# ---- design 1 ----
Figure 1. Routing congestion map (design 1).
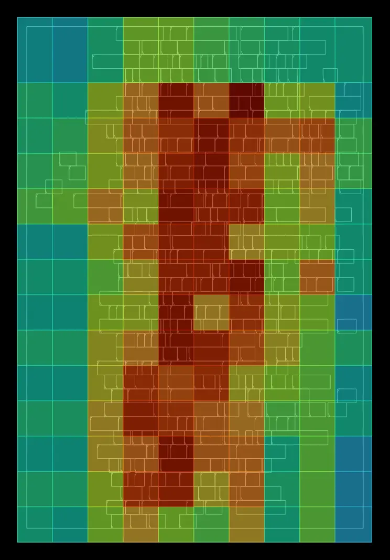

[src/rtl/tlul_stall_pkg.sv]
// ============================================================================
// Module      : tlul_stall_pkg
// Description : Shared types and constants for the TL-UL stall injector.
// Revision    : 1.0 - initial release
// ============================================================================
`default_nettype none

package tlul_stall_pkg;

  typedef enum logic [1:0] {
    IDLE  = 2'd0,
    STALL = 2'd1,
    PASS  = 2'd2
  } stall_state_e;

  localparam int unsigned PROB_W = 4;
  localparam int unsigned STAT_W = 32;

endpackage

`default_nettype wire

[src/rtl/tlul_stall_injector.sv]
// ============================================================================
// Module      : tlul_stall_injector
// Description : Pseudo-random backpressure stage for one TL-UL valid/ready
//               channel, driven by an external 16-bit LFSR.
// Revision    : 1.0 - initial release
// ============================================================================
`default_nettype none

module tlul_stall_injector
  import tlul_stall_pkg::*;
#(
  parameter int unsigned DW             = 32,
  parameter int unsigned STALL_PROB     = 4,
  parameter int unsigned MAX_STALL_LOG2 = 3
) (
  input  logic              clk_i,
  input  logic              rst_ni,
  input  logic              enable_i,
  input  logic [15:0]       lfsr_i,
  output logic              lfsr_en_o,
  input  logic              in_valid_i,
  output logic              in_ready_o,
  input  logic [DW-1:0]     in_data_i,
  output logic              out_valid_o,
  input  logic              out_ready_i,
  output logic [DW-1:0]     out_data_o,
  input  logic              clr_stats_i,
  output logic [STAT_W-1:0] stall_cycles_o
);

  localparam int unsigned CW = MAX_STALL_LOG2;

  // One extra bit so that STALL_PROB == 16 means "every nibble value hits".
  localparam logic [PROB_W:0] C_PROB_THR = (PROB_W + 1)'(STALL_PROB);

  if (STALL_PROB > 16) begin : g_chk_prob
    $error("tlul_stall_injector: STALL_PROB must be 0..16");
  end
  if (MAX_STALL_LOG2 < 1 || MAX_STALL_LOG2 > 8) begin : g_chk_len
    $error("tlul_stall_injector: MAX_STALL_LOG2 must be 1..8");
  end

  stall_state_e      r_state, w_state_nxt;
  logic [CW-1:0]     r_cnt, w_cnt_nxt;
  logic [STAT_W-1:0] r_stall_cycles;
  logic              w_stall_hit;
  logic              w_stall_cyc;
  logic [CW:0]       w_len;
  logic [CW:0]       w_len_m1;
  logic              w_unused_lfsr;

  assign w_stall_hit   = enable_i & in_valid_i & ({1'b0, lfsr_i[15:12]} < C_PROB_THR);
  assign w_len         = {1'b0, lfsr_i[CW-1:0]} + (CW + 1)'(1);
  assign w_len_m1      = w_len - (CW + 1)'(1);
  assign w_unused_lfsr = ^lfsr_i[11:CW];

  assign out_data_o     = in_data_i;
  assign stall_cycles_o = r_stall_cycles;

  always_comb begin
    w_state_nxt = r_state;
    w_cnt_nxt   = r_cnt;
    out_valid_o = 1'b0;
    in_ready_o  = 1'b0;
    lfsr_en_o   = 1'b0;
    w_stall_cyc = 1'b0;
    unique case (r_state)
      IDLE: begin
        lfsr_en_o = enable_i & in_valid_i;
        if (w_stall_hit) begin
          // The decision cycle itself is the first of the L stall cycles.
          w_stall_cyc = 1'b1;
          w_cnt_nxt   = w_len_m1[CW-1:0];
          w_state_nxt = (w_len_m1 == '0) ? PASS : STALL;
        end else begin
          out_valid_o = in_valid_i;
          in_ready_o  = out_ready_i;
          if (in_valid_i && !out_ready_i) begin
            w_state_nxt = PASS;
          end
        end
      end
      STALL: begin
        w_stall_cyc = 1'b1;
        if (!enable_i) begin
          w_state_nxt = PASS;
          w_cnt_nxt   = '0;
        end else begin
          w_cnt_nxt = r_cnt - CW'(1);
          if (r_cnt == CW'(1)) begin
            w_state_nxt = PASS;
          end
        end
      end
      PASS: begin
        out_valid_o = in_valid_i;
        in_ready_o  = out_ready_i;
        if (in_valid_i && out_ready_i) begin
          w_state_nxt = IDLE;
        end
      end
      default: begin
        w_state_nxt = IDLE;
        w_cnt_nxt   = '0;
      end
    endcase
  end

  always_ff @(posedge clk_i or negedge rst_ni) begin
    if (!rst_ni) begin
      r_state        <= IDLE;
      r_cnt          <= '0;
      r_stall_cycles <= '0;
    end else begin
      r_state <= w_state_nxt;
      r_cnt   <= w_cnt_nxt;
      if (clr_stats_i) begin
        r_stall_cycles <= '0;
      end else if (w_stall_cyc && (r_stall_cycles != '1)) begin
        r_stall_cycles <= r_stall_cycles + STAT_W'(1);
      end
    end
  end

endmodule

`default_nettype wire

[config.mk]
export PLATFORM = sky130hd
export DESIGN_NAME = tlul_stall_injector
export DESIGN_NICKNAME = d
export VERILOG_FILES = /design/src/rtl/tlul_stall_pkg.sv /design/src/rtl/tlul_stall_injector.sv
export SDC_FILE = /design/constraint.sdc
export NUM_CORES = 1
export LEC_CHECK = 0
export CAP_MARGIN = 20
export CORE_ASPECT_RATIO = 1.5
export CORE_MARGIN = 1.5
export CORE_UTILIZATION = 37
export CTS_CLUSTER_DIAMETER = 120
export DETAILED_ROUTE_END_ITERATION = 6
export PLACE_DENSITY = 0.78
export SYNTH_ARGS = -nofsm -noshare
export SYNTH_HDL_FRONTEND = slang
export SYNTH_SLANG_ARGS = --single-unit
[constraint.sdc]
create_clock -name clk_i -period 1.8 [get_ports clk_i]
set_input_delay 0.36 -clock clk_i [delete_from_list [all_inputs] [get_ports clk_i]]
set_output_delay 0.36 -clock clk_i [all_outputs]
set_load 0.03 [all_outputs]
# ---- design 2 ----
**src/rtl/astro_msg_pkg.sv**
```systemverilog
// Shared definitions for the UART message path: scheduler FSM encoding,
// message size defaults and the framing bytes used by every message producer.
package astro_msg_pkg;

  localparam int MAX_BYTES_DEF = 8;
  localparam int LEN_W_DEF     = 4;

  localparam logic [7:0] MSG_TERM = 8'h23;  // '#'
  localparam logic [7:0] MSG_SEP  = 8'h2D;  // '-'

  typedef enum logic [2:0] {
    S_IDLE,
    S_GRANT,
    S_START,
    S_WAIT_HI,
    S_WAIT_LO,
    S_FINISH
  } sched_state_e;

endpackage

```
**src/rtl/uart_msg_scheduler_if.sv**
```systemverilog
// Byte handshake between the message scheduler (master) and uart_tx (slave).
interface uart_msg_scheduler_if;

  logic [7:0] tx_byte;
  logic       tx_start;
  logic       tx_busy;

  modport master (output tx_byte, output tx_start, input tx_busy);
  modport slave  (input tx_byte, input tx_start, output tx_busy);

endinterface

```
**src/rtl/uart_msg_scheduler_rr_arbiter.sv**
```systemverilog
// Round-robin arbiter: first set request at or after the pointer, wrapping.
// UART_SCHED_FAULT_PRIO_EN: request 0 (fault) wins outright whenever it is set.
module rr_arbiter #(
  parameter int N_REQ = 3,
  parameter int IDX_W = 2
) (
  input  logic [N_REQ-1:0] i_req,
  input  logic [IDX_W-1:0] i_ptr,
  output logic [N_REQ-1:0] o_grant,
  output logic [IDX_W-1:0] o_idx,
  output logic             o_valid
);

  logic             w_found;
  logic [IDX_W-1:0] w_cand;

  assign o_valid = |i_req;

  always_comb begin : rotate
    int j;
    j       = 0;
    w_cand  = '0;
    o_grant = '0;
    o_idx   = '0;
    w_found = 1'b0;
`ifdef UART_SCHED_FAULT_PRIO_EN
    if (i_req[0]) begin
      o_grant[0] = 1'b1;
      w_found    = 1'b1;
    end
`else
`endif
    for (int k = 0; k < N_REQ; k++) begin
      j = int'(i_ptr) + k;
      if (j >= N_REQ) j = j - N_REQ;
      w_cand = IDX_W'(j);
      if (!w_found && i_req[w_cand]) begin
        o_grant[w_cand] = 1'b1;
        o_idx           = w_cand;
        w_found         = 1'b1;
      end
    end
  end

endmodule

```
**src/rtl/uart_msg_scheduler.sv**
```systemverilog
// Shares one uart_tx between N_REQ message sources: arbitrates, latches a message
// and sends it byte by byte. UART_SCHED_FAULT_PRIO_EN gives source 0 absolute priority.
module uart_msg_scheduler
  import astro_msg_pkg::*;
#(
  parameter int N_REQ     = 3,
  parameter int MAX_BYTES = MAX_BYTES_DEF,
  parameter int LEN_W     = LEN_W_DEF,
  parameter int BUSY_TMO  = 1024
) (
  input  logic                         clk_50M,
  input  logic                         reset,
  input  logic [N_REQ-1:0]             req,
  input  logic [N_REQ*MAX_BYTES*8-1:0] msg_data,
  input  logic [N_REQ*LEN_W-1:0]       msg_len,
  output logic [N_REQ-1:0]             ack,
  output logic [N_REQ-1:0]             done,
  uart_msg_scheduler_if.master         tx,
  output logic                         sched_busy,
  output logic                         tmo_err
);

  localparam int IDX_W      = (N_REQ > 1) ? $clog2(N_REQ) : 1;
  localparam int BYTE_IDX_W = (MAX_BYTES > 1) ? $clog2(MAX_BYTES) : 1;
  localparam int TMO_W      = $clog2(BUSY_TMO);
  localparam int MSG_W      = MAX_BYTES * 8;

  sched_state_e r_state, w_state_nxt;

  logic [IDX_W-1:0]               r_ptr, r_winner, w_win_idx, w_ptr_nxt;
  logic [LEN_W-1:0]               r_len, r_cnt, w_len_sel, w_len_clamp;
  logic [TMO_W-1:0]               r_timer;
  logic [MAX_BYTES-1:0][7:0]      r_buf;
  logic [7:0]                     r_tx_byte;
  logic [N_REQ-1:0]               r_ack, r_done, w_grant, w_ack_nxt, w_done_nxt;
  logic                           r_tx_start, r_tmo, w_start_nxt, w_tmo_nxt, w_any_req;
  logic [BYTE_IDX_W-1:0]          w_byte_idx;
  logic [MSG_W-1:0]               w_msg [N_REQ];
  logic [LEN_W-1:0]               w_len [N_REQ];

  for (genvar i = 0; i < N_REQ; i++) begin : g_src
    assign w_msg[i] = msg_data[i*MSG_W +: MSG_W];
    assign w_len[i] = msg_len[i*LEN_W +: LEN_W];
  end

  rr_arbiter #(.N_REQ(N_REQ), .IDX_W(IDX_W)) u_arb (
    .i_req   (req),
    .i_ptr   (r_ptr),
    .o_grant (w_grant),
    .o_idx   (w_win_idx),
    .o_valid (w_any_req)
  );

  assign w_len_sel   = w_len[w_win_idx];
  assign w_len_clamp = (w_len_sel > LEN_W'(MAX_BYTES)) ? LEN_W'(MAX_BYTES) : w_len_sel;
  assign w_byte_idx  = r_cnt[BYTE_IDX_W-1:0];
  assign w_ptr_nxt   = (r_winner == IDX_W'(N_REQ-1)) ? '0 : r_winner + 1'b1;

  // NOTE: sequential state uses <= so every flop samples pre-edge values regardless of block order.
  always_ff @(posedge clk_50M or posedge reset) begin
    if (reset) r_state <= S_IDLE;
    else       r_state <= w_state_nxt;
  end

  // NOTE: every signal written here gets a default first so no path infers a latch.
  always_comb begin
    w_state_nxt = r_state;
    w_ack_nxt   = '0;
    w_done_nxt  = '0;
    w_start_nxt = 1'b0;
    w_tmo_nxt   = 1'b0;
    case (r_state)
      S_IDLE: if (w_any_req) begin
        w_state_nxt = S_GRANT;
        w_ack_nxt   = w_grant;
      end
      S_GRANT:   w_state_nxt = (r_len == '0) ? S_FINISH : S_START;
      // Never overlap a frame: hold the strobe until uart_tx is idle.
      S_START: if (!tx.tx_busy) begin
        w_start_nxt = 1'b1;
        w_state_nxt = S_WAIT_HI;
      end
      S_WAIT_HI: if (tx.tx_busy) begin
        w_state_nxt = S_WAIT_LO;
      end else if (r_timer == TMO_W'(BUSY_TMO-1)) begin
        w_tmo_nxt   = 1'b1;
        w_state_nxt = S_FINISH;
      end
      S_WAIT_LO: if (!tx.tx_busy) begin
        w_state_nxt = ((r_cnt + 1'b1) == r_len) ? S_FINISH : S_START;
      end
      S_FINISH: begin
        w_done_nxt[r_winner] = 1'b1;
        w_state_nxt          = S_IDLE;
      end
      default: w_state_nxt = S_IDLE;
    endcase
  end

  // NOTE: the message buffer is reset too, so a dropped message never leaks onto tx_byte.
  always_ff @(posedge clk_50M or posedge reset) begin
    if (reset) begin
      r_ptr      <= '0;
      r_winner   <= '0;
      r_len      <= '0;
      r_cnt      <= '0;
      r_timer    <= '0;
      r_buf      <= '0;
      r_tx_byte  <= '0;
      r_ack      <= '0;
      r_done     <= '0;
      r_tx_start <= 1'b0;
      r_tmo      <= 1'b0;
    end else begin
      r_ack      <= w_ack_nxt;
      r_done     <= w_done_nxt;
      r_tx_start <= w_start_nxt;
      r_tmo      <= w_tmo_nxt;
      case (r_state)
        S_IDLE: if (w_any_req) begin
          r_winner <= w_win_idx;
          r_buf    <= w_msg[w_win_idx];
          r_len    <= w_len_clamp;
          r_cnt    <= '0;
        end
        S_START: begin
          r_tx_byte <= r_buf[w_byte_idx];
          r_timer   <= '0;
        end
        S_WAIT_HI: r_timer <= r_timer + 1'b1;
        S_WAIT_LO: if (!tx.tx_busy) r_cnt <= r_cnt + 1'b1;
        S_FINISH:  r_ptr <= w_ptr_nxt;
        default: ;
      endcase
    end
  end

  assign ack         = r_ack;
  assign done        = r_done;
  assign tmo_err     = r_tmo;
  assign tx.tx_start = r_tx_start;
  assign tx.tx_byte  = r_tx_byte;
  assign sched_busy  = (r_state != S_IDLE);

endmodule
```
**src/flat_wrapper.sv**
```systemverilog
// flat-port wrapper written by rule: the top's interface ports become plain ports
module uart_msg_scheduler_flat import astro_msg_pkg::*;
#(
  parameter int N_REQ     = 3,
  parameter int MAX_BYTES = MAX_BYTES_DEF,
  parameter int LEN_W     = LEN_W_DEF,
  parameter int BUSY_TMO  = 1024
)
  (clk_50M, reset, req, msg_data, msg_len, ack, done, sched_busy, tmo_err, tx_tx_byte, tx_tx_start, tx_tx_busy);
  uart_msg_scheduler_if tx_i ();
  input  logic clk_50M;
  input  logic reset;
  input  logic [N_REQ-1:0] req;
  input  logic [N_REQ*MAX_BYTES*8-1:0] msg_data;
  input  logic [N_REQ*LEN_W-1:0] msg_len;
  output logic [N_REQ-1:0] ack;
  output logic [N_REQ-1:0] done;
  output logic sched_busy;
  output logic tmo_err;
  output wire logic [$bits(tx_i.tx_byte)-1:0] tx_tx_byte;
  output wire logic [$bits(tx_i.tx_start)-1:0] tx_tx_start;
  input wire logic [$bits(tx_i.tx_busy)-1:0] tx_tx_busy;
  assign tx_tx_byte = tx_i.tx_byte;
  assign tx_tx_start = tx_i.tx_start;
  assign tx_i.tx_busy = tx_tx_busy;
  uart_msg_scheduler #(.N_REQ(N_REQ), .MAX_BYTES(MAX_BYTES), .LEN_W(LEN_W), .BUSY_TMO(BUSY_TMO)) u_core (.clk_50M(clk_50M), .reset(reset), .req(req), .msg_data(msg_data), .msg_len(msg_len), .ack(ack), .done(done), .tx(tx_i), .sched_busy(sched_busy), .tmo_err(tmo_err));
endmodule
```
**config.mk**
```make
export PLATFORM = sky130hd
export DESIGN_NAME = uart_msg_scheduler_flat
export DESIGN_NICKNAME = d
export VERILOG_FILES = /design/src/rtl/astro_msg_pkg.sv /design/src/rtl/uart_msg_scheduler_if.sv /design/src/rtl/uart_msg_scheduler_rr_arbiter.sv /design/src/rtl/uart_msg_scheduler.sv /design/src/flat_wrapper.sv
export SDC_FILE = /design/constraint.sdc
export NUM_CORES = 1
export LEC_CHECK = 0
export CAP_MARGIN = 20
export CORE_MARGIN = 1.5
export CORE_UTILIZATION = 39
export CTS_BUF_LIST = sky130_fd_sc_hd__clkbuf_2 sky130_fd_sc_hd__clkbuf_4 sky130_fd_sc_hd__clkbuf_8
export DETAILED_ROUTE_END_ITERATION = 8
export PLACE_DENSITY_LB_ADDON = 0.2
export SKIP_CTS_REPAIR_TIMING = 1
export SYNTH_ARGS = -nofsm -noshare
export SYNTH_HDL_FRONTEND = slang
export SYNTH_SLANG_ARGS = --single-unit
```
**constraint.sdc**
```tcl
create_clock -name clk_50M -period 3.7 [get_ports clk_50M]
set_input_delay 0.37 -clock clk_50M [delete_from_list [all_inputs] [get_ports clk_50M]]
set_output_delay 0.37 -clock clk_50M [all_outputs]
set_load 0.02 [all_outputs]
```
# ---- design 3 ----
$ cat src/rtl/pc_control.sv
// Next-PC controller: owns the architectural PC and exception PC, and resolves
// sequential flow, branches/jumps, RTI, exception vectoring, stall and halt.
module pc_control #(
    parameter logic [15:0] RESET_PC   = 16'h0000,
    parameter logic [15:0] EXC_VECTOR = 16'h0002
) (
    input  logic        clk,
    input  logic        rst_n,
    input  logic        instr_valid,
    input  logic [2:0]  pc_code,
    input  logic [15:0] target_pc,
    input  logic        stall,
    input  logic        halt_req,
    input  logic        exc_req,
    output logic [15:0] curr_pc,
    output logic [15:0] pc2,
    output logic [15:0] epc,
    output logic        fetch_en,
    output logic        halted,
    output logic        in_exc,
    output logic        illegal_code
);

    typedef enum logic [1:0] {StRun, StVector, StHalt} state_e;

    state_e      state_q, state_d;
    logic [15:0] curr_pc_q, curr_pc_d;
    logic [15:0] epc_q, epc_d;
    logic        in_exc_q, in_exc_d;
    logic        illegal_q, illegal_d;

    logic commit;
    logic bad_code;
    logic misaligned;
    logic take_exc;

    assign pc2    = curr_pc_q + 16'd2;
    assign commit = (state_q == StRun) && instr_valid && !stall;

    // RTI outside handler mode is just another illegal code.
    assign bad_code   = (pc_code >= 3'b101) || ((pc_code == 3'b100) && !in_exc_q);
    assign misaligned = target_pc[0] && (pc_code >= 3'b001) && (pc_code <= 3'b011);
    assign take_exc   = exc_req || bad_code || misaligned;

    always_comb begin
        state_d   = state_q;
        curr_pc_d = curr_pc_q;
        epc_d     = epc_q;
        in_exc_d  = in_exc_q;
        illegal_d = 1'b0;
        unique case (state_q)
            StRun: begin
                if (commit) begin
                    if (halt_req) begin
                        state_d = StHalt;
                    end else if (take_exc) begin
                        illegal_d = bad_code || misaligned;
                        if (!in_exc_q) begin
                            epc_d     = pc2;
                            curr_pc_d = EXC_VECTOR;
                            in_exc_d  = 1'b1;
                            state_d   = StVector;
                        end else begin
                            // Fault inside the handler: nothing safe to return to.
                            state_d = StHalt;
                        end
                    end else if (pc_code == 3'b100) begin
                        curr_pc_d = epc_q;
                        in_exc_d  = 1'b0;
                    end else if (pc_code == 3'b000) begin
                        curr_pc_d = pc2;
                    end else begin
                        curr_pc_d = target_pc;
                    end
                end
            end
            StVector: state_d = StRun;
            StHalt:   state_d = StHalt;
            default:  state_d = StRun;
        endcase
    end

    always_ff @(posedge clk) begin
        if (!rst_n) begin
            state_q   <= StRun;
            curr_pc_q <= RESET_PC;
            epc_q     <= 16'h0000;
            in_exc_q  <= 1'b0;
            illegal_q <= 1'b0;
        end else begin
            state_q   <= state_d;
            curr_pc_q <= curr_pc_d;
            epc_q     <= epc_d;
            in_exc_q  <= in_exc_d;
            illegal_q <= illegal_d;
        end
    end

    assign curr_pc      = curr_pc_q;
    assign epc          = epc_q;
    assign in_exc       = in_exc_q;
    assign illegal_code = illegal_q;
    assign fetch_en     = (state_q == StRun);
    assign halted       = (state_q == StHalt);

endmodule

$ cat config.mk
export PLATFORM = sky130hd
export DESIGN_NAME = pc_control
export DESIGN_NICKNAME = d
export VERILOG_FILES = /design/src/rtl/pc_control.sv
export SDC_FILE = /design/constraint.sdc
export NUM_CORES = 1
export LEC_CHECK = 0
export CAP_MARGIN = 5
export CORE_UTILIZATION = 29
export CTS_CLUSTER_SIZE = 8
export DETAILED_ROUTE_END_ITERATION = 10
export PLACE_DENSITY_LB_ADDON = 0.25
export SLEW_MARGIN = 20
export SYNTH_ARGS = -nofsm -noshare
export SYNTH_HDL_FRONTEND = slang
export SYNTH_SLANG_ARGS = --single-unit
export TNS_END_PERCENT = 30
$ cat constraint.sdc
create_clock -name clk -period 2.8 [get_ports clk]
set_clock_uncertainty 0.1 [all_clocks]
set_input_delay 0.7 -clock clk [delete_from_list [all_inputs] [get_ports clk]]
set_output_delay 0.7 -clock clk [all_outputs]
set_load 0.01 [all_outputs]
Figure 2. Cell density map (design 1).
Bar = 20 µm. 7 x 10 tiles, from dark blue (low) to red (high), 0 to 100% covered.
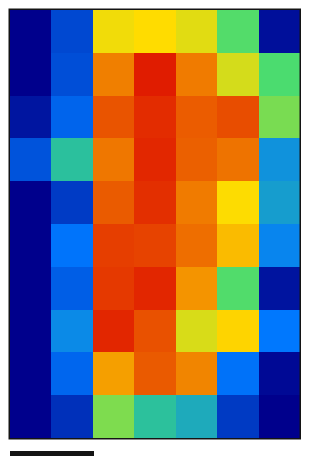
mean over tiles: 51%
fullest tile: 97%
nearly empty tiles: 14%
tiles over 75% full: 40%

About Figure 1:
GR Util All Layers: 20.2%
met2 Use GR: 37.8%
fin util: 58.0%
GRT met3 Usage: 3.06%
global routing's busiest layer: met2

==> results.py, design 1 <==
# Physical implementation metrics
metrics = {
    "final_timing": {
        "clock_skew_ns": 0.0104,
        "slew_headroom_pct": 65.6,
        "finalSetupViolations": 12,
        "setup_ws_ns": -0.210,
    },
    "logic_synthesis": {
        "ys_sh_adder_pct": 1.54,
        "netlist_top_cells_count": "dfrtp_1, buf_4, nor2_1, a21oi_1, nand2_1",
        "avgSynthCellArea_um2": 9.00,
        "syn_inst": 271,
        "xor_share_pct": 2.87,
        "ys.flop_type": "dfrtp_1",
    },
    "status": {
        "status": "complete, but fails checks",
        "violations": "negative setup slack",
    },
    "power_and_ir_drop": {
        "swShare_pct": 26.7,
    },
    "final_layout": {
        "areaGrowthSynthToFinish_pct": 53.2,
        "seq_area_share_pct": 25.6,
        "dominant_cells": "logic gates",
        "diodes": 0,
        "drive_above_1_share_pct": 45.1,
    },
    "placed_design": {
        "hpwl_mm": 4.74,
        "placedCellCount": 419,
        "place_ws_ns": -0.511,
    },
    "grt": {
        "grt.met1_usage_pct": 20.4,
        "grt_first_pass_wirelength_mm": 11.4,
    },
    "clock_tree": {
        "clockRootBuffer": "clkbuf_8",
    },
    "floorplanning": {
        "core_um2": 6440,
    },
    "route": {
        "route.met2.wl_mm": 4.15,
    },
    "critical_path": {
        "critPathLaunchType": "register",
        "cpPeakStageDelay_ns": 0.47,
        "arrival_ns": 2.20,
    },
    "min_path": {
        "hold_start": "lfsr_i[14]",
    },
}
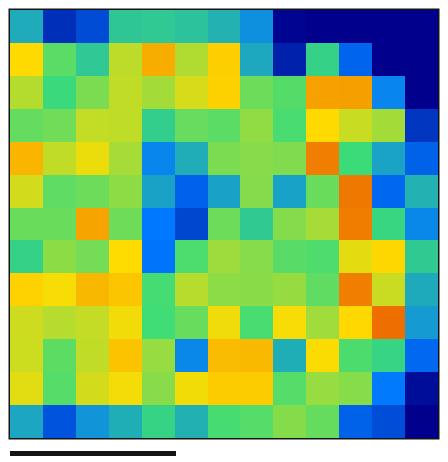
Figure 3: design 2, cell density map.
Bar = 50 µm. 13 x 13 tiles, from dark blue (low) to red (high), 0 to 100% covered.
nearly empty tiles: 5.3%
emptiest ninth of the die: north-east
mean over tiles: 52%
tiles over 75% full: 14%

==> results.py, design 2 <==
# Physical implementation metrics
metrics = {
    "logic_synthesis": {
        "syn_nets": 845,
        "compound_area_share_pct": 14.0,
        "ys_chip_area_um2": 6160,
    },
    "status": {
        "status": "complete, no violations",
    },
    "final_layout": {
        "layout_top_cell": "clkdlybuf4s50_1",
        "lay_top_cells": "clkdlybuf4s50_1, dfrtp_1, nand2_1, mux2i_1, nand3_1",
        "nFillCells": 1341,
    },
    "clock_tree": {
        "clockRootBuffer": "clkbuf_8",
    },
    "final_timing": {
        "clock_skew_ns": 0.0128,
        "fmax_mhz": 339,
        "tightest_slew_ns": 0.803,
        "period_minus_slack_ns": 2.95,
        "worst_hold_slack_ns": 0.425,
    },
    "critical_path": {
        "worstReg2RegStart": "u_core.r_ptr[1]",
        "cpMostUsedCell": "o211ai_1",
        "arrival_ns": 3.26,
    },
    "route": {
        "finalWirelength_mm": 18.7,
        "drt-wirelength-per-cell_um": 17.9,
    },
    "grt": {
        "grt_usage_pct": 23.2,
        "grt_max_degree": 66,
    },
    "placed_design": {
        "place_ws_ns": 0.698,
        "dpl-instance-area_um2": 8610,
    },
    "power_and_ir_drop": {
        "comb_cell_power_uw": 3850,
    },
}
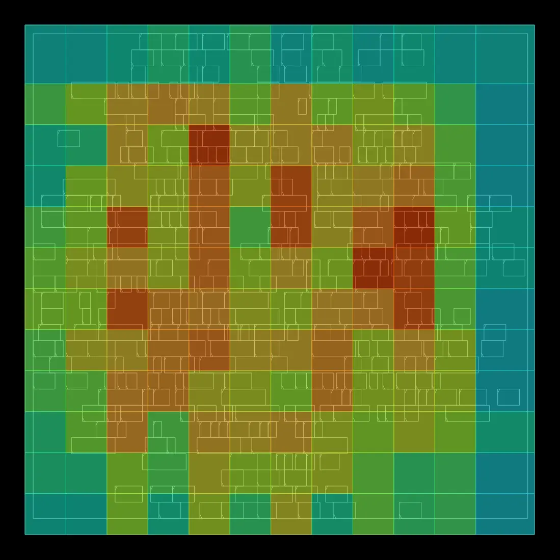
Figure 4: design 3, routing congestion map.
global routing's busiest layer: met2
GR Util All Layers: 18.5%

==> results.py, design 3 <==
# Physical implementation metrics
metrics = {
    "critical_path": {
        "worstReg2RegStart": "in_exc",
        "cp.buffers_inverters": 1,
    },
    "power_and_ir_drop": {
        "totalPowerFinal_uw": 1150,
        "clkPwrFrac_pct": 34.0,
    },
    "final_layout": {
        "clock_tree_area_fraction_pct": 2.75,
        "dominant_cells": "logic gates",
    },
    "route": {
        "finalWirelength_mm": 6.88,
        "dr_total_vias": 2349,
        "drcViolationCount": 0,
    },
    "status": {
        "violations": "negative setup slack",
        "status": "complete, but fails checks",
    },
    "clock_tree": {
        "cts.clk_slew.worst_paths_ns": 0.07,
        "clk_path_buf_depth": 2,
    },
    "final_timing": {
        "setup_ws_ns": -0.00493,
        "fin_setup_tns_ns": -0.00493,
        "finalSetupViolations": 1,
    },
    "logic_synthesis": {
        "synth_flops": 36,
        "most_common_cell": "nor2_1",
    },
    "placed_design": {
        "io_buffer_count": 76,
    },
}

==> layout pictures side by side <==
M1 wires.
picture 1
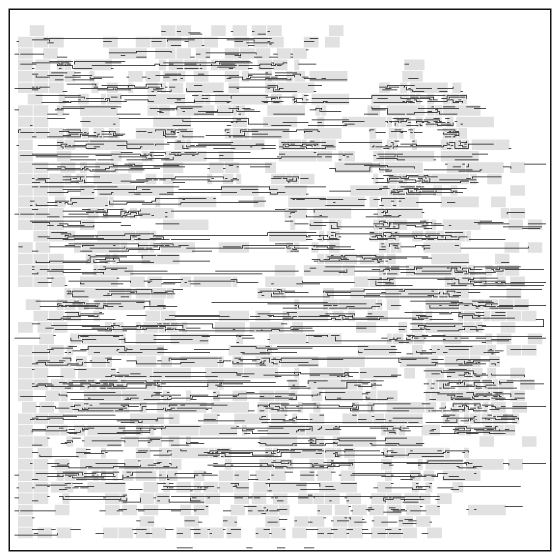
picture 2
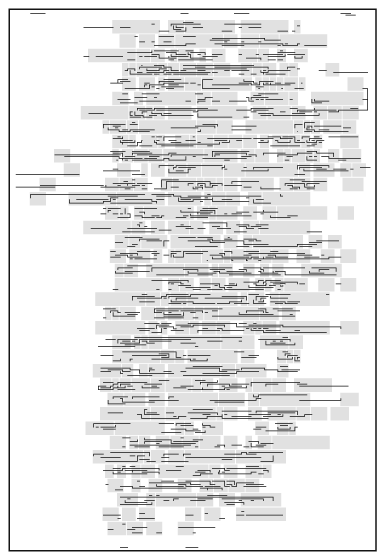
picture 3
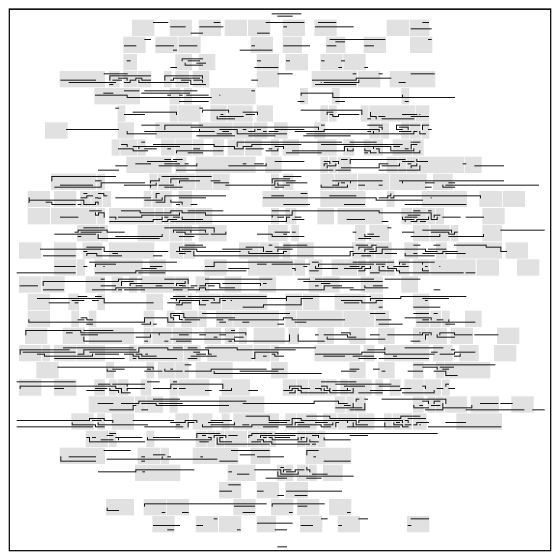
- design 3 = picture 3
- design 1 = picture 2
- design 2 = picture 1

Key to picture 2:
wire length on this layer: 2820 µm
longest straight run: 29.0 µm
share of all routed wire: 36%
nets with wire on the layer: 345


# ---- design 4 ----
Figure 5. Routing congestion map (design 4).
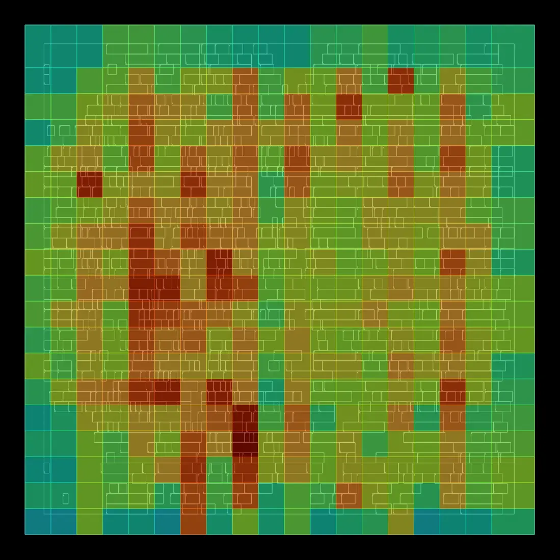

### src/rtl/mips_fetch_unit.sv
// Instruction fetch stage: owns the PC, fetches one word at a time, queues {pc,word} for decode.
// Optional perf counters perf_fetched/perf_flushed are built when FETCH_PERF_CNT_EN is defined.
module mips_fetch_unit #(
  parameter logic [31:0] RESET_PC = 32'hBFC0_0000,
  parameter int unsigned QDEPTH   = 2
) (
  input  logic        clk,
  input  logic        reset,
  output logic        imem_req_valid,
  input  logic        imem_req_ready,
  output logic [31:0] imem_addr,
  input  logic        imem_rsp_valid,
  input  logic [31:0] imem_rsp_data,
  input  logic        redirect_valid,
  input  logic [31:0] redirect_pc,
  output logic        inst_valid,
  input  logic        inst_ready,
  output logic [31:0] inst_data,
  output logic [31:0] inst_pc
`ifdef FETCH_PERF_CNT_EN
  ,
  output logic [31:0] perf_fetched,
  output logic [31:0] perf_flushed
`endif
);

  localparam int unsigned PW = (QDEPTH > 1) ? $clog2(QDEPTH) : 1;
  localparam int unsigned CW = PW + 1;
  localparam logic [CW:0] QD = (CW+1)'(QDEPTH);

  typedef enum logic [1:0] {S_IDLE, S_REQ, S_WAIT, S_DROP} state_t;

  state_t          state, state_nxt;
  logic [31:0]     fetch_pc, req_pc;
  logic [31:0]     redir_aligned;
  logic [31:0]     q_data [QDEPTH];
  logic [31:0]     q_pc   [QDEPTH];
  logic [PW-1:0]   rd_ptr, wr_ptr;
  logic [CW-1:0]   count;
  logic [CW:0]     occ;
  logic            req_fire, credit, push, pop;

  assign redir_aligned  = redirect_pc & ~32'd3;
  assign imem_req_valid = (state == S_REQ);
  assign imem_addr      = fetch_pc;
  assign inst_valid     = (count != '0);
  assign inst_data      = q_data[rd_ptr];
  assign inst_pc        = q_pc[rd_ptr];

  // Occupancy plus the in-flight word, taken before any pop this cycle.
  assign occ      = {1'b0, count} + {{CW{1'b0}}, (state == S_WAIT)};
  assign credit   = (occ < QD);
  assign req_fire = (state == S_REQ) && imem_req_ready;
  assign push     = (state == S_WAIT) && imem_rsp_valid && !redirect_valid;
  assign pop      = inst_valid && inst_ready && !redirect_valid;

  always_comb begin
    state_nxt = state;
    unique case (state)
      S_IDLE: if (redirect_valid || credit) state_nxt = S_REQ;
      S_REQ:  if (req_fire) state_nxt = redirect_valid ? S_DROP : S_WAIT;
      S_WAIT: begin
        if (imem_rsp_valid)      state_nxt = (redirect_valid || credit) ? S_REQ : S_IDLE;
        else if (redirect_valid) state_nxt = S_DROP;
      end
      S_DROP: if (imem_rsp_valid) state_nxt = S_REQ;
      default: state_nxt = S_IDLE;
    endcase
  end

  always_ff @(posedge clk) begin
    if (!reset) begin
      state    <= S_IDLE;
      fetch_pc <= RESET_PC;
      req_pc   <= '0;
      rd_ptr   <= '0;
      wr_ptr   <= '0;
      count    <= '0;
      for (int unsigned i = 0; i < QDEPTH; i++) begin
        q_data[i] <= '0;
        q_pc[i]   <= '0;
      end
    end else begin
      state <= state_nxt;
      if (redirect_valid)  fetch_pc <= redir_aligned;
      else if (req_fire)   fetch_pc <= fetch_pc + 32'd4;
      if (req_fire) req_pc <= fetch_pc;
      if (push) begin
        q_data[wr_ptr] <= imem_rsp_data;
        q_pc[wr_ptr]   <= req_pc;
      end
      if (redirect_valid) begin
        rd_ptr <= '0;
        wr_ptr <= '0;
        count  <= '0;
      end else begin
        if (push) wr_ptr <= wr_ptr + 1'b1;
        if (pop)  rd_ptr <= rd_ptr + 1'b1;
        unique case ({push, pop})
          2'b10:   count <= count + 1'b1;
          2'b01:   count <= count - 1'b1;
          default: count <= count;
        endcase
      end
    end
  end

`ifdef FETCH_PERF_CNT_EN
  logic discard;
  assign discard = imem_rsp_valid &&
                   ((state == S_DROP) || ((state == S_WAIT) && redirect_valid));

  always_ff @(posedge clk) begin
    if (!reset) begin
      perf_fetched <= '0;
      perf_flushed <= '0;
    end else begin
      if (pop) perf_fetched <= perf_fetched + 32'd1;
      perf_flushed <= perf_flushed + (redirect_valid ? 32'(count) : 32'd0) + 32'(discard);
    end
  end
`endif

endmodule
### config.mk
export PLATFORM = sky130hd
export DESIGN_NAME = mips_fetch_unit
export DESIGN_NICKNAME = d
export VERILOG_FILES = /design/src/rtl/mips_fetch_unit.sv
export SDC_FILE = /design/constraint.sdc
export NUM_CORES = 1
export LEC_CHECK = 0
export CORE_MARGIN = 5
export CORE_UTILIZATION = 54
export CTS_BUF_LIST = sky130_fd_sc_hd__clkbuf_16
export CTS_CLUSTER_DIAMETER = 200
export CTS_CLUSTER_SIZE = 10
export DETAILED_ROUTE_END_ITERATION = 6
export HOLD_SLACK_MARGIN = 0.08
export PLACE_DENSITY = 0.81
export REMOVE_ABC_BUFFERS = 1
export SLEW_MARGIN = 40
export SYNTH_ARGS = -nofsm -noshare
export SYNTH_HDL_FRONTEND = slang
export SYNTH_SLANG_ARGS = --single-unit
### constraint.sdc
create_clock -name clk -period 8.6 [get_ports clk]
set_clock_uncertainty 0.05 [all_clocks]
set_input_delay 0.86 -clock clk [delete_from_list [all_inputs] [get_ports clk]]
set_output_delay 0.86 -clock clk [all_outputs]
set_load 0.005 [all_outputs]
# ---- design 5 ----
$ cat config.mk
export PLATFORM = sky130hd
export DESIGN_NAME = fetch_ctrl
export DESIGN_NICKNAME = d
export VERILOG_FILES = /design/src/rtl/fetch_ctrl.sv
export SDC_FILE = /design/constraint.sdc
export NUM_CORES = 1
export LEC_CHECK = 0
export CAP_MARGIN = 20
export CELL_PAD_IN_SITES_DETAIL_PLACEMENT = 2
export CELL_PAD_IN_SITES_GLOBAL_PLACEMENT = 2
export CORE_MARGIN = 5
export CORE_UTILIZATION = 29
export CTS_CLUSTER_DIAMETER = 60
export DETAILED_ROUTE_END_ITERATION = 8
export HOLD_SLACK_MARGIN = 0.06
export MAX_ROUTING_LAYER = met4
export PLACE_DENSITY = 0.85
export SETUP_SLACK_MARGIN = 0.05
export SLEW_MARGIN = 25
export SYNTH_ARGS = -nofsm -noshare
export SYNTH_HDL_FRONTEND = slang
export SYNTH_SLANG_ARGS = --single-unit
$ cat constraint.sdc
create_clock -name CLK -period 3.58 [get_ports CLK]
set_clock_uncertainty 0.05 [all_clocks]
set_input_delay 0.716 -clock CLK [delete_from_list [all_inputs] [get_ports CLK]]
set_output_delay 0.716 -clock CLK [all_outputs]
set_load 0.05 [all_outputs]
$ cat src/rtl/fetch_ctrl.sv
// Program-counter sequencer: selects a resident program, steps/branches/stalls the PC,
// and reports completion through a four-phase Start/Done handshake.
module fetch_ctrl #(
  parameter int unsigned     PC_W       = 8,
  parameter logic [PC_W-1:0] PROG0_BASE = PC_W'(0),
  parameter logic [PC_W-1:0] PROG1_BASE = PC_W'(28),
  parameter logic [PC_W-1:0] PROG2_BASE = PC_W'(48),
  parameter int unsigned     CNT_W      = 16
) (
  input  logic              CLK,
  input  logic              Reset_n,
  input  logic              Start,
  input  logic [1:0]        ProgSel,
  input  logic [8:0]        Instr,
  input  logic              BranchEn,
  input  logic              BranchTaken,
  input  logic [PC_W-1:0]   Target,
  input  logic              Stall,
  output logic [PC_W-1:0]   PC,
  output logic              Exec,
  output logic              Done,
  output logic              Busy,
  output logic              Err,
  output logic [CNT_W-1:0]  RetCnt
);

  typedef enum logic [1:0] {
    IDLE = 2'd0,
    RUN  = 2'd1,
    HALT = 2'd2
  } state_t;

  state_t            state_q;
  logic [PC_W-1:0]   pc_q;
  logic              done_q;
  logic              busy_q;
  logic              err_q;
  logic [CNT_W-1:0]  cnt_q;
  logic [PC_W-1:0]   base_c;
  logic              instr_done_c;

  // Program base lookup; ProgSel=3 never reaches the PC.
  always_comb begin
    base_c = PROG0_BASE;
    unique case (ProgSel)
      2'd1:    base_c = PROG1_BASE;
      2'd2:    base_c = PROG2_BASE;
      default: base_c = PROG0_BASE;
    endcase
  end

  assign instr_done_c = (Instr == 9'd0);

  always_ff @(posedge CLK or negedge Reset_n) begin
    if (!Reset_n) begin
      state_q <= IDLE;
      pc_q    <= '0;
      done_q  <= 1'b0;
      busy_q  <= 1'b0;
      err_q   <= 1'b0;
      cnt_q   <= '0;
    end else begin
      unique case (state_q)
        IDLE: begin
          if (Start) begin
            if (ProgSel == 2'd3) begin
              err_q   <= 1'b1;
              done_q  <= 1'b1;
              state_q <= HALT;
            end else begin
              pc_q    <= base_c;
              cnt_q   <= '0;
              err_q   <= 1'b0;
              busy_q  <= 1'b1;
              state_q <= RUN;
            end
          end
        end
        RUN: begin
          // Stall freezes everything, including done/branch decode.
          if (!Stall) begin
            if (instr_done_c) begin
              done_q  <= 1'b1;
              busy_q  <= 1'b0;
              state_q <= HALT;
            end else begin
              if (BranchEn && BranchTaken) begin
                pc_q <= Target;
              end else begin
                pc_q <= pc_q + PC_W'(1);
                if (pc_q == {PC_W{1'b1}}) err_q <= 1'b1;
              end
              if (cnt_q != {CNT_W{1'b1}}) cnt_q <= cnt_q + CNT_W'(1);
            end
          end
        end
        HALT: begin
          // A new run requires Start to drop first.
          if (!Start) begin
            done_q  <= 1'b0;
            state_q <= IDLE;
          end
        end
        default: begin
          state_q <= IDLE;
          busy_q  <= 1'b0;
          done_q  <= 1'b0;
        end
      endcase
    end
  end

  assign Exec   = (state_q == RUN) & ~Stall;
  assign PC     = pc_q;
  assign Done   = done_q;
  assign Busy   = busy_q;
  assign Err    = err_q;
  assign RetCnt = cnt_q;

endmodule


==> screenshots <==
M1 wires.
Plate I
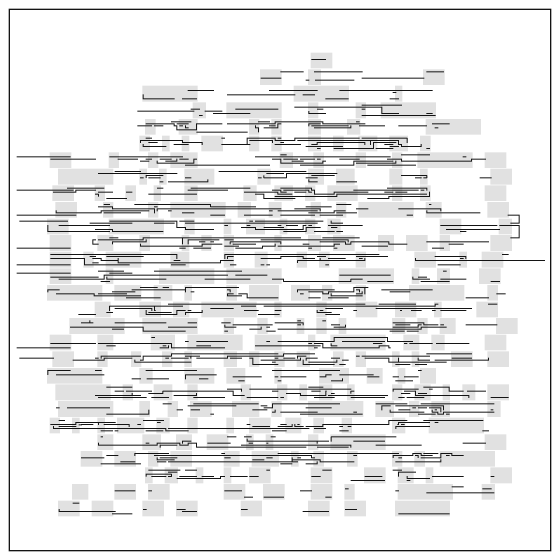
Plate II
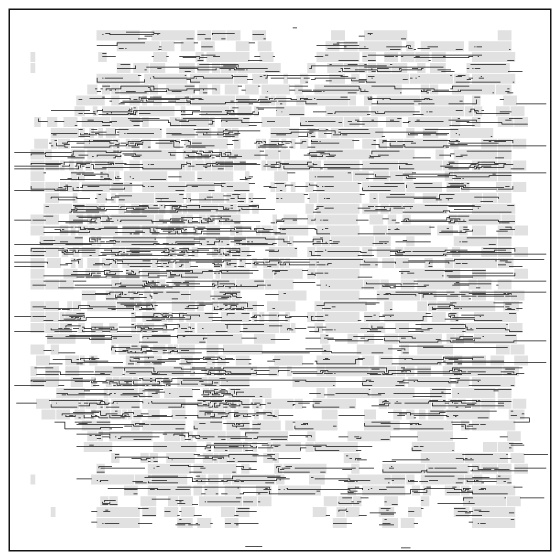
| from | picture |
|---|---|
| design 4 | Plate II |
| design 5 | Plate I |

Key to Plate I:
main direction: horizontal
wire length on this layer: 3070 µm
nets with wire on the layer: 262
longest straight run: 32.2 µm
share of all routed wire: 47%

Figure 6. Signal wires on met2 (design 4).
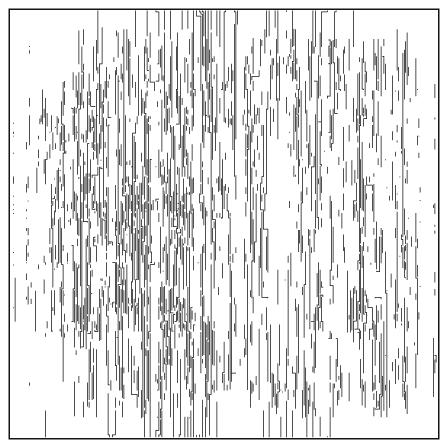
wire length on this layer: 9630 µm
longest straight run: 58.1 µm
nets with wire on the layer: 805
main direction: vertical

About Figure 5:
fin util: 69.8%
routed len/inst: 17.8 µm
global routing's busiest layer: met2

==> results.py, design 4 <==
# Physical implementation metrics
metrics = {
    "status": {
        "status": "complete, no violations",
    },
    "power_and_ir_drop": {
        "clock_power_uw": 753,
        "pg_seq_uw": 1060,
    },
    "clock_tree": {
        "cts_setup_buffers": 0,
    },
    "flow_run": {
        "cap_violations": 0,
    },
    "route": {
        "vias_per_cell": 5.32,
        "first_pass_iters": 5,
    },
    "final_layout": {
        "finalNetCount": 941,
        "comb_area_share_pct": 29.9,
    },
    "grt": {
        "grt_pass1_vias": 5900,
    },
    "placed_design": {
        "gp_congestion": 0.808,
        "io_buffer_count": 161,
        "placedCellCount": 1061,
    },
    "floorplanning": {
        "core_um2": 15700,
    },
    "logic_synthesis": {
        "synthesis.area_um2": 8520,
    },
}
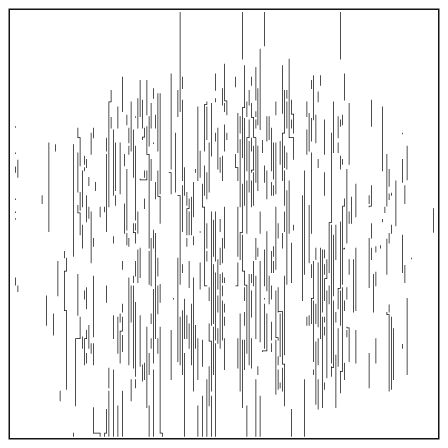
Figure 7: design 5, signal wires on met2.
share of all routed wire: 48%
longest straight run: 28.6 µm
main direction: vertical

==> results.py, design 5 <==
# Physical implementation metrics
metrics = {
    "status": {
        "status": "complete, no violations",
    },
    "grt": {
        "grt_first_pass_wirelength_mm": 10.6,
    },
    "critical_path": {
        "cp-endpoint": "Exec",
        "critPathLaunch": "Stall",
    },
    "placed_design": {
        "io_buffer_count": 52,
        "gp_congestion": 0.796,
        "dpl-instance-area_um2": 2410,
    },
    "floorplanning": {
        "core_um2": 5960,
    },
    "power_and_ir_drop": {
        "p_seq_share_pct": 30.8,
        "clock_power_uw": 264,
    },
    "final_layout": {
        "flop_area_um2": 726,
        "logic_gates": 170,
        "lay_top_cells": "clkdlybuf4s50_1, o21ai_0, dfrtp_1, nand2_1, nand3_1",
    },
    "final_timing": {
        "rsz0062_at_grt": "no",
        "fin_setup_tns_ns": 0,
        "slew_headroom_pct": 64.8,
    },
    "logic_synthesis": {
        "synth_cell_types": 46,
        "simple_gate_share_pct": 25.1,
    },
    "clock_tree": {
        "clk-insertion-delay-late_ns": 0.29,
        "cts_tree": "yes",
        "cts_hold_buf": 0,
        "cts_setup_buffers": 0,
    },
    "route": {
        "wl_met3_um": 253,
    },
}

# ---- design 6 ----
Figure 8. Signal wires on met2 (design 6).
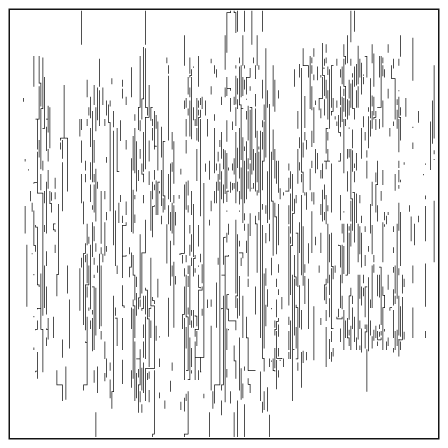

--- config.mk ---
export PLATFORM = sky130hd
export DESIGN_NAME = fb_plot_writer
export DESIGN_NICKNAME = d
export VERILOG_FILES = /design/src/rtl/fb_pkg.sv /design/src/rtl/plot_fifo.sv /design/src/rtl/fb_plot_writer.sv
export SDC_FILE = /design/constraint.sdc
export NUM_CORES = 1
export LEC_CHECK = 0
export ABC_AREA = 1
export CORE_MARGIN = 3
export CORE_UTILIZATION = 50
export CTS_BUF_LIST = sky130_fd_sc_hd__clkbuf_2 sky130_fd_sc_hd__clkbuf_4 sky130_fd_sc_hd__clkbuf_8
export DETAILED_ROUTE_END_ITERATION = 8
export PLACE_DENSITY = 0.7
export SETUP_SLACK_MARGIN = 0.3
export SLEW_MARGIN = 20
export SYNTH_ARGS = -nofsm -noshare
export SYNTH_HDL_FRONTEND = slang
export SYNTH_SLANG_ARGS = --single-unit
--- constraint.sdc ---
create_clock -name clk -period 2.67 [get_ports clk]
set_input_delay 0.801 -clock clk [delete_from_list [all_inputs] [get_ports clk]]
set_output_delay 0.801 -clock clk [all_outputs]
set_load 0.005 [all_outputs]
--- src/rtl/fb_pkg.sv ---
// Shared constants, pixel entry and write-FSM state type for the
// framebuffer plot writer.
package fb_pkg;

   localparam int X_MAX     = 160;
   localparam int Y_MAX     = 120;
   localparam int FB_ADDR_W = 15;

   // One queued pixel: column, row and colour as produced by the drawing stage.
   typedef struct packed {
      logic [7:0] x;
      logic [6:0] y;
      logic [2:0] colour;
   } pix_t;

   typedef enum logic [1:0] {
      IDLE  = 2'd0,
      ADDR  = 2'd1,
      WRITE = 2'd2
   } wr_state_t;

endpackage

--- src/rtl/plot_fifo.sv ---
// Small synchronous pixel FIFO. A push against a full FIFO is accepted
// only when a pop happens in the same cycle; otherwise it is discarded.
module plot_fifo
   import fb_pkg::*;
#(
   parameter int DEPTH = 4
) (
   input  logic clk,
   input  logic rst,
   input  logic push_i,
   input  logic pop_i,
   input  pix_t din_i,
   output pix_t dout_o,
   output logic full_o,
   output logic empty_o
);

   localparam int AW = (DEPTH > 1) ? $clog2(DEPTH) : 1;
   localparam logic [AW-1:0] PTR_ONE = 1;
   localparam logic [AW:0]   CNT_ONE = 1;
   localparam logic [AW:0]   CNT_MAX = DEPTH;

   pix_t          mem_q [DEPTH];
   logic [AW-1:0] wr_ptr_q, rd_ptr_q;
   logic [AW:0]   cnt_q;
   logic          do_push, do_pop;

   assign empty_o = (cnt_q == '0);
   assign full_o  = (cnt_q == CNT_MAX);
   assign do_pop  = pop_i && !empty_o;
   assign do_push = push_i && (!full_o || do_pop);
   assign dout_o  = mem_q[rd_ptr_q];

   // Storage array; contents need no reset because the pointers gate visibility.
   always_ff @(posedge clk) begin
      if (do_push) mem_q[wr_ptr_q] <= din_i;
   end

   // Pointers and occupancy; power-of-two depth lets the pointers wrap freely.
   always_ff @(posedge clk) begin
      if (rst) begin
         wr_ptr_q <= '0;
         rd_ptr_q <= '0;
         cnt_q    <= '0;
      end else begin
         if (do_push) wr_ptr_q <= wr_ptr_q + PTR_ONE;
         if (do_pop)  rd_ptr_q <= rd_ptr_q + PTR_ONE;
         case ({do_push, do_pop})
            2'b10:   cnt_q <= cnt_q + CNT_ONE;
            2'b01:   cnt_q <= cnt_q - CNT_ONE;
            default: cnt_q <= cnt_q;
         endcase
      end
   end

endmodule

--- src/rtl/fb_plot_writer.sv ---
// Buffers plot strobes from the drawing stage and turns each in-range pixel
// into a framebuffer write (address = y*X_MAX + x) with a ready handshake.
module fb_plot_writer
   import fb_pkg::*;
#(
   parameter int DEPTH = 4,
   parameter int X_MAX = fb_pkg::X_MAX,
   parameter int Y_MAX = fb_pkg::Y_MAX
) (
   input  logic                 clk,
   input  logic                 rst,
   input  logic [7:0]           vga_x,
   input  logic [6:0]           vga_y,
   input  logic [2:0]           vga_colour,
   input  logic                 vga_plot,
   output logic [FB_ADDR_W-1:0] fb_addr,
   output logic [2:0]           fb_data,
   output logic                 fb_we,
   input  logic                 fb_ready,
   output logic                 busy,
   output logic                 overflow,
   output logic [7:0]           drop_cnt,
   input  logic                 clr_flags
);

   localparam logic [8:0]           X_LIM = 9'(X_MAX);
   localparam logic [7:0]           Y_LIM = 8'(Y_MAX);
   localparam logic [FB_ADDR_W-1:0] X_MUL = FB_ADDR_W'(X_MAX);

   wr_state_t            state_q, state_d;
   pix_t                 ent_q, ent_d;
   pix_t                 in_pix, head;
   logic [FB_ADDR_W-1:0] addr_q, addr_d;
   logic [2:0]           data_q, data_d;
   logic                 ovf_q, ovf_d;
   logic [7:0]           drop_q, drop_d;
   logic                 in_range, push, pop, full, empty;
   logic                 drop_evt, ovf_evt;

   assign in_range = ({1'b0, vga_x} < X_LIM) && ({1'b0, vga_y} < Y_LIM);
   assign push     = vga_plot && in_range;
   assign drop_evt = vga_plot && !in_range;
   // A full FIFO still takes the pixel when the FSM pops in the same cycle.
   assign ovf_evt  = push && full && !pop;
   assign in_pix   = '{x: vga_x, y: vga_y, colour: vga_colour};

   plot_fifo #(.DEPTH(DEPTH)) u_fifo (
      .clk     (clk),
      .rst     (rst),
      .push_i  (push),
      .pop_i   (pop),
      .din_i   (in_pix),
      .dout_o  (head),
      .full_o  (full),
      .empty_o (empty)
   );

   // Write FSM: pop into the entry register, compute the address, then hold
   // the write until the framebuffer accepts it.
   always_comb begin
      state_d = state_q;
      ent_d   = ent_q;
      addr_d  = addr_q;
      data_d  = data_q;
      pop     = 1'b0;
      case (state_q)
         IDLE: begin
            if (!empty) begin
               pop     = 1'b1;
               ent_d   = head;
               state_d = ADDR;
            end
         end
         ADDR: begin
            addr_d  = FB_ADDR_W'(ent_q.y) * X_MUL + FB_ADDR_W'(ent_q.x);
            data_d  = ent_q.colour;
            state_d = WRITE;
         end
         WRITE: begin
            if (fb_ready) begin
               if (!empty) begin
                  pop     = 1'b1;
                  ent_d   = head;
                  state_d = ADDR;
               end else begin
                  state_d = IDLE;
               end
            end
         end
         default: state_d = IDLE;
      endcase
   end

   // Sticky flags: a clear lands first so an event in the same cycle survives it.
   always_comb begin
      ovf_d  = ovf_q;
      drop_d = drop_q;
      if (clr_flags) begin
         ovf_d  = 1'b0;
         drop_d = '0;
      end
      if (ovf_evt) ovf_d = 1'b1;
      if (drop_evt && (drop_d != 8'hFF)) drop_d = drop_d + 8'd1;
   end

   // State, entry, output and flag registers.
   always_ff @(posedge clk) begin
      if (rst) begin
         state_q <= IDLE;
         ent_q   <= '0;
         addr_q  <= '0;
         data_q  <= '0;
         ovf_q   <= 1'b0;
         drop_q  <= '0;
      end else begin
         state_q <= state_d;
         ent_q   <= ent_d;
         addr_q  <= addr_d;
         data_q  <= data_d;
         ovf_q   <= ovf_d;
         drop_q  <= drop_d;
      end
   end

   assign fb_we    = (state_q == WRITE);
   assign fb_addr  = addr_q;
   assign fb_data  = data_q;
   assign busy     = !empty || (state_q != IDLE);
   assign overflow = ovf_q;
   assign drop_cnt = drop_q;

endmodule

# ---- design 7 ----
===== src/rtl/alu_muldiv_seq.sv =====
// rtl/alu_muldiv_seq.sv - sequencer driving an external Alu32 for shift-add multiply and restoring divide
// Divide path is present only when ALU_SEQ_DIV_EN is defined.
module alu_muldiv_seq #(
  parameter int WIDTH = 32
) (
  input  logic             clk,
  input  logic             rst_n,
  input  logic             start,
  input  logic             op,
  input  logic [WIDTH-1:0] opa,
  input  logic [WIDTH-1:0] opb,
  output logic             busy,
  output logic             done,
  output logic [WIDTH-1:0] result_hi,
  output logic [WIDTH-1:0] result_lo,
  output logic [3:0]       alu_ctl,
  output logic [WIDTH-1:0] alu_a,
  output logic [WIDTH-1:0] alu_b,
  input  logic [WIDTH-1:0] alu_s
);

  localparam int CW = $clog2(WIDTH);

  typedef enum logic [1:0] {IDLE, RUN, DONE} state_e;

  state_e           state_q, state_d;
  logic [CW-1:0]    count_q, count_d;
  logic [WIDTH-1:0] hi_q, hi_d, lo_q, lo_d, m_q, m_d;
  logic [WIDTH-1:0] res_hi_q, res_hi_d, res_lo_q, res_lo_d;
  logic             accept, short_op, b_top, carry, last;

`ifdef ALU_SEQ_DIV_EN
  logic             op_q, op_d;
  logic [WIDTH-1:0] rsh;
  logic             ge;
  assign rsh      = {hi_q[WIDTH-2:0], lo_q[WIDTH-1]};
  assign short_op = op && (opb == '0);
`else
  assign short_op = op;
`endif

  assign accept = (state_q == IDLE) && start;
  assign last   = (count_q == CW'(WIDTH - 1));

  // The ALU has no carry-out, so rebuild it from the sign bits of what was actually applied.
  assign b_top = alu_ctl[2] ? ~alu_b[WIDTH-1] : alu_b[WIDTH-1];
  assign carry = (alu_a[WIDTH-1] & b_top) | ((alu_a[WIDTH-1] | b_top) & ~alu_s[WIDTH-1]);
`ifdef ALU_SEQ_DIV_EN
  assign ge    = hi_q[WIDTH-1] | carry;
`endif

  always_ff @(posedge clk or negedge rst_n) begin
    if (!rst_n) begin
      state_q  <= IDLE;
      count_q  <= '0;
      hi_q     <= '0;
      lo_q     <= '0;
      m_q      <= '0;
      res_hi_q <= '0;
      res_lo_q <= '0;
`ifdef ALU_SEQ_DIV_EN
      op_q     <= 1'b0;
`endif
    end else begin
      state_q  <= state_d;
      count_q  <= count_d;
      hi_q     <= hi_d;
      lo_q     <= lo_d;
      m_q      <= m_d;
      res_hi_q <= res_hi_d;
      res_lo_q <= res_lo_d;
`ifdef ALU_SEQ_DIV_EN
      op_q     <= op_d;
`endif
    end
  end

  always_comb begin
    state_d = state_q;
    case (state_q)
      IDLE:    if (start) state_d = short_op ? DONE : RUN;
      RUN:     if (last) state_d = DONE;
      DONE:    state_d = IDLE;
      default: state_d = IDLE;
    endcase
  end

  always_comb begin
    alu_ctl = 4'b0000;
    alu_a   = '0;
    alu_b   = '0;
    if (state_q == RUN) begin
`ifdef ALU_SEQ_DIV_EN
      if (op_q) begin
        alu_ctl = 4'b0110;
        alu_a   = rsh;
        alu_b   = m_q;
      end else begin
        alu_ctl = 4'b0010;
        alu_a   = hi_q;
        alu_b   = lo_q[0] ? m_q : '0;
      end
`else
      alu_ctl = 4'b0010;
      alu_a   = hi_q;
      alu_b   = lo_q[0] ? m_q : '0;
`endif
    end
  end

  always_comb begin
    count_d  = count_q;
    hi_d     = hi_q;
    lo_d     = lo_q;
    m_d      = m_q;
    res_hi_d = res_hi_q;
    res_lo_d = res_lo_q;
`ifdef ALU_SEQ_DIV_EN
    op_d     = op_q;
`endif
    if (accept) begin
      count_d = '0;
      hi_d    = '0;
`ifdef ALU_SEQ_DIV_EN
      op_d    = op;
      lo_d    = op ? opa : opb;
      m_d     = op ? opb : opa;
      if (short_op) begin
        res_hi_d = opa;
        res_lo_d = '1;
      end
`else
      lo_d    = opb;
      m_d     = opa;
      if (short_op) begin
        res_hi_d = '0;
        res_lo_d = '0;
      end
`endif
    end else if (state_q == RUN) begin
      count_d = count_q + 1'b1;
`ifdef ALU_SEQ_DIV_EN
      if (op_q) begin
        hi_d = ge ? alu_s : rsh;
        lo_d = {lo_q[WIDTH-2:0], ge};
      end else begin
        hi_d = {carry, alu_s[WIDTH-1:1]};
        lo_d = {alu_s[0], lo_q[WIDTH-1:1]};
      end
`else
      hi_d = {carry, alu_s[WIDTH-1:1]};
      lo_d = {alu_s[0], lo_q[WIDTH-1:1]};
`endif
      if (last) begin
        res_hi_d = hi_d;
        res_lo_d = lo_d;
      end
    end
  end

  assign busy      = (state_q != IDLE);
  assign done      = (state_q == DONE);
  assign result_hi = res_hi_q;
  assign result_lo = res_lo_q;

endmodule


===== config.mk =====
export PLATFORM = sky130hd
export DESIGN_NAME = alu_muldiv_seq
export DESIGN_NICKNAME = d
export VERILOG_FILES = /design/src/rtl/alu_muldiv_seq.sv
export SDC_FILE = /design/constraint.sdc
export NUM_CORES = 1
export LEC_CHECK = 0
export CAP_MARGIN = 5
export CORE_AREA = 2 2 128 130
export DETAILED_ROUTE_END_ITERATION = 8
export DIE_AREA = 0 0 130 132
export PLACE_DENSITY = 0.76
export SYNTH_ARGS = -nofsm -noshare
export SYNTH_HDL_FRONTEND = slang
export SYNTH_SLANG_ARGS = --single-unit
export TNS_END_PERCENT = 5

===== constraint.sdc =====
create_clock -name clk -period 2.2 [get_ports clk]
set_input_delay 0.44 -clock clk [delete_from_list [all_inputs] [get_ports clk]]
set_output_delay 0.44 -clock clk [all_outputs]
set_load 0.05 [all_outputs]

# ---- design 8 ----
$ cat config.mk
export PLATFORM = sky130hd
export DESIGN_NAME = gb_pixel_capture_flat
export DESIGN_NICKNAME = d
export VERILOG_FILES = /design/src/rtl/gb_video_pkg.sv /design/src/rtl/gb_pixel_capture_if.sv /design/src/rtl/sync_fifo.sv /design/src/rtl/gb_pixel_capture.sv /design/src/flat_wrapper.sv
export SDC_FILE = /design/constraint.sdc
export NUM_CORES = 1
export LEC_CHECK = 0
export ABC_AREA = 1
export CAP_MARGIN = 25
export CORE_MARGIN = 2
export CORE_UTILIZATION = 54
export DETAILED_ROUTE_END_ITERATION = 6
export GPL_TIMING_DRIVEN = 0
export MAX_ROUTING_LAYER = met4
export PLACE_DENSITY = 0.74
export RECOVER_POWER = 100
export SLEW_MARGIN = 20
export SYNTH_ARGS = -nofsm -noshare
export SYNTH_HDL_FRONTEND = slang
export SYNTH_SLANG_ARGS = --single-unit
$ cat constraint.sdc
create_clock -name clock -period 2.3 [get_ports clock]
set_input_delay 0.23 -clock clock [delete_from_list [all_inputs] [get_ports clock]]
set_output_delay 0.23 -clock clock [all_outputs]
set_load 0.01 [all_outputs]
$ cat src/rtl/gb_video_pkg.sv
// rtl/gb_video_pkg.sv - gameboy LCD geometry, capture states and pixel packing helper
package gb_video_pkg;
  localparam int GB_WIDTH          = 160;
  localparam int GB_HEIGHT         = 144;
  localparam int GB_BYTES_PER_LINE = 40;
  localparam int FB_ADDR_W         = 13;

  typedef enum logic [1:0] {
    WAIT_FRAME,
    CAPTURE,
    DONE
  } capture_state_t;

  // Left-justify 1-3 pending pixels (oldest in the MSBs) and zero-fill the rest of the byte.
  function automatic logic [7:0] pad_pixels(input logic [5:0] pending, input logic [1:0] count);
    case (count)
      2'd1:    pad_pixels = {pending[1:0], 6'b0};
      2'd2:    pad_pixels = {pending[3:0], 4'b0};
      2'd3:    pad_pixels = {pending[5:0], 2'b0};
      default: pad_pixels = 8'h00;
    endcase
  endfunction
endpackage

$ cat src/rtl/gb_pixel_capture_if.sv
// rtl/gb_pixel_capture_if.sv - framebuffer RAM write port
interface gb_pixel_capture_if;
  import gb_video_pkg::*;

  logic [FB_ADDR_W-1:0] fb_addr;
  logic [7:0]           fb_data;
  logic                 fb_we;
  logic                 fb_ready;

  modport master (output fb_addr, output fb_data, output fb_we, input fb_ready);
  modport slave  (input fb_addr, input fb_data, input fb_we, output fb_ready);
endinterface

$ cat src/rtl/sync_fifo.sv
// rtl/sync_fifo.sv - single-clock FIFO with head-of-queue data output
module sync_fifo #(
  parameter int WIDTH = 8,
  parameter int DEPTH = 4
) (
  input  logic             clock,
  input  logic             reset_n,
  input  logic             push,
  input  logic [WIDTH-1:0] push_data,
  input  logic             pop,
  output logic             full,
  output logic             empty,
  output logic [WIDTH-1:0] head_data
);
  localparam int AW = $clog2(DEPTH);

  logic [WIDTH-1:0] mem [DEPTH];
  logic [AW:0]      wr_ptr;
  logic [AW:0]      rd_ptr;
  logic             do_pop;
  logic             do_push;

  assign empty     = (wr_ptr == rd_ptr);
  assign full      = (wr_ptr[AW] != rd_ptr[AW]) && (wr_ptr[AW-1:0] == rd_ptr[AW-1:0]);
  assign do_pop    = pop && !empty;
  // A push into a full FIFO still lands when the head leaves on the same cycle.
  assign do_push   = push && (!full || do_pop);
  assign head_data = mem[rd_ptr[AW-1:0]];

  always_ff @(posedge clock or negedge reset_n) begin
    if (!reset_n) begin
      wr_ptr <= '0;
      rd_ptr <= '0;
      for (int i = 0; i < DEPTH; i++) mem[i] <= '0;
    end else begin
      if (do_push) begin
        mem[wr_ptr[AW-1:0]] <= push_data;
        wr_ptr              <= wr_ptr + 1'b1;
      end
      if (do_pop) rd_ptr <= rd_ptr + 1'b1;
    end
  end
endmodule

$ cat src/rtl/gb_pixel_capture.sv
// rtl/gb_pixel_capture.sv - packs gameboy LCD pixels four-per-byte into the framebuffer
module gb_pixel_capture
  import gb_video_pkg::*;
#(
  parameter int WIDTH      = GB_WIDTH,
  parameter int HEIGHT     = GB_HEIGHT,
  parameter int FIFO_DEPTH = 4
) (
  input  logic               clock,
  input  logic               reset_n,
  input  logic [1:0]         pixel_data,
  input  logic               pixel_clock,
  input  logic               pixel_latch,
  input  logic               hsync,
  input  logic               vsync,
  gb_pixel_capture_if.master fb,
  output logic               frame_done,
  output logic [7:0]         line_count,
  output logic               overflow
);
  localparam int                   ENTRY_W    = 8 + FB_ADDR_W;
  localparam logic [7:0]           X_LIMIT    = 8'(WIDTH);
  localparam logic [7:0]           LAST_LINE  = 8'(HEIGHT - 1);
  localparam logic [FB_ADDR_W-1:0] LINE_BYTES = FB_ADDR_W'(WIDTH / 4);

  logic [1:0]           pix_q;
  logic                 latch_q, pclk_q, pclk_d, hsync_q, hsync_d, vsync_q, vsync_d;
  logic                 pclk_rise, hsync_rise, vsync_rise;
  capture_state_t       state_q, state_d;
  logic                 pixel_act, hsync_act;
  logic [7:0]           x_q, x_d, x_px;
  logic [5:0]           pack_q, pack_d, pack_px;
  logic [FB_ADDR_W-1:0] line_base_q, line_base_d;
  logic [7:0]           line_count_q, line_count_d;
  logic                 frame_done_q, frame_done_d;
  logic                 push_valid_q, push_valid_d;
  logic [ENTRY_W-1:0]   push_entry_q, push_entry_d;
  logic                 overflow_q;
  logic                 fifo_full, fifo_empty, fifo_pop;
  logic [ENTRY_W-1:0]   fifo_head;

  always_ff @(posedge clock or negedge reset_n) begin
    if (!reset_n) begin
      pix_q   <= '0;
      latch_q <= 1'b0;
      pclk_q  <= 1'b0;
      pclk_d  <= 1'b0;
      hsync_q <= 1'b0;
      hsync_d <= 1'b0;
      vsync_q <= 1'b0;
      vsync_d <= 1'b0;
    end else begin
      pix_q   <= pixel_data;
      latch_q <= pixel_latch;
      pclk_q  <= pixel_clock;
      pclk_d  <= pclk_q;
      hsync_q <= hsync;
      hsync_d <= hsync_q;
      vsync_q <= vsync;
      vsync_d <= vsync_q;
    end
  end

  assign pclk_rise  = pclk_q & ~pclk_d;
  assign hsync_rise = hsync_q & ~hsync_d;
  assign vsync_rise = vsync_q & ~vsync_d;

  always_ff @(posedge clock or negedge reset_n) begin
    if (!reset_n) state_q <= WAIT_FRAME;
    else          state_q <= state_d;
  end

  // Priority is vsync, then hsync, then pixel; only CAPTURE looks at pixels and hsync.
  always_comb begin
    state_d   = state_q;
    pixel_act = 1'b0;
    hsync_act = 1'b0;
    if (vsync_rise) begin
      state_d = CAPTURE;
    end else if (state_q == CAPTURE) begin
      pixel_act = pclk_rise && latch_q && (x_q < X_LIMIT);
      hsync_act = hsync_rise;
      if (hsync_rise && (line_count_q == LAST_LINE)) state_d = DONE;
    end
  end

  always_comb begin
    x_px         = x_q;
    pack_px      = pack_q;
    x_d          = x_q;
    pack_d       = pack_q;
    line_base_d  = line_base_q;
    line_count_d = line_count_q;
    frame_done_d = 1'b0;
    push_valid_d = 1'b0;
    push_entry_d = '0;
    if (vsync_rise) begin
      x_d          = '0;
      pack_d       = '0;
      line_base_d  = '0;
      line_count_d = '0;
      frame_done_d = (line_count_q != 8'd0);
    end else begin
      if (pixel_act) begin
        x_px = x_q + 8'd1;
        if (x_q[1:0] == 2'd3) begin
          push_valid_d = 1'b1;
          push_entry_d = {pack_q, pix_q, line_base_q + FB_ADDR_W'(x_q[7:2])};
          pack_px      = '0;
        end else begin
          pack_px = {pack_q[3:0], pix_q};
        end
      end
      x_d    = x_px;
      pack_d = pack_px;
      // A byte completed by a coincident pixel leaves x_px[1:0]==0, so at most one push per cycle.
      if (hsync_act) begin
        if (x_px[1:0] != 2'd0) begin
          push_valid_d = 1'b1;
          push_entry_d = {pad_pixels(pack_px, x_px[1:0]), line_base_q + FB_ADDR_W'(x_px[7:2])};
        end
        x_d          = '0;
        pack_d       = '0;
        line_base_d  = line_base_q + LINE_BYTES;
        line_count_d = line_count_q + 8'd1;
      end
    end
  end

  always_ff @(posedge clock or negedge reset_n) begin
    if (!reset_n) begin
      x_q          <= '0;
      pack_q       <= '0;
      line_base_q  <= '0;
      line_count_q <= '0;
      frame_done_q <= 1'b0;
      push_valid_q <= 1'b0;
      push_entry_q <= '0;
      overflow_q   <= 1'b0;
    end else begin
      x_q          <= x_d;
      pack_q       <= pack_d;
      line_base_q  <= line_base_d;
      line_count_q <= line_count_d;
      frame_done_q <= frame_done_d;
      push_valid_q <= push_valid_d;
      push_entry_q <= push_entry_d;
      if (push_valid_q && fifo_full && !fifo_pop) overflow_q <= 1'b1;
    end
  end

  sync_fifo #(
    .WIDTH (ENTRY_W),
    .DEPTH (FIFO_DEPTH)
  ) u_fifo (
    .clock     (clock),
    .reset_n   (reset_n),
    .push      (push_valid_q),
    .push_data (push_entry_q),
    .pop       (fifo_pop),
    .full      (fifo_full),
    .empty     (fifo_empty),
    .head_data (fifo_head)
  );

  assign fifo_pop                = fb.fb_we & fb.fb_ready;
  assign fb.fb_we                = ~fifo_empty;
  assign {fb.fb_data, fb.fb_addr} = fifo_head;
  assign frame_done              = frame_done_q;
  assign line_count              = line_count_q;
  assign overflow                = overflow_q;
endmodule

$ cat src/flat_wrapper.sv
// flat-port wrapper written by rule: the top's interface ports become plain ports
module gb_pixel_capture_flat import gb_video_pkg::*;
#(
  parameter int WIDTH      = GB_WIDTH,
  parameter int HEIGHT     = GB_HEIGHT,
  parameter int FIFO_DEPTH = 4
)
  (clock, reset_n, pixel_data, pixel_clock, pixel_latch, hsync, vsync, frame_done, line_count, overflow, fb_fb_addr, fb_fb_data, fb_fb_we, fb_fb_ready);
  gb_pixel_capture_if fb_i ();
  input  logic clock;
  input  logic reset_n;
  input  logic [1:0] pixel_data;
  input  logic pixel_clock;
  input  logic pixel_latch;
  input  logic hsync;
  input  logic vsync;
  output logic frame_done;
  output logic [7:0] line_count;
  output logic overflow;
  output wire logic [$bits(fb_i.fb_addr)-1:0] fb_fb_addr;
  output wire logic [$bits(fb_i.fb_data)-1:0] fb_fb_data;
  output wire logic [$bits(fb_i.fb_we)-1:0] fb_fb_we;
  input wire logic [$bits(fb_i.fb_ready)-1:0] fb_fb_ready;
  assign fb_fb_addr = fb_i.fb_addr;
  assign fb_fb_data = fb_i.fb_data;
  assign fb_fb_we = fb_i.fb_we;
  assign fb_i.fb_ready = fb_fb_ready;
  gb_pixel_capture #(.WIDTH(WIDTH), .HEIGHT(HEIGHT), .FIFO_DEPTH(FIFO_DEPTH)) u_core (.clock(clock), .reset_n(reset_n), .pixel_data(pixel_data), .pixel_clock(pixel_clock), .pixel_latch(pixel_latch), .hsync(hsync), .vsync(vsync), .fb(fb_i), .frame_done(frame_done), .line_count(line_count), .overflow(overflow));
endmodule
Figure 9. Routing congestion map (design 7).
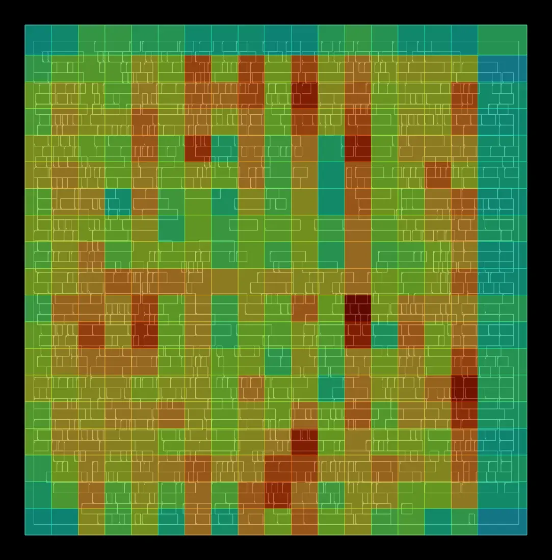
fin util: 65.3%
routed len/inst: 15.5 µm
GR Util All Layers: 21.8%
GRT met3 Usage: 6.21%

==> results.py, design 7 <==
# Physical implementation metrics
metrics = {
    "critical_path": {
        "critPathLaunch": "state_q[1]",
        "cp-endpoint": "alu_a[22]",
        "worstReg2RegStart": "count_q[0]",
        "crit_path_end_kind": "output port",
        "worst_path_dominant_cell_family": "buffers and inverters",
    },
    "power_and_ir_drop": {
        "totalPowerFinal_uw": 15200,
        "comb_cell_power_uw": 7260,
    },
    "route": {
        "route.met2.wl_mm": 8.53,
    },
    "placed_design": {
        "io_buffer_count": 230,
        "place_ws_ns": 0.205,
    },
    "clock_tree": {
        "cts_num_sinks": 167,
        "clockRootBuffer": "clkbuf_16",
        "cts_setup_buffers": 2,
    },
    "flow_run": {
        "cap_violations": 0,
    },
    "final_layout": {
        "flop_area_um2": 4180,
        "comb_area_share_pct": 25.2,
        "drive_above_1_share_pct": 13.3,
        "layout.area.comb_um2": 2590,
    },
    "grt": {
        "top_usage_layer": "met2",
        "grtUsageMet2_pct": 33.7,
        "grt.met1_usage_pct": 29.5,
    },
    "logic_synthesis": {
        "synthDominantCellAreaShare_pct": 58.2,
        "avgSynthCellArea_um2": 9.73,
        "netlist_top_cells_count": "nand2_1, dfrtp_1, nand3_1",
    },
    "final_timing": {
        "min_period_over_period_pct": 96.1,
        "slew_viol_final": 0,
        "tightest_slew_ns": 0.557,
        "hold_viol_final": 0,
    },
    "status": {
        "status": "complete, no violations",
    },
}
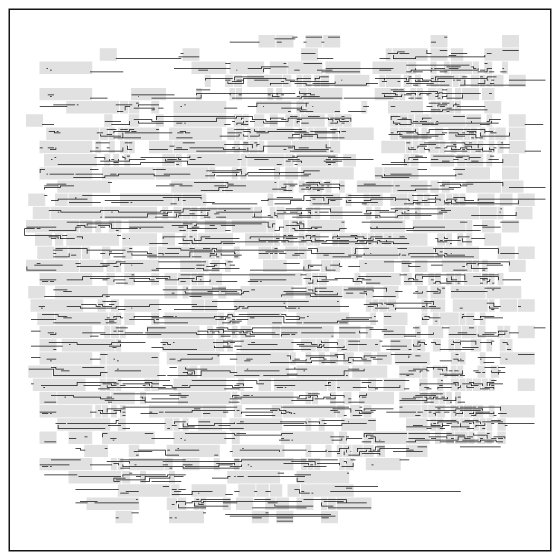
Figure 10: design 6, M1 wires.
share of all routed wire: 46%
wire length on this layer: 5340 µm

About Figure 8:
main direction: vertical
share of all routed wire: 47%
longest straight run: 53.7 µm
nets with wire on the layer: 536

==> results.py, design 6 <==
# Physical implementation metrics
metrics = {
    "floorplanning": {
        "placementRows": 37,
        "num_tap_cells": 136,
        "die_x_um": 111,
        "core_um2": 10600,
    },
    "placed_design": {
        "hpwl_mm": 7.76,
        "gp_congestion": 0.835,
    },
    "final_layout": {
        "max_flop_register": "u_fifo.mem_q",
        "layout.area.comb_um2": 1940,
        "drive_above_1_share_pct": 12.1,
        "dominant_cells": "sequential cells",
        "clock_tree_area_fraction_pct": 5.84,
    },
    "min_path": {
        "holdPathEnd": "u_fifo.rd_ptr_q[1]",
        "min_path_type": "reg -> reg",
    },
    "clock_tree": {
        "cts_num_sinks": 128,
    },
    "status": {
        "status": "complete, no violations",
    },
    "critical_path": {
        "cp-endpoint": "fb_addr[13]",
    },
    "power_and_ir_drop": {
        "ir_drop_uv": 507,
        "top_power_group": "sequential cells",
        "pg_seq_uw": 2700,
        "clkPwrFrac_pct": 23.5,
        "clock_power_uw": 1630,
        "p_per_area_nw_per_um2": 1030,
    },
    "logic_synthesis": {
        "synth_flops": 128,
    },
    "route": {
        "dr_total_vias": 4161,
    },
}
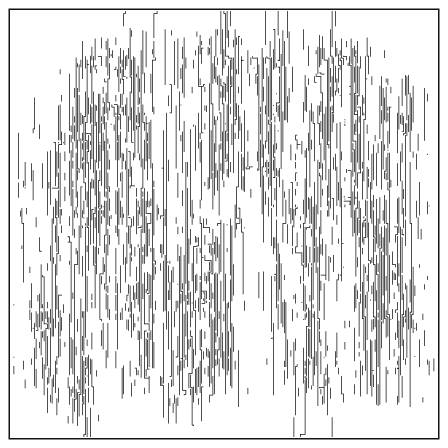
Figure 11: design 8, signal wires on met2.
wire length on this layer: 9300 µm
longest straight run: 62.6 µm

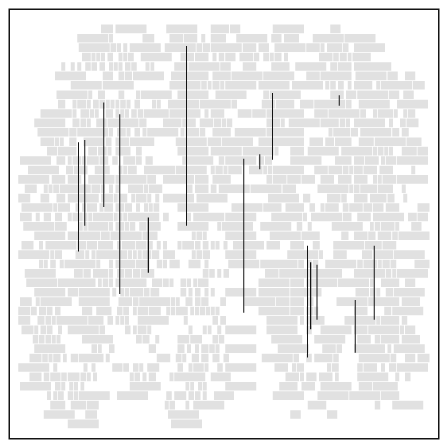
Figure 12: design 8, met4 routing.
nets with wire on the layer: 13
wire length on this layer: 377 µm
share of all routed wire: 2.1%

==> results.py, design 8 <==
# Physical implementation metrics
metrics = {
    "route": {
        "highest_layer": "met4",
        "wl_met3_um": 757,
        "vias_per_cell": 5.64,
        "antenna_left": 0,
    },
    "final_layout": {
        "fin_area_um2": 9500,
        "reg_top3": "u_core.u_fifo.mem x84, u_core.push_entry_q x21, u_core.line_base_q x10",
        "inv_count": 75,
        "flops": 157,
        "final_core_util_pct": 68.2,
    },
    "status": {
        "status": "complete, but fails checks",
        "violations": "negative setup slack",
    },
    "critical_path": {
        "cpMaxStageDelayCell": "dfrtp_1",
    },
    "final_timing": {
        "finalSetupViolations": 11,
        "slew_headroom_pct": 3.12,
        "setup_ws_ns": -0.198,
    },
    "grt": {
        "grt.met1_usage_pct": 31.0,
    },
    "placed_design": {
        "gp_congestion": 0.917,
        "placedCellCount": 988,
        "dpl-instance-area_um2": 8430,
    },
    "clock_tree": {
        "clockRootBuffer": "clkbuf_16",
    },
    "logic_synthesis": {
        "most_common_cell": "dfrtp_1",
        "synth_cell_types": 50,
        "muxShareOfSynthArea_pct": 13.5,
        "compound_area_share_pct": 10.4,
        "netlist_top_cells_count": "dfrtp_1, nor2_1, nand2_1, o21ai_0, inv_1",
        "edf_count": 0,
    },
    "min_path": {
        "hold_start": "pixel_data[0]",
    },
}

# ---- design 9 ----
Figure 13. M1 wires (design 9).
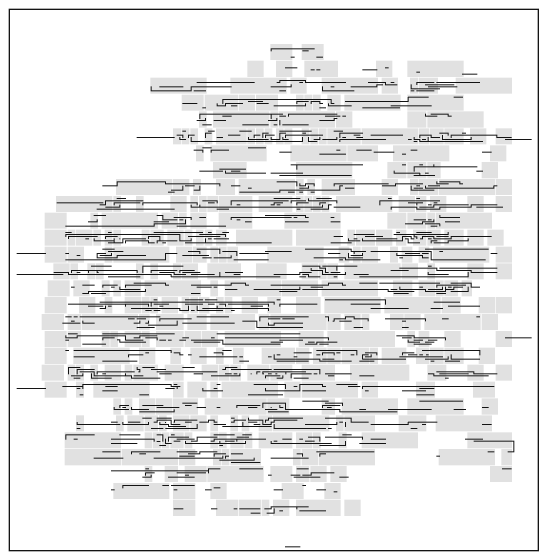

File: config.mk
export PLATFORM = sky130hd
export DESIGN_NAME = imm_materializer
export DESIGN_NICKNAME = d
export VERILOG_FILES = /design/src/rtl/imm_materializer.sv
export SDC_FILE = /design/constraint.sdc
export NUM_CORES = 1
export LEC_CHECK = 0
export CORE_AREA = 4 4 81 83
export CTS_CLUSTER_DIAMETER = 80
export CTS_CLUSTER_SIZE = 24
export DETAILED_ROUTE_END_ITERATION = 10
export DIE_AREA = 0 0 85 87
export HOLD_SLACK_MARGIN = 0.08
export PLACE_DENSITY = 0.82
export SYNTH_ARGS = -nofsm -noshare
export SYNTH_HDL_FRONTEND = slang
export SYNTH_SLANG_ARGS = --single-unit
File: constraint.sdc
create_clock -name CLK -period 1.8 [get_ports CLK]
set_input_delay 0.36 -clock CLK [delete_from_list [all_inputs] [get_ports CLK]]
set_output_delay 0.36 -clock CLK [all_outputs]
set_load 0.05 [all_outputs]
File: src/rtl/imm_materializer.sv
// Emits the shortest ADDI / LUI / LUI+LBI instruction sequence that loads a
// 16-bit constant into a register, one 16-bit word per valid/ready handshake.
module imm_materializer #(
  parameter logic [3:0] ZERO_REG    = 4'h0,
  parameter bit         ENABLE_ADDI = 1'b1,
  parameter int         CNT_W       = 16
) (
  input  logic             CLK,
  input  logic             Reset_n,
  input  logic             In_ReqValid,
  input  logic [3:0]       In_Rd,
  input  logic [15:0]      In_Value,
  output logic             Out_ReqReady,
  output logic [15:0]      Out_Inst,
  output logic             Out_InstValid,
  input  logic             In_InstReady,
  output logic             Out_Busy,
  output logic [CNT_W-1:0] Out_EmitCount
);

  localparam logic [1:0] S_IDLE  = 2'd0;
  localparam logic [1:0] S_EMIT1 = 2'd1;
  localparam logic [1:0] S_EMIT2 = 2'd2;

  localparam logic [3:0] OP_ADDI = 4'b0100;
  localparam logic [3:0] OP_LUI  = 4'b1110;
  localparam logic [3:0] OP_LBI  = 4'b1111;

  logic [1:0]       state_q, state_d;
  logic [15:0]      inst_q, inst_d;
  logic             valid_q, valid_d;
  logic [3:0]       rd_q, rd_d;
  logic [15:0]      v_q, v_d;
  logic [CNT_W-1:0] cnt_q, cnt_d;

  logic        in_small;
  logic [15:0] first_word;
  logic        pair_q;
  logic [15:0] lbi_word;
  logic        handshake;

  // v[15:3] all-equal means v fits a sign-extended 4-bit immediate.
  assign in_small = ENABLE_ADDI && ((&In_Value[15:3]) || ~(|In_Value[15:3]));

  always_comb begin
    first_word = {In_Rd, In_Value[15:8], OP_LUI};
    if (in_small) begin
      first_word = {In_Rd, ZERO_REG, In_Value[3:0], OP_ADDI};
    end
  end

  // The captured value needs a second word unless it was ADDI or LUI-only.
  assign pair_q = !(ENABLE_ADDI && ((&v_q[15:3]) || ~(|v_q[15:3])))
                  && (v_q[7:0] != 8'h00);
  assign lbi_word  = {rd_q, v_q[7:0], OP_LBI};
  assign handshake = valid_q && In_InstReady;

  always_comb begin
    state_d = state_q;
    inst_d  = inst_q;
    valid_d = valid_q;
    rd_d    = rd_q;
    v_d     = v_q;
    cnt_d   = cnt_q;
    if (handshake) begin
      cnt_d = cnt_q + CNT_W'(1);
    end
    case (state_q)
      S_IDLE: begin
        if (In_ReqValid) begin
          rd_d    = In_Rd;
          v_d     = In_Value;
          inst_d  = first_word;
          valid_d = 1'b1;
          state_d = S_EMIT1;
        end
      end
      S_EMIT1: begin
        if (handshake) begin
          if (pair_q) begin
            inst_d  = lbi_word;
            state_d = S_EMIT2;
          end else begin
            valid_d = 1'b0;
            state_d = S_IDLE;
          end
        end
      end
      S_EMIT2: begin
        if (handshake) begin
          valid_d = 1'b0;
          state_d = S_IDLE;
        end
      end
      default: begin
        valid_d = 1'b0;
        state_d = S_IDLE;
      end
    endcase
  end

  always_ff @(posedge CLK or negedge Reset_n) begin
    if (!Reset_n) begin
      state_q <= S_IDLE;
      inst_q  <= 16'h0000;
      valid_q <= 1'b0;
      rd_q    <= 4'h0;
      v_q     <= 16'h0000;
      cnt_q   <= '0;
    end else begin
      state_q <= state_d;
      inst_q  <= inst_d;
      valid_q <= valid_d;
      rd_q    <= rd_d;
      v_q     <= v_d;
      cnt_q   <= cnt_d;
    end
  end

  assign Out_ReqReady  = (state_q == S_IDLE);
  assign Out_Busy      = (state_q != S_IDLE);
  assign Out_Inst      = inst_q;
  assign Out_InstValid = valid_q;
  assign Out_EmitCount = cnt_q;

endmodule

# ---- design 10 ----
--- config.mk ---
export PLATFORM = sky130hd
export DESIGN_NAME = lsu_ram_bridge_flat
export DESIGN_NICKNAME = d
export VERILOG_FILES = /design/src/rtl/mem_pkg.sv /design/src/rtl/lsu_ram_bridge_if.sv /design/src/rtl/lsu_lane_align.sv /design/src/rtl/lsu_ram_bridge.sv /design/src/flat_wrapper.sv
export SDC_FILE = /design/constraint.sdc
export NUM_CORES = 1
export LEC_CHECK = 0
export CORE_UTILIZATION = 47
export DETAILED_ROUTE_END_ITERATION = 6
export GPL_ROUTABILITY_DRIVEN = 0
export GPL_TIMING_DRIVEN = 0
export PLACE_DENSITY = 0.88
export SLEW_MARGIN = 20
export SYNTH_ARGS = -nofsm -noshare
export SYNTH_HDL_FRONTEND = slang
export SYNTH_HIERARCHICAL = 1
export SYNTH_SLANG_ARGS = --single-unit
--- constraint.sdc ---
create_clock -name clk -period 5.4 [get_ports clk]
set_input_delay 1.62 -clock clk [delete_from_list [all_inputs] [get_ports clk]]
set_output_delay 1.62 -clock clk [all_outputs]
set_load 0.05 [all_outputs]
--- src/rtl/mem_pkg.sv ---
// Shared constants, FSM state encoding and the request legality check
// for the LSU-to-NextRam bridge.
package mem_pkg;

  localparam int MEM_DEPTH_DFLT = 2048;
  localparam int ADDR_W_DFLT    = 16;

  localparam logic [2:0] F3_B  = 3'd0;
  localparam logic [2:0] F3_H  = 3'd1;
  localparam logic [2:0] F3_W  = 3'd2;
  localparam logic [2:0] F3_BU = 3'd4;
  localparam logic [2:0] F3_HU = 3'd5;

  typedef enum logic [2:0] {IDLE, RD, MWR, WR, LRESP, SRESP, ERR} lsu_state_t;

  typedef struct packed {
    logic        we;
    logic [2:0]  funct3;
    logic [31:0] addr;
    logic [31:0] wdata;
  } lsu_req_t;

  // Any one of: bad funct3, misaligned half/word, or address past the RAM.
  function automatic logic req_error(input lsu_req_t r, input logic [31:0] lim);
    logic bad_f3, bad_al;
    if (r.we) bad_f3 = (r.funct3 > F3_W);
    else      bad_f3 = !(r.funct3 inside {F3_B, F3_H, F3_W, F3_BU, F3_HU});
    bad_al = ((r.funct3 == F3_H || r.funct3 == F3_HU) && r.addr[0]) ||
             ((r.funct3 == F3_W) && (r.addr[1:0] != 2'b00));
    return bad_f3 || bad_al || (r.addr >= lim);
  endfunction

endpackage

--- src/rtl/lsu_ram_bridge_if.sv ---
// Request/response channel plus the NextRam port of the bridge.
interface lsu_ram_bridge_if #(parameter int ADDR_W = 16);
  logic              req_valid;
  logic              req_ready;
  logic              req_we;
  logic [2:0]        req_funct3;
  logic [31:0]       req_addr;
  logic [31:0]       req_wdata;
  logic              resp_valid;
  logic              resp_err;
  logic [31:0]       resp_rdata;
  logic              ram_ren;
  logic [ADDR_W-1:0] ram_raddr;
  logic [31:0]       ram_rdata;
  logic              ram_wen;
  logic [ADDR_W-1:0] ram_waddr;
  logic [1:0]        ram_ben;
  logic [31:0]       ram_wdata;

  modport slave (
    input  req_valid, req_we, req_funct3, req_addr, req_wdata, ram_rdata,
    output req_ready, resp_valid, resp_err, resp_rdata,
           ram_ren, ram_raddr, ram_wen, ram_waddr, ram_ben, ram_wdata
  );

  modport master (
    output req_valid, req_we, req_funct3, req_addr, req_wdata, ram_rdata,
    input  req_ready, resp_valid, resp_err, resp_rdata,
           ram_ren, ram_raddr, ram_wen, ram_waddr, ram_ben, ram_wdata
  );
endinterface

--- src/rtl/lsu_lane_align.sv ---
// Combinational byte-lane logic: load extract/extend and sub-word store merge.
module lsu_lane_align
  import mem_pkg::*;
#(
  parameter int NUM_LANES = 4
) (
  input  logic [2:0]               i_funct3,
  input  logic [1:0]               i_lane,
  input  logic [NUM_LANES*8-1:0]   i_word,
  input  logic [NUM_LANES*8-1:0]   i_wdata,
  output logic [NUM_LANES*8-1:0]   o_load,
  output logic [NUM_LANES*8-1:0]   o_merge
);

  logic [31:0] w_sh;
  assign w_sh = i_word >> {i_lane, 3'b000};

  always_comb begin
    case (i_funct3)
      F3_B:    o_load = {{24{w_sh[7]}}, w_sh[7:0]};
      F3_H:    o_load = {{16{w_sh[15]}}, w_sh[15:0]};
      F3_W:    o_load = i_word;
      F3_BU:   o_load = {24'd0, w_sh[7:0]};
      F3_HU:   o_load = {16'd0, w_sh[15:0]};
      default: o_load = '0;
    endcase
  end

  // Each lane either keeps the RAM byte or takes the matching store byte.
  for (genvar g = 0; g < NUM_LANES; g++) begin : g_lane
    localparam logic [1:0] LN = 2'(g);
    logic       w_hit;
    logic [7:0] w_src;
    always_comb begin
      w_hit = 1'b0;
      w_src = i_wdata[8*g +: 8];
      case (i_funct3)
        F3_B: begin
          w_hit = (i_lane == LN);
          w_src = i_wdata[7:0];
        end
        F3_H: begin
          w_hit = (i_lane[1] == LN[1]);
          w_src = LN[0] ? i_wdata[15:8] : i_wdata[7:0];
        end
        F3_W:    w_hit = 1'b1;
        default: w_hit = 1'b0;
      endcase
    end
    assign o_merge[8*g +: 8] = w_hit ? w_src : i_word[8*g +: 8];
  end

endmodule

--- src/rtl/lsu_ram_bridge.sv ---
// RV32I load/store front end for the 2048x32 NextRam; sub-word stores are
// done as read-modify-write so the RAM only ever sees full-word writes.
module lsu_ram_bridge
  import mem_pkg::*;
#(
  parameter int MEM_DEPTH = MEM_DEPTH_DFLT,
  parameter int ADDR_W    = ADDR_W_DFLT
) (
  input  logic            clk,
  input  logic            rst,
  lsu_ram_bridge_if.slave bus
);

  localparam logic [31:0] BYTE_LIM = 32'(MEM_DEPTH * 4);

  lsu_state_t        r_state;
  logic              r_we;
  logic [2:0]        r_f3;
  logic [ADDR_W-1:0] r_waddr;
  logic [1:0]        r_lane;
  logic [31:0]       r_wdata;
  logic              r_ren, r_wen, r_rsp, r_rsp_err;

  lsu_req_t    w_req;
  logic        w_err;
  logic [31:0] w_load, w_merge;

  always_comb begin
    w_req.we     = bus.req_we;
    w_req.funct3 = bus.req_funct3;
    w_req.addr   = bus.req_addr;
    w_req.wdata  = bus.req_wdata;
  end
  assign w_err = req_error(w_req, BYTE_LIM);

  // Strobes are registered alongside the transition into the state they belong to.
  always_ff @(posedge clk or posedge rst) begin
    if (rst) begin
      r_state   <= IDLE;
      r_we      <= 1'b0;
      r_f3      <= '0;
      r_waddr   <= '0;
      r_lane    <= '0;
      r_wdata   <= '0;
      r_ren     <= 1'b0;
      r_wen     <= 1'b0;
      r_rsp     <= 1'b0;
      r_rsp_err <= 1'b0;
    end else begin
      r_ren     <= 1'b0;
      r_wen     <= 1'b0;
      r_rsp     <= 1'b0;
      r_rsp_err <= 1'b0;
      case (r_state)
        IDLE: if (bus.req_valid) begin
          r_we    <= bus.req_we;
          r_f3    <= bus.req_funct3;
          r_waddr <= bus.req_addr[ADDR_W+1:2];
          r_lane  <= bus.req_addr[1:0];
          r_wdata <= bus.req_wdata;
          if (w_err) begin
            r_state   <= ERR;
            r_rsp     <= 1'b1;
            r_rsp_err <= 1'b1;
          end else if (bus.req_we && bus.req_funct3 == F3_W) begin
            r_state <= WR;
            r_wen   <= 1'b1;
          end else begin
            r_state <= RD;
            r_ren   <= 1'b1;
          end
        end
        RD: if (r_we) begin
          r_state <= MWR;
          r_wen   <= 1'b1;
        end else begin
          r_state <= LRESP;
          r_rsp   <= 1'b1;
        end
        MWR, WR: begin
          r_state <= SRESP;
          r_rsp   <= 1'b1;
        end
        default: r_state <= IDLE;
      endcase
    end
  end

  lsu_lane_align #(.NUM_LANES(4)) u_align (
    .i_funct3 (r_f3),
    .i_lane   (r_lane),
    .i_word   (bus.ram_rdata),
    .i_wdata  (r_wdata),
    .o_load   (w_load),
    .o_merge  (w_merge)
  );

  assign bus.req_ready  = (r_state == IDLE) && !rst;
  assign bus.ram_ren    = r_ren;
  assign bus.ram_raddr  = r_waddr;
  assign bus.ram_wen    = r_wen;
  assign bus.ram_waddr  = r_waddr;
  assign bus.ram_ben    = 2'b00;
  assign bus.ram_wdata  = r_wen ? ((r_state == MWR) ? w_merge : r_wdata) : '0;
  assign bus.resp_valid = r_rsp;
  assign bus.resp_err   = r_rsp_err;
  assign bus.resp_rdata = (r_state == LRESP) ? w_load : '0;

endmodule

--- src/flat_wrapper.sv ---
// flat-port wrapper written by rule: the top's interface ports become plain ports
module lsu_ram_bridge_flat import mem_pkg::*;
#(
  parameter int MEM_DEPTH = MEM_DEPTH_DFLT,
  parameter int ADDR_W    = ADDR_W_DFLT
)
  (clk, rst, bus_req_valid, bus_req_we, bus_req_funct3, bus_req_addr, bus_req_wdata, bus_ram_rdata, bus_req_ready, bus_resp_valid, bus_resp_err, bus_resp_rdata, bus_ram_ren, bus_ram_raddr, bus_ram_wen, bus_ram_waddr, bus_ram_ben, bus_ram_wdata);
  lsu_ram_bridge_if #(.ADDR_W(ADDR_W)) bus_i ();
  input  logic clk;
  input  logic rst;
  input wire logic [$bits(bus_i.req_valid)-1:0] bus_req_valid;
  input wire logic [$bits(bus_i.req_we)-1:0] bus_req_we;
  input wire logic [$bits(bus_i.req_funct3)-1:0] bus_req_funct3;
  input wire logic [$bits(bus_i.req_addr)-1:0] bus_req_addr;
  input wire logic [$bits(bus_i.req_wdata)-1:0] bus_req_wdata;
  input wire logic [$bits(bus_i.ram_rdata)-1:0] bus_ram_rdata;
  output wire logic [$bits(bus_i.req_ready)-1:0] bus_req_ready;
  output wire logic [$bits(bus_i.resp_valid)-1:0] bus_resp_valid;
  output wire logic [$bits(bus_i.resp_err)-1:0] bus_resp_err;
  output wire logic [$bits(bus_i.resp_rdata)-1:0] bus_resp_rdata;
  output wire logic [$bits(bus_i.ram_ren)-1:0] bus_ram_ren;
  output wire logic [$bits(bus_i.ram_raddr)-1:0] bus_ram_raddr;
  output wire logic [$bits(bus_i.ram_wen)-1:0] bus_ram_wen;
  output wire logic [$bits(bus_i.ram_waddr)-1:0] bus_ram_waddr;
  output wire logic [$bits(bus_i.ram_ben)-1:0] bus_ram_ben;
  output wire logic [$bits(bus_i.ram_wdata)-1:0] bus_ram_wdata;
  assign bus_i.req_valid = bus_req_valid;
  assign bus_i.req_we = bus_req_we;
  assign bus_i.req_funct3 = bus_req_funct3;
  assign bus_i.req_addr = bus_req_addr;
  assign bus_i.req_wdata = bus_req_wdata;
  assign bus_i.ram_rdata = bus_ram_rdata;
  assign bus_req_ready = bus_i.req_ready;
  assign bus_resp_valid = bus_i.resp_valid;
  assign bus_resp_err = bus_i.resp_err;
  assign bus_resp_rdata = bus_i.resp_rdata;
  assign bus_ram_ren = bus_i.ram_ren;
  assign bus_ram_raddr = bus_i.ram_raddr;
  assign bus_ram_wen = bus_i.ram_wen;
  assign bus_ram_waddr = bus_i.ram_waddr;
  assign bus_ram_ben = bus_i.ram_ben;
  assign bus_ram_wdata = bus_i.ram_wdata;
  lsu_ram_bridge #(.MEM_DEPTH(MEM_DEPTH), .ADDR_W(ADDR_W)) u_core (.clk(clk), .rst(rst), .bus(bus_i));
endmodule
# ---- design 11 ----
### config.mk
export PLATFORM = sky130hd
export DESIGN_NAME = mux4x1_serial
export DESIGN_NICKNAME = d
export VERILOG_FILES = /design/src/rtl/mux4x1_serial.sv
export SDC_FILE = /design/constraint.sdc
export NUM_CORES = 1
export LEC_CHECK = 0
export CELL_PAD_IN_SITES_DETAIL_PLACEMENT = 2
export CELL_PAD_IN_SITES_GLOBAL_PLACEMENT = 2
export CORE_UTILIZATION = 25
export CTS_CLUSTER_DIAMETER = 150
export CTS_CLUSTER_SIZE = 8
export DETAILED_ROUTE_END_ITERATION = 10
export PLACE_DENSITY_LB_ADDON = 0.3
export SETUP_SLACK_MARGIN = 0.1
export SLEW_MARGIN = 10
export SYNTH_ARGS = -nofsm -noshare
export SYNTH_HDL_FRONTEND = slang
export SYNTH_SLANG_ARGS = --single-unit
### constraint.sdc
create_clock -name clk4f -period 1.75 [get_ports clk4f]
set_clock_uncertainty 0.1 [all_clocks]
set_input_delay 0.2625 -clock clk4f [delete_from_list [all_inputs] [get_ports clk4f]]
set_output_delay 0.2625 -clock clk4f [all_outputs]
set_load 0.02 [all_outputs]
### src/rtl/mux4x1_serial.sv
// mux4x1_serial
//
// Purpose:
//   Transmit-side 4:1 byte serializer. Four parallel byte lanes, updated at
//   the slow (1f) rate, are merged into a single byte stream at the fast (4f)
//   rate. A free-running 2-bit phase counter on clk4f takes the place of the
//   separate 1f/2f clock edges.
//
//   The frame is built around the phase-0 edge:
//     - Lanes 1..3 and their valid bits are captured into hold registers.
//     - Lane 0 is emitted straight from in0/valid_in[0] (bypass).
//   On the following edges (phase 1..3), lanes 1..3 are emitted from the hold
//   registers. As a result, changes to the inputs during phases 1..3 cannot
//   leak into the frame currently being sent.
//
// Ports:
//   clk4f       in   1   fast clock; all logic runs on its rising edge
//   reset       in   1   synchronous, active-high reset
//   in0..in3    in   BW  lane data; sampled at phase 0 only
//   valid_in    in   4   per-lane valid (bit k qualifies in<k>); phase 0 only
//   out         out  BW  serialized byte (holds its value on invalid slots)
//   valid_out   out  1   out carries valid lane data this cycle
//   lane_id     out  2   lane index of the slot currently on out
//   frame_start out  1   one-cycle pulse coincident with the lane-0 slot
//   phase       out  2   current phase counter value
//
// All outputs are registered; there is no combinational input-to-output path.

module mux4x1_serial #(
  parameter int BW = 8
) (
  input  logic          clk4f,
  input  logic          reset,
  input  logic [BW-1:0] in0,
  input  logic [BW-1:0] in1,
  input  logic [BW-1:0] in2,
  input  logic [BW-1:0] in3,
  input  logic [3:0]    valid_in,
  output logic [BW-1:0] out,
  output logic          valid_out,
  output logic [1:0]    lane_id,
  output logic          frame_start,
  output logic [1:0]    phase
);

  // Hold registers for lanes 1..3 of the frame currently being emitted.
  logic [BW-1:0] h1, h2, h3;
  logic [3:1]    vh;

  // Data/valid of the slot that the next edge will emit. Lane 0 bypasses the
  // hold registers, which is what gives it its single-cycle latency.
  logic [BW-1:0] slot_data;
  logic          slot_valid;

  always_comb begin
    slot_data  = in0;
    slot_valid = valid_in[0];
    case (phase)
      2'd1: begin
        slot_data  = h1;
        slot_valid = vh[1];
      end
      2'd2: begin
        slot_data  = h2;
        slot_valid = vh[2];
      end
      2'd3: begin
        slot_data  = h3;
        slot_valid = vh[3];
      end
      default: begin
        slot_data  = in0;
        slot_valid = valid_in[0];
      end
    endcase
  end

  // Clearing vh on reset guarantees that stale hold contents from an
  // interrupted frame can never be flagged valid.
  always_ff @(posedge clk4f) begin
    if (reset) begin
      phase       <= 2'd0;
      out         <= '0;
      valid_out   <= 1'b0;
      lane_id     <= 2'd0;
      frame_start <= 1'b0;
      h1          <= '0;
      h2          <= '0;
      h3          <= '0;
      vh          <= 3'b000;
    end else begin
      // The 2-bit counter wraps 3->0 on its own.
      phase       <= phase + 2'd1;
      lane_id     <= phase;
      frame_start <= (phase == 2'd0);

      if (phase == 2'd0) begin
        h1 <= in1;
        h2 <= in2;
        h3 <= in3;
        vh <= valid_in[3:1];
      end

      // An invalid slot freezes out and only drops valid_out.
      valid_out <= slot_valid;
      if (slot_valid) begin
        out <= slot_data;
      end
    end
  end

endmodule


==> notes/layouts.md <==
Pictures saved along the way, in no particular order.

Routing congestion map.
(a)
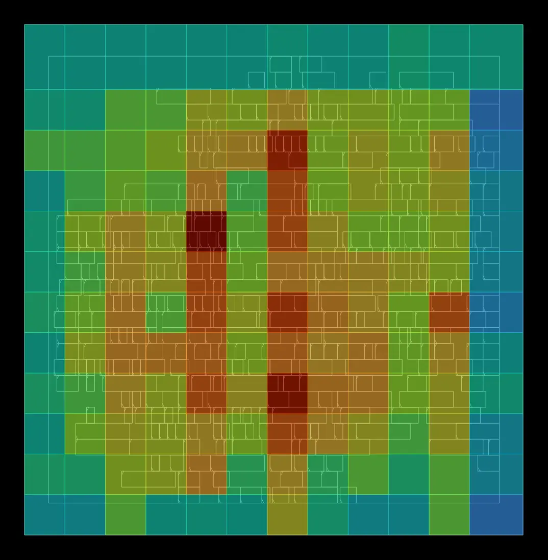
(b)
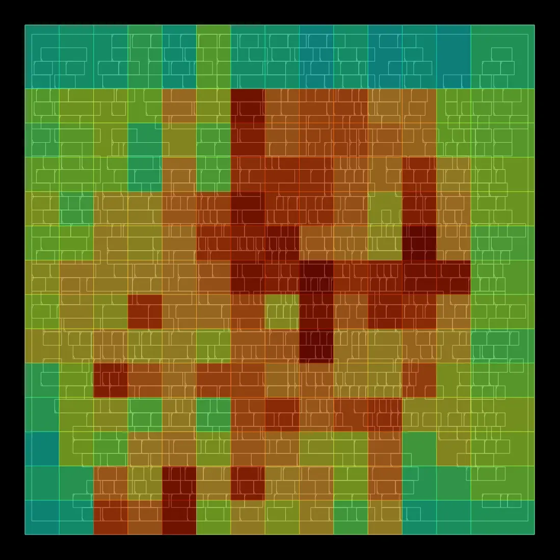
(c)
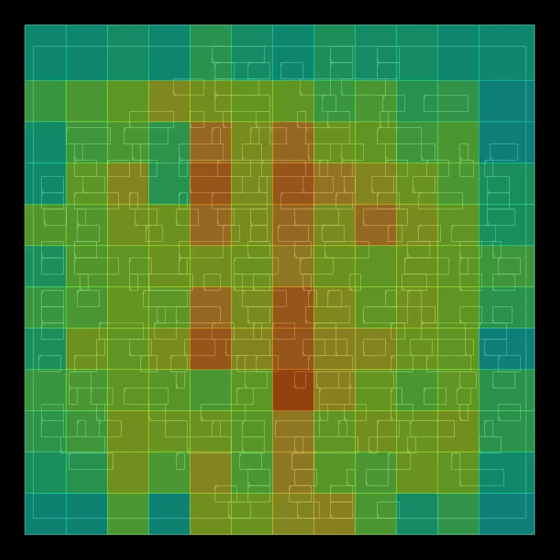
- (a) = design 9
- (c) = design 11
- (b) = design 10
- highest track usage: (b)

Figure 14. Cell density map (design 9).
Bar = 20 µm. 8 x 9 tiles, from dark blue (low) to red (high), 0 to 100% covered.
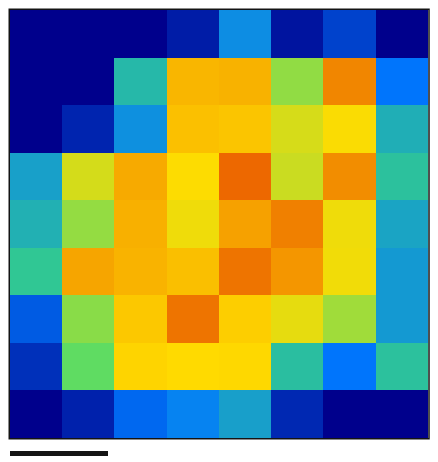
mean over tiles: 48%
tiles over 75% full: 31%
nearly empty tiles: 14%

Notes on Figure 13 above:
nets with wire on the layer: 338
wire length on this layer: 2610 µm
main direction: horizontal
longest straight run: 28.1 µm
share of all routed wire: 42%

==> results.py, design 9 <==
# Physical implementation metrics
metrics = {
    "critical_path": {
        "timing.rr.end": "Out_Inst[7]",
        "critPathLaunch": "v_q[15]",
        "cpPeakStageDelay_ns": 0.55,
    },
    "logic_synthesis": {
        "ys.flop_type": "dfrtp_1",
        "muxShareOfSynthArea_pct": 7.05,
        "ys_sh_adder_pct": 0.490,
        "ys_seq_share_pct": 52.9,
        "top_area_cell": "dfrtp_1",
        "topCombFamilyByArea": "simple AND/OR/NAND/NOR gates",
    },
    "grt": {
        "grt.overflow.total": 0,
        "grt_first_pass_wirelength_mm": 10.2,
    },
    "final_layout": {
        "final_core_util_pct": 61.7,
        "clockBufferCount": 5,
        "nFillCells": 491,
    },
    "power_and_ir_drop": {
        "top_power_group": "combinational cells",
        "p_seq_share_pct": 31.5,
    },
    "status": {
        "status": "complete, but fails checks",
        "violations": "negative setup slack",
    },
    "clock_tree": {
        "clk-insertion-delay-late_ns": 0.32,
    },
    "final_timing": {
        "setup_ws_ns": -0.185,
        "finalSetupViolations": 14,
        "slew_viol_final": 0,
    },
    "placed_design": {
        "hpwl_mm": 4.52,
        "placedCellCount": 422,
    },
    "min_path": {
        "hold_start": "Out_Inst[2]",
    },
}
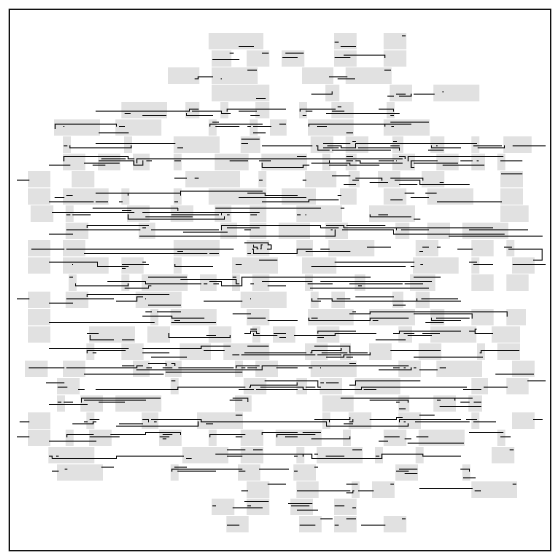
Figure 15: design 11, M1 wires.
wire length on this layer: 2270 µm
share of all routed wire: 47%

==> results.py, design 11 <==
# Physical implementation metrics
metrics = {
    "status": {
        "status": "complete, no violations",
    },
    "final_layout": {
        "flop_area_um2": 828,
        "flops": 41,
        "dominant_cells": "sequential cells",
        "clock_tree_area_fraction_pct": 3.61,
    },
    "logic_synthesis": {
        "topCombFamilyByArea": "multiplexers",
        "ys_cells": 172,
        "synthesis.area_um2": 1730,
    },
    "critical_path": {
        "cp_max_fo": 5,
        "critPathLaunchType": "register",
    },
    "min_path": {
        "holdPathEnd": "out[6]",
    },
    "placed_design": {
        "gp_congestion": 0.732,
        "dpl-instance-area_um2": 2360,
    },
    "route": {
        "finalWirelength_mm": 4.79,
        "highest_layer": "met4",
    },
    "clock_tree": {
        "cts_resized": 3,
        "clockRootBuffer": "clkbuf_8",
    },
    "floorplanning": {
        "placementRows": 29,
        "fp_util_pct": 26.6,
    },
}
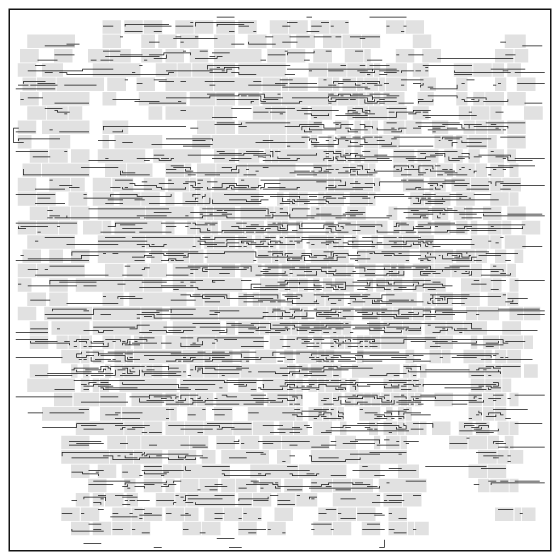
Figure 16: design 10, M1 wires.
main direction: horizontal
longest straight run: 35.4 µm
share of all routed wire: 38%
wire length on this layer: 5890 µm
nets with wire on the layer: 735

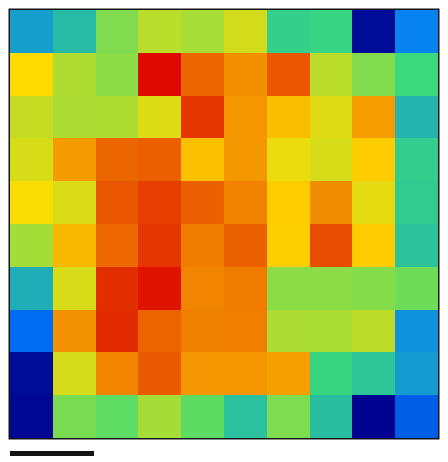
Figure 17: design 10, cell density map.
Bar = 20 µm. 10 x 10 tiles, from dark blue (low) to red (high), 0 to 100% covered.
tiles over 75% full: 43%
mean over tiles: 66%
fullest tile: 99%
nearly empty tiles: 2.0%
emptiest ninth of the die: south-east

==> results.py, design 10 <==
# Physical implementation metrics
metrics = {
    "status": {
        "status": "complete, no violations",
    },
    "placed_design": {
        "dpl-instance-area_um2": 6970,
    },
    "logic_synthesis": {
        "synth_cell_types": 52,
        "edf_count": 0,
        "topCombFamilyByArea": "multiplexers",
    },
    "grt": {
        "grt.overflow.total": 0,
        "grt_pass1_vias": 4876,
        "grt_first_pass_wirelength_mm": 23.6,
    },
    "final_layout": {
        "clockBufferCount": 10,
        "largest_reg_flops": 32,
        "areaGrowthSynthToFinish_pct": 50.5,
        "buf_share_pct": 32.5,
        "layout.area.comb_um2": 2870,
        "seq_area_share_pct": 21.4,
    },
    "route": {
        "wl_met3_mm": 1.40,
        "dr_total_vias": 4908,
        "vias_per_cell": 5.67,
    },
    "clock_tree": {
        "cts_resized": 87,
        "cts_tree": "yes",
    },
    "floorplanning": {
        "design.portCount": 206,
        "die_x_um": 103,
    },
    "power_and_ir_drop": {
        "swShare_pct": 49.4,
        "power_leakage_uw": 0.00308,
    },
    "flow_run": {
        "warnings": 26,
    },
    "min_path": {
        "min_path_type": "reg -> reg",
        "holdPathEnd": "u_core/r_lane[1]",
    },
    "final_timing": {
        "slew_viol_final": 0,
    },
    "critical_path": {
        "cp.depth": 9,
    },
}

# ---- design 12 ----
**config.mk**
```make
export PLATFORM = sky130hd
export DESIGN_NAME = uart_tx_arbiter
export DESIGN_NICKNAME = d
export VERILOG_FILES = /design/src/rtl/uart_pkg.sv /design/src/rtl/rr_pick.sv /design/src/rtl/uart_tx_arbiter.sv
export SDC_FILE = /design/constraint.sdc
export NUM_CORES = 1
export LEC_CHECK = 0
export ABC_AREA = 0
export CAP_MARGIN = 25
export CORE_MARGIN = 3
export CORE_UTILIZATION = 54
export DETAILED_ROUTE_END_ITERATION = 10
export PLACE_DENSITY = 0.86
export RECOVER_POWER = 50
export SLEW_MARGIN = 40
export SYNTH_ARGS = -nofsm -noshare
export SYNTH_HDL_FRONTEND = slang
export SYNTH_SLANG_ARGS = --single-unit
```
**constraint.sdc**
```tcl
create_clock -name bclk -period 7.35 [get_ports bclk]
set_clock_uncertainty 0.05 [all_clocks]
set_input_delay 2.205 -clock bclk [delete_from_list [all_inputs] [get_ports bclk]]
set_output_delay 2.205 -clock bclk [all_outputs]
set_load 0.03 [all_outputs]
```
**src/rtl/uart_pkg.sv**
```systemverilog
// Shared UART definitions: FSM state encodings, default frame width and clog2,
// used by the TX/RX state machines and the transmitter arbiter.
package uart_pkg;

  localparam int DATA_BITS_DEF = 8;

  localparam logic [1:0] ST_IDLE  = 2'd0;
  localparam logic [1:0] ST_START = 2'd1;
  localparam logic [1:0] ST_BUSY  = 2'd2;
  localparam logic [1:0] ST_GAP   = 2'd3;

  function automatic int clog2(input int value);
    int result;
    int rem;
    result = 0;
    rem    = value - 1;
    while (rem > 0) begin
      result = result + 1;
      rem    = rem >> 1;
    end
    return result;
  endfunction

endpackage

```
**src/rtl/rr_pick.sv**
```systemverilog
// Combinational round-robin selector: first set request at or after pointer,
// wrapping past the top requester back to 0.
module rr_pick
  import uart_pkg::*;
#(
  parameter int NUM_REQ = 4,
  parameter int PW      = clog2(NUM_REQ)
) (
  input  logic [NUM_REQ-1:0] req,
  input  logic [PW-1:0]      pointer,
  output logic [NUM_REQ-1:0] onehot,
  output logic [PW-1:0]      index,
  output logic               valid
);

  always_comb begin : search
    int idx;
    onehot = '0;
    index  = '0;
    valid  = 1'b0;
    idx    = 0;
    for (int k = 0; k < NUM_REQ; k++) begin
      idx = int'(pointer) + k;
      if (idx >= NUM_REQ) idx = idx - NUM_REQ;
      if (!valid && req[idx]) begin
        valid       = 1'b1;
        onehot[idx] = 1'b1;
        index       = PW'(idx);
      end
    end
  end

endmodule

```
**src/rtl/uart_tx_arbiter.sv**
```systemverilog
// Round-robin arbiter sharing one UART transmitter between NUM_REQ requesters,
// with an inter-frame gap and a done-watchdog against a hung transmitter.
module uart_tx_arbiter
  import uart_pkg::*;
#(
  parameter int NUM_REQ        = 4,
  parameter int DATA_BITS      = DATA_BITS_DEF,
  parameter int GAP_CYCLES     = 2,
  parameter int TIMEOUT_CYCLES = 255
) (
  input  logic                           bclk,
  input  logic                           rst,
  input  logic [NUM_REQ-1:0]             req,
  input  logic [NUM_REQ*DATA_BITS-1:0]   req_data,
  output logic [NUM_REQ-1:0]             ack,
  output logic [NUM_REQ-1:0]             grant,
  output logic                           busy,
  output logic                           txd_startH,
  output logic [DATA_BITS-1:0]           tx_data,
  input  logic                           txd_done,
  output logic                           timeout_err
);

  localparam int PW = clog2(NUM_REQ);
  localparam int WW = clog2(TIMEOUT_CYCLES + 1);
  localparam int GW = (clog2(GAP_CYCLES + 1) > 0) ? clog2(GAP_CYCLES + 1) : 1;

  localparam logic [PW-1:0] PTR_LAST  = PW'(NUM_REQ - 1);
  localparam logic [WW-1:0] WD_EXPIRE = WW'(TIMEOUT_CYCLES - 1);
  localparam logic [WW-1:0] WD_MAX    = WW'(TIMEOUT_CYCLES);
  localparam logic [GW-1:0] GAP_LAST  = GW'((GAP_CYCLES > 0) ? GAP_CYCLES - 1 : 0);
  localparam logic [1:0]    ST_AFTER  = (GAP_CYCLES == 0) ? ST_IDLE : ST_GAP;
  localparam logic          BUSY_AFTER = (GAP_CYCLES != 0);

  logic [1:0]         state;
  logic [PW-1:0]      ptr;
  logic [WW-1:0]      wd;
  logic [GW-1:0]      gap_cnt;
  logic [NUM_REQ-1:0] pick_onehot;
  logic [PW-1:0]      pick_idx;
  logic               pick_valid;

  rr_pick #(
    .NUM_REQ (NUM_REQ),
    .PW      (PW)
  ) u_pick (
    .req     (req),
    .pointer (ptr),
    .onehot  (pick_onehot),
    .index   (pick_idx),
    .valid   (pick_valid)
  );

  always_ff @(posedge bclk) begin
    if (rst) begin
      state       <= ST_IDLE;
      ptr         <= '0;
      wd          <= '0;
      gap_cnt     <= '0;
      ack         <= '0;
      grant       <= '0;
      busy        <= 1'b0;
      txd_startH  <= 1'b0;
      tx_data     <= '0;
      timeout_err <= 1'b0;
    end else begin
      ack         <= '0;
      txd_startH  <= 1'b0;
      timeout_err <= 1'b0;
      case (state)
        ST_IDLE: begin
          if (pick_valid) begin
            state   <= ST_START;
            grant   <= pick_onehot;
            busy    <= 1'b1;
            tx_data <= req_data[int'(pick_idx)*DATA_BITS +: DATA_BITS];
            ptr     <= (pick_idx == PTR_LAST) ? '0 : pick_idx + 1'b1;
          end
        end
        ST_START: begin
          txd_startH <= 1'b1;
          wd         <= '0;
          state      <= ST_BUSY;
        end
        ST_BUSY: begin
          if (wd != WD_MAX) wd <= wd + 1'b1;
          // done takes priority over a simultaneous watchdog expiry
          if (txd_done) begin
            ack     <= grant;
            grant   <= '0;
            gap_cnt <= '0;
            busy    <= BUSY_AFTER;
            state   <= ST_AFTER;
          end else if (wd == WD_EXPIRE) begin
            timeout_err <= 1'b1;
            grant       <= '0;
            gap_cnt     <= '0;
            busy        <= BUSY_AFTER;
            state       <= ST_AFTER;
          end
        end
        ST_GAP: begin
          if (gap_cnt == GAP_LAST) begin
            busy  <= 1'b0;
            state <= ST_IDLE;
          end else begin
            gap_cnt <= gap_cnt + 1'b1;
          end
        end
        default: state <= ST_IDLE;
      endcase
    end
  end

endmodule

```
# ---- design 13 ----
`src/rtl/j1_debounce_pkg.sv`:
```
`default_nettype none
// ============================================================================
// Module   : j1_debounce_pkg
// Purpose  : Shared constants, debounce action encoding and a clog2 helper
//            for the J1 header input conditioner.
// Revision : 1.0  initial release
// ============================================================================
package j1_debounce_pkg;

  localparam int CLK_HZ                  = 12_000_000;
  localparam int DEBOUNCE_MS_DEFAULT     = 5;
  localparam int DEBOUNCE_CYCLES_DEFAULT = (CLK_HZ / 1000) * DEBOUNCE_MS_DEFAULT;

  // What a single bit's debouncer does on the coming edge.
  typedef enum logic [1:0] {
    ACT_IDLE   = 2'd0,  // synced level agrees with output: clear count
    ACT_COUNT  = 2'd1,  // disagreement still too short: keep counting
    ACT_ACCEPT = 2'd2   // disagreement long enough: take the new level
  } debounce_act_e;

  // Ceiling log2, never below 1 so a counter always has at least one bit.
  function automatic int clog2(input int value);
    int res;
    int v;
    res = 0;
    v   = value - 1;
    while (v > 0) begin
      res = res + 1;
      v   = v >> 1;
    end
    return (res < 1) ? 1 : res;
  endfunction

endpackage : j1_debounce_pkg
`default_nettype wire

```
`src/rtl/j1_debounce_bit.sv`:
```
`default_nettype none
// ============================================================================
// Module   : j1_debounce_bit
// Purpose  : One input bit: synchronizer chain, consecutive-disagreement
//            counter, stable output register and one-cycle change pulse.
// Revision : 1.0  initial release
// ============================================================================
module j1_debounce_bit
  import j1_debounce_pkg::*;
#(
  parameter int SYNC_STAGES     = 2,
  parameter int DEBOUNCE_CYCLES = DEBOUNCE_CYCLES_DEFAULT
) (
  input  logic clk,
  input  logic rst,
  input  logic i_raw,
  output logic o_level,
  output logic o_changed
);

  localparam int               CNT_W    = clog2(DEBOUNCE_CYCLES);
  localparam logic [CNT_W-1:0] CNT_LAST = CNT_W'(DEBOUNCE_CYCLES - 1);

  logic [SYNC_STAGES-1:0] sync_q, sync_d;
  logic [CNT_W-1:0]       cnt_q, cnt_d;
  logic                   level_q, level_d;
  logic                   changed_q, changed_d;
  logic                   w_sync;
  debounce_act_e          w_act;

  // Next-state: shift the synchronizer and decide count/accept for this edge.
  always_comb begin
    sync_d    = {sync_q[SYNC_STAGES-2:0], i_raw};
    w_sync    = sync_q[SYNC_STAGES-1];
    cnt_d     = cnt_q;
    level_d   = level_q;
    changed_d = 1'b0;

    if (w_sync == level_q) begin
      w_act = ACT_IDLE;
    end else if (cnt_q != CNT_LAST) begin
      w_act = ACT_COUNT;
    end else begin
      w_act = ACT_ACCEPT;
    end

    case (w_act)
      ACT_COUNT: begin
        cnt_d = cnt_q + 1'b1;
      end
      ACT_ACCEPT: begin
        cnt_d     = '0;
        level_d   = w_sync;
        changed_d = 1'b1;
      end
      default: begin
        cnt_d = '0;
      end
    endcase
  end

  // State registers; reset discards any partial count and the chain contents.
  always_ff @(posedge clk) begin
    if (rst) begin
      sync_q    <= '0;
      cnt_q     <= '0;
      level_q   <= 1'b0;
      changed_q <= 1'b0;
    end else begin
      sync_q    <= sync_d;
      cnt_q     <= cnt_d;
      level_q   <= level_d;
      changed_q <= changed_d;
    end
  end

  assign o_level   = level_q;
  assign o_changed = changed_q;

endmodule : j1_debounce_bit
`default_nettype wire

```
`src/rtl/j1_debounce.sv`:
```
`default_nettype none
// ============================================================================
// Module   : j1_debounce
// Purpose  : J1 header input conditioner: per-bit synchronize + debounce,
//            change pulses, and a VALID flag after the post-reset settle time.
// Revision : 1.0  initial release
// ============================================================================
module j1_debounce
  import j1_debounce_pkg::*;
#(
  parameter int WIDTH           = 4,
  parameter int SYNC_STAGES     = 2,
  parameter int DEBOUNCE_CYCLES = DEBOUNCE_CYCLES_DEFAULT
) (
  input  logic             CLK,
  input  logic             RESET,
  input  logic [WIDTH-1:0] I,
  output logic [WIDTH-1:0] O,
  output logic [WIDTH-1:0] CHANGED,
  output logic             VALID
);

  // A bit held from the first post-reset edge is accepted at edge
  // SYNC_STAGES+DEBOUNCE_CYCLES, so VALID rises on that same edge.
  localparam int                  SETTLE_CYCLES = SYNC_STAGES + DEBOUNCE_CYCLES;
  localparam int                  SETTLE_W      = clog2(SETTLE_CYCLES);
  localparam logic [SETTLE_W-1:0] SETTLE_LAST   = SETTLE_W'(SETTLE_CYCLES - 1);

  logic [SETTLE_W-1:0] settle_q, settle_d;
  logic                valid_q, valid_d;

  generate
    for (genvar b = 0; b < WIDTH; b++) begin : g_bit
      j1_debounce_bit #(
        .SYNC_STAGES     (SYNC_STAGES),
        .DEBOUNCE_CYCLES (DEBOUNCE_CYCLES)
      ) u_bit (
        .clk       (CLK),
        .rst       (RESET),
        .i_raw     (I[b]),
        .o_level   (O[b]),
        .o_changed (CHANGED[b])
      );
    end
  endgenerate

  // Settle counter saturates at its last value; VALID latches once reached.
  always_comb begin
    settle_d = settle_q;
    if (settle_q != SETTLE_LAST) begin
      settle_d = settle_q + 1'b1;
    end
    valid_d = valid_q | (settle_q == SETTLE_LAST);
  end

  // Settle state registers.
  always_ff @(posedge CLK) begin
    if (RESET) begin
      settle_q <= '0;
      valid_q  <= 1'b0;
    end else begin
      settle_q <= settle_d;
      valid_q  <= valid_d;
    end
  end

  assign VALID = valid_q;

endmodule : j1_debounce
`default_nettype wire

```
`config.mk`:
```
export PLATFORM = sky130hd
export DESIGN_NAME = j1_debounce
export DESIGN_NICKNAME = d
export VERILOG_FILES = /design/src/rtl/j1_debounce_pkg.sv /design/src/rtl/j1_debounce_bit.sv /design/src/rtl/j1_debounce.sv
export SDC_FILE = /design/constraint.sdc
export NUM_CORES = 1
export LEC_CHECK = 0
export CAP_MARGIN = 30
export CELL_PAD_IN_SITES_DETAIL_PLACEMENT = 0
export CELL_PAD_IN_SITES_GLOBAL_PLACEMENT = 1
export CORE_ASPECT_RATIO = 0.7
export CORE_MARGIN = 4
export CORE_UTILIZATION = 47
export CTS_CLUSTER_DIAMETER = 200
export DETAILED_ROUTE_END_ITERATION = 7
export PLACE_DENSITY = 0.78
export SLEW_MARGIN = 20
export SYNTH_ARGS = -nofsm -noshare
export SYNTH_HDL_FRONTEND = slang
export SYNTH_SLANG_ARGS = --single-unit
```
`constraint.sdc`:
```
create_clock -name CLK -period 2.4 [get_ports CLK]
set_clock_uncertainty 0.15 [all_clocks]
set_input_delay 0.72 -clock CLK [delete_from_list [all_inputs] [get_ports CLK]]
set_output_delay 0.72 -clock CLK [all_outputs]
set_load 0.03 [all_outputs]
```

==> screenshots <==
M1 wires.
panel A
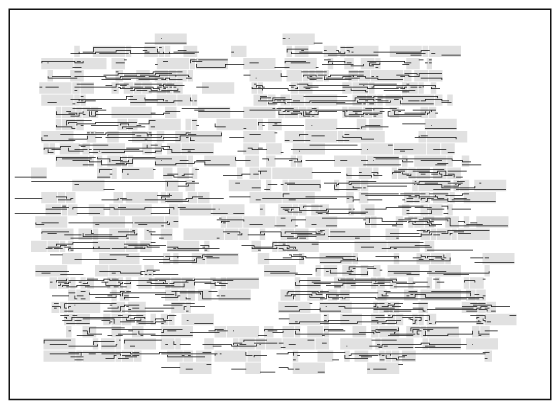
panel B
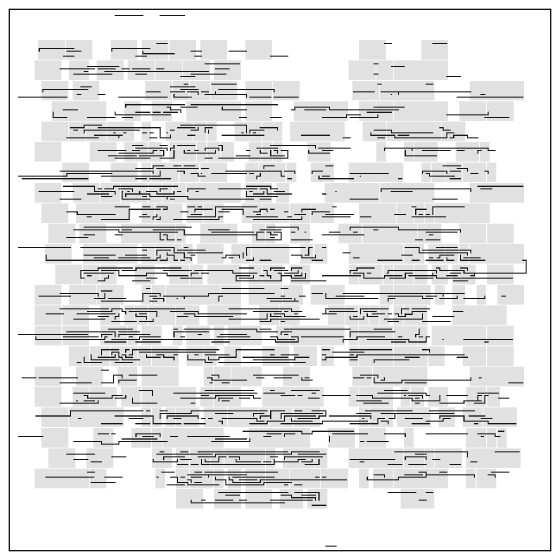
Panel B comes from design 12.
Panel A comes from design 13.

Key to panel B:
wire length on this layer: 2500 µm
share of all routed wire: 42%
nets with wire on the layer: 326
main direction: horizontal
longest straight run: 17.7 µm

Figure 18. Signal wires on met2 (design 12).
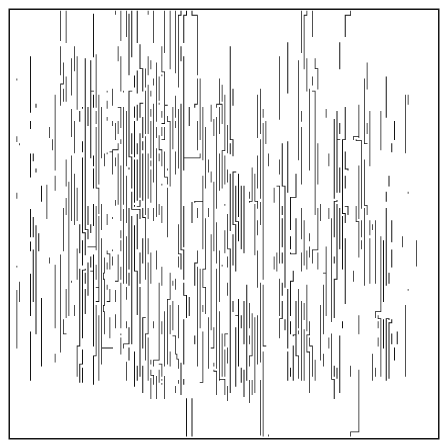
wire length on this layer: 3000 µm
nets with wire on the layer: 316
main direction: vertical

==> results.py, design 12 <==
# Physical implementation metrics
metrics = {
    "final_layout": {
        "logic_gates": 217,
        "diodes": 0,
        "buf_share_pct": 19.3,
        "fin_area_um2": 2990,
    },
    "logic_synthesis": {
        "edf_count": 0,
        "top_area_cell": "dfxtp_1",
        "compound_area_share_pct": 26.4,
        "synth_flops": 33,
        "muxShareOfSynthArea_pct": 12.2,
    },
    "status": {
        "status": "complete, no violations",
    },
    "grt": {
        "met3_usage_pct": 5.40,
        "grt_pass1_vias": 2120,
    },
    "critical_path": {
        "cp.buffers_inverters": 1,
    },
    "clock_tree": {
        "h-tree-depth": 2,
    },
    "power_and_ir_drop": {
        "comb_cell_power_uw": 602,
        "p_comb_share_pct": 61.1,
    },
}
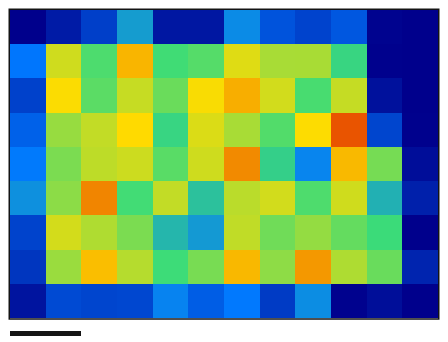
Figure 19: design 13, cell density map.
Bar = 20 µm. 12 x 9 tiles, from dark blue (low) to red (high), 0 to 100% covered.
fullest tile: 91%
mean over tiles: 43%
nearly empty tiles: 9.3%
emptiest ninth of the die: north-east
tiles over 75% full: 9.3%

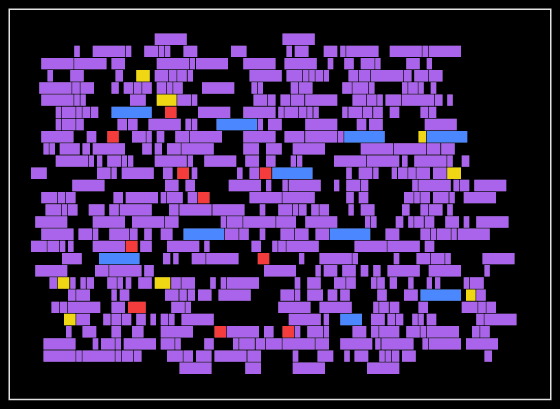
Figure 20: design 13, cells by drive strength.
| size | color | cells |
|---|---|---|
| drive 1 or less | purple | 456 |
| drive 2 | yellow | 8 |
| drive 6 and up | blue | 10 |
| drive 3 to 4 | red | 10 |

==> results.py, design 13 <==
# Physical implementation metrics
metrics = {
    "logic_synthesis": {
        "xor_share_pct": 14.3,
        "ys_sh_adder_pct": 1.80,
        "most_common_cell": "dfxtp_1",
        "muxShareOfSynthArea_pct": 0.961,
        "ys_chip_area_um2": 4170,
    },
    "critical_path": {
        "crit_path_end_kind": "output port",
        "cpPeakStageDelay_ns": 0.70,
    },
    "final_layout": {
        "inv_count": 15,
        "finalNetCount": 494,
        "logic_gates": 336,
        "seq_area_share_pct": 41.7,
        "final_cells": 604,
    },
    "final_timing": {
        "slew_headroom_pct": 58.6,
        "rsz0062_at_grt": "no",
        "min_period_over_period_pct": 95.3,
    },
    "floorplanning": {
        "num_tap_cells": 120,
        "core_um2": 8550,
        "die_h_um": 86.8,
    },
    "flow_run": {
        "cap_violations": 0,
    },
    "status": {
        "status": "complete, no violations",
    },
    "route": {
        "wl_met3_um": 263,
        "antenna_left": 0,
    },
    "power_and_ir_drop": {
        "p_per_area_nw_per_um2": 630,
        "pg_seq_uw": 1630,
        "power_leakage_uw": 0.00142,
        "p_seq_share_pct": 55.6,
    },
    "clock_tree": {
        "cts_num_sinks": 97,
    },
    "placed_design": {
        "gp_congestion": 0.829,
    },
}

# ---- design 14 ----
Figure 21. M1 wires (design 14).
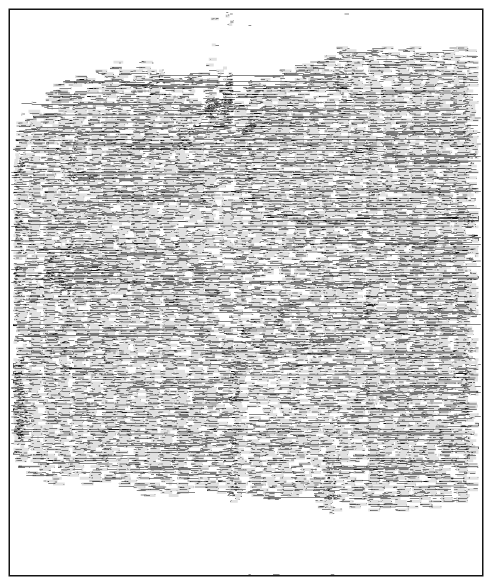

**config.mk**
```make
export PLATFORM = sky130hd
export DESIGN_NAME = conv_taps_gen
export DESIGN_NICKNAME = d
export VERILOG_FILES = /design/src/rtl/conv_taps_gen_pkg.sv /design/src/rtl/conv_taps_gen_lb_line.sv /design/src/rtl/conv_taps_gen.sv
export SDC_FILE = /design/constraint.sdc
export NUM_CORES = 2
export LEC_CHECK = 0
export CORE_ASPECT_RATIO = 1.2
export CORE_MARGIN = 3
export CORE_UTILIZATION = 50
export DETAILED_ROUTE_END_ITERATION = 16
export GPL_TIMING_DRIVEN = 0
export HOLD_SLACK_MARGIN = 0.12
export PLACE_DENSITY = 0.66
export RECOVER_POWER = 100
export SYNTH_ARGS = -nofsm -noshare
export SYNTH_HDL_FRONTEND = slang
export SYNTH_SLANG_ARGS = --single-unit
```
**constraint.sdc**
```tcl
create_clock -name clk -period 53.9 [get_ports clk]
set_input_delay 10.78 -clock clk [delete_from_list [all_inputs] [get_ports clk]]
set_output_delay 10.78 -clock clk [all_outputs]
set_load 0.01 [all_outputs]
```
**src/rtl/conv_taps_gen_pkg.sv**
```systemverilog
// Shared constants, FSM encoding and layer-select encoding for the conv_taps_gen window generator.
package conv_pkg;

    localparam int K      = 5;
    localparam int DW     = 32;
    localparam int NI_L1  = 28;
    localparam int NI_L2  = 12;
    localparam int NI_MAX = 28;
    localparam int CW     = 5;

    typedef enum logic [1:0] {
        IDLE = 2'd0,
        RUN  = 2'd1,
        DONE = 2'd2
    } fsm_t;

    typedef enum logic {
        LAYER_1 = 1'b0,
        LAYER_2 = 1'b1
    } layer_t;

    function automatic logic [CW-1:0] ni_of(input layer_t layer);
        return (layer == LAYER_2) ? CW'(NI_L2) : CW'(NI_L1);
    endfunction

endpackage

```
**src/rtl/conv_taps_gen_lb_line.sv**
```systemverilog
// One line buffer: NI_MAX-deep shift line with a run-time selectable read tap at index ni-1.
module lb_line #(
    parameter int DW     = 32,
    parameter int NI_MAX = 28
) (
    input  logic                          clk,
    input  logic                          en,
    input  logic [DW-1:0]                 din,
    input  logic [$clog2(NI_MAX+1)-1:0]   ni,
    output logic [DW-1:0]                 dout
);

    // storage is intentionally unreset; qualification downstream hides stale contents
    logic [DW-1:0] sr [NI_MAX];

    always_ff @(posedge clk) begin
        if (en) begin
            sr[0] <= din;
            for (int i = 1; i < NI_MAX; i++) begin
                sr[i] <= sr[i-1];
            end
        end
    end

    always_comb begin
        dout = sr[NI_MAX-1];
        for (int i = 0; i < NI_MAX; i++) begin
            if (int'(ni) == i + 1) begin
                dout = sr[i];
            end
        end
    end

endmodule

```
**src/rtl/conv_taps_gen.sv**
```systemverilog
// Line-buffer column generator feeding the 5x5 binary convolution engine.
// Optional stall counter output enabled by defining CONV_TAPS_STALL_CNT_EN.
//
//   state | meaning
//   IDLE  | waiting for start; din_ready low
//   RUN   | accepting raster pixels until the last pixel of the frame
//   DONE  | one-cycle frame_done pulse, then back to IDLE
module conv_taps_gen
    import conv_pkg::*;
(
    input  logic              clk,
    input  logic              rst,
    input  logic              start,
    input  logic              state,
    input  logic [DW-1:0]     din,
    input  logic              din_valid,
    output logic              din_ready,
    output logic [K*DW-1:0]   taps,
    output logic              taps_valid,
    output logic              win_valid,
    output logic              busy,
    output logic              frame_done
`ifdef CONV_TAPS_STALL_CNT_EN
    ,
    output logic [15:0]       stall_cnt
`endif
);

    fsm_t            fsm_q;
    fsm_t            fsm_d;
    layer_t          layer_q;
    logic [CW-1:0]   row_q;
    logic [CW-1:0]   col_q;
    logic [CW-1:0]   ni;
    logic            accept;
    logic            last_col;
    logic            last_px;
    logic [DW-1:0]   chain [K];
    logic [K*DW-1:0] taps_d;

    assign ni       = ni_of(layer_q);
    assign accept   = din_valid && din_ready;
    assign last_col = (col_q == ni - CW'(1));
    assign last_px  = last_col && (row_q == ni - CW'(1));

    // chain[0] is the live pixel, chain[j+1] is chain[j] delayed by one row
    assign chain[0] = din;

    for (genvar j = 0; j < K - 1; j++) begin : g_lb
        lb_line #(
            .DW     (DW),
            .NI_MAX (NI_MAX)
        ) u_lb (
            .clk  (clk),
            .en   (accept),
            .din  (chain[j]),
            .ni   (ni),
            .dout (chain[j+1])
        );
    end

    always_comb begin
        taps_d = '0;
        for (int j = 0; j < K; j++) begin
            taps_d[j*DW +: DW] = chain[j];
        end
    end

    always_ff @(posedge clk) begin
        if (rst) begin
            fsm_q <= IDLE;
        end else begin
            fsm_q <= fsm_d;
        end
    end

    always_comb begin
        fsm_d = fsm_q;
        case (fsm_q)
            IDLE:    if (start) fsm_d = RUN;
            RUN:     if (accept && last_px) fsm_d = DONE;
            DONE:    fsm_d = IDLE;
            default: fsm_d = IDLE;
        endcase
    end

    always_comb begin
        din_ready  = (fsm_q == RUN);
        busy       = (fsm_q != IDLE);
        frame_done = (fsm_q == DONE);
    end

    always_ff @(posedge clk) begin
        if (rst) begin
            layer_q    <= LAYER_1;
            row_q      <= '0;
            col_q      <= '0;
            taps       <= '0;
            taps_valid <= 1'b0;
            win_valid  <= 1'b0;
        end else begin
            taps_valid <= 1'b0;
            win_valid  <= 1'b0;
            if (fsm_q == IDLE && start) begin
                layer_q <= layer_t'(state);
                row_q   <= '0;
                col_q   <= '0;
            end
            if (accept) begin
                taps       <= taps_d;
                taps_valid <= (row_q >= CW'(K-1));
                win_valid  <= (row_q >= CW'(K-1)) && (col_q >= CW'(K-1));
                if (last_col) begin
                    col_q <= '0;
                    row_q <= row_q + CW'(1);
                end else begin
                    col_q <= col_q + CW'(1);
                end
            end
        end
    end

`ifdef CONV_TAPS_STALL_CNT_EN
    always_ff @(posedge clk) begin
        if (rst) begin
            stall_cnt <= '0;
        end else if (fsm_q == IDLE && start) begin
            stall_cnt <= '0;
        end else if (fsm_q == RUN && !din_valid && stall_cnt != 16'hFFFF) begin
            stall_cnt <= stall_cnt + 16'd1;
        end
    end
`else
    // without the stall counter there is no extra state to maintain
`endif

endmodule

```
# ---- design 15 ----
### src/rtl/reg_ctx_sequencer.sv
// reg_ctx_sequencer: register file context save/restore engine with a LIFO context stack; define CTX_CLEAR_EN to zero registers while saving.
module reg_ctx_sequencer #(
  parameter int WORD_SIZE = 8,
  parameter int REG_SIZE  = 4,
  parameter int DEPTH     = 2,
  localparam int ADDR_W   = $clog2(REG_SIZE),
  localparam int LVL_W    = $clog2(DEPTH + 1)
) (
  input  logic                 clk,
  input  logic                 rst,
  input  logic                 save_req,
  input  logic                 restore_req,
  output logic [ADDR_W-1:0]    rd_addr,
  input  logic [WORD_SIZE-1:0] rd_data,
  output logic [ADDR_W-1:0]    wr_addr,
  output logic [WORD_SIZE-1:0] wr_data,
  output logic                 wr_en,
  output logic                 busy,
  output logic                 done,
  output logic                 err,
  output logic [LVL_W-1:0]     ctx_level,
  output logic                 ctx_full,
  output logic                 ctx_empty
);
  localparam int SW = DEPTH > 1 ? $clog2(DEPTH) : 1;
  localparam logic [LVL_W-1:0] FULL = LVL_W'(DEPTH);
  localparam logic [ADDR_W-1:0] LAST = ADDR_W'(REG_SIZE - 1);
  typedef enum logic [1:0] {IDLE, SAVE, RESTORE, DONE} state_t;
  state_t state, state_n;
  logic [ADDR_W-1:0] idx, idx_n;
  logic [LVL_W-1:0] lvl_n;
  logic err_n;
  logic [SW-1:0] sv_slot, rs_slot;
  logic [WORD_SIZE-1:0] stack [DEPTH][REG_SIZE];
  assign sv_slot = SW'(ctx_level);
  assign rs_slot = SW'(ctx_level - LVL_W'(1));
  assign busy = state == SAVE || state == RESTORE;
  assign done = state == DONE;
  assign rd_addr = state == SAVE ? idx : '0;
`ifdef CTX_CLEAR_EN
  assign wr_en = busy;
`else
  assign wr_en = state == RESTORE;
`endif
  assign wr_addr = wr_en ? idx : '0;
  assign wr_data = state == RESTORE ? stack[rs_slot][idx] : '0;
  always_comb begin
    state_n = state;
    idx_n = idx;
    lvl_n = ctx_level;
    err_n = 1'b0;
    case (state)
      IDLE:
        if (save_req) begin
          err_n = ctx_full;
          state_n = ctx_full ? IDLE : SAVE;
          idx_n = '0;
        end else if (restore_req) begin
          err_n = ctx_empty;
          state_n = ctx_empty ? IDLE : RESTORE;
          idx_n = '0;
        end
      DONE: state_n = IDLE;
      default: begin
        idx_n = idx + ADDR_W'(1);
        if (idx == LAST) begin
          state_n = DONE;
          lvl_n = state == SAVE ? ctx_level + LVL_W'(1) : ctx_level - LVL_W'(1);
        end
      end
    endcase
  end
  always_ff @(posedge clk) begin
    if (rst) begin
      state <= IDLE;
      idx <= '0;
      ctx_level <= '0;
      ctx_full <= 1'b0;
      ctx_empty <= 1'b1;
      err <= 1'b0;
    end else begin
      state <= state_n;
      idx <= idx_n;
      ctx_level <= lvl_n;
      ctx_full <= lvl_n == FULL;
      ctx_empty <= lvl_n == '0;
      err <= err_n;
    end
  end
  always_ff @(posedge clk)
    if (state == SAVE) stack[sv_slot][idx] <= rd_data;
endmodule

### config.mk
export PLATFORM = sky130hd
export DESIGN_NAME = reg_ctx_sequencer
export DESIGN_NICKNAME = d
export VERILOG_FILES = /design/src/rtl/reg_ctx_sequencer.sv
export SDC_FILE = /design/constraint.sdc
export NUM_CORES = 1
export LEC_CHECK = 0
export CORE_MARGIN = 2
export CORE_UTILIZATION = 25
export DETAILED_ROUTE_END_ITERATION = 10
export PLACE_DENSITY = 0.45
export RECOVER_POWER = 25
export SLEW_MARGIN = 40
export SYNTH_ARGS = -nofsm -noshare
export SYNTH_HDL_FRONTEND = slang
export SYNTH_SLANG_ARGS = --single-unit
export TNS_END_PERCENT = 10
### constraint.sdc
create_clock -name clk -period 1.9 [get_ports clk]
set_input_delay 0.38 -clock clk [delete_from_list [all_inputs] [get_ports clk]]
set_output_delay 0.38 -clock clk [all_outputs]
set_load 0.03 [all_outputs]
# ---- design 16 ----
<file path="config.mk">
export PLATFORM = sky130hd
export DESIGN_NAME = reg_bank_wr
export DESIGN_NICKNAME = d
export VERILOG_FILES = /design/src/rtl/reg_bank_wr.sv
export SDC_FILE = /design/constraint.sdc
export NUM_CORES = 1
export LEC_CHECK = 0
export CORE_AREA = 3 3 262 264
export DETAILED_ROUTE_END_ITERATION = 8
export DIE_AREA = 0 0 265 267
export PLACE_DENSITY_LB_ADDON = 0.12
export SLEW_MARGIN = 20
export SYNTH_ARGS = -nofsm -noshare
export SYNTH_HDL_FRONTEND = slang
export SYNTH_SLANG_ARGS = --single-unit
</file>
<file path="constraint.sdc">
create_clock -name clk -period 60.3 [get_ports clk]
set_input_delay 12.06 -clock clk [delete_from_list [all_inputs] [get_ports clk]]
set_output_delay 12.06 -clock clk [all_outputs]
set_load 0.01 [all_outputs]
</file>
<file path="src/rtl/reg_bank_wr.sv">
// Register bank write/read stage: 16 x 32 register file fed by the registered mux output.
// Latency: write visible 2 cycles after wr_en (control delayed 1 stage to meet mux data); reads 1 cycle.
// Backpressure: none; accepts one write and two reads every cycle. Optional macro: REG_BANK_BYPASS_EN.
module reg_bank_wr #(
  parameter int PA_ADDR = 4,
  parameter int PA_DATA = 32,
  parameter int PA_HL   = 2
) (
  input  logic               clk,
  input  logic               rst,
  input  logic               wr_en,
  input  logic [PA_ADDR-1:0] wr_addr,
  input  logic [PA_HL-1:0]   hl_sel,
  input  logic [PA_DATA-1:0] mux_out,
  input  logic [PA_ADDR-1:0] rd_a_addr,
  input  logic [PA_ADDR-1:0] rd_b_addr,
  output logic [PA_DATA-1:0] rd_a_data,
  output logic [PA_DATA-1:0] rd_b_data,
  output logic               hazard_a,
  output logic               hazard_b,
  output logic               wr_done
);

  localparam int DEPTH = 2 ** PA_ADDR;
  localparam int HALF  = PA_DATA / 2;
  localparam logic [PA_HL-1:0] HL_LO   = PA_HL'(1);
  localparam logic [PA_HL-1:0] HL_HI   = PA_HL'(2);
  localparam logic [PA_HL-1:0] HL_NONE = PA_HL'(3);

  logic [PA_DATA-1:0] mem [DEPTH];

  logic               wr_v_q;
  logic [PA_ADDR-1:0] wr_addr_q;
  logic [PA_HL-1:0]   hl_q;

  logic               wr_ok;
  logic [PA_DATA-1:0] old_word;
  logic [PA_DATA-1:0] new_word;
  logic               byp_a;
  logic               byp_b;

  // A write is real only if it targets a non-zero register and is not masked off entirely.
  assign wr_ok    = wr_en & (wr_addr != '0) & (hl_sel != HL_NONE);
  assign hazard_a = wr_ok & (rd_a_addr == wr_addr);
  assign hazard_b = wr_ok & (rd_b_addr == wr_addr);

  // Stage 1: hold the write control one cycle so it lines up with the registered mux data.
  always_ff @(posedge clk or posedge rst) begin
    if (rst) begin
      wr_v_q    <= 1'b0;
      wr_addr_q <= '0;
      hl_q      <= '0;
      wr_done   <= 1'b0;
    end else begin
      wr_v_q    <= wr_ok;
      wr_addr_q <= wr_addr;
      hl_q      <= hl_sel;
      wr_done   <= wr_v_q;
    end
  end

  // Half-word merge of incoming data onto the current register contents.
  always_comb begin
    old_word = mem[wr_addr_q];
    new_word = mux_out;
    case (hl_q)
      HL_LO:   new_word = {old_word[PA_DATA-1:HALF], mux_out[HALF-1:0]};
      HL_HI:   new_word = {mux_out[PA_DATA-1:HALF], old_word[HALF-1:0]};
      default: new_word = mux_out;
    endcase
  end

  // Stage 2: commit the merged word; mux_out is ignored unless a write is in flight.
  always_ff @(posedge clk or posedge rst) begin
    if (rst) begin
      for (int i = 0; i < DEPTH; i++) begin
        mem[i] <= '0;
      end
    end else if (wr_v_q) begin
      mem[wr_addr_q] <= new_word;
    end
  end

`ifdef REG_BANK_BYPASS_EN
  // Forward the committing value to a read sampled at the same edge.
  assign byp_a = wr_v_q & (rd_a_addr == wr_addr_q);
  assign byp_b = wr_v_q & (rd_b_addr == wr_addr_q);
`else
  // Without forwarding, a same-edge read sees the pre-commit contents.
  assign byp_a = 1'b0;
  assign byp_b = 1'b0;
`endif

  // Registered read ports; register 0 is never written so it always returns zero.
  always_ff @(posedge clk or posedge rst) begin
    if (rst) begin
      rd_a_data <= '0;
      rd_b_data <= '0;
    end else begin
      rd_a_data <= byp_a ? new_word : mem[rd_a_addr];
      rd_b_data <= byp_b ? new_word : mem[rd_b_addr];
    end
  end

endmodule
</file>
# ---- design 17 ----
$ cat src/rtl/serial_nibble_adder_if.sv
// Start/busy/done handshake and operand/result bus
// for the serial nibble adder.
interface serial_nibble_adder_if #(
  parameter int WIDTH = 32
);
  logic             start;
  logic [WIDTH-1:0] A;
  logic [WIDTH-1:0] B;
  logic             Cin;
  logic             busy;
  logic             done;
  logic [WIDTH-1:0] Sum;
  logic             Cout;

  modport master (
    output start, A, B, Cin,
    input  busy, done, Sum, Cout
  );

  modport slave (
    input  start, A, B, Cin,
    output busy, done, Sum, Cout
  );
endinterface

$ cat src/rtl/serial_nibble_adder.sv
// Wide adder reusing one 4-bit ripple slice per
// clock, LSB nibble first; result held until next done.
module serial_nibble_adder #(
  parameter  int WIDTH   = 32,
  localparam int NIBBLES = WIDTH / 4,
  localparam int IW      = $clog2(NIBBLES)
) (
  input logic                 clk,
  input logic                 rst,
  serial_nibble_adder_if.slave bus
);

  typedef enum logic {
    IDLE = 1'b0,
    ADD  = 1'b1
  } state_t;

  state_t           state_q;
  state_t           state_d;
  logic             load;
  logic             step;
  logic             finish;
  logic             last;
  logic [WIDTH-1:0] op_a;
  logic [WIDTH-1:0] op_b;
  logic [WIDTH-1:0] acc;
  logic [WIDTH-1:0] acc_nxt;
  logic [WIDTH-1:0] sum_q;
  logic             carry;
  logic             cout_q;
  logic             done_q;
  logic [IW-1:0]    idx;
  logic [4:0]       nib;

  assign nib = {1'b0, op_a[3:0]}
             + {1'b0, op_b[3:0]}
             + {4'd0, carry};

  assign acc_nxt = {nib[3:0], acc[WIDTH-1:4]};
  assign last    = (idx == IW'(NIBBLES - 1));

  // State register.
  always_ff @(posedge clk or posedge rst) begin
    if (rst) state_q <= IDLE;
    else     state_q <= state_d;
  end

  // Next state: accept in IDLE, leave ADD after last nibble.
  always_comb begin
    state_d = state_q;
    unique case (state_q)
      IDLE: if (bus.start) state_d = ADD;
      ADD:  if (last)      state_d = IDLE;
      default: state_d = IDLE;
    endcase
  end

  // Control strobes decoded from the current state.
  always_comb begin
    load   = 1'b0;
    step   = 1'b0;
    finish = 1'b0;
    unique case (1'b1)
      (state_q == IDLE): load = bus.start;
      (state_q == ADD): begin
        step   = 1'b1;
        finish = last;
      end
      default: ;
    endcase
  end

  // Operand shifters, accumulator and held result.
  always_ff @(posedge clk or posedge rst) begin
    if (rst) begin
      op_a   <= '0;
      op_b   <= '0;
      acc    <= '0;
      carry  <= 1'b0;
      idx    <= '0;
      sum_q  <= '0;
      cout_q <= 1'b0;
      done_q <= 1'b0;
    end else begin
      done_q <= finish;
      if (load) begin
        op_a  <= bus.A;
        op_b  <= bus.B;
        carry <= bus.Cin;
        idx   <= '0;
        acc   <= '0;
      end else if (step) begin
        op_a  <= op_a >> 4;
        op_b  <= op_b >> 4;
        carry <= nib[4];
        idx   <= idx + IW'(1);
        acc   <= acc_nxt;
        if (finish) begin
          sum_q  <= acc_nxt;
          cout_q <= nib[4];
        end
      end
    end
  end

  assign bus.busy = (state_q == ADD);
  assign bus.done = done_q;
  assign bus.Sum  = sum_q;
  assign bus.Cout = cout_q;

endmodule

$ cat src/flat_wrapper.sv
// flat-port wrapper written by rule: the top's interface ports become plain ports
module serial_nibble_adder_flat 
#(
  parameter  int WIDTH   = 32,
  localparam int NIBBLES = WIDTH / 4,
  localparam int IW      = $clog2(NIBBLES)
)
  (clk, rst, bus_start, bus_A, bus_B, bus_Cin, bus_busy, bus_done, bus_Sum, bus_Cout);
  serial_nibble_adder_if #(.WIDTH(WIDTH)) bus_i ();
  input logic clk;
  input logic rst;
  input wire logic [$bits(bus_i.start)-1:0] bus_start;
  input wire logic [$bits(bus_i.A)-1:0] bus_A;
  input wire logic [$bits(bus_i.B)-1:0] bus_B;
  input wire logic [$bits(bus_i.Cin)-1:0] bus_Cin;
  output wire logic [$bits(bus_i.busy)-1:0] bus_busy;
  output wire logic [$bits(bus_i.done)-1:0] bus_done;
  output wire logic [$bits(bus_i.Sum)-1:0] bus_Sum;
  output wire logic [$bits(bus_i.Cout)-1:0] bus_Cout;
  assign bus_i.start = bus_start;
  assign bus_i.A = bus_A;
  assign bus_i.B = bus_B;
  assign bus_i.Cin = bus_Cin;
  assign bus_busy = bus_i.busy;
  assign bus_done = bus_i.done;
  assign bus_Sum = bus_i.Sum;
  assign bus_Cout = bus_i.Cout;
  serial_nibble_adder #(.WIDTH(WIDTH)) u_core (.clk(clk), .rst(rst), .bus(bus_i));
endmodule
$ cat config.mk
export PLATFORM = sky130hd
export DESIGN_NAME = serial_nibble_adder_flat
export DESIGN_NICKNAME = d
export VERILOG_FILES = /design/src/rtl/serial_nibble_adder_if.sv /design/src/rtl/serial_nibble_adder.sv /design/src/flat_wrapper.sv
export SDC_FILE = /design/constraint.sdc
export NUM_CORES = 1
export LEC_CHECK = 0
export CORE_UTILIZATION = 45
export DETAILED_ROUTE_END_ITERATION = 8
export PLACE_DENSITY = 0.79
export SLEW_MARGIN = 25
export SYNTH_ARGS = -nofsm -noshare
export SYNTH_HDL_FRONTEND = slang
export SYNTH_SLANG_ARGS = --single-unit
$ cat constraint.sdc
create_clock -name clk -period 6.2 [get_ports clk]
set_input_delay 1.24 -clock clk [delete_from_list [all_inputs] [get_ports clk]]
set_output_delay 1.24 -clock clk [all_outputs]
set_load 0.02 [all_outputs]
# ---- design 18 ----
<file path="config.mk">
export PLATFORM = sky130hd
export DESIGN_NAME = instruction_fetch_unit
export DESIGN_NICKNAME = d
export VERILOG_FILES = /design/src/rtl/instruction_fetch_unit_pkg.sv /design/src/rtl/instruction_fetch_unit.sv
export SDC_FILE = /design/constraint.sdc
export NUM_CORES = 1
export LEC_CHECK = 0
export CAP_MARGIN = 5
export CORE_MARGIN = 2
export CORE_UTILIZATION = 46
export CTS_BUF_LIST = sky130_fd_sc_hd__clkbuf_16
export CTS_CLUSTER_DIAMETER = 100
export CTS_CLUSTER_SIZE = 40
export DETAILED_ROUTE_END_ITERATION = 12
export HOLD_SLACK_MARGIN = 0.02
export PLACE_DENSITY = 0.81
export SLEW_MARGIN = 20
export SYNTH_ARGS = -nofsm -noshare
export SYNTH_HDL_FRONTEND = slang
export SYNTH_SLANG_ARGS = --single-unit
</file>
<file path="constraint.sdc">
create_clock -name clk -period 2.5 [get_ports clk]
set_input_delay 0.5 -clock clk [delete_from_list [all_inputs] [get_ports clk]]
set_output_delay 0.5 -clock clk [all_outputs]
set_load 0.01 [all_outputs]
</file>
<file path="src/rtl/instruction_fetch_unit_pkg.sv">
// fetch_pkg: shared types and constants for the instruction fetch stage.
//   fetch_state_t    - fetch FSM states (IDLE, REQ, WAIT, HOLD, FLUSH)
//   WORD_BYTES       - PC increment per instruction word
//   DEFAULT_RESET_PC - default PC loaded at reset
//   word_align()     - forces a byte address onto a word boundary
package fetch_pkg;

    typedef enum logic [2:0] {
        IDLE,
        REQ,
        WAIT,
        HOLD,
        FLUSH
    } fetch_state_t;

    localparam int unsigned WORD_BYTES       = 4;
    localparam logic [31:0] DEFAULT_RESET_PC = 32'h0000_0000;

    function automatic logic [31:0] word_align(input logic [31:0] addr);
        return {addr[31:2], 2'b00};
    endfunction

endpackage

</file>
<file path="src/rtl/instruction_fetch_unit.sv">
// instruction_fetch_unit: fetch stage feeding the decoder.
// Holds the PC, issues one word request at a time to instruction memory and
// presents each returned word with its PC over a valid/ready handshake.
// Redirects from execute flush any in-flight fetch and restart at the target.
// Ports:
//   clk            - clock, rising edge
//   reset          - asynchronous, active-low reset
//   imem_req       - one-cycle request strobe to instruction memory
//   imem_addr      - byte address of the requested word
//   imem_rvalid    - memory response strobe
//   imem_rdata     - memory response word
//   redirect_valid - one-cycle redirect strobe from execute
//   redirect_pc    - redirect target (low two bits ignored)
//   inst_valid     - instruction/pc_out valid toward decode
//   inst_ready     - decode accepts this cycle
//   instruction    - fetched word
//   pc_out         - address of the presented instruction
//   fetch_count    - number of instructions handed to decode (wraps)
module instruction_fetch_unit
    import fetch_pkg::*;
#(
    parameter logic [31:0] RESET_PC = DEFAULT_RESET_PC
) (
    input  logic        clk,
    input  logic        reset,
    output logic        imem_req,
    output logic [31:0] imem_addr,
    input  logic        imem_rvalid,
    input  logic [31:0] imem_rdata,
    input  logic        redirect_valid,
    input  logic [31:0] redirect_pc,
    output logic        inst_valid,
    input  logic        inst_ready,
    output logic [31:0] instruction,
    output logic [31:0] pc_out,
    output logic [31:0] fetch_count
);

    fetch_state_t state, state_nxt;
    logic [31:0]  pc, pc_nxt;
    logic [31:0]  instr_q;
    logic [31:0]  pc_out_q;
    logic [31:0]  count_q;
    logic         capture;
    logic         accept;

    always_comb begin
        state_nxt = state;
        pc_nxt    = pc;
        capture   = 1'b0;
        accept    = 1'b0;
        case (state)
            IDLE: state_nxt = REQ;
            REQ: begin
                if (redirect_valid) begin
                    // Request already went out this cycle; its response must be drained.
                    pc_nxt    = word_align(redirect_pc);
                    state_nxt = FLUSH;
                end else begin
                    state_nxt = WAIT;
                end
            end
            WAIT: begin
                if (redirect_valid) begin
                    pc_nxt    = word_align(redirect_pc);
                    state_nxt = imem_rvalid ? REQ : FLUSH;
                end else if (imem_rvalid) begin
                    capture   = 1'b1;
                    state_nxt = HOLD;
                end
            end
            HOLD: begin
                // Redirect wins over a same-cycle handshake.
                if (redirect_valid) begin
                    pc_nxt    = word_align(redirect_pc);
                    state_nxt = REQ;
                end else if (inst_ready) begin
                    accept    = 1'b1;
                    pc_nxt    = pc + 32'(WORD_BYTES);
                    state_nxt = REQ;
                end
            end
            FLUSH: begin
                if (redirect_valid) begin
                    pc_nxt = word_align(redirect_pc);
                end
                if (imem_rvalid) begin
                    state_nxt = REQ;
                end
            end
            default: state_nxt = IDLE;
        endcase
    end

    always_ff @(posedge clk or negedge reset) begin
        if (!reset) begin
            state    <= IDLE;
            pc       <= RESET_PC;
            instr_q  <= '0;
            pc_out_q <= '0;
            count_q  <= '0;
        end else begin
            state <= state_nxt;
            pc    <= pc_nxt;
            if (capture) begin
                instr_q  <= imem_rdata;
                pc_out_q <= pc;
            end
            if (accept) begin
                count_q <= count_q + 32'd1;
            end
        end
    end

    // All outputs derive from registers only.
    assign imem_req    = (state == REQ);
    assign imem_addr   = pc;
    assign inst_valid  = (state == HOLD);
    assign instruction = instr_q;
    assign pc_out      = pc_out_q;
    assign fetch_count = count_q;

endmodule

</file>
Figure 22. Cell density map (design 18).
Bar = 20 µm. 12 x 12 tiles, from dark blue (low) to red (high), 0 to 100% covered.
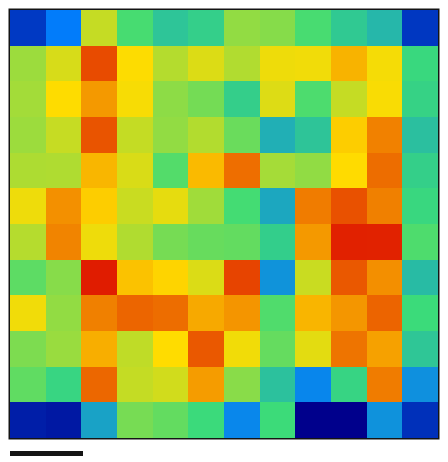
tiles over 75% full: 29%
nearly empty tiles: 1.4%
mean over tiles: 63%
fullest tile: 97%

==> results.py, design 18 <==
# Physical implementation metrics
metrics = {
    "placed_design": {
        "hpwl_mm": 11.5,
    },
    "grt": {
        "met3_usage_pct": 7.83,
        "top_usage_layer": "met2",
        "grt_max_degree": 44,
    },
    "critical_path": {
        "reg2reg_slack_ns": 0.28,
        "critPathLaunchType": "register",
    },
    "final_layout": {
        "fin_area_um2": 8790,
        "areaGrowthSynthToFinish_pct": 49.7,
        "final_cells": 903,
        "final_core_util_pct": 70.3,
        "dominant_cells": "sequential cells",
        "flop_area_um2": 3180,
    },
    "power_and_ir_drop": {
        "pg_seq_uw": 3630,
        "p_int_uw": 7310,
        "p_seq_share_pct": 33.4,
    },
    "final_timing": {
        "clock_skew_ns": 0.00910,
    },
    "status": {
        "status": "complete, no violations",
    },
    "route": {
        "drt-met1-wl_mm": 6.35,
        "wl_met3_mm": 1.26,
        "route.met2.wl_mm": 7.78,
        "finalWirelength_mm": 15.6,
    },
    "min_path": {
        "min_path_type": "in -> async",
    },
    "logic_synthesis": {
        "topCellsByArea": "dfrtp_1, mux2_2, xnor2_1",
    },
    "floorplanning": {
        "die_x_um": 117,
        "placementRows": 41,
    },
    "clock_tree": {
        "h-tree-depth": 4,
    },
    "flow_run": {
        "cap_violations": 0,
    },
}
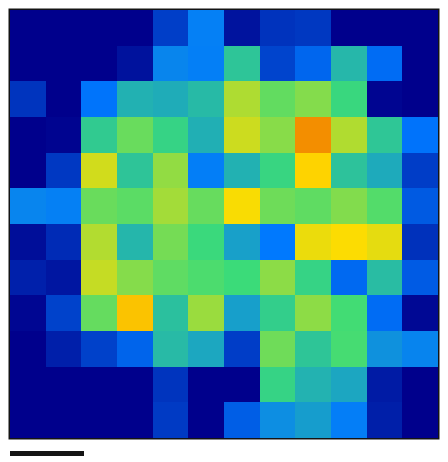
Figure 23: design 15, cell density map.
Bar = 20 µm. 12 x 12 tiles, from dark blue (low) to red (high), 0 to 100% covered.
nearly empty tiles: 23%
mean over tiles: 30%
fullest tile: 84%

==> results.py, design 15 <==
# Physical implementation metrics
metrics = {
    "critical_path": {
        "worst_path_dominant_cell_family": "multiplexers",
        "cp.buffers_inverters": 2,
        "timing.rr.end": "ctx_level[1]",
    },
    "min_path": {
        "worst_hold_path.num_cells": 2,
    },
    "final_timing": {
        "setup_ws_ns": -0.159,
        "finalSetupViolations": 8,
    },
    "route": {
        "route.met2.wl_mm": 3.45,
        "drcViolationCount": 0,
    },
    "final_layout": {
        "logic_gates": 103,
        "drive_above_1_share_pct": 37.6,
    },
    "placed_design": {
        "dpl-instance-area_um2": 3770,
    },
    "power_and_ir_drop": {
        "comb_cell_power_uw": 1270,
    },
    "status": {
        "violations": "negative setup slack",
        "status": "complete, but fails checks",
    },
    "logic_synthesis": {
        "xor_share_pct": 0.563,
    },
}
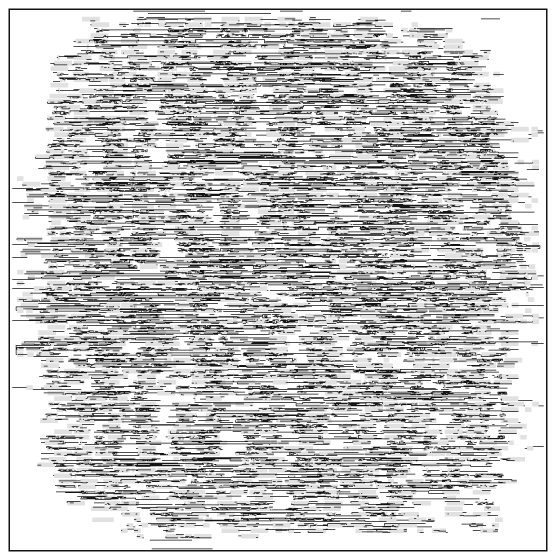
Figure 24: design 16, M1 wires.
wire length on this layer: 41.2 mm
share of all routed wire: 40%
longest straight run: 65.3 µm
main direction: horizontal
nets with wire on the layer: 2510

==> results.py, design 16 <==
# Physical implementation metrics
metrics = {
    "clock_tree": {
        "clk_path_buf_depth": 3,
    },
    "route": {
        "drt-wirelength-per-cell_um": 29.2,
        "antenna_left": 0,
        "finalWirelength_mm": 103,
        "wl_met3_mm": 9.11,
    },
    "logic_synthesis": {
        "yosys_warnings": 0,
        "xor_share_pct": 0.211,
        "simple_gate_share_pct": 7.10,
        "avgSynthCellArea_um2": 12.8,
    },
    "final_timing": {
        "period_minus_slack_ns": 25.91,
        "clock_skew_ns": 0.0290,
    },
    "grt": {
        "antenna_found_initial": 0,
    },
    "status": {
        "status": "complete, no violations",
    },
    "min_path": {
        "hold_start": "mem[45]",
    },
    "placed_design": {
        "dpl-instance-area_um2": 35000,
    },
    "power_and_ir_drop": {
        "p_per_area_nw_per_um2": 38.2,
    },
}
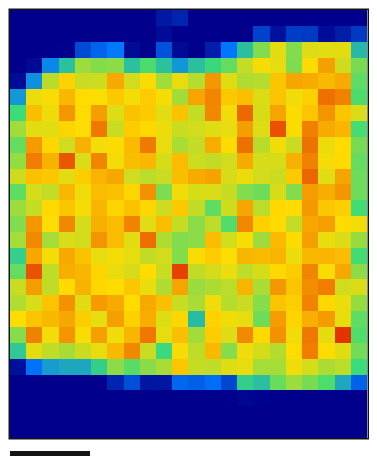
Figure 25: design 14, cell density map.
Bar = 100 µm. 22 x 27 tiles, from dark blue (low) to red (high), 0 to 100% covered.
nearly empty tiles: 19%
fullest tile: 94%
tiles over 75% full: 31%

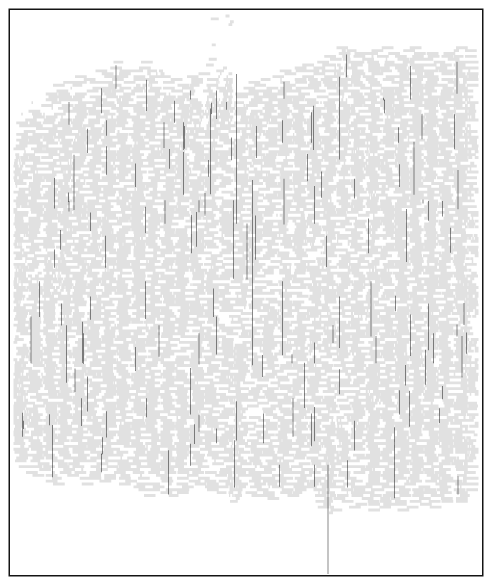
Figure 26: design 14, met4 routing.
main direction: vertical
share of all routed wire: 2.6%
wire length on this layer: 4090 µm

Notes on Figure 21 above:
longest straight run: 225 µm
main direction: horizontal
share of all routed wire: 45%
wire length on this layer: 70.8 mm

==> results.py, design 14 <==
# Physical implementation metrics
metrics = {
    "status": {
        "status": "complete, but fails checks",
        "violations": "max-capacitance violations, max-slew violations",
    },
    "power_and_ir_drop": {
        "power_leakage_uw": 0.0380,
        "clkPwrFrac_pct": 41.4,
    },
    "logic_synthesis": {
        "compound_area_share_pct": 0.439,
        "avgSynthCellArea_um2": 25.7,
        "syn_inst": 4481,
        "async_reset_ff_share_pct": 0,
    },
    "clock_tree": {
        "clk_path_buf_depth": 4,
    },
    "final_layout": {
        "drive_above_1_share_pct": 10.1,
        "areaGrowthSynthToFinish_pct": 15.2,
        "layout_top_cell": "edfxtp_1",
        "largest_reg_flops": 3584,
        "clock_tree_area_fraction_pct": 8.56,
    },
    "floorplanning": {
        "die_h_um": 532,
    },
    "final_timing": {
        "hold_viol_final": 0,
        "rsz0062_at_grt": "no",
        "slew_headroom_pct": -546,
        "slew_viol_final": 1478,
        "clock_skew_ns": 0.0300,
    },
    "flow_run": {
        "cap_violations": 11,
    },
    "placed_design": {
        "place_ws_ns": 35.53,
    },
    "critical_path": {
        "critPathLaunchType": "input port",
        "critical_path_class": "in -> reg",
    },
    "route": {
        "finalWirelength_mm": 158,
    },
    "grt": {
        "top_usage_layer": "met2",
    },
}
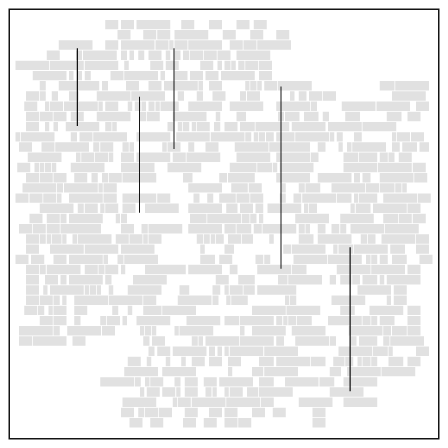
Figure 27: design 17, met4 routing.
wire length on this layer: 164 µm
main direction: vertical
longest straight run: 48.3 µm
share of all routed wire: 1.4%

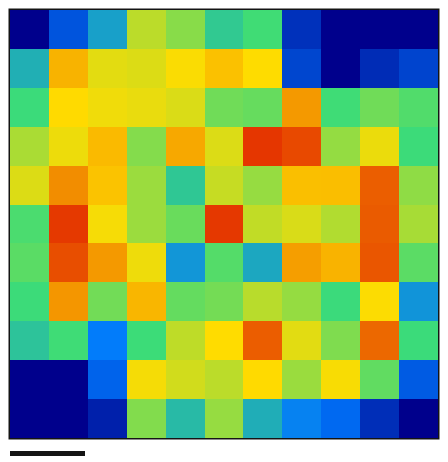
Figure 28: design 17, cell density map.
Bar = 20 µm. 11 x 11 tiles, from dark blue (low) to red (high), 0 to 100% covered.
mean over tiles: 55%
nearly empty tiles: 8.3%
fullest tile: 94%
tiles over 75% full: 22%

==> results.py, design 17 <==
# Physical implementation metrics
metrics = {
    "critical_path": {
        "cp.buffers_inverters": 1,
        "critical_path_class": "reg -> out",
        "critPathLaunchType": "register",
        "crit_required_ns": 4.96,
        "worstReg2RegStart": "u_core.bus.busy",
    },
    "route": {
        "antenna_left": 0,
    },
    "clock_tree": {
        "h-tree-depth": 4,
    },
    "status": {
        "status": "complete, no violations",
    },
    "logic_synthesis": {
        "async_reset_ff_share_pct": 100,
        "avgSynthCellArea_um2": 11.5,
    },
    "placed_design": {
        "place_ws_ns": 3.13,
    },
    "grt": {
        "grt_first_pass_wirelength_mm": 19.3,
    },
    "power_and_ir_drop": {
        "clkPwrFrac_pct": 29.9,
    },
    "final_layout": {
        "layout.area.comb_um2": 2210,
    },
    "min_path": {
        "worst_hold_path.num_cells": 2,
    },
    "floorplanning": {
        "num_tap_cells": 168,
    },
}

==> layout pictures side by side <==
Signal wires on met2.
shot_01.png
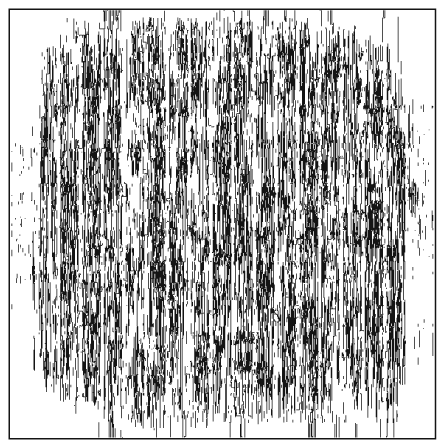
shot_02.png
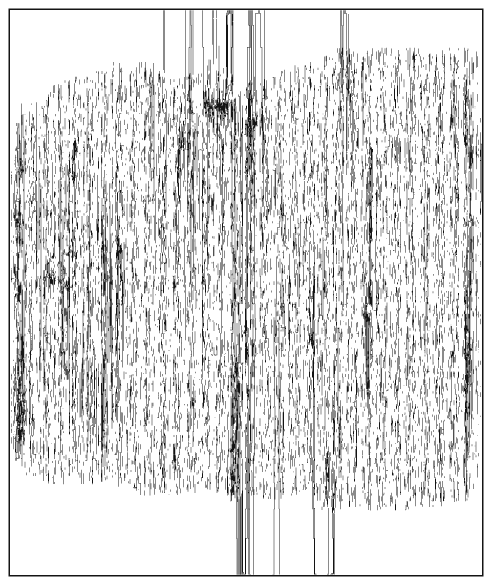
shot_03.png
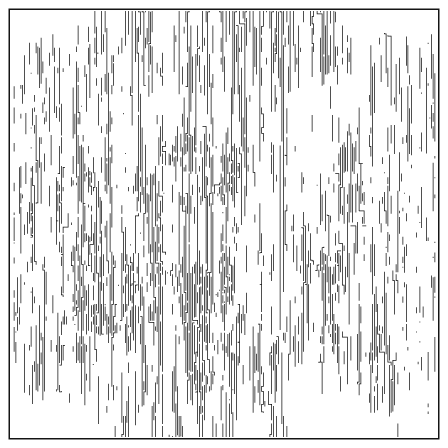
shot_04.png
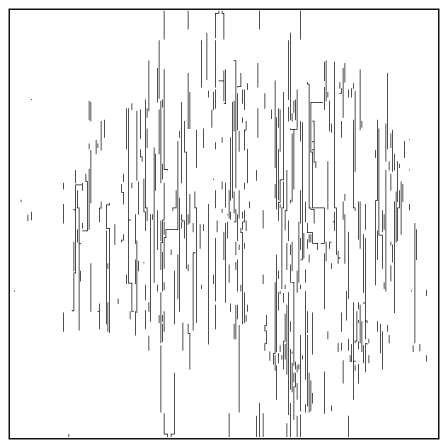
shot_05.png
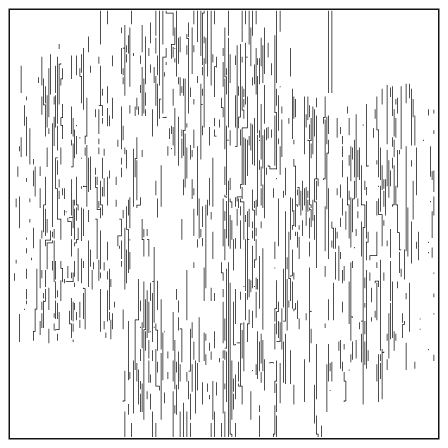
shot_03.png comes from design 18.
shot_05.png comes from design 17.
shot_02.png comes from design 14.
shot_01.png comes from design 16.
shot_04.png comes from design 15.

Key to shot_04.png:
nets with wire on the layer: 230
longest straight run: 47.1 µm
share of all routed wire: 49%
main direction: vertical


# ---- design 19 ----
### config.mk
export PLATFORM = sky130hd
export DESIGN_NAME = s2p_master
export DESIGN_NICKNAME = d
export VERILOG_FILES = /design/src/rtl/s2p_master.sv
export SDC_FILE = /design/constraint.sdc
export NUM_CORES = 1
export LEC_CHECK = 0
export ABC_AREA = 1
export CORE_MARGIN = 2
export CORE_UTILIZATION = 45
export CTS_CLUSTER_DIAMETER = 100
export DETAILED_ROUTE_END_ITERATION = 8
export PLACE_DENSITY = 0.67
export SYNTH_ARGS = -nofsm -noshare
export SYNTH_HDL_FRONTEND = slang
export SYNTH_SLANG_ARGS = --single-unit
### constraint.sdc
create_clock -name clk -period 4.1 [get_ports clk]
set_clock_uncertainty 0.15 [all_clocks]
set_input_delay 1.025 -clock clk [delete_from_list [all_inputs] [get_ports clk]]
set_output_delay 1.025 -clock clk [all_outputs]
set_load 0.05 [all_outputs]
### src/rtl/s2p_master.sv
// s2p_master: serial-to-parallel link master.
// Drives sld_n/sclk toward the far-side p2s_slave. Samples the returned serial
// stream si and presents each completed frame on po, with a one-cycle po_vld pulse.
// A frame runs on a single start pulse, or back-to-back while auto_en is held.
// Optional build macro S2P_DBNC_EN: po updates only when two consecutive raw
// frames agree.
module s2p_master #(
  parameter int NBIT  = 64,
  parameter int DIV   = 16,
  parameter int LD_W  = 8,
  parameter int GAP_W = 8,
  parameter int INTV  = 1000
) (
  input  logic            clk,
  input  logic            rst_n,
  input  logic            start,
  input  logic            auto_en,
  input  logic            si,
  output logic            sclk,
  output logic            sld_n,
  output logic [NBIT-1:0] po,
  output logic            po_vld,
  output logic            busy
);

  // Bits needed to count 0..value-1, never less than one.
  function automatic int clogb2(input int value);
    int w;
    w = 1;
    while ((1 << w) < value) w = w + 1;
    return w;
  endfunction

  localparam int CNT_MAX1 = (LD_W > GAP_W) ? LD_W : GAP_W;
  localparam int CNT_MAX2 = (DIV > INTV) ? DIV : INTV;
  localparam int CNT_MAX  = (CNT_MAX1 > CNT_MAX2) ? CNT_MAX1 : CNT_MAX2;
  localparam int CNT_W    = clogb2(CNT_MAX);
  localparam int BIT_W    = clogb2(NBIT);

  localparam logic [CNT_W-1:0] LD_LAST   = CNT_W'(LD_W - 1);
  localparam logic [CNT_W-1:0] GAP_LAST  = CNT_W'(GAP_W - 1);
  localparam logic [CNT_W-1:0] DIV_LAST  = CNT_W'(DIV - 1);
  localparam logic [CNT_W-1:0] INTV_LAST = CNT_W'(INTV - 1);
  localparam logic [BIT_W-1:0] BIT_LAST  = BIT_W'(NBIT - 1);

  typedef enum logic [2:0] {
    IDLE,
    LOAD,
    GAP,
    SHIFT,
    DONE,
    WAIT
  } state_t;

  state_t            state;
  logic [CNT_W-1:0]  cnt;
  logic [BIT_W-1:0]  bit_idx;
  logic [NBIT-1:0]   sr;
  logic              si_meta;
  logic              si_sync;

`ifdef S2P_DBNC_EN
  logic [NBIT-1:0]   prev_raw;
  logic              prev_vld;
`endif

  // Two-flop synchronizer for the asynchronous return data.
  always_ff @(posedge clk) begin
    if (!rst_n) begin
      si_meta <= 1'b0;
      si_sync <= 1'b0;
    end else begin
      si_meta <= si;
      si_sync <= si_meta;
    end
  end

  // Frame sequencer: load strobe, gap, clocked shift, then publish the frame.
  // NOTE: every register here uses <= so all branches see the pre-edge values.
  always_ff @(posedge clk) begin
    if (!rst_n) begin
      state   <= IDLE;
      cnt     <= '0;
      bit_idx <= '0;
      sr      <= '0;
      sclk    <= 1'b0;
      sld_n   <= 1'b1;
      po      <= '0;
      po_vld  <= 1'b0;
      busy    <= 1'b0;
`ifdef S2P_DBNC_EN
      prev_raw <= '0;
      prev_vld <= 1'b0;
`endif
    end else begin
      po_vld <= 1'b0;
      case (state)
        IDLE: begin
          if (start || auto_en) begin
            state <= LOAD;
            sld_n <= 1'b0;
            busy  <= 1'b1;
            cnt   <= '0;
          end
        end

        LOAD: begin
          if (cnt == LD_LAST) begin
            state <= GAP;
            sld_n <= 1'b1;
            cnt   <= '0;
          end else begin
            cnt <= cnt + 1'b1;
          end
        end

        GAP: begin
          if (cnt == GAP_LAST) begin
            state   <= SHIFT;
            cnt     <= '0;
            bit_idx <= '0;
          end else begin
            cnt <= cnt + 1'b1;
          end
        end

        SHIFT: begin
          if (cnt == DIV_LAST) begin
            cnt <= '0;
            if (!sclk) begin
              // Rising edge of sclk: the slave's bit has been stable for a while.
              sclk        <= 1'b1;
              sr[bit_idx] <= si_sync;
            end else begin
              sclk <= 1'b0;
              if (bit_idx == BIT_LAST) begin
                state <= DONE;
              end else begin
                bit_idx <= bit_idx + 1'b1;
              end
            end
          end else begin
            cnt <= cnt + 1'b1;
          end
        end

        DONE: begin
          busy <= 1'b0;
          cnt  <= '0;
`ifdef S2P_DBNC_EN
          if (prev_vld && (sr == prev_raw)) begin
            po     <= sr;
            po_vld <= 1'b1;
          end
          prev_raw <= sr;
          prev_vld <= 1'b1;
`else
          po     <= sr;
          po_vld <= 1'b1;
`endif
          state <= auto_en ? WAIT : IDLE;
        end

        WAIT: begin
          if (!auto_en) begin
            state <= IDLE;
          end else if (cnt == INTV_LAST) begin
            state <= LOAD;
            sld_n <= 1'b0;
            busy  <= 1'b1;
            cnt   <= '0;
          end else begin
            cnt <= cnt + 1'b1;
          end
        end

        default: state <= IDLE;
      endcase
    end
  end

endmodule

# ---- design 20 ----
**src/rtl/shifter_left_seq.sv**
```systemverilog
// Multicycle 16-bit logical left shifter, one bit position per clock.
// Latency: shamt+1 cycles from the accepting edge to done; back-to-back every shamt+2 cycles.
// Backpressure: start is only honoured in IDLE or DONE; requests during SHIFT are dropped, never queued.
module shifter_left_seq (
    input  logic        clk,
    input  logic        rst_n,
    input  logic        start,
    input  logic [3:0]  shamt,
    input  logic [15:0] sftSrc,
    output logic [15:0] result,
    output logic        cout,
    output logic        busy,
    output logic        done
);

    localparam logic [1:0] IDLE  = 2'd0;
    localparam logic [1:0] SHIFT = 2'd1;
    localparam logic [1:0] DONE  = 2'd2;

    logic [1:0]  state;
    logic [1:0]  state_nxt;
    logic [15:0] work;
    logic [15:0] work_nxt;
    logic [3:0]  cnt;
    logic [3:0]  cnt_nxt;
    logic        cout_q;
    logic        cout_nxt;
    logic        accept;

    assign accept = start && ((state == IDLE) || (state == DONE));

    // busy/done are registered from the next state so they stay glitch-free flops
    always_ff @(posedge clk or negedge rst_n) begin
        if (!rst_n) begin
            state <= IDLE;
            busy  <= 1'b0;
            done  <= 1'b0;
        end else begin
            state <= state_nxt;
            busy  <= (state_nxt == SHIFT);
            done  <= (state_nxt == DONE);
        end
    end

    always_comb begin
        state_nxt = IDLE;
        case (state)
            IDLE:    state_nxt = start ? SHIFT : IDLE;
            SHIFT:   state_nxt = (cnt == 4'd0) ? DONE : SHIFT;
            DONE:    state_nxt = start ? SHIFT : IDLE;
            default: state_nxt = IDLE;
        endcase
    end

    always_comb begin
        work_nxt = work;
        cnt_nxt  = cnt;
        cout_nxt = cout_q;
        if (accept) begin
            work_nxt = sftSrc;
            cnt_nxt  = shamt;
            cout_nxt = 1'b0;
        end else if ((state == SHIFT) && (cnt != 4'd0)) begin
            work_nxt = {work[14:0], 1'b0};
            cout_nxt = work[15];
            cnt_nxt  = cnt - 4'd1;
        end
    end

    always_ff @(posedge clk or negedge rst_n) begin
        if (!rst_n) begin
            work   <= 16'h0000;
            cnt    <= 4'd0;
            cout_q <= 1'b0;
        end else begin
            work   <= work_nxt;
            cnt    <= cnt_nxt;
            cout_q <= cout_nxt;
        end
    end

    assign result = work;
    assign cout   = cout_q;

endmodule

```
**config.mk**
```make
export PLATFORM = sky130hd
export DESIGN_NAME = shifter_left_seq
export DESIGN_NICKNAME = d
export VERILOG_FILES = /design/src/rtl/shifter_left_seq.sv
export SDC_FILE = /design/constraint.sdc
export NUM_CORES = 1
export LEC_CHECK = 0
export CORE_ASPECT_RATIO = 1.2
export CORE_MARGIN = 5
export CORE_UTILIZATION = 38
export DETAILED_ROUTE_END_ITERATION = 10
export GPL_TIMING_DRIVEN = 1
export MAX_ROUTING_LAYER = met4
export PLACE_DENSITY = 0.72
export SYNTH_ARGS = -nofsm -noshare
export SYNTH_HDL_FRONTEND = slang
export SYNTH_SLANG_ARGS = --single-unit
```
**constraint.sdc**
```tcl
create_clock -name clk -period 1.77 [get_ports clk]
set_input_delay 0.2655 -clock clk [delete_from_list [all_inputs] [get_ports clk]]
set_output_delay 0.2655 -clock clk [all_outputs]
set_load 0.01 [all_outputs]
```
# ---- design 21 ----
$ cat config.mk
export PLATFORM = sky130hd
export DESIGN_NAME = sync_fifo_prog
export DESIGN_NICKNAME = d
export VERILOG_FILES = /design/src/rtl/sync_fifo_prog.sv
export SDC_FILE = /design/constraint.sdc
export NUM_CORES = 1
export LEC_CHECK = 0
export ABC_CLOCK_PERIOD_IN_PS = 8500
export CAP_MARGIN = 20
export CORE_ASPECT_RATIO = 2
export CORE_MARGIN = 5
export CORE_UTILIZATION = 45
export CTS_CLUSTER_DIAMETER = 80
export DETAILED_ROUTE_END_ITERATION = 10
export DONT_BUFFER_PORTS = 1
export GPL_TIMING_DRIVEN = 0
export PLACE_DENSITY = 0.58
export SYNTH_ARGS = -nofsm -noshare
export SYNTH_HDL_FRONTEND = slang
export SYNTH_SLANG_ARGS = --single-unit
$ cat constraint.sdc
create_clock -name clk -period 8.5 [get_ports clk]
set_input_delay 1.275 -clock clk [delete_from_list [all_inputs] [get_ports clk]]
set_output_delay 1.275 -clock clk [all_outputs]
set_load 0.01 [all_outputs]
$ cat src/rtl/sync_fifo_prog.sv
// Single-clock FIFO with fill counter, programmable almost-full/empty thresholds and sticky error flags.
// Define SYNC_FIFO_FWFT_EN for first-word-fall-through reads; otherwise rdata is registered (1-cycle latency).
module sync_fifo_prog #(
   parameter int DATA_LINES = 8,
   parameter int ADDR_LINES = 4
) (
   input  logic                  clk,
   input  logic                  rst,
   input  logic                  winc,
   input  logic [DATA_LINES-1:0] wdata,
   input  logic                  rinc,
   output logic [DATA_LINES-1:0] rdata,
   input  logic [ADDR_LINES:0]   af_thresh,
   input  logic [ADDR_LINES:0]   ae_thresh,
   input  logic                  err_clr,
   output logic [ADDR_LINES:0]   fill_count,
   output logic                  wfull,
   output logic                  rempty,
   output logic                  half_full,
   output logic                  half_empty,
   output logic                  almost_full,
   output logic                  almost_empty,
   output logic                  overflow,
   output logic                  underflow
);

   localparam int DEPTH = 1 << ADDR_LINES;
   localparam logic [ADDR_LINES:0] C_DEPTH = (ADDR_LINES+1)'(DEPTH);
   localparam logic [ADDR_LINES:0] C_HALF  = (ADDR_LINES+1)'(DEPTH / 2);

   logic [DATA_LINES-1:0] r_mem [DEPTH];
   logic [ADDR_LINES-1:0] r_wrAddr;
   logic [ADDR_LINES-1:0] r_rdAddr;
   logic [ADDR_LINES:0]   r_count;
   logic                  r_overflow;
   logic                  r_underflow;

   logic w_full;
   logic w_empty;
   logic w_wrAcc;
   logic w_rdAcc;

   // Acceptance depends only on the registered count, so a full FIFO can still take a read
   // and an empty one a write in the same cycle.
   assign w_full  = (r_count == C_DEPTH);
   assign w_empty = (r_count == '0);
   assign w_wrAcc = winc && !w_full;
   assign w_rdAcc = rinc && !w_empty;

   always_ff @(posedge clk) begin
      if (w_wrAcc) begin
         r_mem[r_wrAddr] <= wdata;
      end
   end

   always_ff @(posedge clk or posedge rst) begin
      if (rst) begin
         r_wrAddr <= '0;
         r_rdAddr <= '0;
         r_count  <= '0;
      end else begin
         if (w_wrAcc) begin
            r_wrAddr <= r_wrAddr + 1'b1;
         end
         if (w_rdAcc) begin
            r_rdAddr <= r_rdAddr + 1'b1;
         end
         case ({w_wrAcc, w_rdAcc})
            2'b10:   r_count <= r_count + 1'b1;
            2'b01:   r_count <= r_count - 1'b1;
            default: r_count <= r_count;
         endcase
      end
   end

   // A rejecting access in the same cycle as err_clr wins, so no error event is ever lost.
   always_ff @(posedge clk or posedge rst) begin
      if (rst) begin
         r_overflow  <= 1'b0;
         r_underflow <= 1'b0;
      end else begin
         if (winc && w_full) begin
            r_overflow <= 1'b1;
         end else if (err_clr) begin
            r_overflow <= 1'b0;
         end
         if (rinc && w_empty) begin
            r_underflow <= 1'b1;
         end else if (err_clr) begin
            r_underflow <= 1'b0;
         end
      end
   end

`ifdef SYNC_FIFO_FWFT_EN
   assign rdata = r_mem[r_rdAddr];
`else
   logic [DATA_LINES-1:0] r_rdata;

   always_ff @(posedge clk or posedge rst) begin
      if (rst) begin
         r_rdata <= '0;
      end else if (w_rdAcc) begin
         r_rdata <= r_mem[r_rdAddr];
      end
   end

   assign rdata = r_rdata;
`endif

   // Threshold extremes need no special casing: af_thresh=0 and ae_thresh>=DEPTH saturate naturally.
   assign fill_count   = r_count;
   assign wfull        = w_full;
   assign rempty       = w_empty;
   assign half_full    = (r_count >= C_HALF);
   assign half_empty   = (r_count <  C_HALF);
   assign almost_full  = (r_count >= af_thresh);
   assign almost_empty = (r_count <= ae_thresh);
   assign overflow     = r_overflow;
   assign underflow    = r_underflow;

endmodule

# ---- design 22 ----
==> src/rtl/nyakuo_pkg.sv <==
// Shared types and constants for the core bring-up sequencer.
package nyakuo_pkg;

    localparam int XLEN = 32;
    localparam logic [31:0] DEFAULT_RESET_PC = 32'h8000_0000;

    typedef enum logic [2:0] {
        RESET   = 3'd0,
        CLR_RF  = 3'd1,
        CLR_MEM = 3'd2,
        LOAD_PC = 3'd3,
        RUN     = 3'd4
    } seq_state_e;

endpackage

==> src/rtl/reset_sequencer_if.sv <==
// Bring-up bus between the reset sequencer and the core/memory side.
// The master modport is the sequencer; the slave modport is the core side.
interface reset_sequencer_if #(
    parameter int XLEN  = nyakuo_pkg::XLEN,
    parameter int RF_AW = 5
);
    logic             soft_rst_i;
    logic             mem_ready_i;
    logic             rf_we_o;
    logic [RF_AW-1:0] rf_addr_o;
    logic [XLEN-1:0]  rf_data_o;
    logic             mem_we_o;
    logic [XLEN-1:0]  mem_addr_o;
    logic [XLEN-1:0]  mem_data_o;
    logic             pc_load_o;
    logic [XLEN-1:0]  pc_init_o;
    logic             busy_o;
    logic             run_o;

    modport master (
        input  soft_rst_i, mem_ready_i,
        output rf_we_o, rf_addr_o, rf_data_o,
        output mem_we_o, mem_addr_o, mem_data_o,
        output pc_load_o, pc_init_o, busy_o, run_o
    );

    modport slave (
        output soft_rst_i, mem_ready_i,
        input  rf_we_o, rf_addr_o, rf_data_o,
        input  mem_we_o, mem_addr_o, mem_data_o,
        input  pc_load_o, pc_init_o, busy_o, run_o
    );
endinterface

==> src/rtl/seq_counter.sv <==
// Clearable up-counter with a terminal-value flag, used to walk the
// register file and the data-memory window during bring-up.
module seq_counter #(
    parameter int WIDTH = 4,
    parameter int LAST  = 0
) (
    input  logic             clk_i,
    input  logic             rst_i,
    input  logic             clr_i,
    input  logic             en_i,
    output logic [WIDTH-1:0] cnt_o,
    output logic             last_o
);
    logic [WIDTH-1:0] cnt_q;
    logic [WIDTH-1:0] cnt_d;

    // Clear has priority over increment.
    always_comb begin
        cnt_d = cnt_q;
        if (clr_i) begin
            cnt_d = '0;
        end else if (en_i) begin
            cnt_d = cnt_q + WIDTH'(1);
        end
    end

    // Counter register.
    always_ff @(posedge clk_i) begin
        if (rst_i) begin
            cnt_q <= '0;
        end else begin
            cnt_q <= cnt_d;
        end
    end

    assign cnt_o  = cnt_q;
    assign last_o = (cnt_q == WIDTH'(LAST));
endmodule

==> src/rtl/reset_sequencer.sv <==
// Core bring-up controller: clears the register file, optionally clears a
// data-memory window (macro RESET_SEQ_MEM_CLEAR_EN), pulses the PC load and
// then lets the core run. All outputs are decoded from registered state.
module reset_sequencer #(
    parameter int              XLEN      = nyakuo_pkg::XLEN,
    parameter int              RF_DEPTH  = 32,
    parameter int              MEM_DEPTH = 1024,
    parameter logic [XLEN-1:0] RESET_PC  = XLEN'(nyakuo_pkg::DEFAULT_RESET_PC),
    parameter logic [XLEN-1:0] CLEAR_VAL = '0
) (
    input logic               clk_i,
    input logic               rst_i,
    reset_sequencer_if.master bus
);
    import nyakuo_pkg::*;

    localparam int RF_AW = $clog2(RF_DEPTH);
    // One spare bit so the terminal compare never wraps.
    localparam int RF_CW = RF_AW + 1;

`ifdef RESET_SEQ_MEM_CLEAR_EN
    localparam seq_state_e AFTER_RF = CLR_MEM;
    localparam int MEM_CW = $clog2(MEM_DEPTH) + 1;
`else
    localparam seq_state_e AFTER_RF = LOAD_PC;
`endif

    seq_state_e state_q;
    seq_state_e state_d;

    logic [RF_CW-1:0] rf_cnt;
    logic             rf_last;
    logic             rf_cnt_msb_unused;

    // Register-file index: held at 0 outside CLR_RF, cleared on the last entry.
    seq_counter #(
        .WIDTH (RF_CW),
        .LAST  (RF_DEPTH - 1)
    ) u_rf_cnt (
        .clk_i  (clk_i),
        .rst_i  (rst_i),
        .clr_i  ((state_q != CLR_RF) || rf_last),
        .en_i   (1'b1),
        .cnt_o  (rf_cnt),
        .last_o (rf_last)
    );

    assign rf_cnt_msb_unused = rf_cnt[RF_AW];

`ifdef RESET_SEQ_MEM_CLEAR_EN
    logic [MEM_CW-1:0] mem_cnt;
    logic              mem_last;
    logic              mem_accept;

    assign mem_accept = (state_q == CLR_MEM) && bus.mem_ready_i;

    // Memory word index: advances only on accepted writes.
    seq_counter #(
        .WIDTH (MEM_CW),
        .LAST  (MEM_DEPTH - 1)
    ) u_mem_cnt (
        .clk_i  (clk_i),
        .rst_i  (rst_i),
        .clr_i  ((state_q != CLR_MEM) || (mem_accept && mem_last)),
        .en_i   (mem_accept),
        .cnt_o  (mem_cnt),
        .last_o (mem_last)
    );
`else
    logic mem_ready_unused;
    assign mem_ready_unused = bus.mem_ready_i;
`endif

    // State register; reset dominates every state.
    always_ff @(posedge clk_i) begin
        if (rst_i) begin
            state_q <= RESET;
        end else begin
            state_q <= state_d;
        end
    end

    // Next-state logic and Moore output decode.
    always_comb begin
        state_d        = state_q;
        bus.rf_we_o    = 1'b0;
        bus.mem_we_o   = 1'b0;
        bus.mem_addr_o = '0;
        bus.pc_load_o  = 1'b0;
        bus.busy_o     = 1'b0;
        bus.run_o      = 1'b0;
        case (state_q)
            RESET: begin
                state_d = CLR_RF;
            end
            CLR_RF: begin
                bus.rf_we_o = 1'b1;
                bus.busy_o  = 1'b1;
                if (rf_last) begin
                    state_d = AFTER_RF;
                end
            end
`ifdef RESET_SEQ_MEM_CLEAR_EN
            CLR_MEM: begin
                bus.mem_we_o   = 1'b1;
                bus.busy_o     = 1'b1;
                bus.mem_addr_o = XLEN'(mem_cnt) * XLEN'(XLEN / 8);
                if (mem_accept && mem_last) begin
                    state_d = LOAD_PC;
                end
            end
`endif
            LOAD_PC: begin
                bus.pc_load_o = 1'b1;
                bus.busy_o    = 1'b1;
                state_d       = RUN;
            end
            RUN: begin
                bus.run_o = 1'b1;
                if (bus.soft_rst_i) begin
                    state_d = CLR_RF;
                end
            end
            default: begin
                state_d = RESET;
            end
        endcase
    end

    assign bus.rf_addr_o  = rf_cnt[RF_AW-1:0];
    assign bus.rf_data_o  = CLEAR_VAL;
    assign bus.mem_data_o = CLEAR_VAL;
    assign bus.pc_init_o  = RESET_PC;
endmodule

==> src/flat_wrapper.sv <==
// flat-port wrapper written by rule: the top's interface ports become plain ports
module reset_sequencer_flat import nyakuo_pkg::*;
#(
    parameter int              XLEN      = nyakuo_pkg::XLEN,
    parameter int              RF_DEPTH  = 32,
    parameter int              MEM_DEPTH = 1024,
    parameter logic [XLEN-1:0] RESET_PC  = XLEN'(nyakuo_pkg::DEFAULT_RESET_PC),
    parameter logic [XLEN-1:0] CLEAR_VAL = '0
)
  (clk_i, rst_i, bus_soft_rst_i, bus_mem_ready_i, bus_rf_we_o, bus_rf_addr_o, bus_rf_data_o, bus_mem_we_o, bus_mem_addr_o, bus_mem_data_o, bus_pc_load_o, bus_pc_init_o, bus_busy_o, bus_run_o);
  reset_sequencer_if #(.XLEN(XLEN), .RF_AW(2)) bus_i ();
  input logic clk_i;
  input logic rst_i;
  input wire logic [$bits(bus_i.soft_rst_i)-1:0] bus_soft_rst_i;
  input wire logic [$bits(bus_i.mem_ready_i)-1:0] bus_mem_ready_i;
  output wire logic [$bits(bus_i.rf_we_o)-1:0] bus_rf_we_o;
  output wire logic [$bits(bus_i.rf_addr_o)-1:0] bus_rf_addr_o;
  output wire logic [$bits(bus_i.rf_data_o)-1:0] bus_rf_data_o;
  output wire logic [$bits(bus_i.mem_we_o)-1:0] bus_mem_we_o;
  output wire logic [$bits(bus_i.mem_addr_o)-1:0] bus_mem_addr_o;
  output wire logic [$bits(bus_i.mem_data_o)-1:0] bus_mem_data_o;
  output wire logic [$bits(bus_i.pc_load_o)-1:0] bus_pc_load_o;
  output wire logic [$bits(bus_i.pc_init_o)-1:0] bus_pc_init_o;
  output wire logic [$bits(bus_i.busy_o)-1:0] bus_busy_o;
  output wire logic [$bits(bus_i.run_o)-1:0] bus_run_o;
  assign bus_i.soft_rst_i = bus_soft_rst_i;
  assign bus_i.mem_ready_i = bus_mem_ready_i;
  assign bus_rf_we_o = bus_i.rf_we_o;
  assign bus_rf_addr_o = bus_i.rf_addr_o;
  assign bus_rf_data_o = bus_i.rf_data_o;
  assign bus_mem_we_o = bus_i.mem_we_o;
  assign bus_mem_addr_o = bus_i.mem_addr_o;
  assign bus_mem_data_o = bus_i.mem_data_o;
  assign bus_pc_load_o = bus_i.pc_load_o;
  assign bus_pc_init_o = bus_i.pc_init_o;
  assign bus_busy_o = bus_i.busy_o;
  assign bus_run_o = bus_i.run_o;
  reset_sequencer #(.XLEN(XLEN), .RF_DEPTH(RF_DEPTH), .MEM_DEPTH(MEM_DEPTH), .RESET_PC(RESET_PC), .CLEAR_VAL(CLEAR_VAL)) u_core (.clk_i(clk_i), .rst_i(rst_i), .bus(bus_i));
endmodule
==> config.mk <==
export PLATFORM = sky130hd
export DESIGN_NAME = reset_sequencer_flat
export DESIGN_NICKNAME = d
export VERILOG_FILES = /design/src/rtl/nyakuo_pkg.sv /design/src/rtl/reset_sequencer_if.sv /design/src/rtl/seq_counter.sv /design/src/rtl/reset_sequencer.sv /design/src/flat_wrapper.sv
export SDC_FILE = /design/constraint.sdc
export NUM_CORES = 1
export LEC_CHECK = 0
export CAP_MARGIN = 0
export CORE_AREA = 2 2 69 71
export CTS_CLUSTER_SIZE = 30
export DETAILED_ROUTE_END_ITERATION = 16
export DIE_AREA = 0 0 71 73
export GPL_ROUTABILITY_DRIVEN = 1
export PLACE_DENSITY = 0.89
export REMOVE_ABC_BUFFERS = 1
export SLEW_MARGIN = 0
export SYNTH_ARGS = -nofsm -noshare
export SYNTH_HDL_FRONTEND = slang
export SYNTH_SLANG_ARGS = --single-unit
export TNS_END_PERCENT = 50
==> constraint.sdc <==
create_clock -name clk_i -period 2.4 [get_ports clk_i]
set_clock_uncertainty 0.05 [all_clocks]
set_input_delay 0.24 -clock clk_i [delete_from_list [all_inputs] [get_ports clk_i]]
set_output_delay 0.24 -clock clk_i [all_outputs]
set_load 0.005 [all_outputs]

## Gallery

M1 wires.
image #1
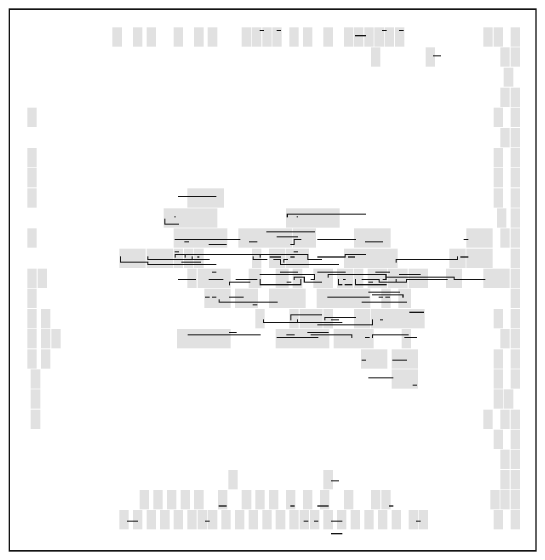
image #2
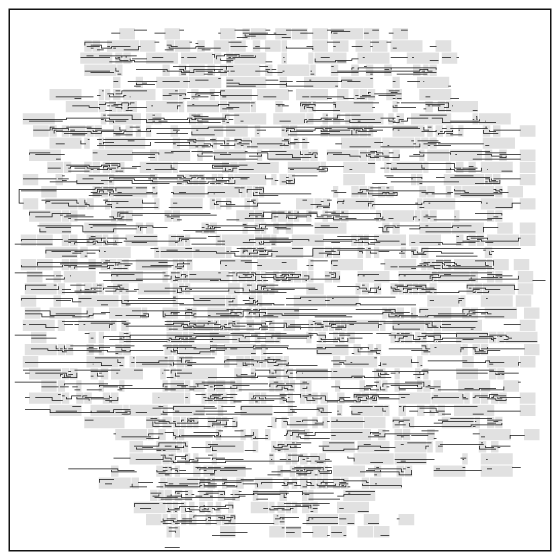
image #3
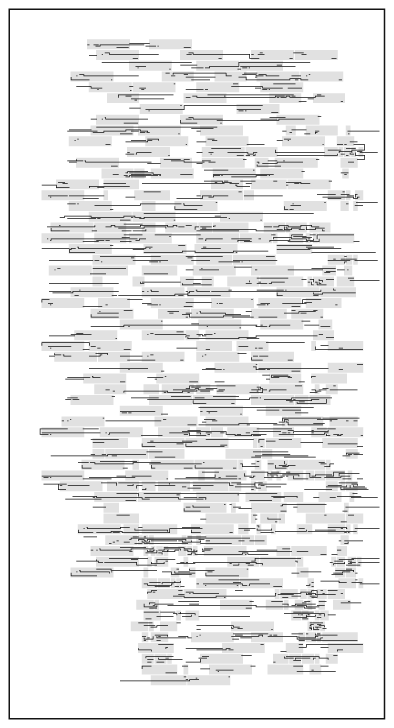
image #4
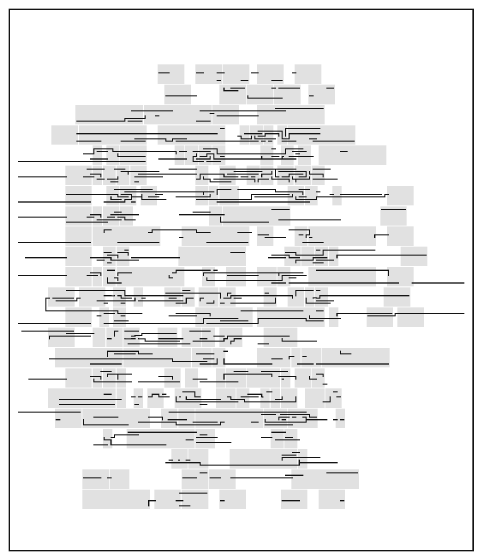
image #4 -> design 20
image #1 -> design 22
image #2 -> design 19
image #3 -> design 21

Key to image #1:
wire length on this layer: 331 µm
nets with wire on the layer: 65

Figure 29. Routing congestion map (design 19).
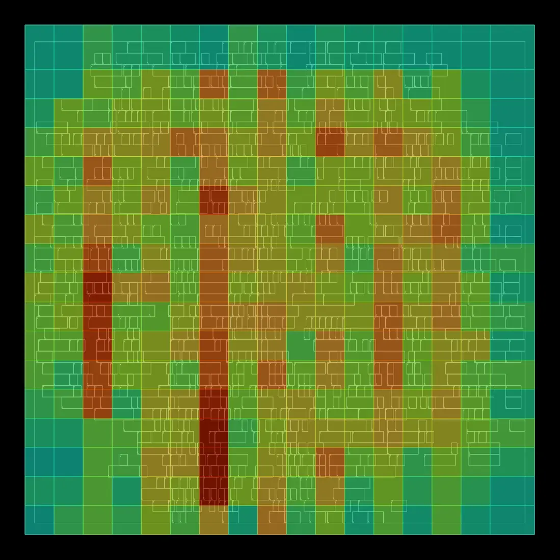
fin util: 56.9%
routed len/inst: 12.9 µm
GRT met3 Usage: 4.61%

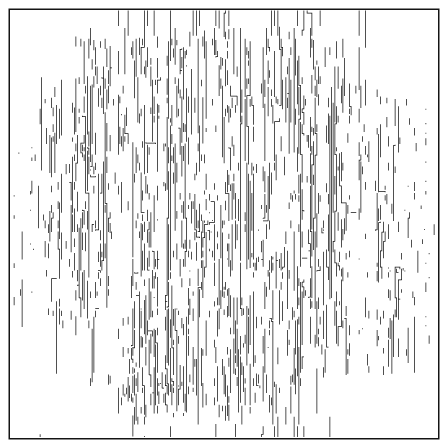
Figure 30: design 19, signal wires on met2.
main direction: vertical
nets with wire on the layer: 677
share of all routed wire: 44%
longest straight run: 59.5 µm

==> results.py, design 19 <==
# Physical implementation metrics
metrics = {
    "route": {
        "antenna_left": 0,
        "drcViolationCount": 0,
        "drt-met1-wl_mm": 6.91,
    },
    "critical_path": {
        "reg2reg_slack_ns": 1.37,
        "critical_path_class": "reg -> out",
        "critPathLaunchType": "register",
        "path_cells": "clkdlybuf4s50_1",
    },
    "final_layout": {
        "layout_top_cell": "dfxtp_1",
        "inv_count": 107,
        "areaGrowthSynthToFinish_pct": 22.9,
        "lay_top_cells": "dfxtp_1, nand2_1, a21oi_1, inv_1, clkdlybuf4s50_1",
        "clockBufferCount": 29,
    },
    "floorplanning": {
        "core_um2": 13300,
        "design.portCount": 73,
        "chipArea_um2": 14600,
    },
    "power_and_ir_drop": {
        "p_int_uw": 2680,
        "p_sw_uw": 1160,
        "swShare_pct": 30.2,
    },
    "logic_synthesis": {
        "synth_flops": 153,
        "topCellsByArea": "dfxtp_1, a21oi_1, nand2_1",
        "synth_cell_types": 27,
    },
    "grt": {
        "grt_max_degree": 91,
        "antenna_found_initial": 0,
        "grt.met1_usage_pct": 26.7,
    },
    "status": {
        "status": "complete, no violations",
    },
    "final_timing": {
        "period_minus_slack_ns": 2.81,
        "fmax_mhz": 356,
    },
    "clock_tree": {
        "cts.clk_slew.worst_paths_ns": 0.06,
        "clockRootBuffer": "clkbuf_16",
    },
}
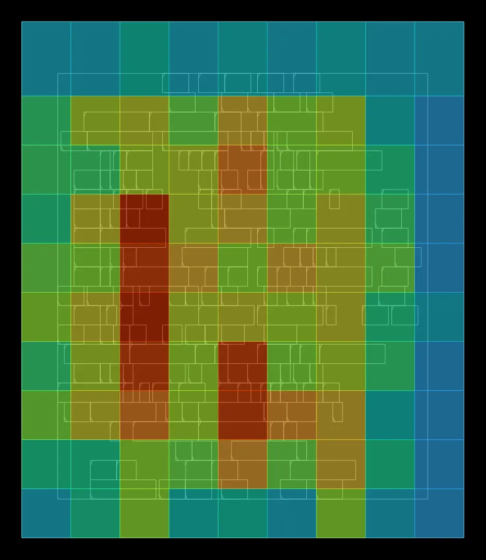
Figure 31: design 20, routing congestion map.
met1 GRT Util: 18.7%
global routing's busiest layer: met2
met2 Use GR: 23.6%
GRT met3 Usage: 2.79%
routed len/inst: 14.2 µm

==> results.py, design 20 <==
# Physical implementation metrics
metrics = {
    "final_timing": {
        "tightest_slew_ns": 0.314,
        "hold_viol_final": 0,
        "slew_headroom_pct": 79.0,
    },
    "clock_tree": {
        "cts_setup_buffers": 0,
        "cts.clk_slew.worst_paths_ns": 0.14,
        "cts_resized": 0,
    },
    "logic_synthesis": {
        "synthesis.area_um2": 1240,
        "ys_chip_area_um2": 1240,
        "syn_nets": 160,
        "synthDominantCellAreaShare_pct": 50.5,
    },
    "route": {
        "first_iter_violations": 56,
        "route.met2.wl_mm": 1.50,
        "finalWirelength_mm": 3.05,
        "dr_total_vias": 1181,
    },
    "critical_path": {
        "cpPeakStageDelay_ns": 0.52,
        "reg2reg_slack_ns": 0.12,
    },
    "floorplanning": {
        "core_um2": 3110,
        "fp_util_pct": 39.8,
    },
    "status": {
        "status": "complete, no violations",
    },
    "final_layout": {
        "finalNetCount": 205,
    },
    "placed_design": {
        "placedCellCount": 211,
    },
}
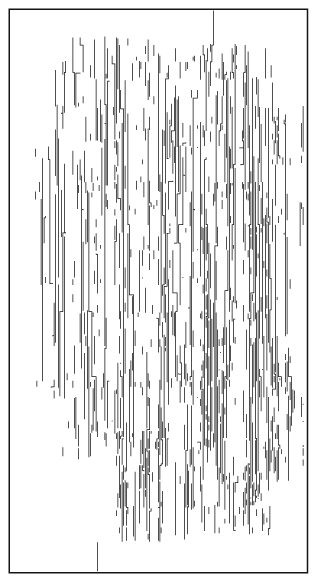
Figure 32: design 21, signal wires on met2.
longest straight run: 104 µm
wire length on this layer: 7380 µm
main direction: vertical
share of all routed wire: 59%
nets with wire on the layer: 373

==> results.py, design 21 <==
# Physical implementation metrics
metrics = {
    "status": {
        "status": "complete, no violations",
    },
    "final_timing": {
        "clock_skew_ns": 0.00818,
    },
    "final_layout": {
        "num-nonclk-buffers": 19,
        "finalNetCount": 416,
        "comb_area_share_pct": 24.8,
        "dominant_cells": "sequential cells",
    },
    "grt": {
        "top_usage_layer": "met2",
        "grt_pass1_vias": 3296,
        "grt_max_degree": 24,
    },
    "critical_path": {
        "crit_path_end_kind": "output port",
        "critPathLaunch": "ae_thresh[1]",
        "cp.depth": 7,
    },
    "floorplanning": {
        "core_um2": 14000,
    },
    "route": {
        "drt-wirelength-per-cell_um": 21.8,
    },
    "logic_synthesis": {
        "netlist_top_cells_count": "edfxtp_1, mux4_2, dfrtp_1, nand2_1",
        "muxShareOfSynthArea_pct": 13.9,
        "edf_count": 128,
        "avgSynthCellArea_um2": 18.1,
        "yosys_warnings": 0,
    },
    "min_path": {
        "hold_start": "rdata[5]",
        "holdPathEnd": "rdata[5]",
    },
    "power_and_ir_drop": {
        "p_seq_share_pct": 40.8,
    },
    "clock_tree": {
        "clk_path_buf_depth": 2,
    },
}
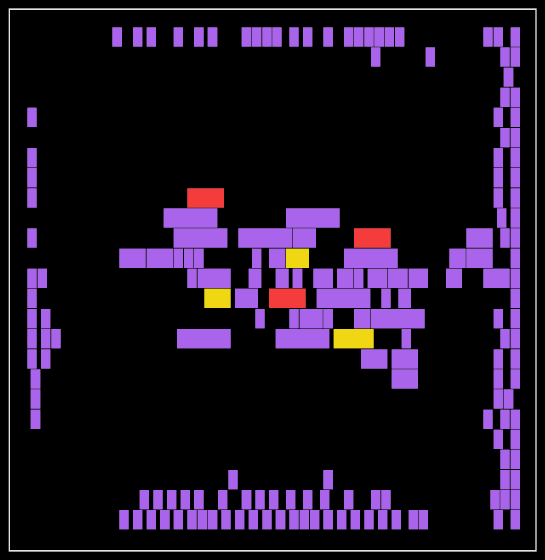
Figure 33: design 22, cells by drive strength.
| size | color | cells |
|---|---|---|
| drive 6 and up | red | 3 |
| drive 1 or less | purple | 174 |
| drive 2 | yellow | 3 |

==> results.py, design 22 <==
# Physical implementation metrics
metrics = {
    "final_layout": {
        "areaGrowthSynthToFinish_pct": -23.1,
        "final_cells": 234,
        "comb_area_share_pct": 63.7,
        "clock_tree_area_fraction_pct": 4.30,
        "fin_area_um2": 1050,
        "seq_area_share_pct": 17.2,
    },
    "logic_synthesis": {
        "ys_cells": 172,
        "yosys_warnings": 0,
        "synth_cell_types": 22,
        "ys_sh_adder_pct": 0.919,
        "topCellsByArea": "buf_4, dfxtp_1, nor2_1",
        "edf_count": 0,
        "topCombFamilyByArea": "buffers and inverters",
    },
    "critical_path": {
        "crit_required_ns": 2.11,
        "critPathLaunch": "u_core.state_q[1]",
    },
    "grt": {
        "grt_first_pass_wirelength_mm": 1.42,
        "grtUsageMet2_pct": 5.92,
        "grt.overflow.total": 0,
    },
    "power_and_ir_drop": {
        "clock_power_uw": 175,
        "p_int_uw": 280,
        "totalPowerFinal_uw": 397,
    },
    "placed_design": {
        "hpwl_mm": 1.18,
        "gp_congestion": 0.637,
    },
    "status": {
        "status": "complete, no violations",
    },
    "route": {
        "dr_total_vias": 628,
    },
    "clock_tree": {
        "clk-insertion-delay-late_ns": 0.23,
        "h-tree-depth": 1,
        "cts_num_sinks": 9,
    },
    "min_path": {
        "holdPathEnd": "u_core.u_rf_cnt.cnt_o[0]",
    },
    "final_timing": {
        "slew_viol_final": 0,
    },
}

# ---- design 23 ----
Figure 34. M1 wires (design 23).
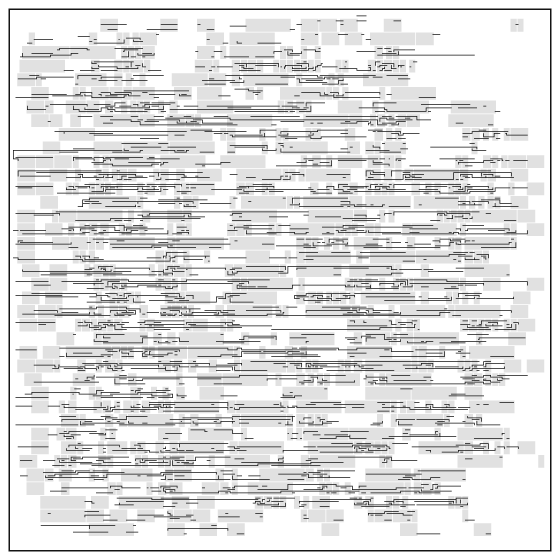

==> config.mk <==
export PLATFORM = sky130hd
export DESIGN_NAME = instr_fetch_flat
export DESIGN_NICKNAME = d
export VERILOG_FILES = /design/src/rtl/instr_fetch_if.sv /design/src/rtl/instr_fetch.sv /design/src/flat_wrapper.sv
export SDC_FILE = /design/constraint.sdc
export NUM_CORES = 1
export LEC_CHECK = 0
export ABC_AREA = 1
export ABC_CLOCK_PERIOD_IN_PS = 2900
export CORE_UTILIZATION = 47
export DETAILED_ROUTE_END_ITERATION = 8
export PLACE_DENSITY_LB_ADDON = 0.1
export SLEW_MARGIN = 30
export SYNTH_ARGS = -nofsm -noshare
export SYNTH_HDL_FRONTEND = slang
export SYNTH_SLANG_ARGS = --single-unit
==> constraint.sdc <==
create_clock -name clk -period 2.9 [get_ports clk]
set_input_delay 0.435 -clock clk [delete_from_list [all_inputs] [get_ports clk]]
set_output_delay 0.435 -clock clk [all_outputs]
set_load 0.005 [all_outputs]
==> src/rtl/instr_fetch_if.sv <==
// Fetch-stage bundle: ROM read port, redirect input, decoder handshake and debug state.
// Handshake: a word transfers on a clock edge where ir_valid && ir_ready; ir_valid never waits on ir_ready.
interface instr_fetch_if;
    logic        rom_rd;
    logic [15:0] rom_addr;
    logic [15:0] rom_data;
    logic        redirect;
    logic [15:0] redirect_pc;
    logic [15:0] ir_word;
    logic [15:0] ir_addr;
    logic        ir_is_ext;
    logic        ir_valid;
    logic        ir_ready;
    logic [15:0] fetch_pc;
    logic [1:0]  fsm_state;

    modport master (
        output rom_rd, rom_addr, ir_word, ir_addr, ir_is_ext, ir_valid, fetch_pc, fsm_state,
        input  rom_data, redirect, redirect_pc, ir_ready
    );

    modport slave (
        input  rom_rd, rom_addr, ir_word, ir_addr, ir_is_ext, ir_valid, fetch_pc, fsm_state,
        output rom_data, redirect, redirect_pc, ir_ready
    );
endinterface

==> src/rtl/instr_fetch.sv <==
// Instruction fetch/prefetch stage: ROM reads into a small FIFO, opcode/extension tagging.
// Optional IFETCH_RESET_VECTOR_EN: fetch the start PC from the reset vector at 16'hFFFE.
module instr_fetch #(
    parameter int          DEPTH    = 2,
    parameter logic [15:0] RESET_PC = 16'hC000
) (
    input  logic          clk,
    input  logic          rst,
    instr_fetch_if.master bus
);
    localparam int AW = $clog2(DEPTH);
    localparam logic [AW:0] DEPTH_C = (AW+1)'(DEPTH);

    typedef enum logic [1:0] {
        S_VEC_REQ  = 2'd0,
        S_VEC_WAIT = 2'd1,
        S_RUN      = 2'd2
    } state_t;

`ifdef IFETCH_RESET_VECTOR_EN
    localparam state_t      INIT_STATE = S_VEC_REQ;
    localparam logic [15:0] INIT_PC    = 16'hFFFE;
`else
    localparam state_t      INIT_STATE = S_RUN;
    localparam logic [15:0] INIT_PC    = RESET_PC;
`endif

    state_t          state;
    logic [15:0]     fetch_pc;
    logic [15:0]     pend_addr;
    logic            inflight;
    logic [AW:0]     count;
    logic [AW-1:0]   rd_ptr;
    logic [AW-1:0]   wr_ptr;
    logic [1:0]      ext_left;
    logic [15:0]     word_mem [DEPTH];
    logic [15:0]     addr_mem [DEPTH];

    logic            take_redirect;
    logic            issue;
    logic            push;
    logic            pop;
    logic [AW:0]     occupancy;

    // Number of extension words that follow an opcode.
    function automatic logic [1:0] ext_count(input logic [15:0] op);
        logic [3:0] rs;
        logic [1:0] as_f;
        logic       src_ext;
        as_f    = op[5:4];
        rs      = (op[15:12] == 4'h1) ? op[3:0] : op[11:8];
        src_ext = (as_f == 2'b01 && rs != 4'd3) || (as_f == 2'b11 && rs == 4'd0);
        if (op[15:12] >= 4'h4)
            ext_count = {1'b0, src_ext} + {1'b0, op[7]};
        else if (op[15:12] == 4'h1)
            ext_count = {1'b0, src_ext};
        else
            ext_count = 2'd0;
    endfunction

    always_comb begin
        occupancy     = count + {{AW{1'b0}}, inflight};
        take_redirect = (state == S_RUN) && bus.redirect;
        issue         = (state == S_RUN) && !bus.redirect && (occupancy < DEPTH_C);
        push          = inflight && !take_redirect;
        pop           = (count != '0) && bus.ir_ready && !take_redirect;
    end

    // rom_rd is gated by rst so it drops the instant reset is asserted.
    assign bus.rom_rd    = !rst && (issue || state == S_VEC_REQ);
    assign bus.rom_addr  = fetch_pc;
    assign bus.fetch_pc  = fetch_pc;
    assign bus.ir_word   = word_mem[rd_ptr];
    assign bus.ir_addr   = addr_mem[rd_ptr];
    assign bus.ir_valid  = (count != '0);
    assign bus.ir_is_ext = (ext_left != 2'd0);
    assign bus.fsm_state = state;

    always_ff @(posedge clk or posedge rst) begin
        if (rst) begin
            state     <= INIT_STATE;
            fetch_pc  <= INIT_PC;
            pend_addr <= 16'h0000;
            inflight  <= 1'b0;
            count     <= '0;
            rd_ptr    <= '0;
            wr_ptr    <= '0;
            ext_left  <= 2'd0;
            for (int i = 0; i < DEPTH; i++) begin
                word_mem[i] <= 16'h0000;
                addr_mem[i] <= 16'h0000;
            end
        end else begin
            case (state)
                S_VEC_REQ: state <= S_VEC_WAIT;
                S_VEC_WAIT: begin
                    fetch_pc <= bus.rom_data & 16'hFFFE;
                    state    <= S_RUN;
                end
                default: begin
                    if (take_redirect) begin
                        fetch_pc <= bus.redirect_pc & 16'hFFFE;
                        inflight <= 1'b0;
                        count    <= '0;
                        rd_ptr   <= '0;
                        wr_ptr   <= '0;
                        ext_left <= 2'd0;
                    end else begin
                        inflight <= issue;
                        if (issue) begin
                            pend_addr <= fetch_pc;
                            fetch_pc  <= fetch_pc + 16'd2;
                        end
                        if (push) begin
                            word_mem[wr_ptr] <= bus.rom_data;
                            addr_mem[wr_ptr] <= pend_addr;
                            wr_ptr           <= wr_ptr + AW'(1);
                        end
                        if (pop) begin
                            rd_ptr <= rd_ptr + AW'(1);
                            if (ext_left == 2'd0)
                                ext_left <= ext_count(word_mem[rd_ptr]);
                            else
                                ext_left <= ext_left - 2'd1;
                        end
                        if (push && !pop)
                            count <= count + (AW+1)'(1);
                        else if (pop && !push)
                            count <= count - (AW+1)'(1);
                    end
                end
            endcase
        end
    end
endmodule

==> src/flat_wrapper.sv <==
// flat-port wrapper written by rule: the top's interface ports become plain ports
module instr_fetch_flat 
#(
    parameter int          DEPTH    = 2,
    parameter logic [15:0] RESET_PC = 16'hC000
)
  (clk, rst, bus_rom_rd, bus_rom_addr, bus_ir_word, bus_ir_addr, bus_ir_is_ext, bus_ir_valid, bus_fetch_pc, bus_fsm_state, bus_rom_data, bus_redirect, bus_redirect_pc, bus_ir_ready);
  instr_fetch_if bus_i ();
  input  logic clk;
  input  logic rst;
  output wire logic [$bits(bus_i.rom_rd)-1:0] bus_rom_rd;
  output wire logic [$bits(bus_i.rom_addr)-1:0] bus_rom_addr;
  output wire logic [$bits(bus_i.ir_word)-1:0] bus_ir_word;
  output wire logic [$bits(bus_i.ir_addr)-1:0] bus_ir_addr;
  output wire logic [$bits(bus_i.ir_is_ext)-1:0] bus_ir_is_ext;
  output wire logic [$bits(bus_i.ir_valid)-1:0] bus_ir_valid;
  output wire logic [$bits(bus_i.fetch_pc)-1:0] bus_fetch_pc;
  output wire logic [$bits(bus_i.fsm_state)-1:0] bus_fsm_state;
  input wire logic [$bits(bus_i.rom_data)-1:0] bus_rom_data;
  input wire logic [$bits(bus_i.redirect)-1:0] bus_redirect;
  input wire logic [$bits(bus_i.redirect_pc)-1:0] bus_redirect_pc;
  input wire logic [$bits(bus_i.ir_ready)-1:0] bus_ir_ready;
  assign bus_rom_rd = bus_i.rom_rd;
  assign bus_rom_addr = bus_i.rom_addr;
  assign bus_ir_word = bus_i.ir_word;
  assign bus_ir_addr = bus_i.ir_addr;
  assign bus_ir_is_ext = bus_i.ir_is_ext;
  assign bus_ir_valid = bus_i.ir_valid;
  assign bus_fetch_pc = bus_i.fetch_pc;
  assign bus_fsm_state = bus_i.fsm_state;
  assign bus_i.rom_data = bus_rom_data;
  assign bus_i.redirect = bus_redirect;
  assign bus_i.redirect_pc = bus_redirect_pc;
  assign bus_i.ir_ready = bus_ir_ready;
  instr_fetch #(.DEPTH(DEPTH), .RESET_PC(RESET_PC)) u_core (.clk(clk), .rst(rst), .bus(bus_i));
endmodule
# ---- design 24 ----
<file path="config.mk">
export PLATFORM = sky130hd
export DESIGN_NAME = xor_descrambler_flat
export DESIGN_NICKNAME = d
export VERILOG_FILES = /design/src/rtl/xor_descrambler_pkg.sv /design/src/rtl/xor_descrambler_if.sv /design/src/rtl/xor_descrambler_lfsr.sv /design/src/rtl/xor_descrambler.sv /design/src/flat_wrapper.sv
export SDC_FILE = /design/constraint.sdc
export NUM_CORES = 1
export LEC_CHECK = 0
export CORE_ASPECT_RATIO = 0.6
export CORE_UTILIZATION = 48
export CTS_CLUSTER_DIAMETER = 200
export CTS_CLUSTER_SIZE = 20
export DETAILED_ROUTE_END_ITERATION = 10
export PLACE_DENSITY_LB_ADDON = 0.3
export SLEW_MARGIN = 20
export SYNTH_ARGS = -nofsm -noshare
export SYNTH_HDL_FRONTEND = slang
export SYNTH_SLANG_ARGS = --single-unit
</file>
<file path="constraint.sdc">
create_clock -name clock -period 2.3 [get_ports clock]
set_input_delay 0.46 -clock clock [delete_from_list [all_inputs] [get_ports clock]]
set_output_delay 0.46 -clock clock [all_outputs]
set_load 0.01 [all_outputs]
</file>
<file path="src/rtl/xor_descrambler_pkg.sv">
// Shared definitions for the XOR descrambler and its transmit-side twin.
//
// Contents:
//   LFSR_W, TAP_HI, TAP_LO : keystream LFSR geometry (x^7 + x^4 + 1)
//   fsm_state_t            : frame-sync states
//   ks_step8()             : advances the LFSR eight steps and returns
//                            {next_state, keystream_byte}. The scrambler
//                            calls this same function so both ends always
//                            produce an identical keystream.
package xor_descrambler_pkg;

    localparam int LFSR_W = 7;
    localparam int TAP_HI = 6;
    localparam int TAP_LO = 3;

    typedef enum logic [0:0] {
        IDLE     = 1'b0,
        IN_FRAME = 1'b1
    } fsm_state_t;

    // Keystream bit i comes from step i, so the first step lands in the LSB.
    function automatic logic [LFSR_W+7:0] ks_step8(input logic [LFSR_W-1:0] state);
        logic [LFSR_W-1:0] s;
        logic [7:0]        ks;
        logic              k;
        s  = state;
        ks = '0;
        for (int i = 0; i < 8; i++) begin
            k     = s[TAP_HI] ^ s[TAP_LO];
            ks[i] = k;
            s     = {s[LFSR_W-2:0], k};
        end
        return {s, ks};
    endfunction

endpackage

</file>
<file path="src/rtl/xor_descrambler_if.sv">
// Byte-stream bundle around the descrambler.
//
// Handshake rule for both streams: a byte moves on a rising clock edge where
// valid and ready are both high. The producer keeps valid and its payload
// steady until that edge; ready may change freely and never depends on
// whether the transfer itself is taking place.
//
// Signals:
//   io_in_valid/io_in_ready/io_in_data/io_in_first/io_in_last : input stream
//   io_out_valid/io_out_ready/io_out_data/io_out_last         : output stream
//   io_sync_err  : one-cycle framing violation pulse
//   io_frame_cnt : frames fully delivered at the output
//   dbg_state    : current frame-sync state
//
// Modports: slave = the descrambler, master = source/consumer side.
interface xor_descrambler_if
    import xor_descrambler_pkg::*;
#(
    parameter int CNT_W = 16
);
    logic             io_in_valid;
    logic             io_in_ready;
    logic [7:0]       io_in_data;
    logic             io_in_first;
    logic             io_in_last;
    logic             io_out_valid;
    logic             io_out_ready;
    logic [7:0]       io_out_data;
    logic             io_out_last;
    logic             io_sync_err;
    logic [CNT_W-1:0] io_frame_cnt;
    fsm_state_t       dbg_state;

    modport slave (
        input  io_in_valid, io_in_data, io_in_first, io_in_last, io_out_ready,
        output io_in_ready, io_out_valid, io_out_data, io_out_last,
               io_sync_err, io_frame_cnt, dbg_state
    );

    modport master (
        output io_in_valid, io_in_data, io_in_first, io_in_last, io_out_ready,
        input  io_in_ready, io_out_valid, io_out_data, io_out_last,
               io_sync_err, io_frame_cnt, dbg_state
    );
endinterface

</file>
<file path="src/rtl/xor_descrambler_lfsr.sv">
// Keystream generator for the descrambler.
//
// Ports:
//   clock, reset : system clock, synchronous active-high reset
//   accept       : an input byte is consumed this cycle
//   first        : that byte starts a frame (keystream restarts from SEED)
//   ks_byte      : keystream byte for the byte currently presented
//
// The keystream is computed combinationally from either SEED or the stored
// state so the first byte of a frame needs no extra cycle.
module xor_descrambler_lfsr
    import xor_descrambler_pkg::*;
#(
    parameter logic [LFSR_W-1:0] SEED = 7'h7F
)(
    input  logic       clock,
    input  logic       reset,
    input  logic       accept,
    input  logic       first,
    output logic [7:0] ks_byte
);
    logic [LFSR_W-1:0] lfsr;
    logic [LFSR_W-1:0] start;
    logic [LFSR_W+7:0] step;

    assign start   = first ? SEED : lfsr;
    assign step    = ks_step8(start);
    assign ks_byte = step[7:0];

    always_ff @(posedge clock) begin
        if (reset) begin
            lfsr <= SEED;
        end else if (accept) begin
            lfsr <= step[LFSR_W+7:8];
        end
    end
endmodule

</file>
<file path="src/rtl/xor_descrambler.sv">
// Receive-side XOR descrambler with a one-entry output register and frame
// sync tracking.
//
// Ports:
//   clock, reset : system clock, synchronous active-high reset
//   io           : xor_descrambler_if.slave bundle (input stream, output
//                  stream, sync error pulse, delivered-frame counter, state)
//
// An input byte is taken whenever the output register is empty or is being
// drained in the same cycle, giving one byte per cycle at full rate.
module xor_descrambler
    import xor_descrambler_pkg::*;
#(
    parameter logic [LFSR_W-1:0] SEED  = 7'h7F,
    parameter int                CNT_W = 16
)(
    input  logic                 clock,
    input  logic                 reset,
    xor_descrambler_if.slave     io
);
    logic             in_ready;
    logic             accept;
    logic             drain;
    logic [7:0]       ks_byte;
    logic             out_valid;
    logic [7:0]       out_data;
    logic             out_last;
    logic             sync_err;
    logic             sync_err_next;
    logic [CNT_W-1:0] frame_cnt;
    fsm_state_t       state;
    fsm_state_t       state_next;

    assign in_ready = ~out_valid | io.io_out_ready;
    assign accept   = io.io_in_valid & in_ready;
    assign drain    = out_valid & io.io_out_ready;

    xor_descrambler_lfsr #(
        .SEED (SEED)
    ) u_lfsr (
        .clock   (clock),
        .reset   (reset),
        .accept  (accept),
        .first   (io.io_in_first),
        .ks_byte (ks_byte)
    );

    // Frame sync: every accepted byte leaves us in IN_FRAME unless it carries
    // last. A byte without first in IDLE, or with first in IN_FRAME, is a
    // violation but the byte is still passed on.
    always_comb begin
        state_next    = state;
        sync_err_next = 1'b0;
        if (accept) begin
            case (state)
                IDLE: begin
                    if (!io.io_in_first) begin
                        sync_err_next = 1'b1;
                    end
                    state_next = io.io_in_last ? IDLE : IN_FRAME;
                end
                IN_FRAME: begin
                    if (io.io_in_first) begin
                        sync_err_next = 1'b1;
                        state_next    = io.io_in_last ? IDLE : IN_FRAME;
                    end else if (io.io_in_last) begin
                        state_next = IDLE;
                    end
                end
                default: state_next = IDLE;
            endcase
        end
    end

    always_ff @(posedge clock) begin
        if (reset) begin
            state     <= IDLE;
            sync_err  <= 1'b0;
            out_valid <= 1'b0;
            out_data  <= '0;
            out_last  <= 1'b0;
            frame_cnt <= '0;
        end else begin
            state    <= state_next;
            sync_err <= sync_err_next;
            if (accept) begin
                out_valid <= 1'b1;
                out_data  <= io.io_in_data ^ ks_byte;
                out_last  <= io.io_in_last;
            end else if (drain) begin
                out_valid <= 1'b0;
            end
            if (drain && out_last) begin
                frame_cnt <= frame_cnt + 1'b1;
            end
        end
    end

    assign io.io_in_ready  = in_ready;
    assign io.io_out_valid = out_valid;
    assign io.io_out_data  = out_data;
    assign io.io_out_last  = out_last;
    assign io.io_sync_err  = sync_err;
    assign io.io_frame_cnt = frame_cnt;
    assign io.dbg_state    = state;

`ifndef SYNTHESIS
    always @(posedge clock) begin
        if (!reset && out_valid && io.io_out_ready) begin
            $display("xor_descrambler: out data=%02h last=%0b", out_data, out_last);
        end
    end
`endif
endmodule

</file>
<file path="src/flat_wrapper.sv">
// flat-port wrapper written by rule: the top's interface ports become plain ports
module xor_descrambler_flat import xor_descrambler_pkg::*;
#(
    parameter logic [LFSR_W-1:0] SEED  = 7'h7F,
    parameter int                CNT_W = 16
)
  (clock, reset, io_io_in_valid, io_io_in_data, io_io_in_first, io_io_in_last, io_io_out_ready, io_io_in_ready, io_io_out_valid, io_io_out_data, io_io_out_last, io_io_sync_err, io_io_frame_cnt, io_dbg_state);
  xor_descrambler_if #(.CNT_W(CNT_W)) io_i ();
  input  logic clock;
  input  logic reset;
  input wire logic [$bits(io_i.io_in_valid)-1:0] io_io_in_valid;
  input wire logic [$bits(io_i.io_in_data)-1:0] io_io_in_data;
  input wire logic [$bits(io_i.io_in_first)-1:0] io_io_in_first;
  input wire logic [$bits(io_i.io_in_last)-1:0] io_io_in_last;
  input wire logic [$bits(io_i.io_out_ready)-1:0] io_io_out_ready;
  output wire logic [$bits(io_i.io_in_ready)-1:0] io_io_in_ready;
  output wire logic [$bits(io_i.io_out_valid)-1:0] io_io_out_valid;
  output wire logic [$bits(io_i.io_out_data)-1:0] io_io_out_data;
  output wire logic [$bits(io_i.io_out_last)-1:0] io_io_out_last;
  output wire logic [$bits(io_i.io_sync_err)-1:0] io_io_sync_err;
  output wire logic [$bits(io_i.io_frame_cnt)-1:0] io_io_frame_cnt;
  output wire logic [$bits(io_i.dbg_state)-1:0] io_dbg_state;
  assign io_i.io_in_valid = io_io_in_valid;
  assign io_i.io_in_data = io_io_in_data;
  assign io_i.io_in_first = io_io_in_first;
  assign io_i.io_in_last = io_io_in_last;
  assign io_i.io_out_ready = io_io_out_ready;
  assign io_io_in_ready = io_i.io_in_ready;
  assign io_io_out_valid = io_i.io_out_valid;
  assign io_io_out_data = io_i.io_out_data;
  assign io_io_out_last = io_i.io_out_last;
  assign io_io_sync_err = io_i.io_sync_err;
  assign io_io_frame_cnt = io_i.io_frame_cnt;
  assign io_dbg_state = io_i.dbg_state;
  xor_descrambler #(.SEED(SEED), .CNT_W(CNT_W)) u_core (.clock(clock), .reset(reset), .io(io_i));
endmodule
</file>
# ---- design 25 ----
`config.mk`:
```
export PLATFORM = sky130hd
export DESIGN_NAME = reg_scoreboard_ctrl_flat
export DESIGN_NICKNAME = d
export VERILOG_FILES = /design/src/rtl/reg_scoreboard_ctrl_if.sv /design/src/rtl/reg_scoreboard_ctrl.sv /design/src/flat_wrapper.sv
export SDC_FILE = /design/constraint.sdc
export NUM_CORES = 1
export LEC_CHECK = 0
export CORE_MARGIN = 2
export CORE_UTILIZATION = 38
export DETAILED_ROUTE_END_ITERATION = 8
export HOLD_SLACK_MARGIN = 0.15
export PLACE_DENSITY = 0.71
export SLEW_MARGIN = 20
export SYNTH_ARGS = -nofsm -noshare
export SYNTH_HDL_FRONTEND = slang
export SYNTH_SLANG_ARGS = --single-unit
```
`constraint.sdc`:
```
create_clock -name clk -period 3.4 [get_ports clk]
set_input_delay 0.34 -clock clk [delete_from_list [all_inputs] [get_ports clk]]
set_output_delay 0.34 -clock clk [all_outputs]
set_load 0.01 [all_outputs]
```
`src/rtl/reg_scoreboard_ctrl_if.sv`:
```
// Issue / writeback / drain bundle between decode and the register scoreboard.
// The scoreboard sits on the slave side; decode and writeback drive the master side.
interface reg_scoreboard_ctrl_if #(
    parameter int ADDR_W   = 5,
    parameter int NUM_REGS = 32
);
    logic                issue_valid;
    logic                issue_ready;
    logic [ADDR_W-1:0]   issue_rs1;
    logic [ADDR_W-1:0]   issue_rs2;
    logic [ADDR_W-1:0]   issue_rd;
    logic                issue_rd_we;
    logic                wb_valid;
    logic [ADDR_W-1:0]   wb_rd;
    logic                drain_req;
    logic                drain_done;
    logic [NUM_REGS-1:0] busy_flags;
    logic [ADDR_W:0]     outstanding;
    logic                wb_err;

    modport master (
        output issue_valid,
        output issue_rs1,
        output issue_rs2,
        output issue_rd,
        output issue_rd_we,
        output wb_valid,
        output wb_rd,
        output drain_req,
        input  issue_ready,
        input  drain_done,
        input  busy_flags,
        input  outstanding,
        input  wb_err
    );

    modport slave (
        input  issue_valid,
        input  issue_rs1,
        input  issue_rs2,
        input  issue_rd,
        input  issue_rd_we,
        input  wb_valid,
        input  wb_rd,
        input  drain_req,
        output issue_ready,
        output drain_done,
        output busy_flags,
        output outstanding,
        output wb_err
    );
endinterface

```
`src/rtl/reg_scoreboard_ctrl.sv`:
```
// Register busy-flag scoreboard: RAW/WAW issue interlock, writeback clear,
// and a drain sequence that blocks issue until all pending writes retire.
module reg_scoreboard_ctrl #(
    parameter int NUM_REGS           = 32,
    parameter int ADDR_W             = 5,
    parameter int ZERO_REG_HARDWIRED = 1
) (
    input  logic                 clk,
    input  logic                 reset,
    reg_scoreboard_ctrl_if.slave bus
);

    localparam bit HW_ZERO = (ZERO_REG_HARDWIRED != 0);

    typedef enum logic [1:0] {
        ST_RUN   = 2'd0,
        ST_DRAIN = 2'd1,
        ST_DONE  = 2'd2
    } state_t;

    state_t                r_state;
    state_t                w_state_nxt;
    logic [NUM_REGS-1:0]   r_busy;
    logic [NUM_REGS-1:0]   w_busy_nxt;
    logic [ADDR_W:0]       r_cnt;
    logic [ADDR_W:0]       w_cnt_nxt;
    logic                  r_wb_err;

    logic [NUM_REGS-1:0]   w_one;
    logic [NUM_REGS-1:0]   w_wb_vec;
    logic [NUM_REGS-1:0]   w_set_vec;
    logic [NUM_REGS-1:0]   w_eff;
    logic                  w_wb_en;
    logic                  w_wb_hit;
    logic                  w_clr;
    logic                  w_wb_bad;
    logic                  w_rs1_ok;
    logic                  w_rs2_ok;
    logic                  w_rd_ok;
    logic                  w_hazard;
    logic                  w_run;
    logic                  w_ready;
    logic                  w_accept;
    logic                  w_set;
    logic                  w_drain_done;

    assign w_one = {{(NUM_REGS-1){1'b0}}, 1'b1};

    // r0 writebacks and operands are ignored entirely when r0 is hardwired
    assign w_rs1_ok = !(HW_ZERO && bus.issue_rs1 == '0);
    assign w_rs2_ok = !(HW_ZERO && bus.issue_rs2 == '0);
    assign w_rd_ok  = !(HW_ZERO && bus.issue_rd == '0);
    assign w_wb_en  = bus.wb_valid && !(HW_ZERO && bus.wb_rd == '0);

    assign w_wb_vec = w_wb_en ? (w_one << bus.wb_rd) : '0;
    assign w_wb_hit = r_busy[bus.wb_rd];
    assign w_clr    = w_wb_en & w_wb_hit;
    assign w_wb_bad = w_wb_en & ~w_wb_hit;

    // same-cycle writeback bypasses the flag so dependents issue in the wb cycle
    assign w_eff = r_busy & ~w_wb_vec;

    assign w_hazard = (w_rs1_ok & w_eff[bus.issue_rs1])
                    | (w_rs2_ok & w_eff[bus.issue_rs2])
                    | (w_rd_ok & bus.issue_rd_we & w_eff[bus.issue_rd]);

    assign w_ready   = w_run & ~w_hazard;
    assign w_accept  = bus.issue_valid & w_ready;
    assign w_set     = w_accept & bus.issue_rd_we & w_rd_ok;
    assign w_set_vec = w_set ? (w_one << bus.issue_rd) : '0;

    // set applied after clear so a same-register issue wins over its writeback
    always_comb begin
        w_busy_nxt = r_busy;
        if (w_clr) begin
            w_busy_nxt = w_busy_nxt & ~w_wb_vec;
        end
        w_busy_nxt = w_busy_nxt | w_set_vec;
    end

    always_comb begin
        w_cnt_nxt = r_cnt;
        unique case ({w_set, w_clr})
            2'b10:   w_cnt_nxt = r_cnt + 1'b1;
            2'b01:   w_cnt_nxt = r_cnt - 1'b1;
            default: w_cnt_nxt = r_cnt;
        endcase
    end

    always_ff @(posedge clk or posedge reset) begin
        if (reset) begin
            r_busy   <= '0;
            r_cnt    <= '0;
            r_wb_err <= 1'b0;
        end else begin
            r_busy <= w_busy_nxt;
            r_cnt  <= w_cnt_nxt;
            if (w_wb_bad) begin
                r_wb_err <= 1'b1;
            end
        end
    end

    always_ff @(posedge clk or posedge reset) begin
        if (reset) begin
            r_state <= ST_RUN;
        end else begin
            r_state <= w_state_nxt;
        end
    end

    always_comb begin
        w_state_nxt = r_state;
        unique case (r_state)
            ST_RUN: begin
                if (bus.drain_req) begin
                    w_state_nxt = ST_DRAIN;
                end
            end
            ST_DRAIN: begin
                if (!bus.drain_req) begin
                    w_state_nxt = ST_RUN;
                end else if (r_cnt == '0) begin
                    w_state_nxt = ST_DONE;
                end else if (r_cnt == 1 && w_clr) begin
                    w_state_nxt = ST_DONE;
                end
            end
            ST_DONE: begin
                if (!bus.drain_req) begin
                    w_state_nxt = ST_RUN;
                end
            end
            default: w_state_nxt = ST_RUN;
        endcase
    end

    always_comb begin
        w_run        = 1'b0;
        w_drain_done = 1'b0;
        unique case (r_state)
            ST_RUN:   w_run        = 1'b1;
            ST_DONE:  w_drain_done = 1'b1;
            default: begin
                w_run        = 1'b0;
                w_drain_done = 1'b0;
            end
        endcase
    end

    assign bus.issue_ready = w_ready;
    assign bus.drain_done  = w_drain_done;
    assign bus.busy_flags  = r_busy;
    assign bus.outstanding = r_cnt;
    assign bus.wb_err      = r_wb_err;

endmodule

```
`src/flat_wrapper.sv`:
```
// flat-port wrapper written by rule: the top's interface ports become plain ports
module reg_scoreboard_ctrl_flat 
#(
    parameter int NUM_REGS           = 32,
    parameter int ADDR_W             = 5,
    parameter int ZERO_REG_HARDWIRED = 1
)
  (clk, reset, bus_issue_valid, bus_issue_rs1, bus_issue_rs2, bus_issue_rd, bus_issue_rd_we, bus_wb_valid, bus_wb_rd, bus_drain_req, bus_issue_ready, bus_drain_done, bus_busy_flags, bus_outstanding, bus_wb_err);
  reg_scoreboard_ctrl_if #(.ADDR_W(ADDR_W), .NUM_REGS(NUM_REGS)) bus_i ();
  input  logic clk;
  input  logic reset;
  input wire logic [$bits(bus_i.issue_valid)-1:0] bus_issue_valid;
  input wire logic [$bits(bus_i.issue_rs1)-1:0] bus_issue_rs1;
  input wire logic [$bits(bus_i.issue_rs2)-1:0] bus_issue_rs2;
  input wire logic [$bits(bus_i.issue_rd)-1:0] bus_issue_rd;
  input wire logic [$bits(bus_i.issue_rd_we)-1:0] bus_issue_rd_we;
  input wire logic [$bits(bus_i.wb_valid)-1:0] bus_wb_valid;
  input wire logic [$bits(bus_i.wb_rd)-1:0] bus_wb_rd;
  input wire logic [$bits(bus_i.drain_req)-1:0] bus_drain_req;
  output wire logic [$bits(bus_i.issue_ready)-1:0] bus_issue_ready;
  output wire logic [$bits(bus_i.drain_done)-1:0] bus_drain_done;
  output wire logic [$bits(bus_i.busy_flags)-1:0] bus_busy_flags;
  output wire logic [$bits(bus_i.outstanding)-1:0] bus_outstanding;
  output wire logic [$bits(bus_i.wb_err)-1:0] bus_wb_err;
  assign bus_i.issue_valid = bus_issue_valid;
  assign bus_i.issue_rs1 = bus_issue_rs1;
  assign bus_i.issue_rs2 = bus_issue_rs2;
  assign bus_i.issue_rd = bus_issue_rd;
  assign bus_i.issue_rd_we = bus_issue_rd_we;
  assign bus_i.wb_valid = bus_wb_valid;
  assign bus_i.wb_rd = bus_wb_rd;
  assign bus_i.drain_req = bus_drain_req;
  assign bus_issue_ready = bus_i.issue_ready;
  assign bus_drain_done = bus_i.drain_done;
  assign bus_busy_flags = bus_i.busy_flags;
  assign bus_outstanding = bus_i.outstanding;
  assign bus_wb_err = bus_i.wb_err;
  reg_scoreboard_ctrl #(.NUM_REGS(NUM_REGS), .ADDR_W(ADDR_W), .ZERO_REG_HARDWIRED(ZERO_REG_HARDWIRED)) u_core (.clk(clk), .reset(reset), .bus(bus_i));
endmodule
```
# ---- design 26 ----
### src/rtl/fast_serial_pkg.sv
// Shared constants and helpers for the fast-serial receive/transmit blocks.
// Drop counter width is used only when FSRX_FIFO_DROP_CNT_EN is defined.
package fast_serial_pkg;

    localparam int FS_BYTE_W     = 8;
    localparam int FS_DROP_CNT_W = 16;

    function automatic int fs_level_w(input int depth_log2);
        return depth_log2 + 1;
    endfunction

endpackage

### src/rtl/fastserial_fifo_ram.sv
// Byte-wide register array: synchronous write port, asynchronous read port.
module fastserial_fifo_ram
    import fast_serial_pkg::*;
#(
    parameter int ADDR_W = 4
) (
    input  logic                 i_clk,
    input  logic                 i_we,
    input  logic [ADDR_W-1:0]    i_waddr,
    input  logic [FS_BYTE_W-1:0] i_wdata,
    input  logic [ADDR_W-1:0]    i_raddr,
    output logic [FS_BYTE_W-1:0] o_rdata
);

    logic [FS_BYTE_W-1:0] mem [2**ADDR_W];

    always_ff @(posedge i_clk) begin
        if (i_we) begin
            mem[i_waddr] <= i_wdata;
        end
    end

    assign o_rdata = mem[i_raddr];

endmodule

### src/rtl/fastserial_rx_fifo.sv
// FWFT byte FIFO from rx_fastserial to the Avalon-ST byte sink.
// Define FSRX_FIFO_DROP_CNT_EN to add the saturating o_drop_count output.
module fastserial_rx_fifo
    import fast_serial_pkg::*;
#(
    parameter int DEPTH_LOG2   = 4,
    parameter int AFULL_MARGIN = 2
) (
    input  logic                     i_clk,
    input  logic                     i_reset_n,
    input  logic [FS_BYTE_W-1:0]     i_data,
    input  logic                     i_ready,
    output logic [FS_BYTE_W-1:0]     o_st_data,
    output logic                     o_st_valid,
    input  logic                     i_st_ready,
    output logic [DEPTH_LOG2:0]      o_level,
    output logic                     o_almost_full,
    output logic                     o_overflow,
`ifdef FSRX_FIFO_DROP_CNT_EN
    output logic [FS_DROP_CNT_W-1:0] o_drop_count,
`endif
    input  logic                     i_clear_overflow
);

    localparam int LW = fs_level_w(DEPTH_LOG2);
    localparam logic [LW-1:0] DEPTH_L  = LW'(2**DEPTH_LOG2);
    localparam logic [LW-1:0] MARGIN_L = LW'(AFULL_MARGIN);

    logic [DEPTH_LOG2-1:0] rd_ptr;
    logic [DEPTH_LOG2-1:0] wr_ptr;
    logic [LW-1:0]         level_next;
    logic [LW-1:0]         free_next;
    logic                  full;
    logic                  push;
    logic                  pop;
    logic                  drop;

    assign full       = (o_level == DEPTH_L);
    assign o_st_valid = (o_level != '0);
    assign pop        = o_st_valid && i_st_ready;
    // A pop in the same cycle frees a slot, so a strobe while full still lands.
    assign push       = i_ready && (!full || pop);
    assign drop       = i_ready && full && !pop;

    always_comb begin
        level_next = o_level;
        unique case ({push, pop})
            2'b10:   level_next = o_level + LW'(1);
            2'b01:   level_next = o_level - LW'(1);
            default: level_next = o_level;
        endcase
    end

    assign free_next = DEPTH_L - level_next;

    always_ff @(posedge i_clk) begin
        if (!i_reset_n) begin
            rd_ptr        <= '0;
            wr_ptr        <= '0;
            o_level       <= '0;
            o_almost_full <= 1'b0;
            o_overflow    <= 1'b0;
        end else begin
            if (push) begin
                wr_ptr <= wr_ptr + 1'b1;
            end
            if (pop) begin
                rd_ptr <= rd_ptr + 1'b1;
            end
            o_level       <= level_next;
            o_almost_full <= (free_next <= MARGIN_L);
            if (drop) begin
                o_overflow <= 1'b1;
            end else if (i_clear_overflow) begin
                o_overflow <= 1'b0;
            end
        end
    end

`ifdef FSRX_FIFO_DROP_CNT_EN
    always_ff @(posedge i_clk) begin
        if (!i_reset_n) begin
            o_drop_count <= '0;
        end else if (i_clear_overflow) begin
            o_drop_count <= drop ? FS_DROP_CNT_W'(1) : '0;
        end else if (drop && (o_drop_count != '1)) begin
            o_drop_count <= o_drop_count + 1'b1;
        end
    end
`endif

    fastserial_fifo_ram #(
        .ADDR_W (DEPTH_LOG2)
    ) u_ram (
        .i_clk   (i_clk),
        .i_we    (push && i_reset_n),
        .i_waddr (wr_ptr),
        .i_wdata (i_data),
        .i_raddr (rd_ptr),
        .o_rdata (o_st_data)
    );

endmodule

### config.mk
export PLATFORM = sky130hd
export DESIGN_NAME = fastserial_rx_fifo
export DESIGN_NICKNAME = d
export VERILOG_FILES = /design/src/rtl/fast_serial_pkg.sv /design/src/rtl/fastserial_fifo_ram.sv /design/src/rtl/fastserial_rx_fifo.sv
export SDC_FILE = /design/constraint.sdc
export NUM_CORES = 1
export LEC_CHECK = 0
export ABC_AREA = 1
export CAP_MARGIN = 25
export CORE_MARGIN = 2
export CORE_UTILIZATION = 45
export DETAILED_ROUTE_END_ITERATION = 10
export HOLD_SLACK_MARGIN = 0.02
export PLACE_DENSITY_LB_ADDON = 0.05
export SYNTH_ARGS = -nofsm -noshare
export SYNTH_HDL_FRONTEND = slang
export SYNTH_HIERARCHICAL = 1
export SYNTH_SLANG_ARGS = --single-unit
### constraint.sdc
create_clock -name i_clk -period 6.25 [get_ports i_clk]
set_input_delay 1.25 -clock i_clk [delete_from_list [all_inputs] [get_ports i_clk]]
set_output_delay 1.25 -clock i_clk [all_outputs]
set_load 0.01 [all_outputs]
Figure 35. Met4 routing (design 25).
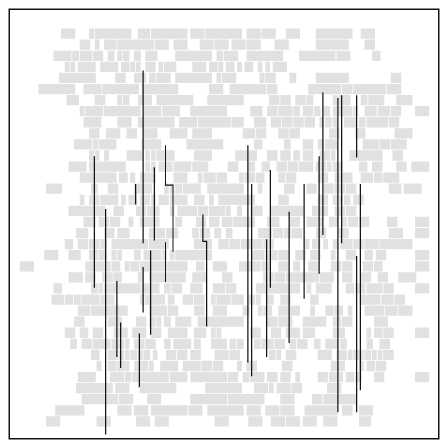
wire length on this layer: 787 µm
share of all routed wire: 4.6%

==> results.py, design 25 <==
# Physical implementation metrics
metrics = {
    "floorplanning": {
        "die_x_um": 105,
        "placementRows": 36,
    },
    "status": {
        "status": "complete, no violations",
    },
    "logic_synthesis": {
        "most_common_cell": "nand2_1",
        "top_area_cell": "dfrtp_1",
    },
    "power_and_ir_drop": {
        "totalPowerFinal_uw": 2220,
    },
    "final_layout": {
        "logic_gates": 344,
        "num-nonclk-buffers": 193,
        "lay_top_cells": "buf_4, clkdlybuf4s50_1, nand2_1, dfrtp_1, o31ai_2",
        "largest_reg_flops": 32,
    },
    "critical_path": {
        "critPathLaunch": "bus_wb_rd[4]",
        "critical_path_class": "in -> out",
        "cpPeakStageDelay_ns": 0.58,
    },
    "route": {
        "vias_per_cell": 6.23,
        "first_pass_iters": 5,
    },
    "placed_design": {
        "hpwl_mm": 13.7,
    },
    "clock_tree": {
        "cts_hold_buf": 0,
    },
    "grt": {
        "grt.met1_usage_pct": 41.8,
    },
}
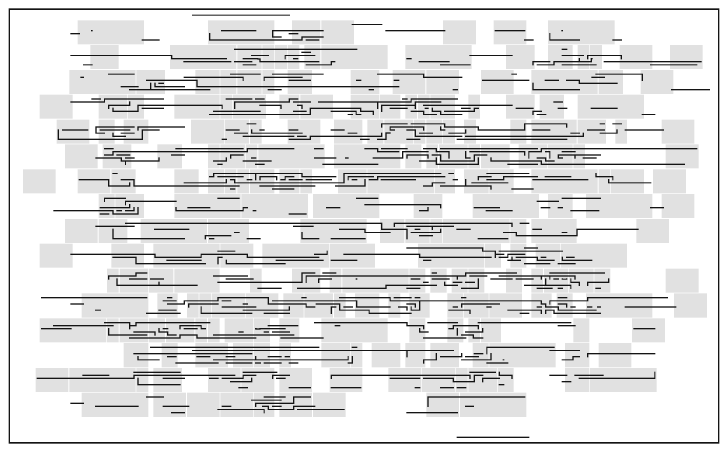
Figure 36: design 24, M1 wires.
longest straight run: 28.5 µm
main direction: horizontal

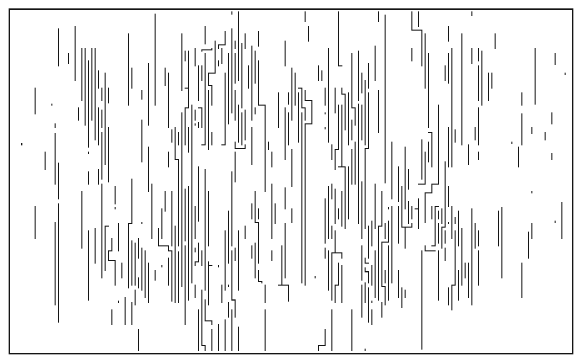
Figure 37: design 24, signal wires on met2.
main direction: vertical
longest straight run: 24.5 µm
wire length on this layer: 1780 µm
share of all routed wire: 45%

==> results.py, design 24 <==
# Physical implementation metrics
metrics = {
    "status": {
        "status": "complete, no violations",
    },
    "clock_tree": {
        "cts_hold_buf": 0,
        "h-tree-depth": 2,
    },
    "grt": {
        "grt_first_pass_wirelength_mm": 6.00,
        "antenna_found_initial": 0,
    },
    "final_layout": {
        "clock_tree_area_fraction_pct": 3.81,
        "largest_reg_flops": 16,
        "num-nonclk-buffers": 51,
    },
    "flow_run": {
        "cap_violations": 0,
        "warnings": 26,
    },
    "power_and_ir_drop": {
        "p_comb_share_pct": 16.6,
        "p_per_area_nw_per_um2": 595,
        "clkPwrFrac_pct": 33.0,
    },
    "route": {
        "first_pass_iters": 4,
        "antenna_left": 0,
        "wl_met3_um": 258,
    },
    "logic_synthesis": {
        "edf_count": 0,
        "ys_seq_share_pct": 42.7,
        "ys.flop_type": "dfxtp_1",
        "topCellsByArea": "dfxtp_1, xnor2_1, nor2_1",
        "yosys_warnings": 0,
    },
    "critical_path": {
        "crit_required_ns": 1.84,
        "worstReg2RegStart": "u_core.io.io_frame_cnt[3]",
        "critPathLaunchType": "input port",
    },
}
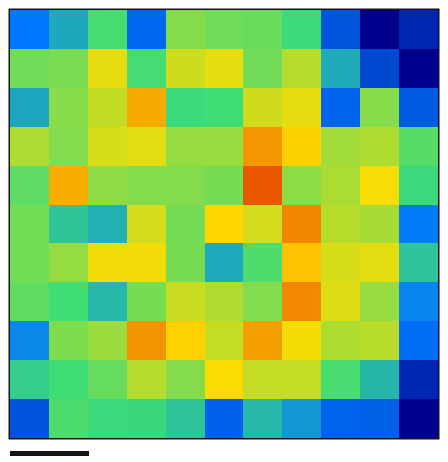
Figure 38: design 23, cell density map.
Bar = 20 µm. 11 x 11 tiles, from dark blue (low) to red (high), 0 to 100% covered.
emptiest ninth of the die: north-east
fullest tile: 90%
mean over tiles: 54%
nearly empty tiles: 2.5%
tiles over 75% full: 9.9%

About Figure 34:
wire length on this layer: 6150 µm
main direction: horizontal
longest straight run: 50.4 µm

==> results.py, design 23 <==
# Physical implementation metrics
metrics = {
    "status": {
        "status": "complete, no violations",
    },
    "floorplanning": {
        "num_tap_cells": 140,
        "die_h_um": 108,
        "fp_util_pct": 48.3,
    },
    "grt": {
        "grtUsageMet2_pct": 34.9,
        "grt.overflow.total": 0,
        "top_usage_layer": "met2",
    },
    "route": {
        "drt-met1-wl_mm": 6.15,
        "finalWirelength_mm": 12.8,
        "wl_met3_um": 707,
    },
    "logic_synthesis": {
        "muxShareOfSynthArea_pct": 0,
        "synthesis.area_um2": 5260,
        "edf_count": 0,
    },
    "placed_design": {
        "io_buffer_count": 100,
    },
    "final_timing": {
        "rsz0062_at_grt": "no",
        "slew_headroom_pct": 58.9,
    },
    "clock_tree": {
        "cts_num_sinks": 101,
        "cts_tree": "yes",
        "cts-buffers-inserted": 9,
    },
    "critical_path": {
        "critical_path_class": "reg -> out",
        "critPathLaunchType": "register",
    },
    "final_layout": {
        "layout_top_cell": "nand2_1",
        "flop_area_um2": 2530,
        "final_cells": 908,
    },
    "flow_run": {
        "cap_violations": 0,
    },
    "power_and_ir_drop": {
        "swShare_pct": 35.7,
    },
}
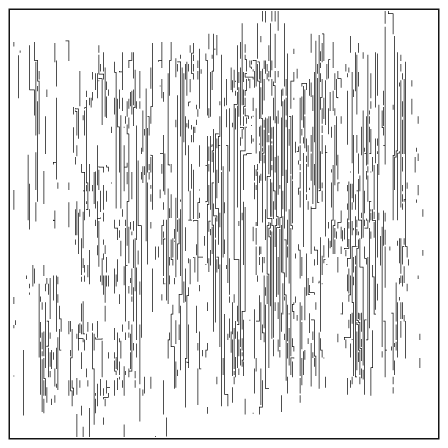
Figure 39: design 26, signal wires on met2.
nets with wire on the layer: 531
share of all routed wire: 50%
wire length on this layer: 7620 µm
longest straight run: 68.3 µm

==> results.py, design 26 <==
# Physical implementation metrics
metrics = {
    "status": {
        "status": "complete, no violations",
    },
    "final_layout": {
        "lay_top_cells": "nand2_1, edfxtp_1, inv_1, nand3_1, nor2_1",
        "comb_area_share_pct": 23.8,
        "final_cells": 909,
        "clock_tree_area_fraction_pct": 7.41,
        "layout.area.comb_um2": 1790,
    },
    "placed_design": {
        "io_buffer_count": 28,
        "dpl-instance-area_um2": 6970,
        "placedCellCount": 877,
        "hpwl_mm": 9.81,
    },
    "power_and_ir_drop": {
        "clock_power_uw": 942,
    },
    "route": {
        "highest_layer": "met4",
        "drcViolationCount": 0,
    },
    "logic_synthesis": {
        "ys.flop_type": "edfxtp_1",
        "netlist_top_cells_count": "nand2_1, edfxtp_1, inv_1, nand3_1, nor2_1",
        "simple_gate_share_pct": 24.5,
        "muxShareOfSynthArea_pct": 0,
    },
    "clock_tree": {
        "clockRootBuffer": "clkbuf_16",
        "cts.clk_slew.worst_paths_ns": 0.06,
    },
    "critical_path": {
        "path_cells": "buf_4, inv_2, nand3_1, nand3_1, nand3_1, nand2_1, clkdlybuf4s50_1",
    },
    "floorplanning": {
        "chipArea_um2": 15700,
        "placementRows": 44,
    },
    "min_path": {
        "min_path_type": "reg -> reg",
    },
    "final_timing": {
        "period_minus_slack_ns": 4.00,
    },
    "grt": {
        "grt_usage_pct": 20.3,
    },
}


==> notes/layouts.md <==
Pictures saved along the way, in no particular order.

Cell density map.
(a)
Bar = 20 µm. 9 x 18 tiles, from dark blue (low) to red (high), 0 to 100% covered.
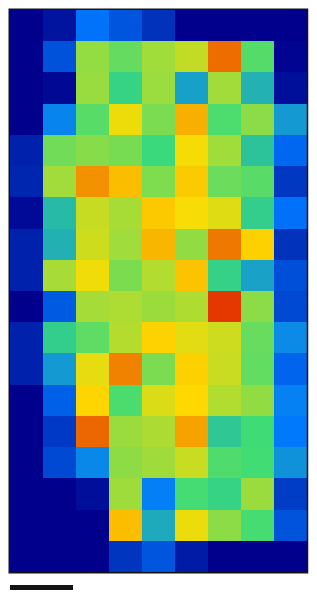
(b)
Bar = 50 µm. 13 x 13 tiles, from dark blue (low) to red (high), 0 to 100% covered.
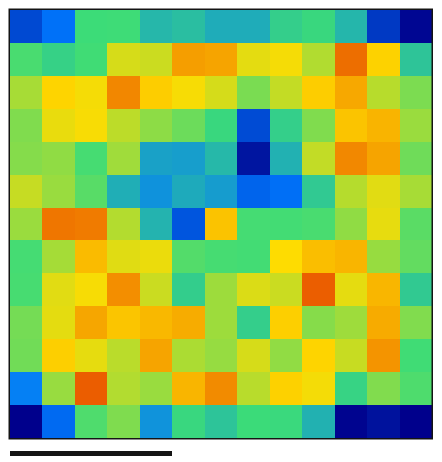
(c)
Bar = 20 µm. 9 x 9 tiles, from dark blue (low) to red (high), 0 to 100% covered.
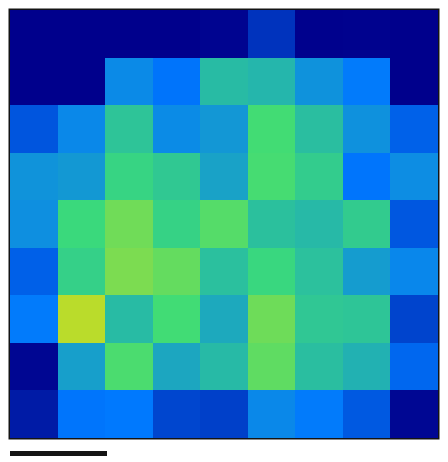
(d)
Bar = 20 µm. 6 x 7 tiles, from dark blue (low) to red (high), 0 to 100% covered.
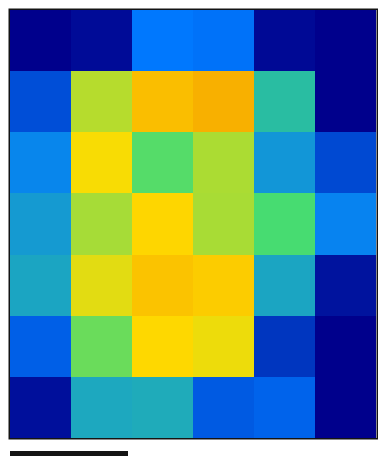
(e)
Bar = 20 µm. 11 x 11 tiles, from dark blue (low) to red (high), 0 to 100% covered.
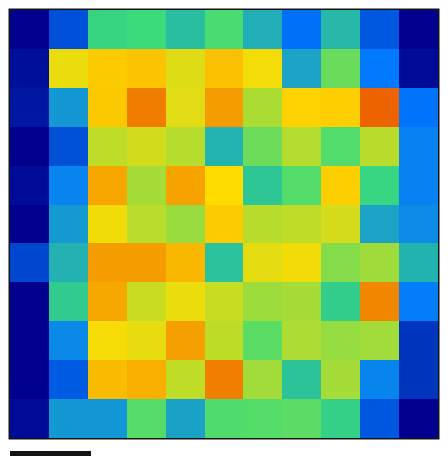
(f)
Bar = 50 µm. 14 x 14 tiles, from dark blue (low) to red (high), 0 to 100% covered.
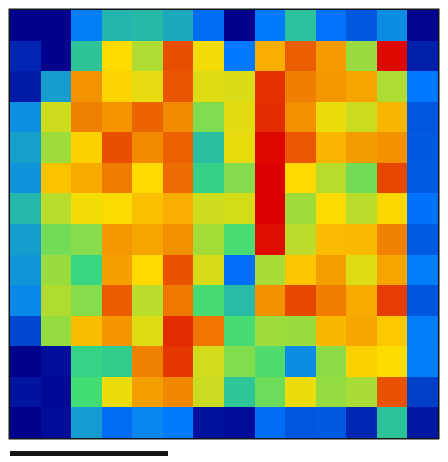
design 25: (e)
design 4: (f)
design 20: (d)
design 21: (a)
design 5: (c)
design 7: (b)
Of these, lowest utilization: (c)
Of these, smallest die: (d)


## Gallery

Cell density map.
panel A
Bar = 50 µm. 13 x 13 tiles, from dark blue (low) to red (high), 0 to 100% covered.
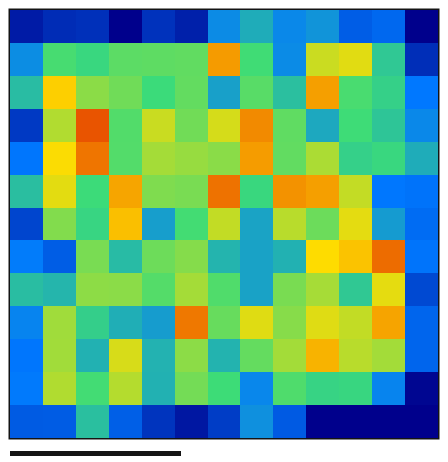
panel B
Bar = 20 µm. 12 x 12 tiles, from dark blue (low) to red (high), 0 to 100% covered.
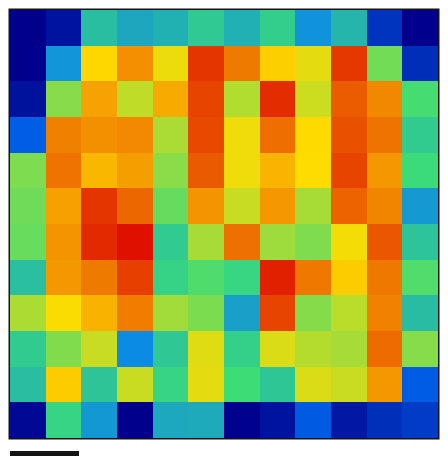
panel C
Bar = 20 µm. 7 x 7 tiles, from dark blue (low) to red (high), 0 to 100% covered.
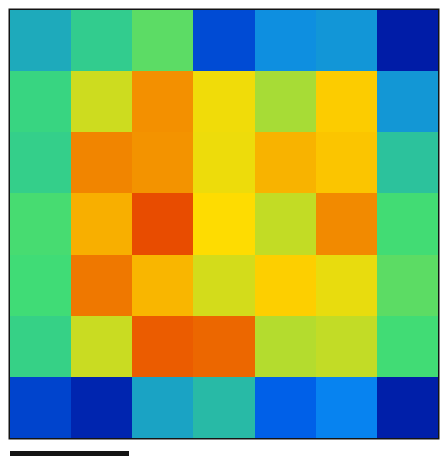
panel D
Bar = 20 µm. 7 x 7 tiles, from dark blue (low) to red (high), 0 to 100% covered.
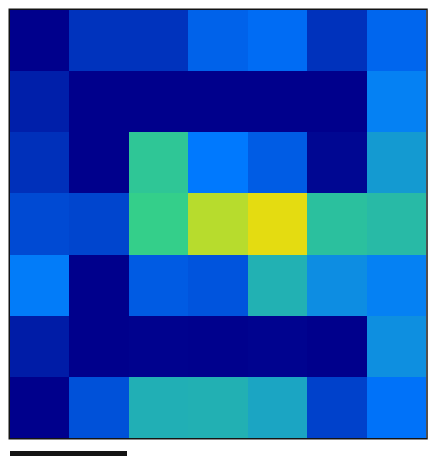
panel E
Bar = 20 µm. 9 x 9 tiles, from dark blue (low) to red (high), 0 to 100% covered.
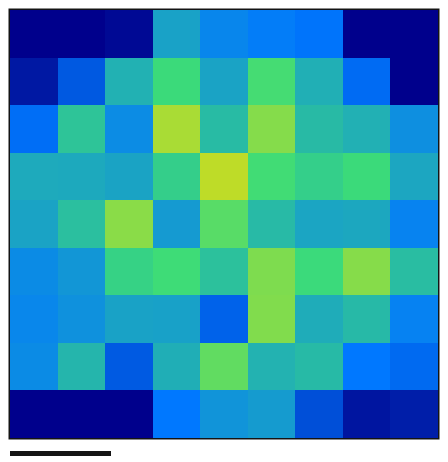
panel F
Bar = 20 µm. 11 x 11 tiles, from dark blue (low) to red (high), 0 to 100% covered.
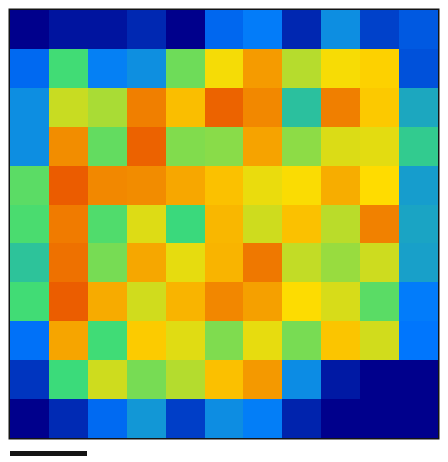
Panel B is design 8.
Panel F is design 6.
Panel A is design 26.
Panel C is design 12.
Panel D is design 22.
Panel E is design 11.
Of these, lowest utilization: panel D

Key to panel C:
mean over tiles: 57%
fullest tile: 91%
densest ninth of the die: center
tiles over 75% full: 29%

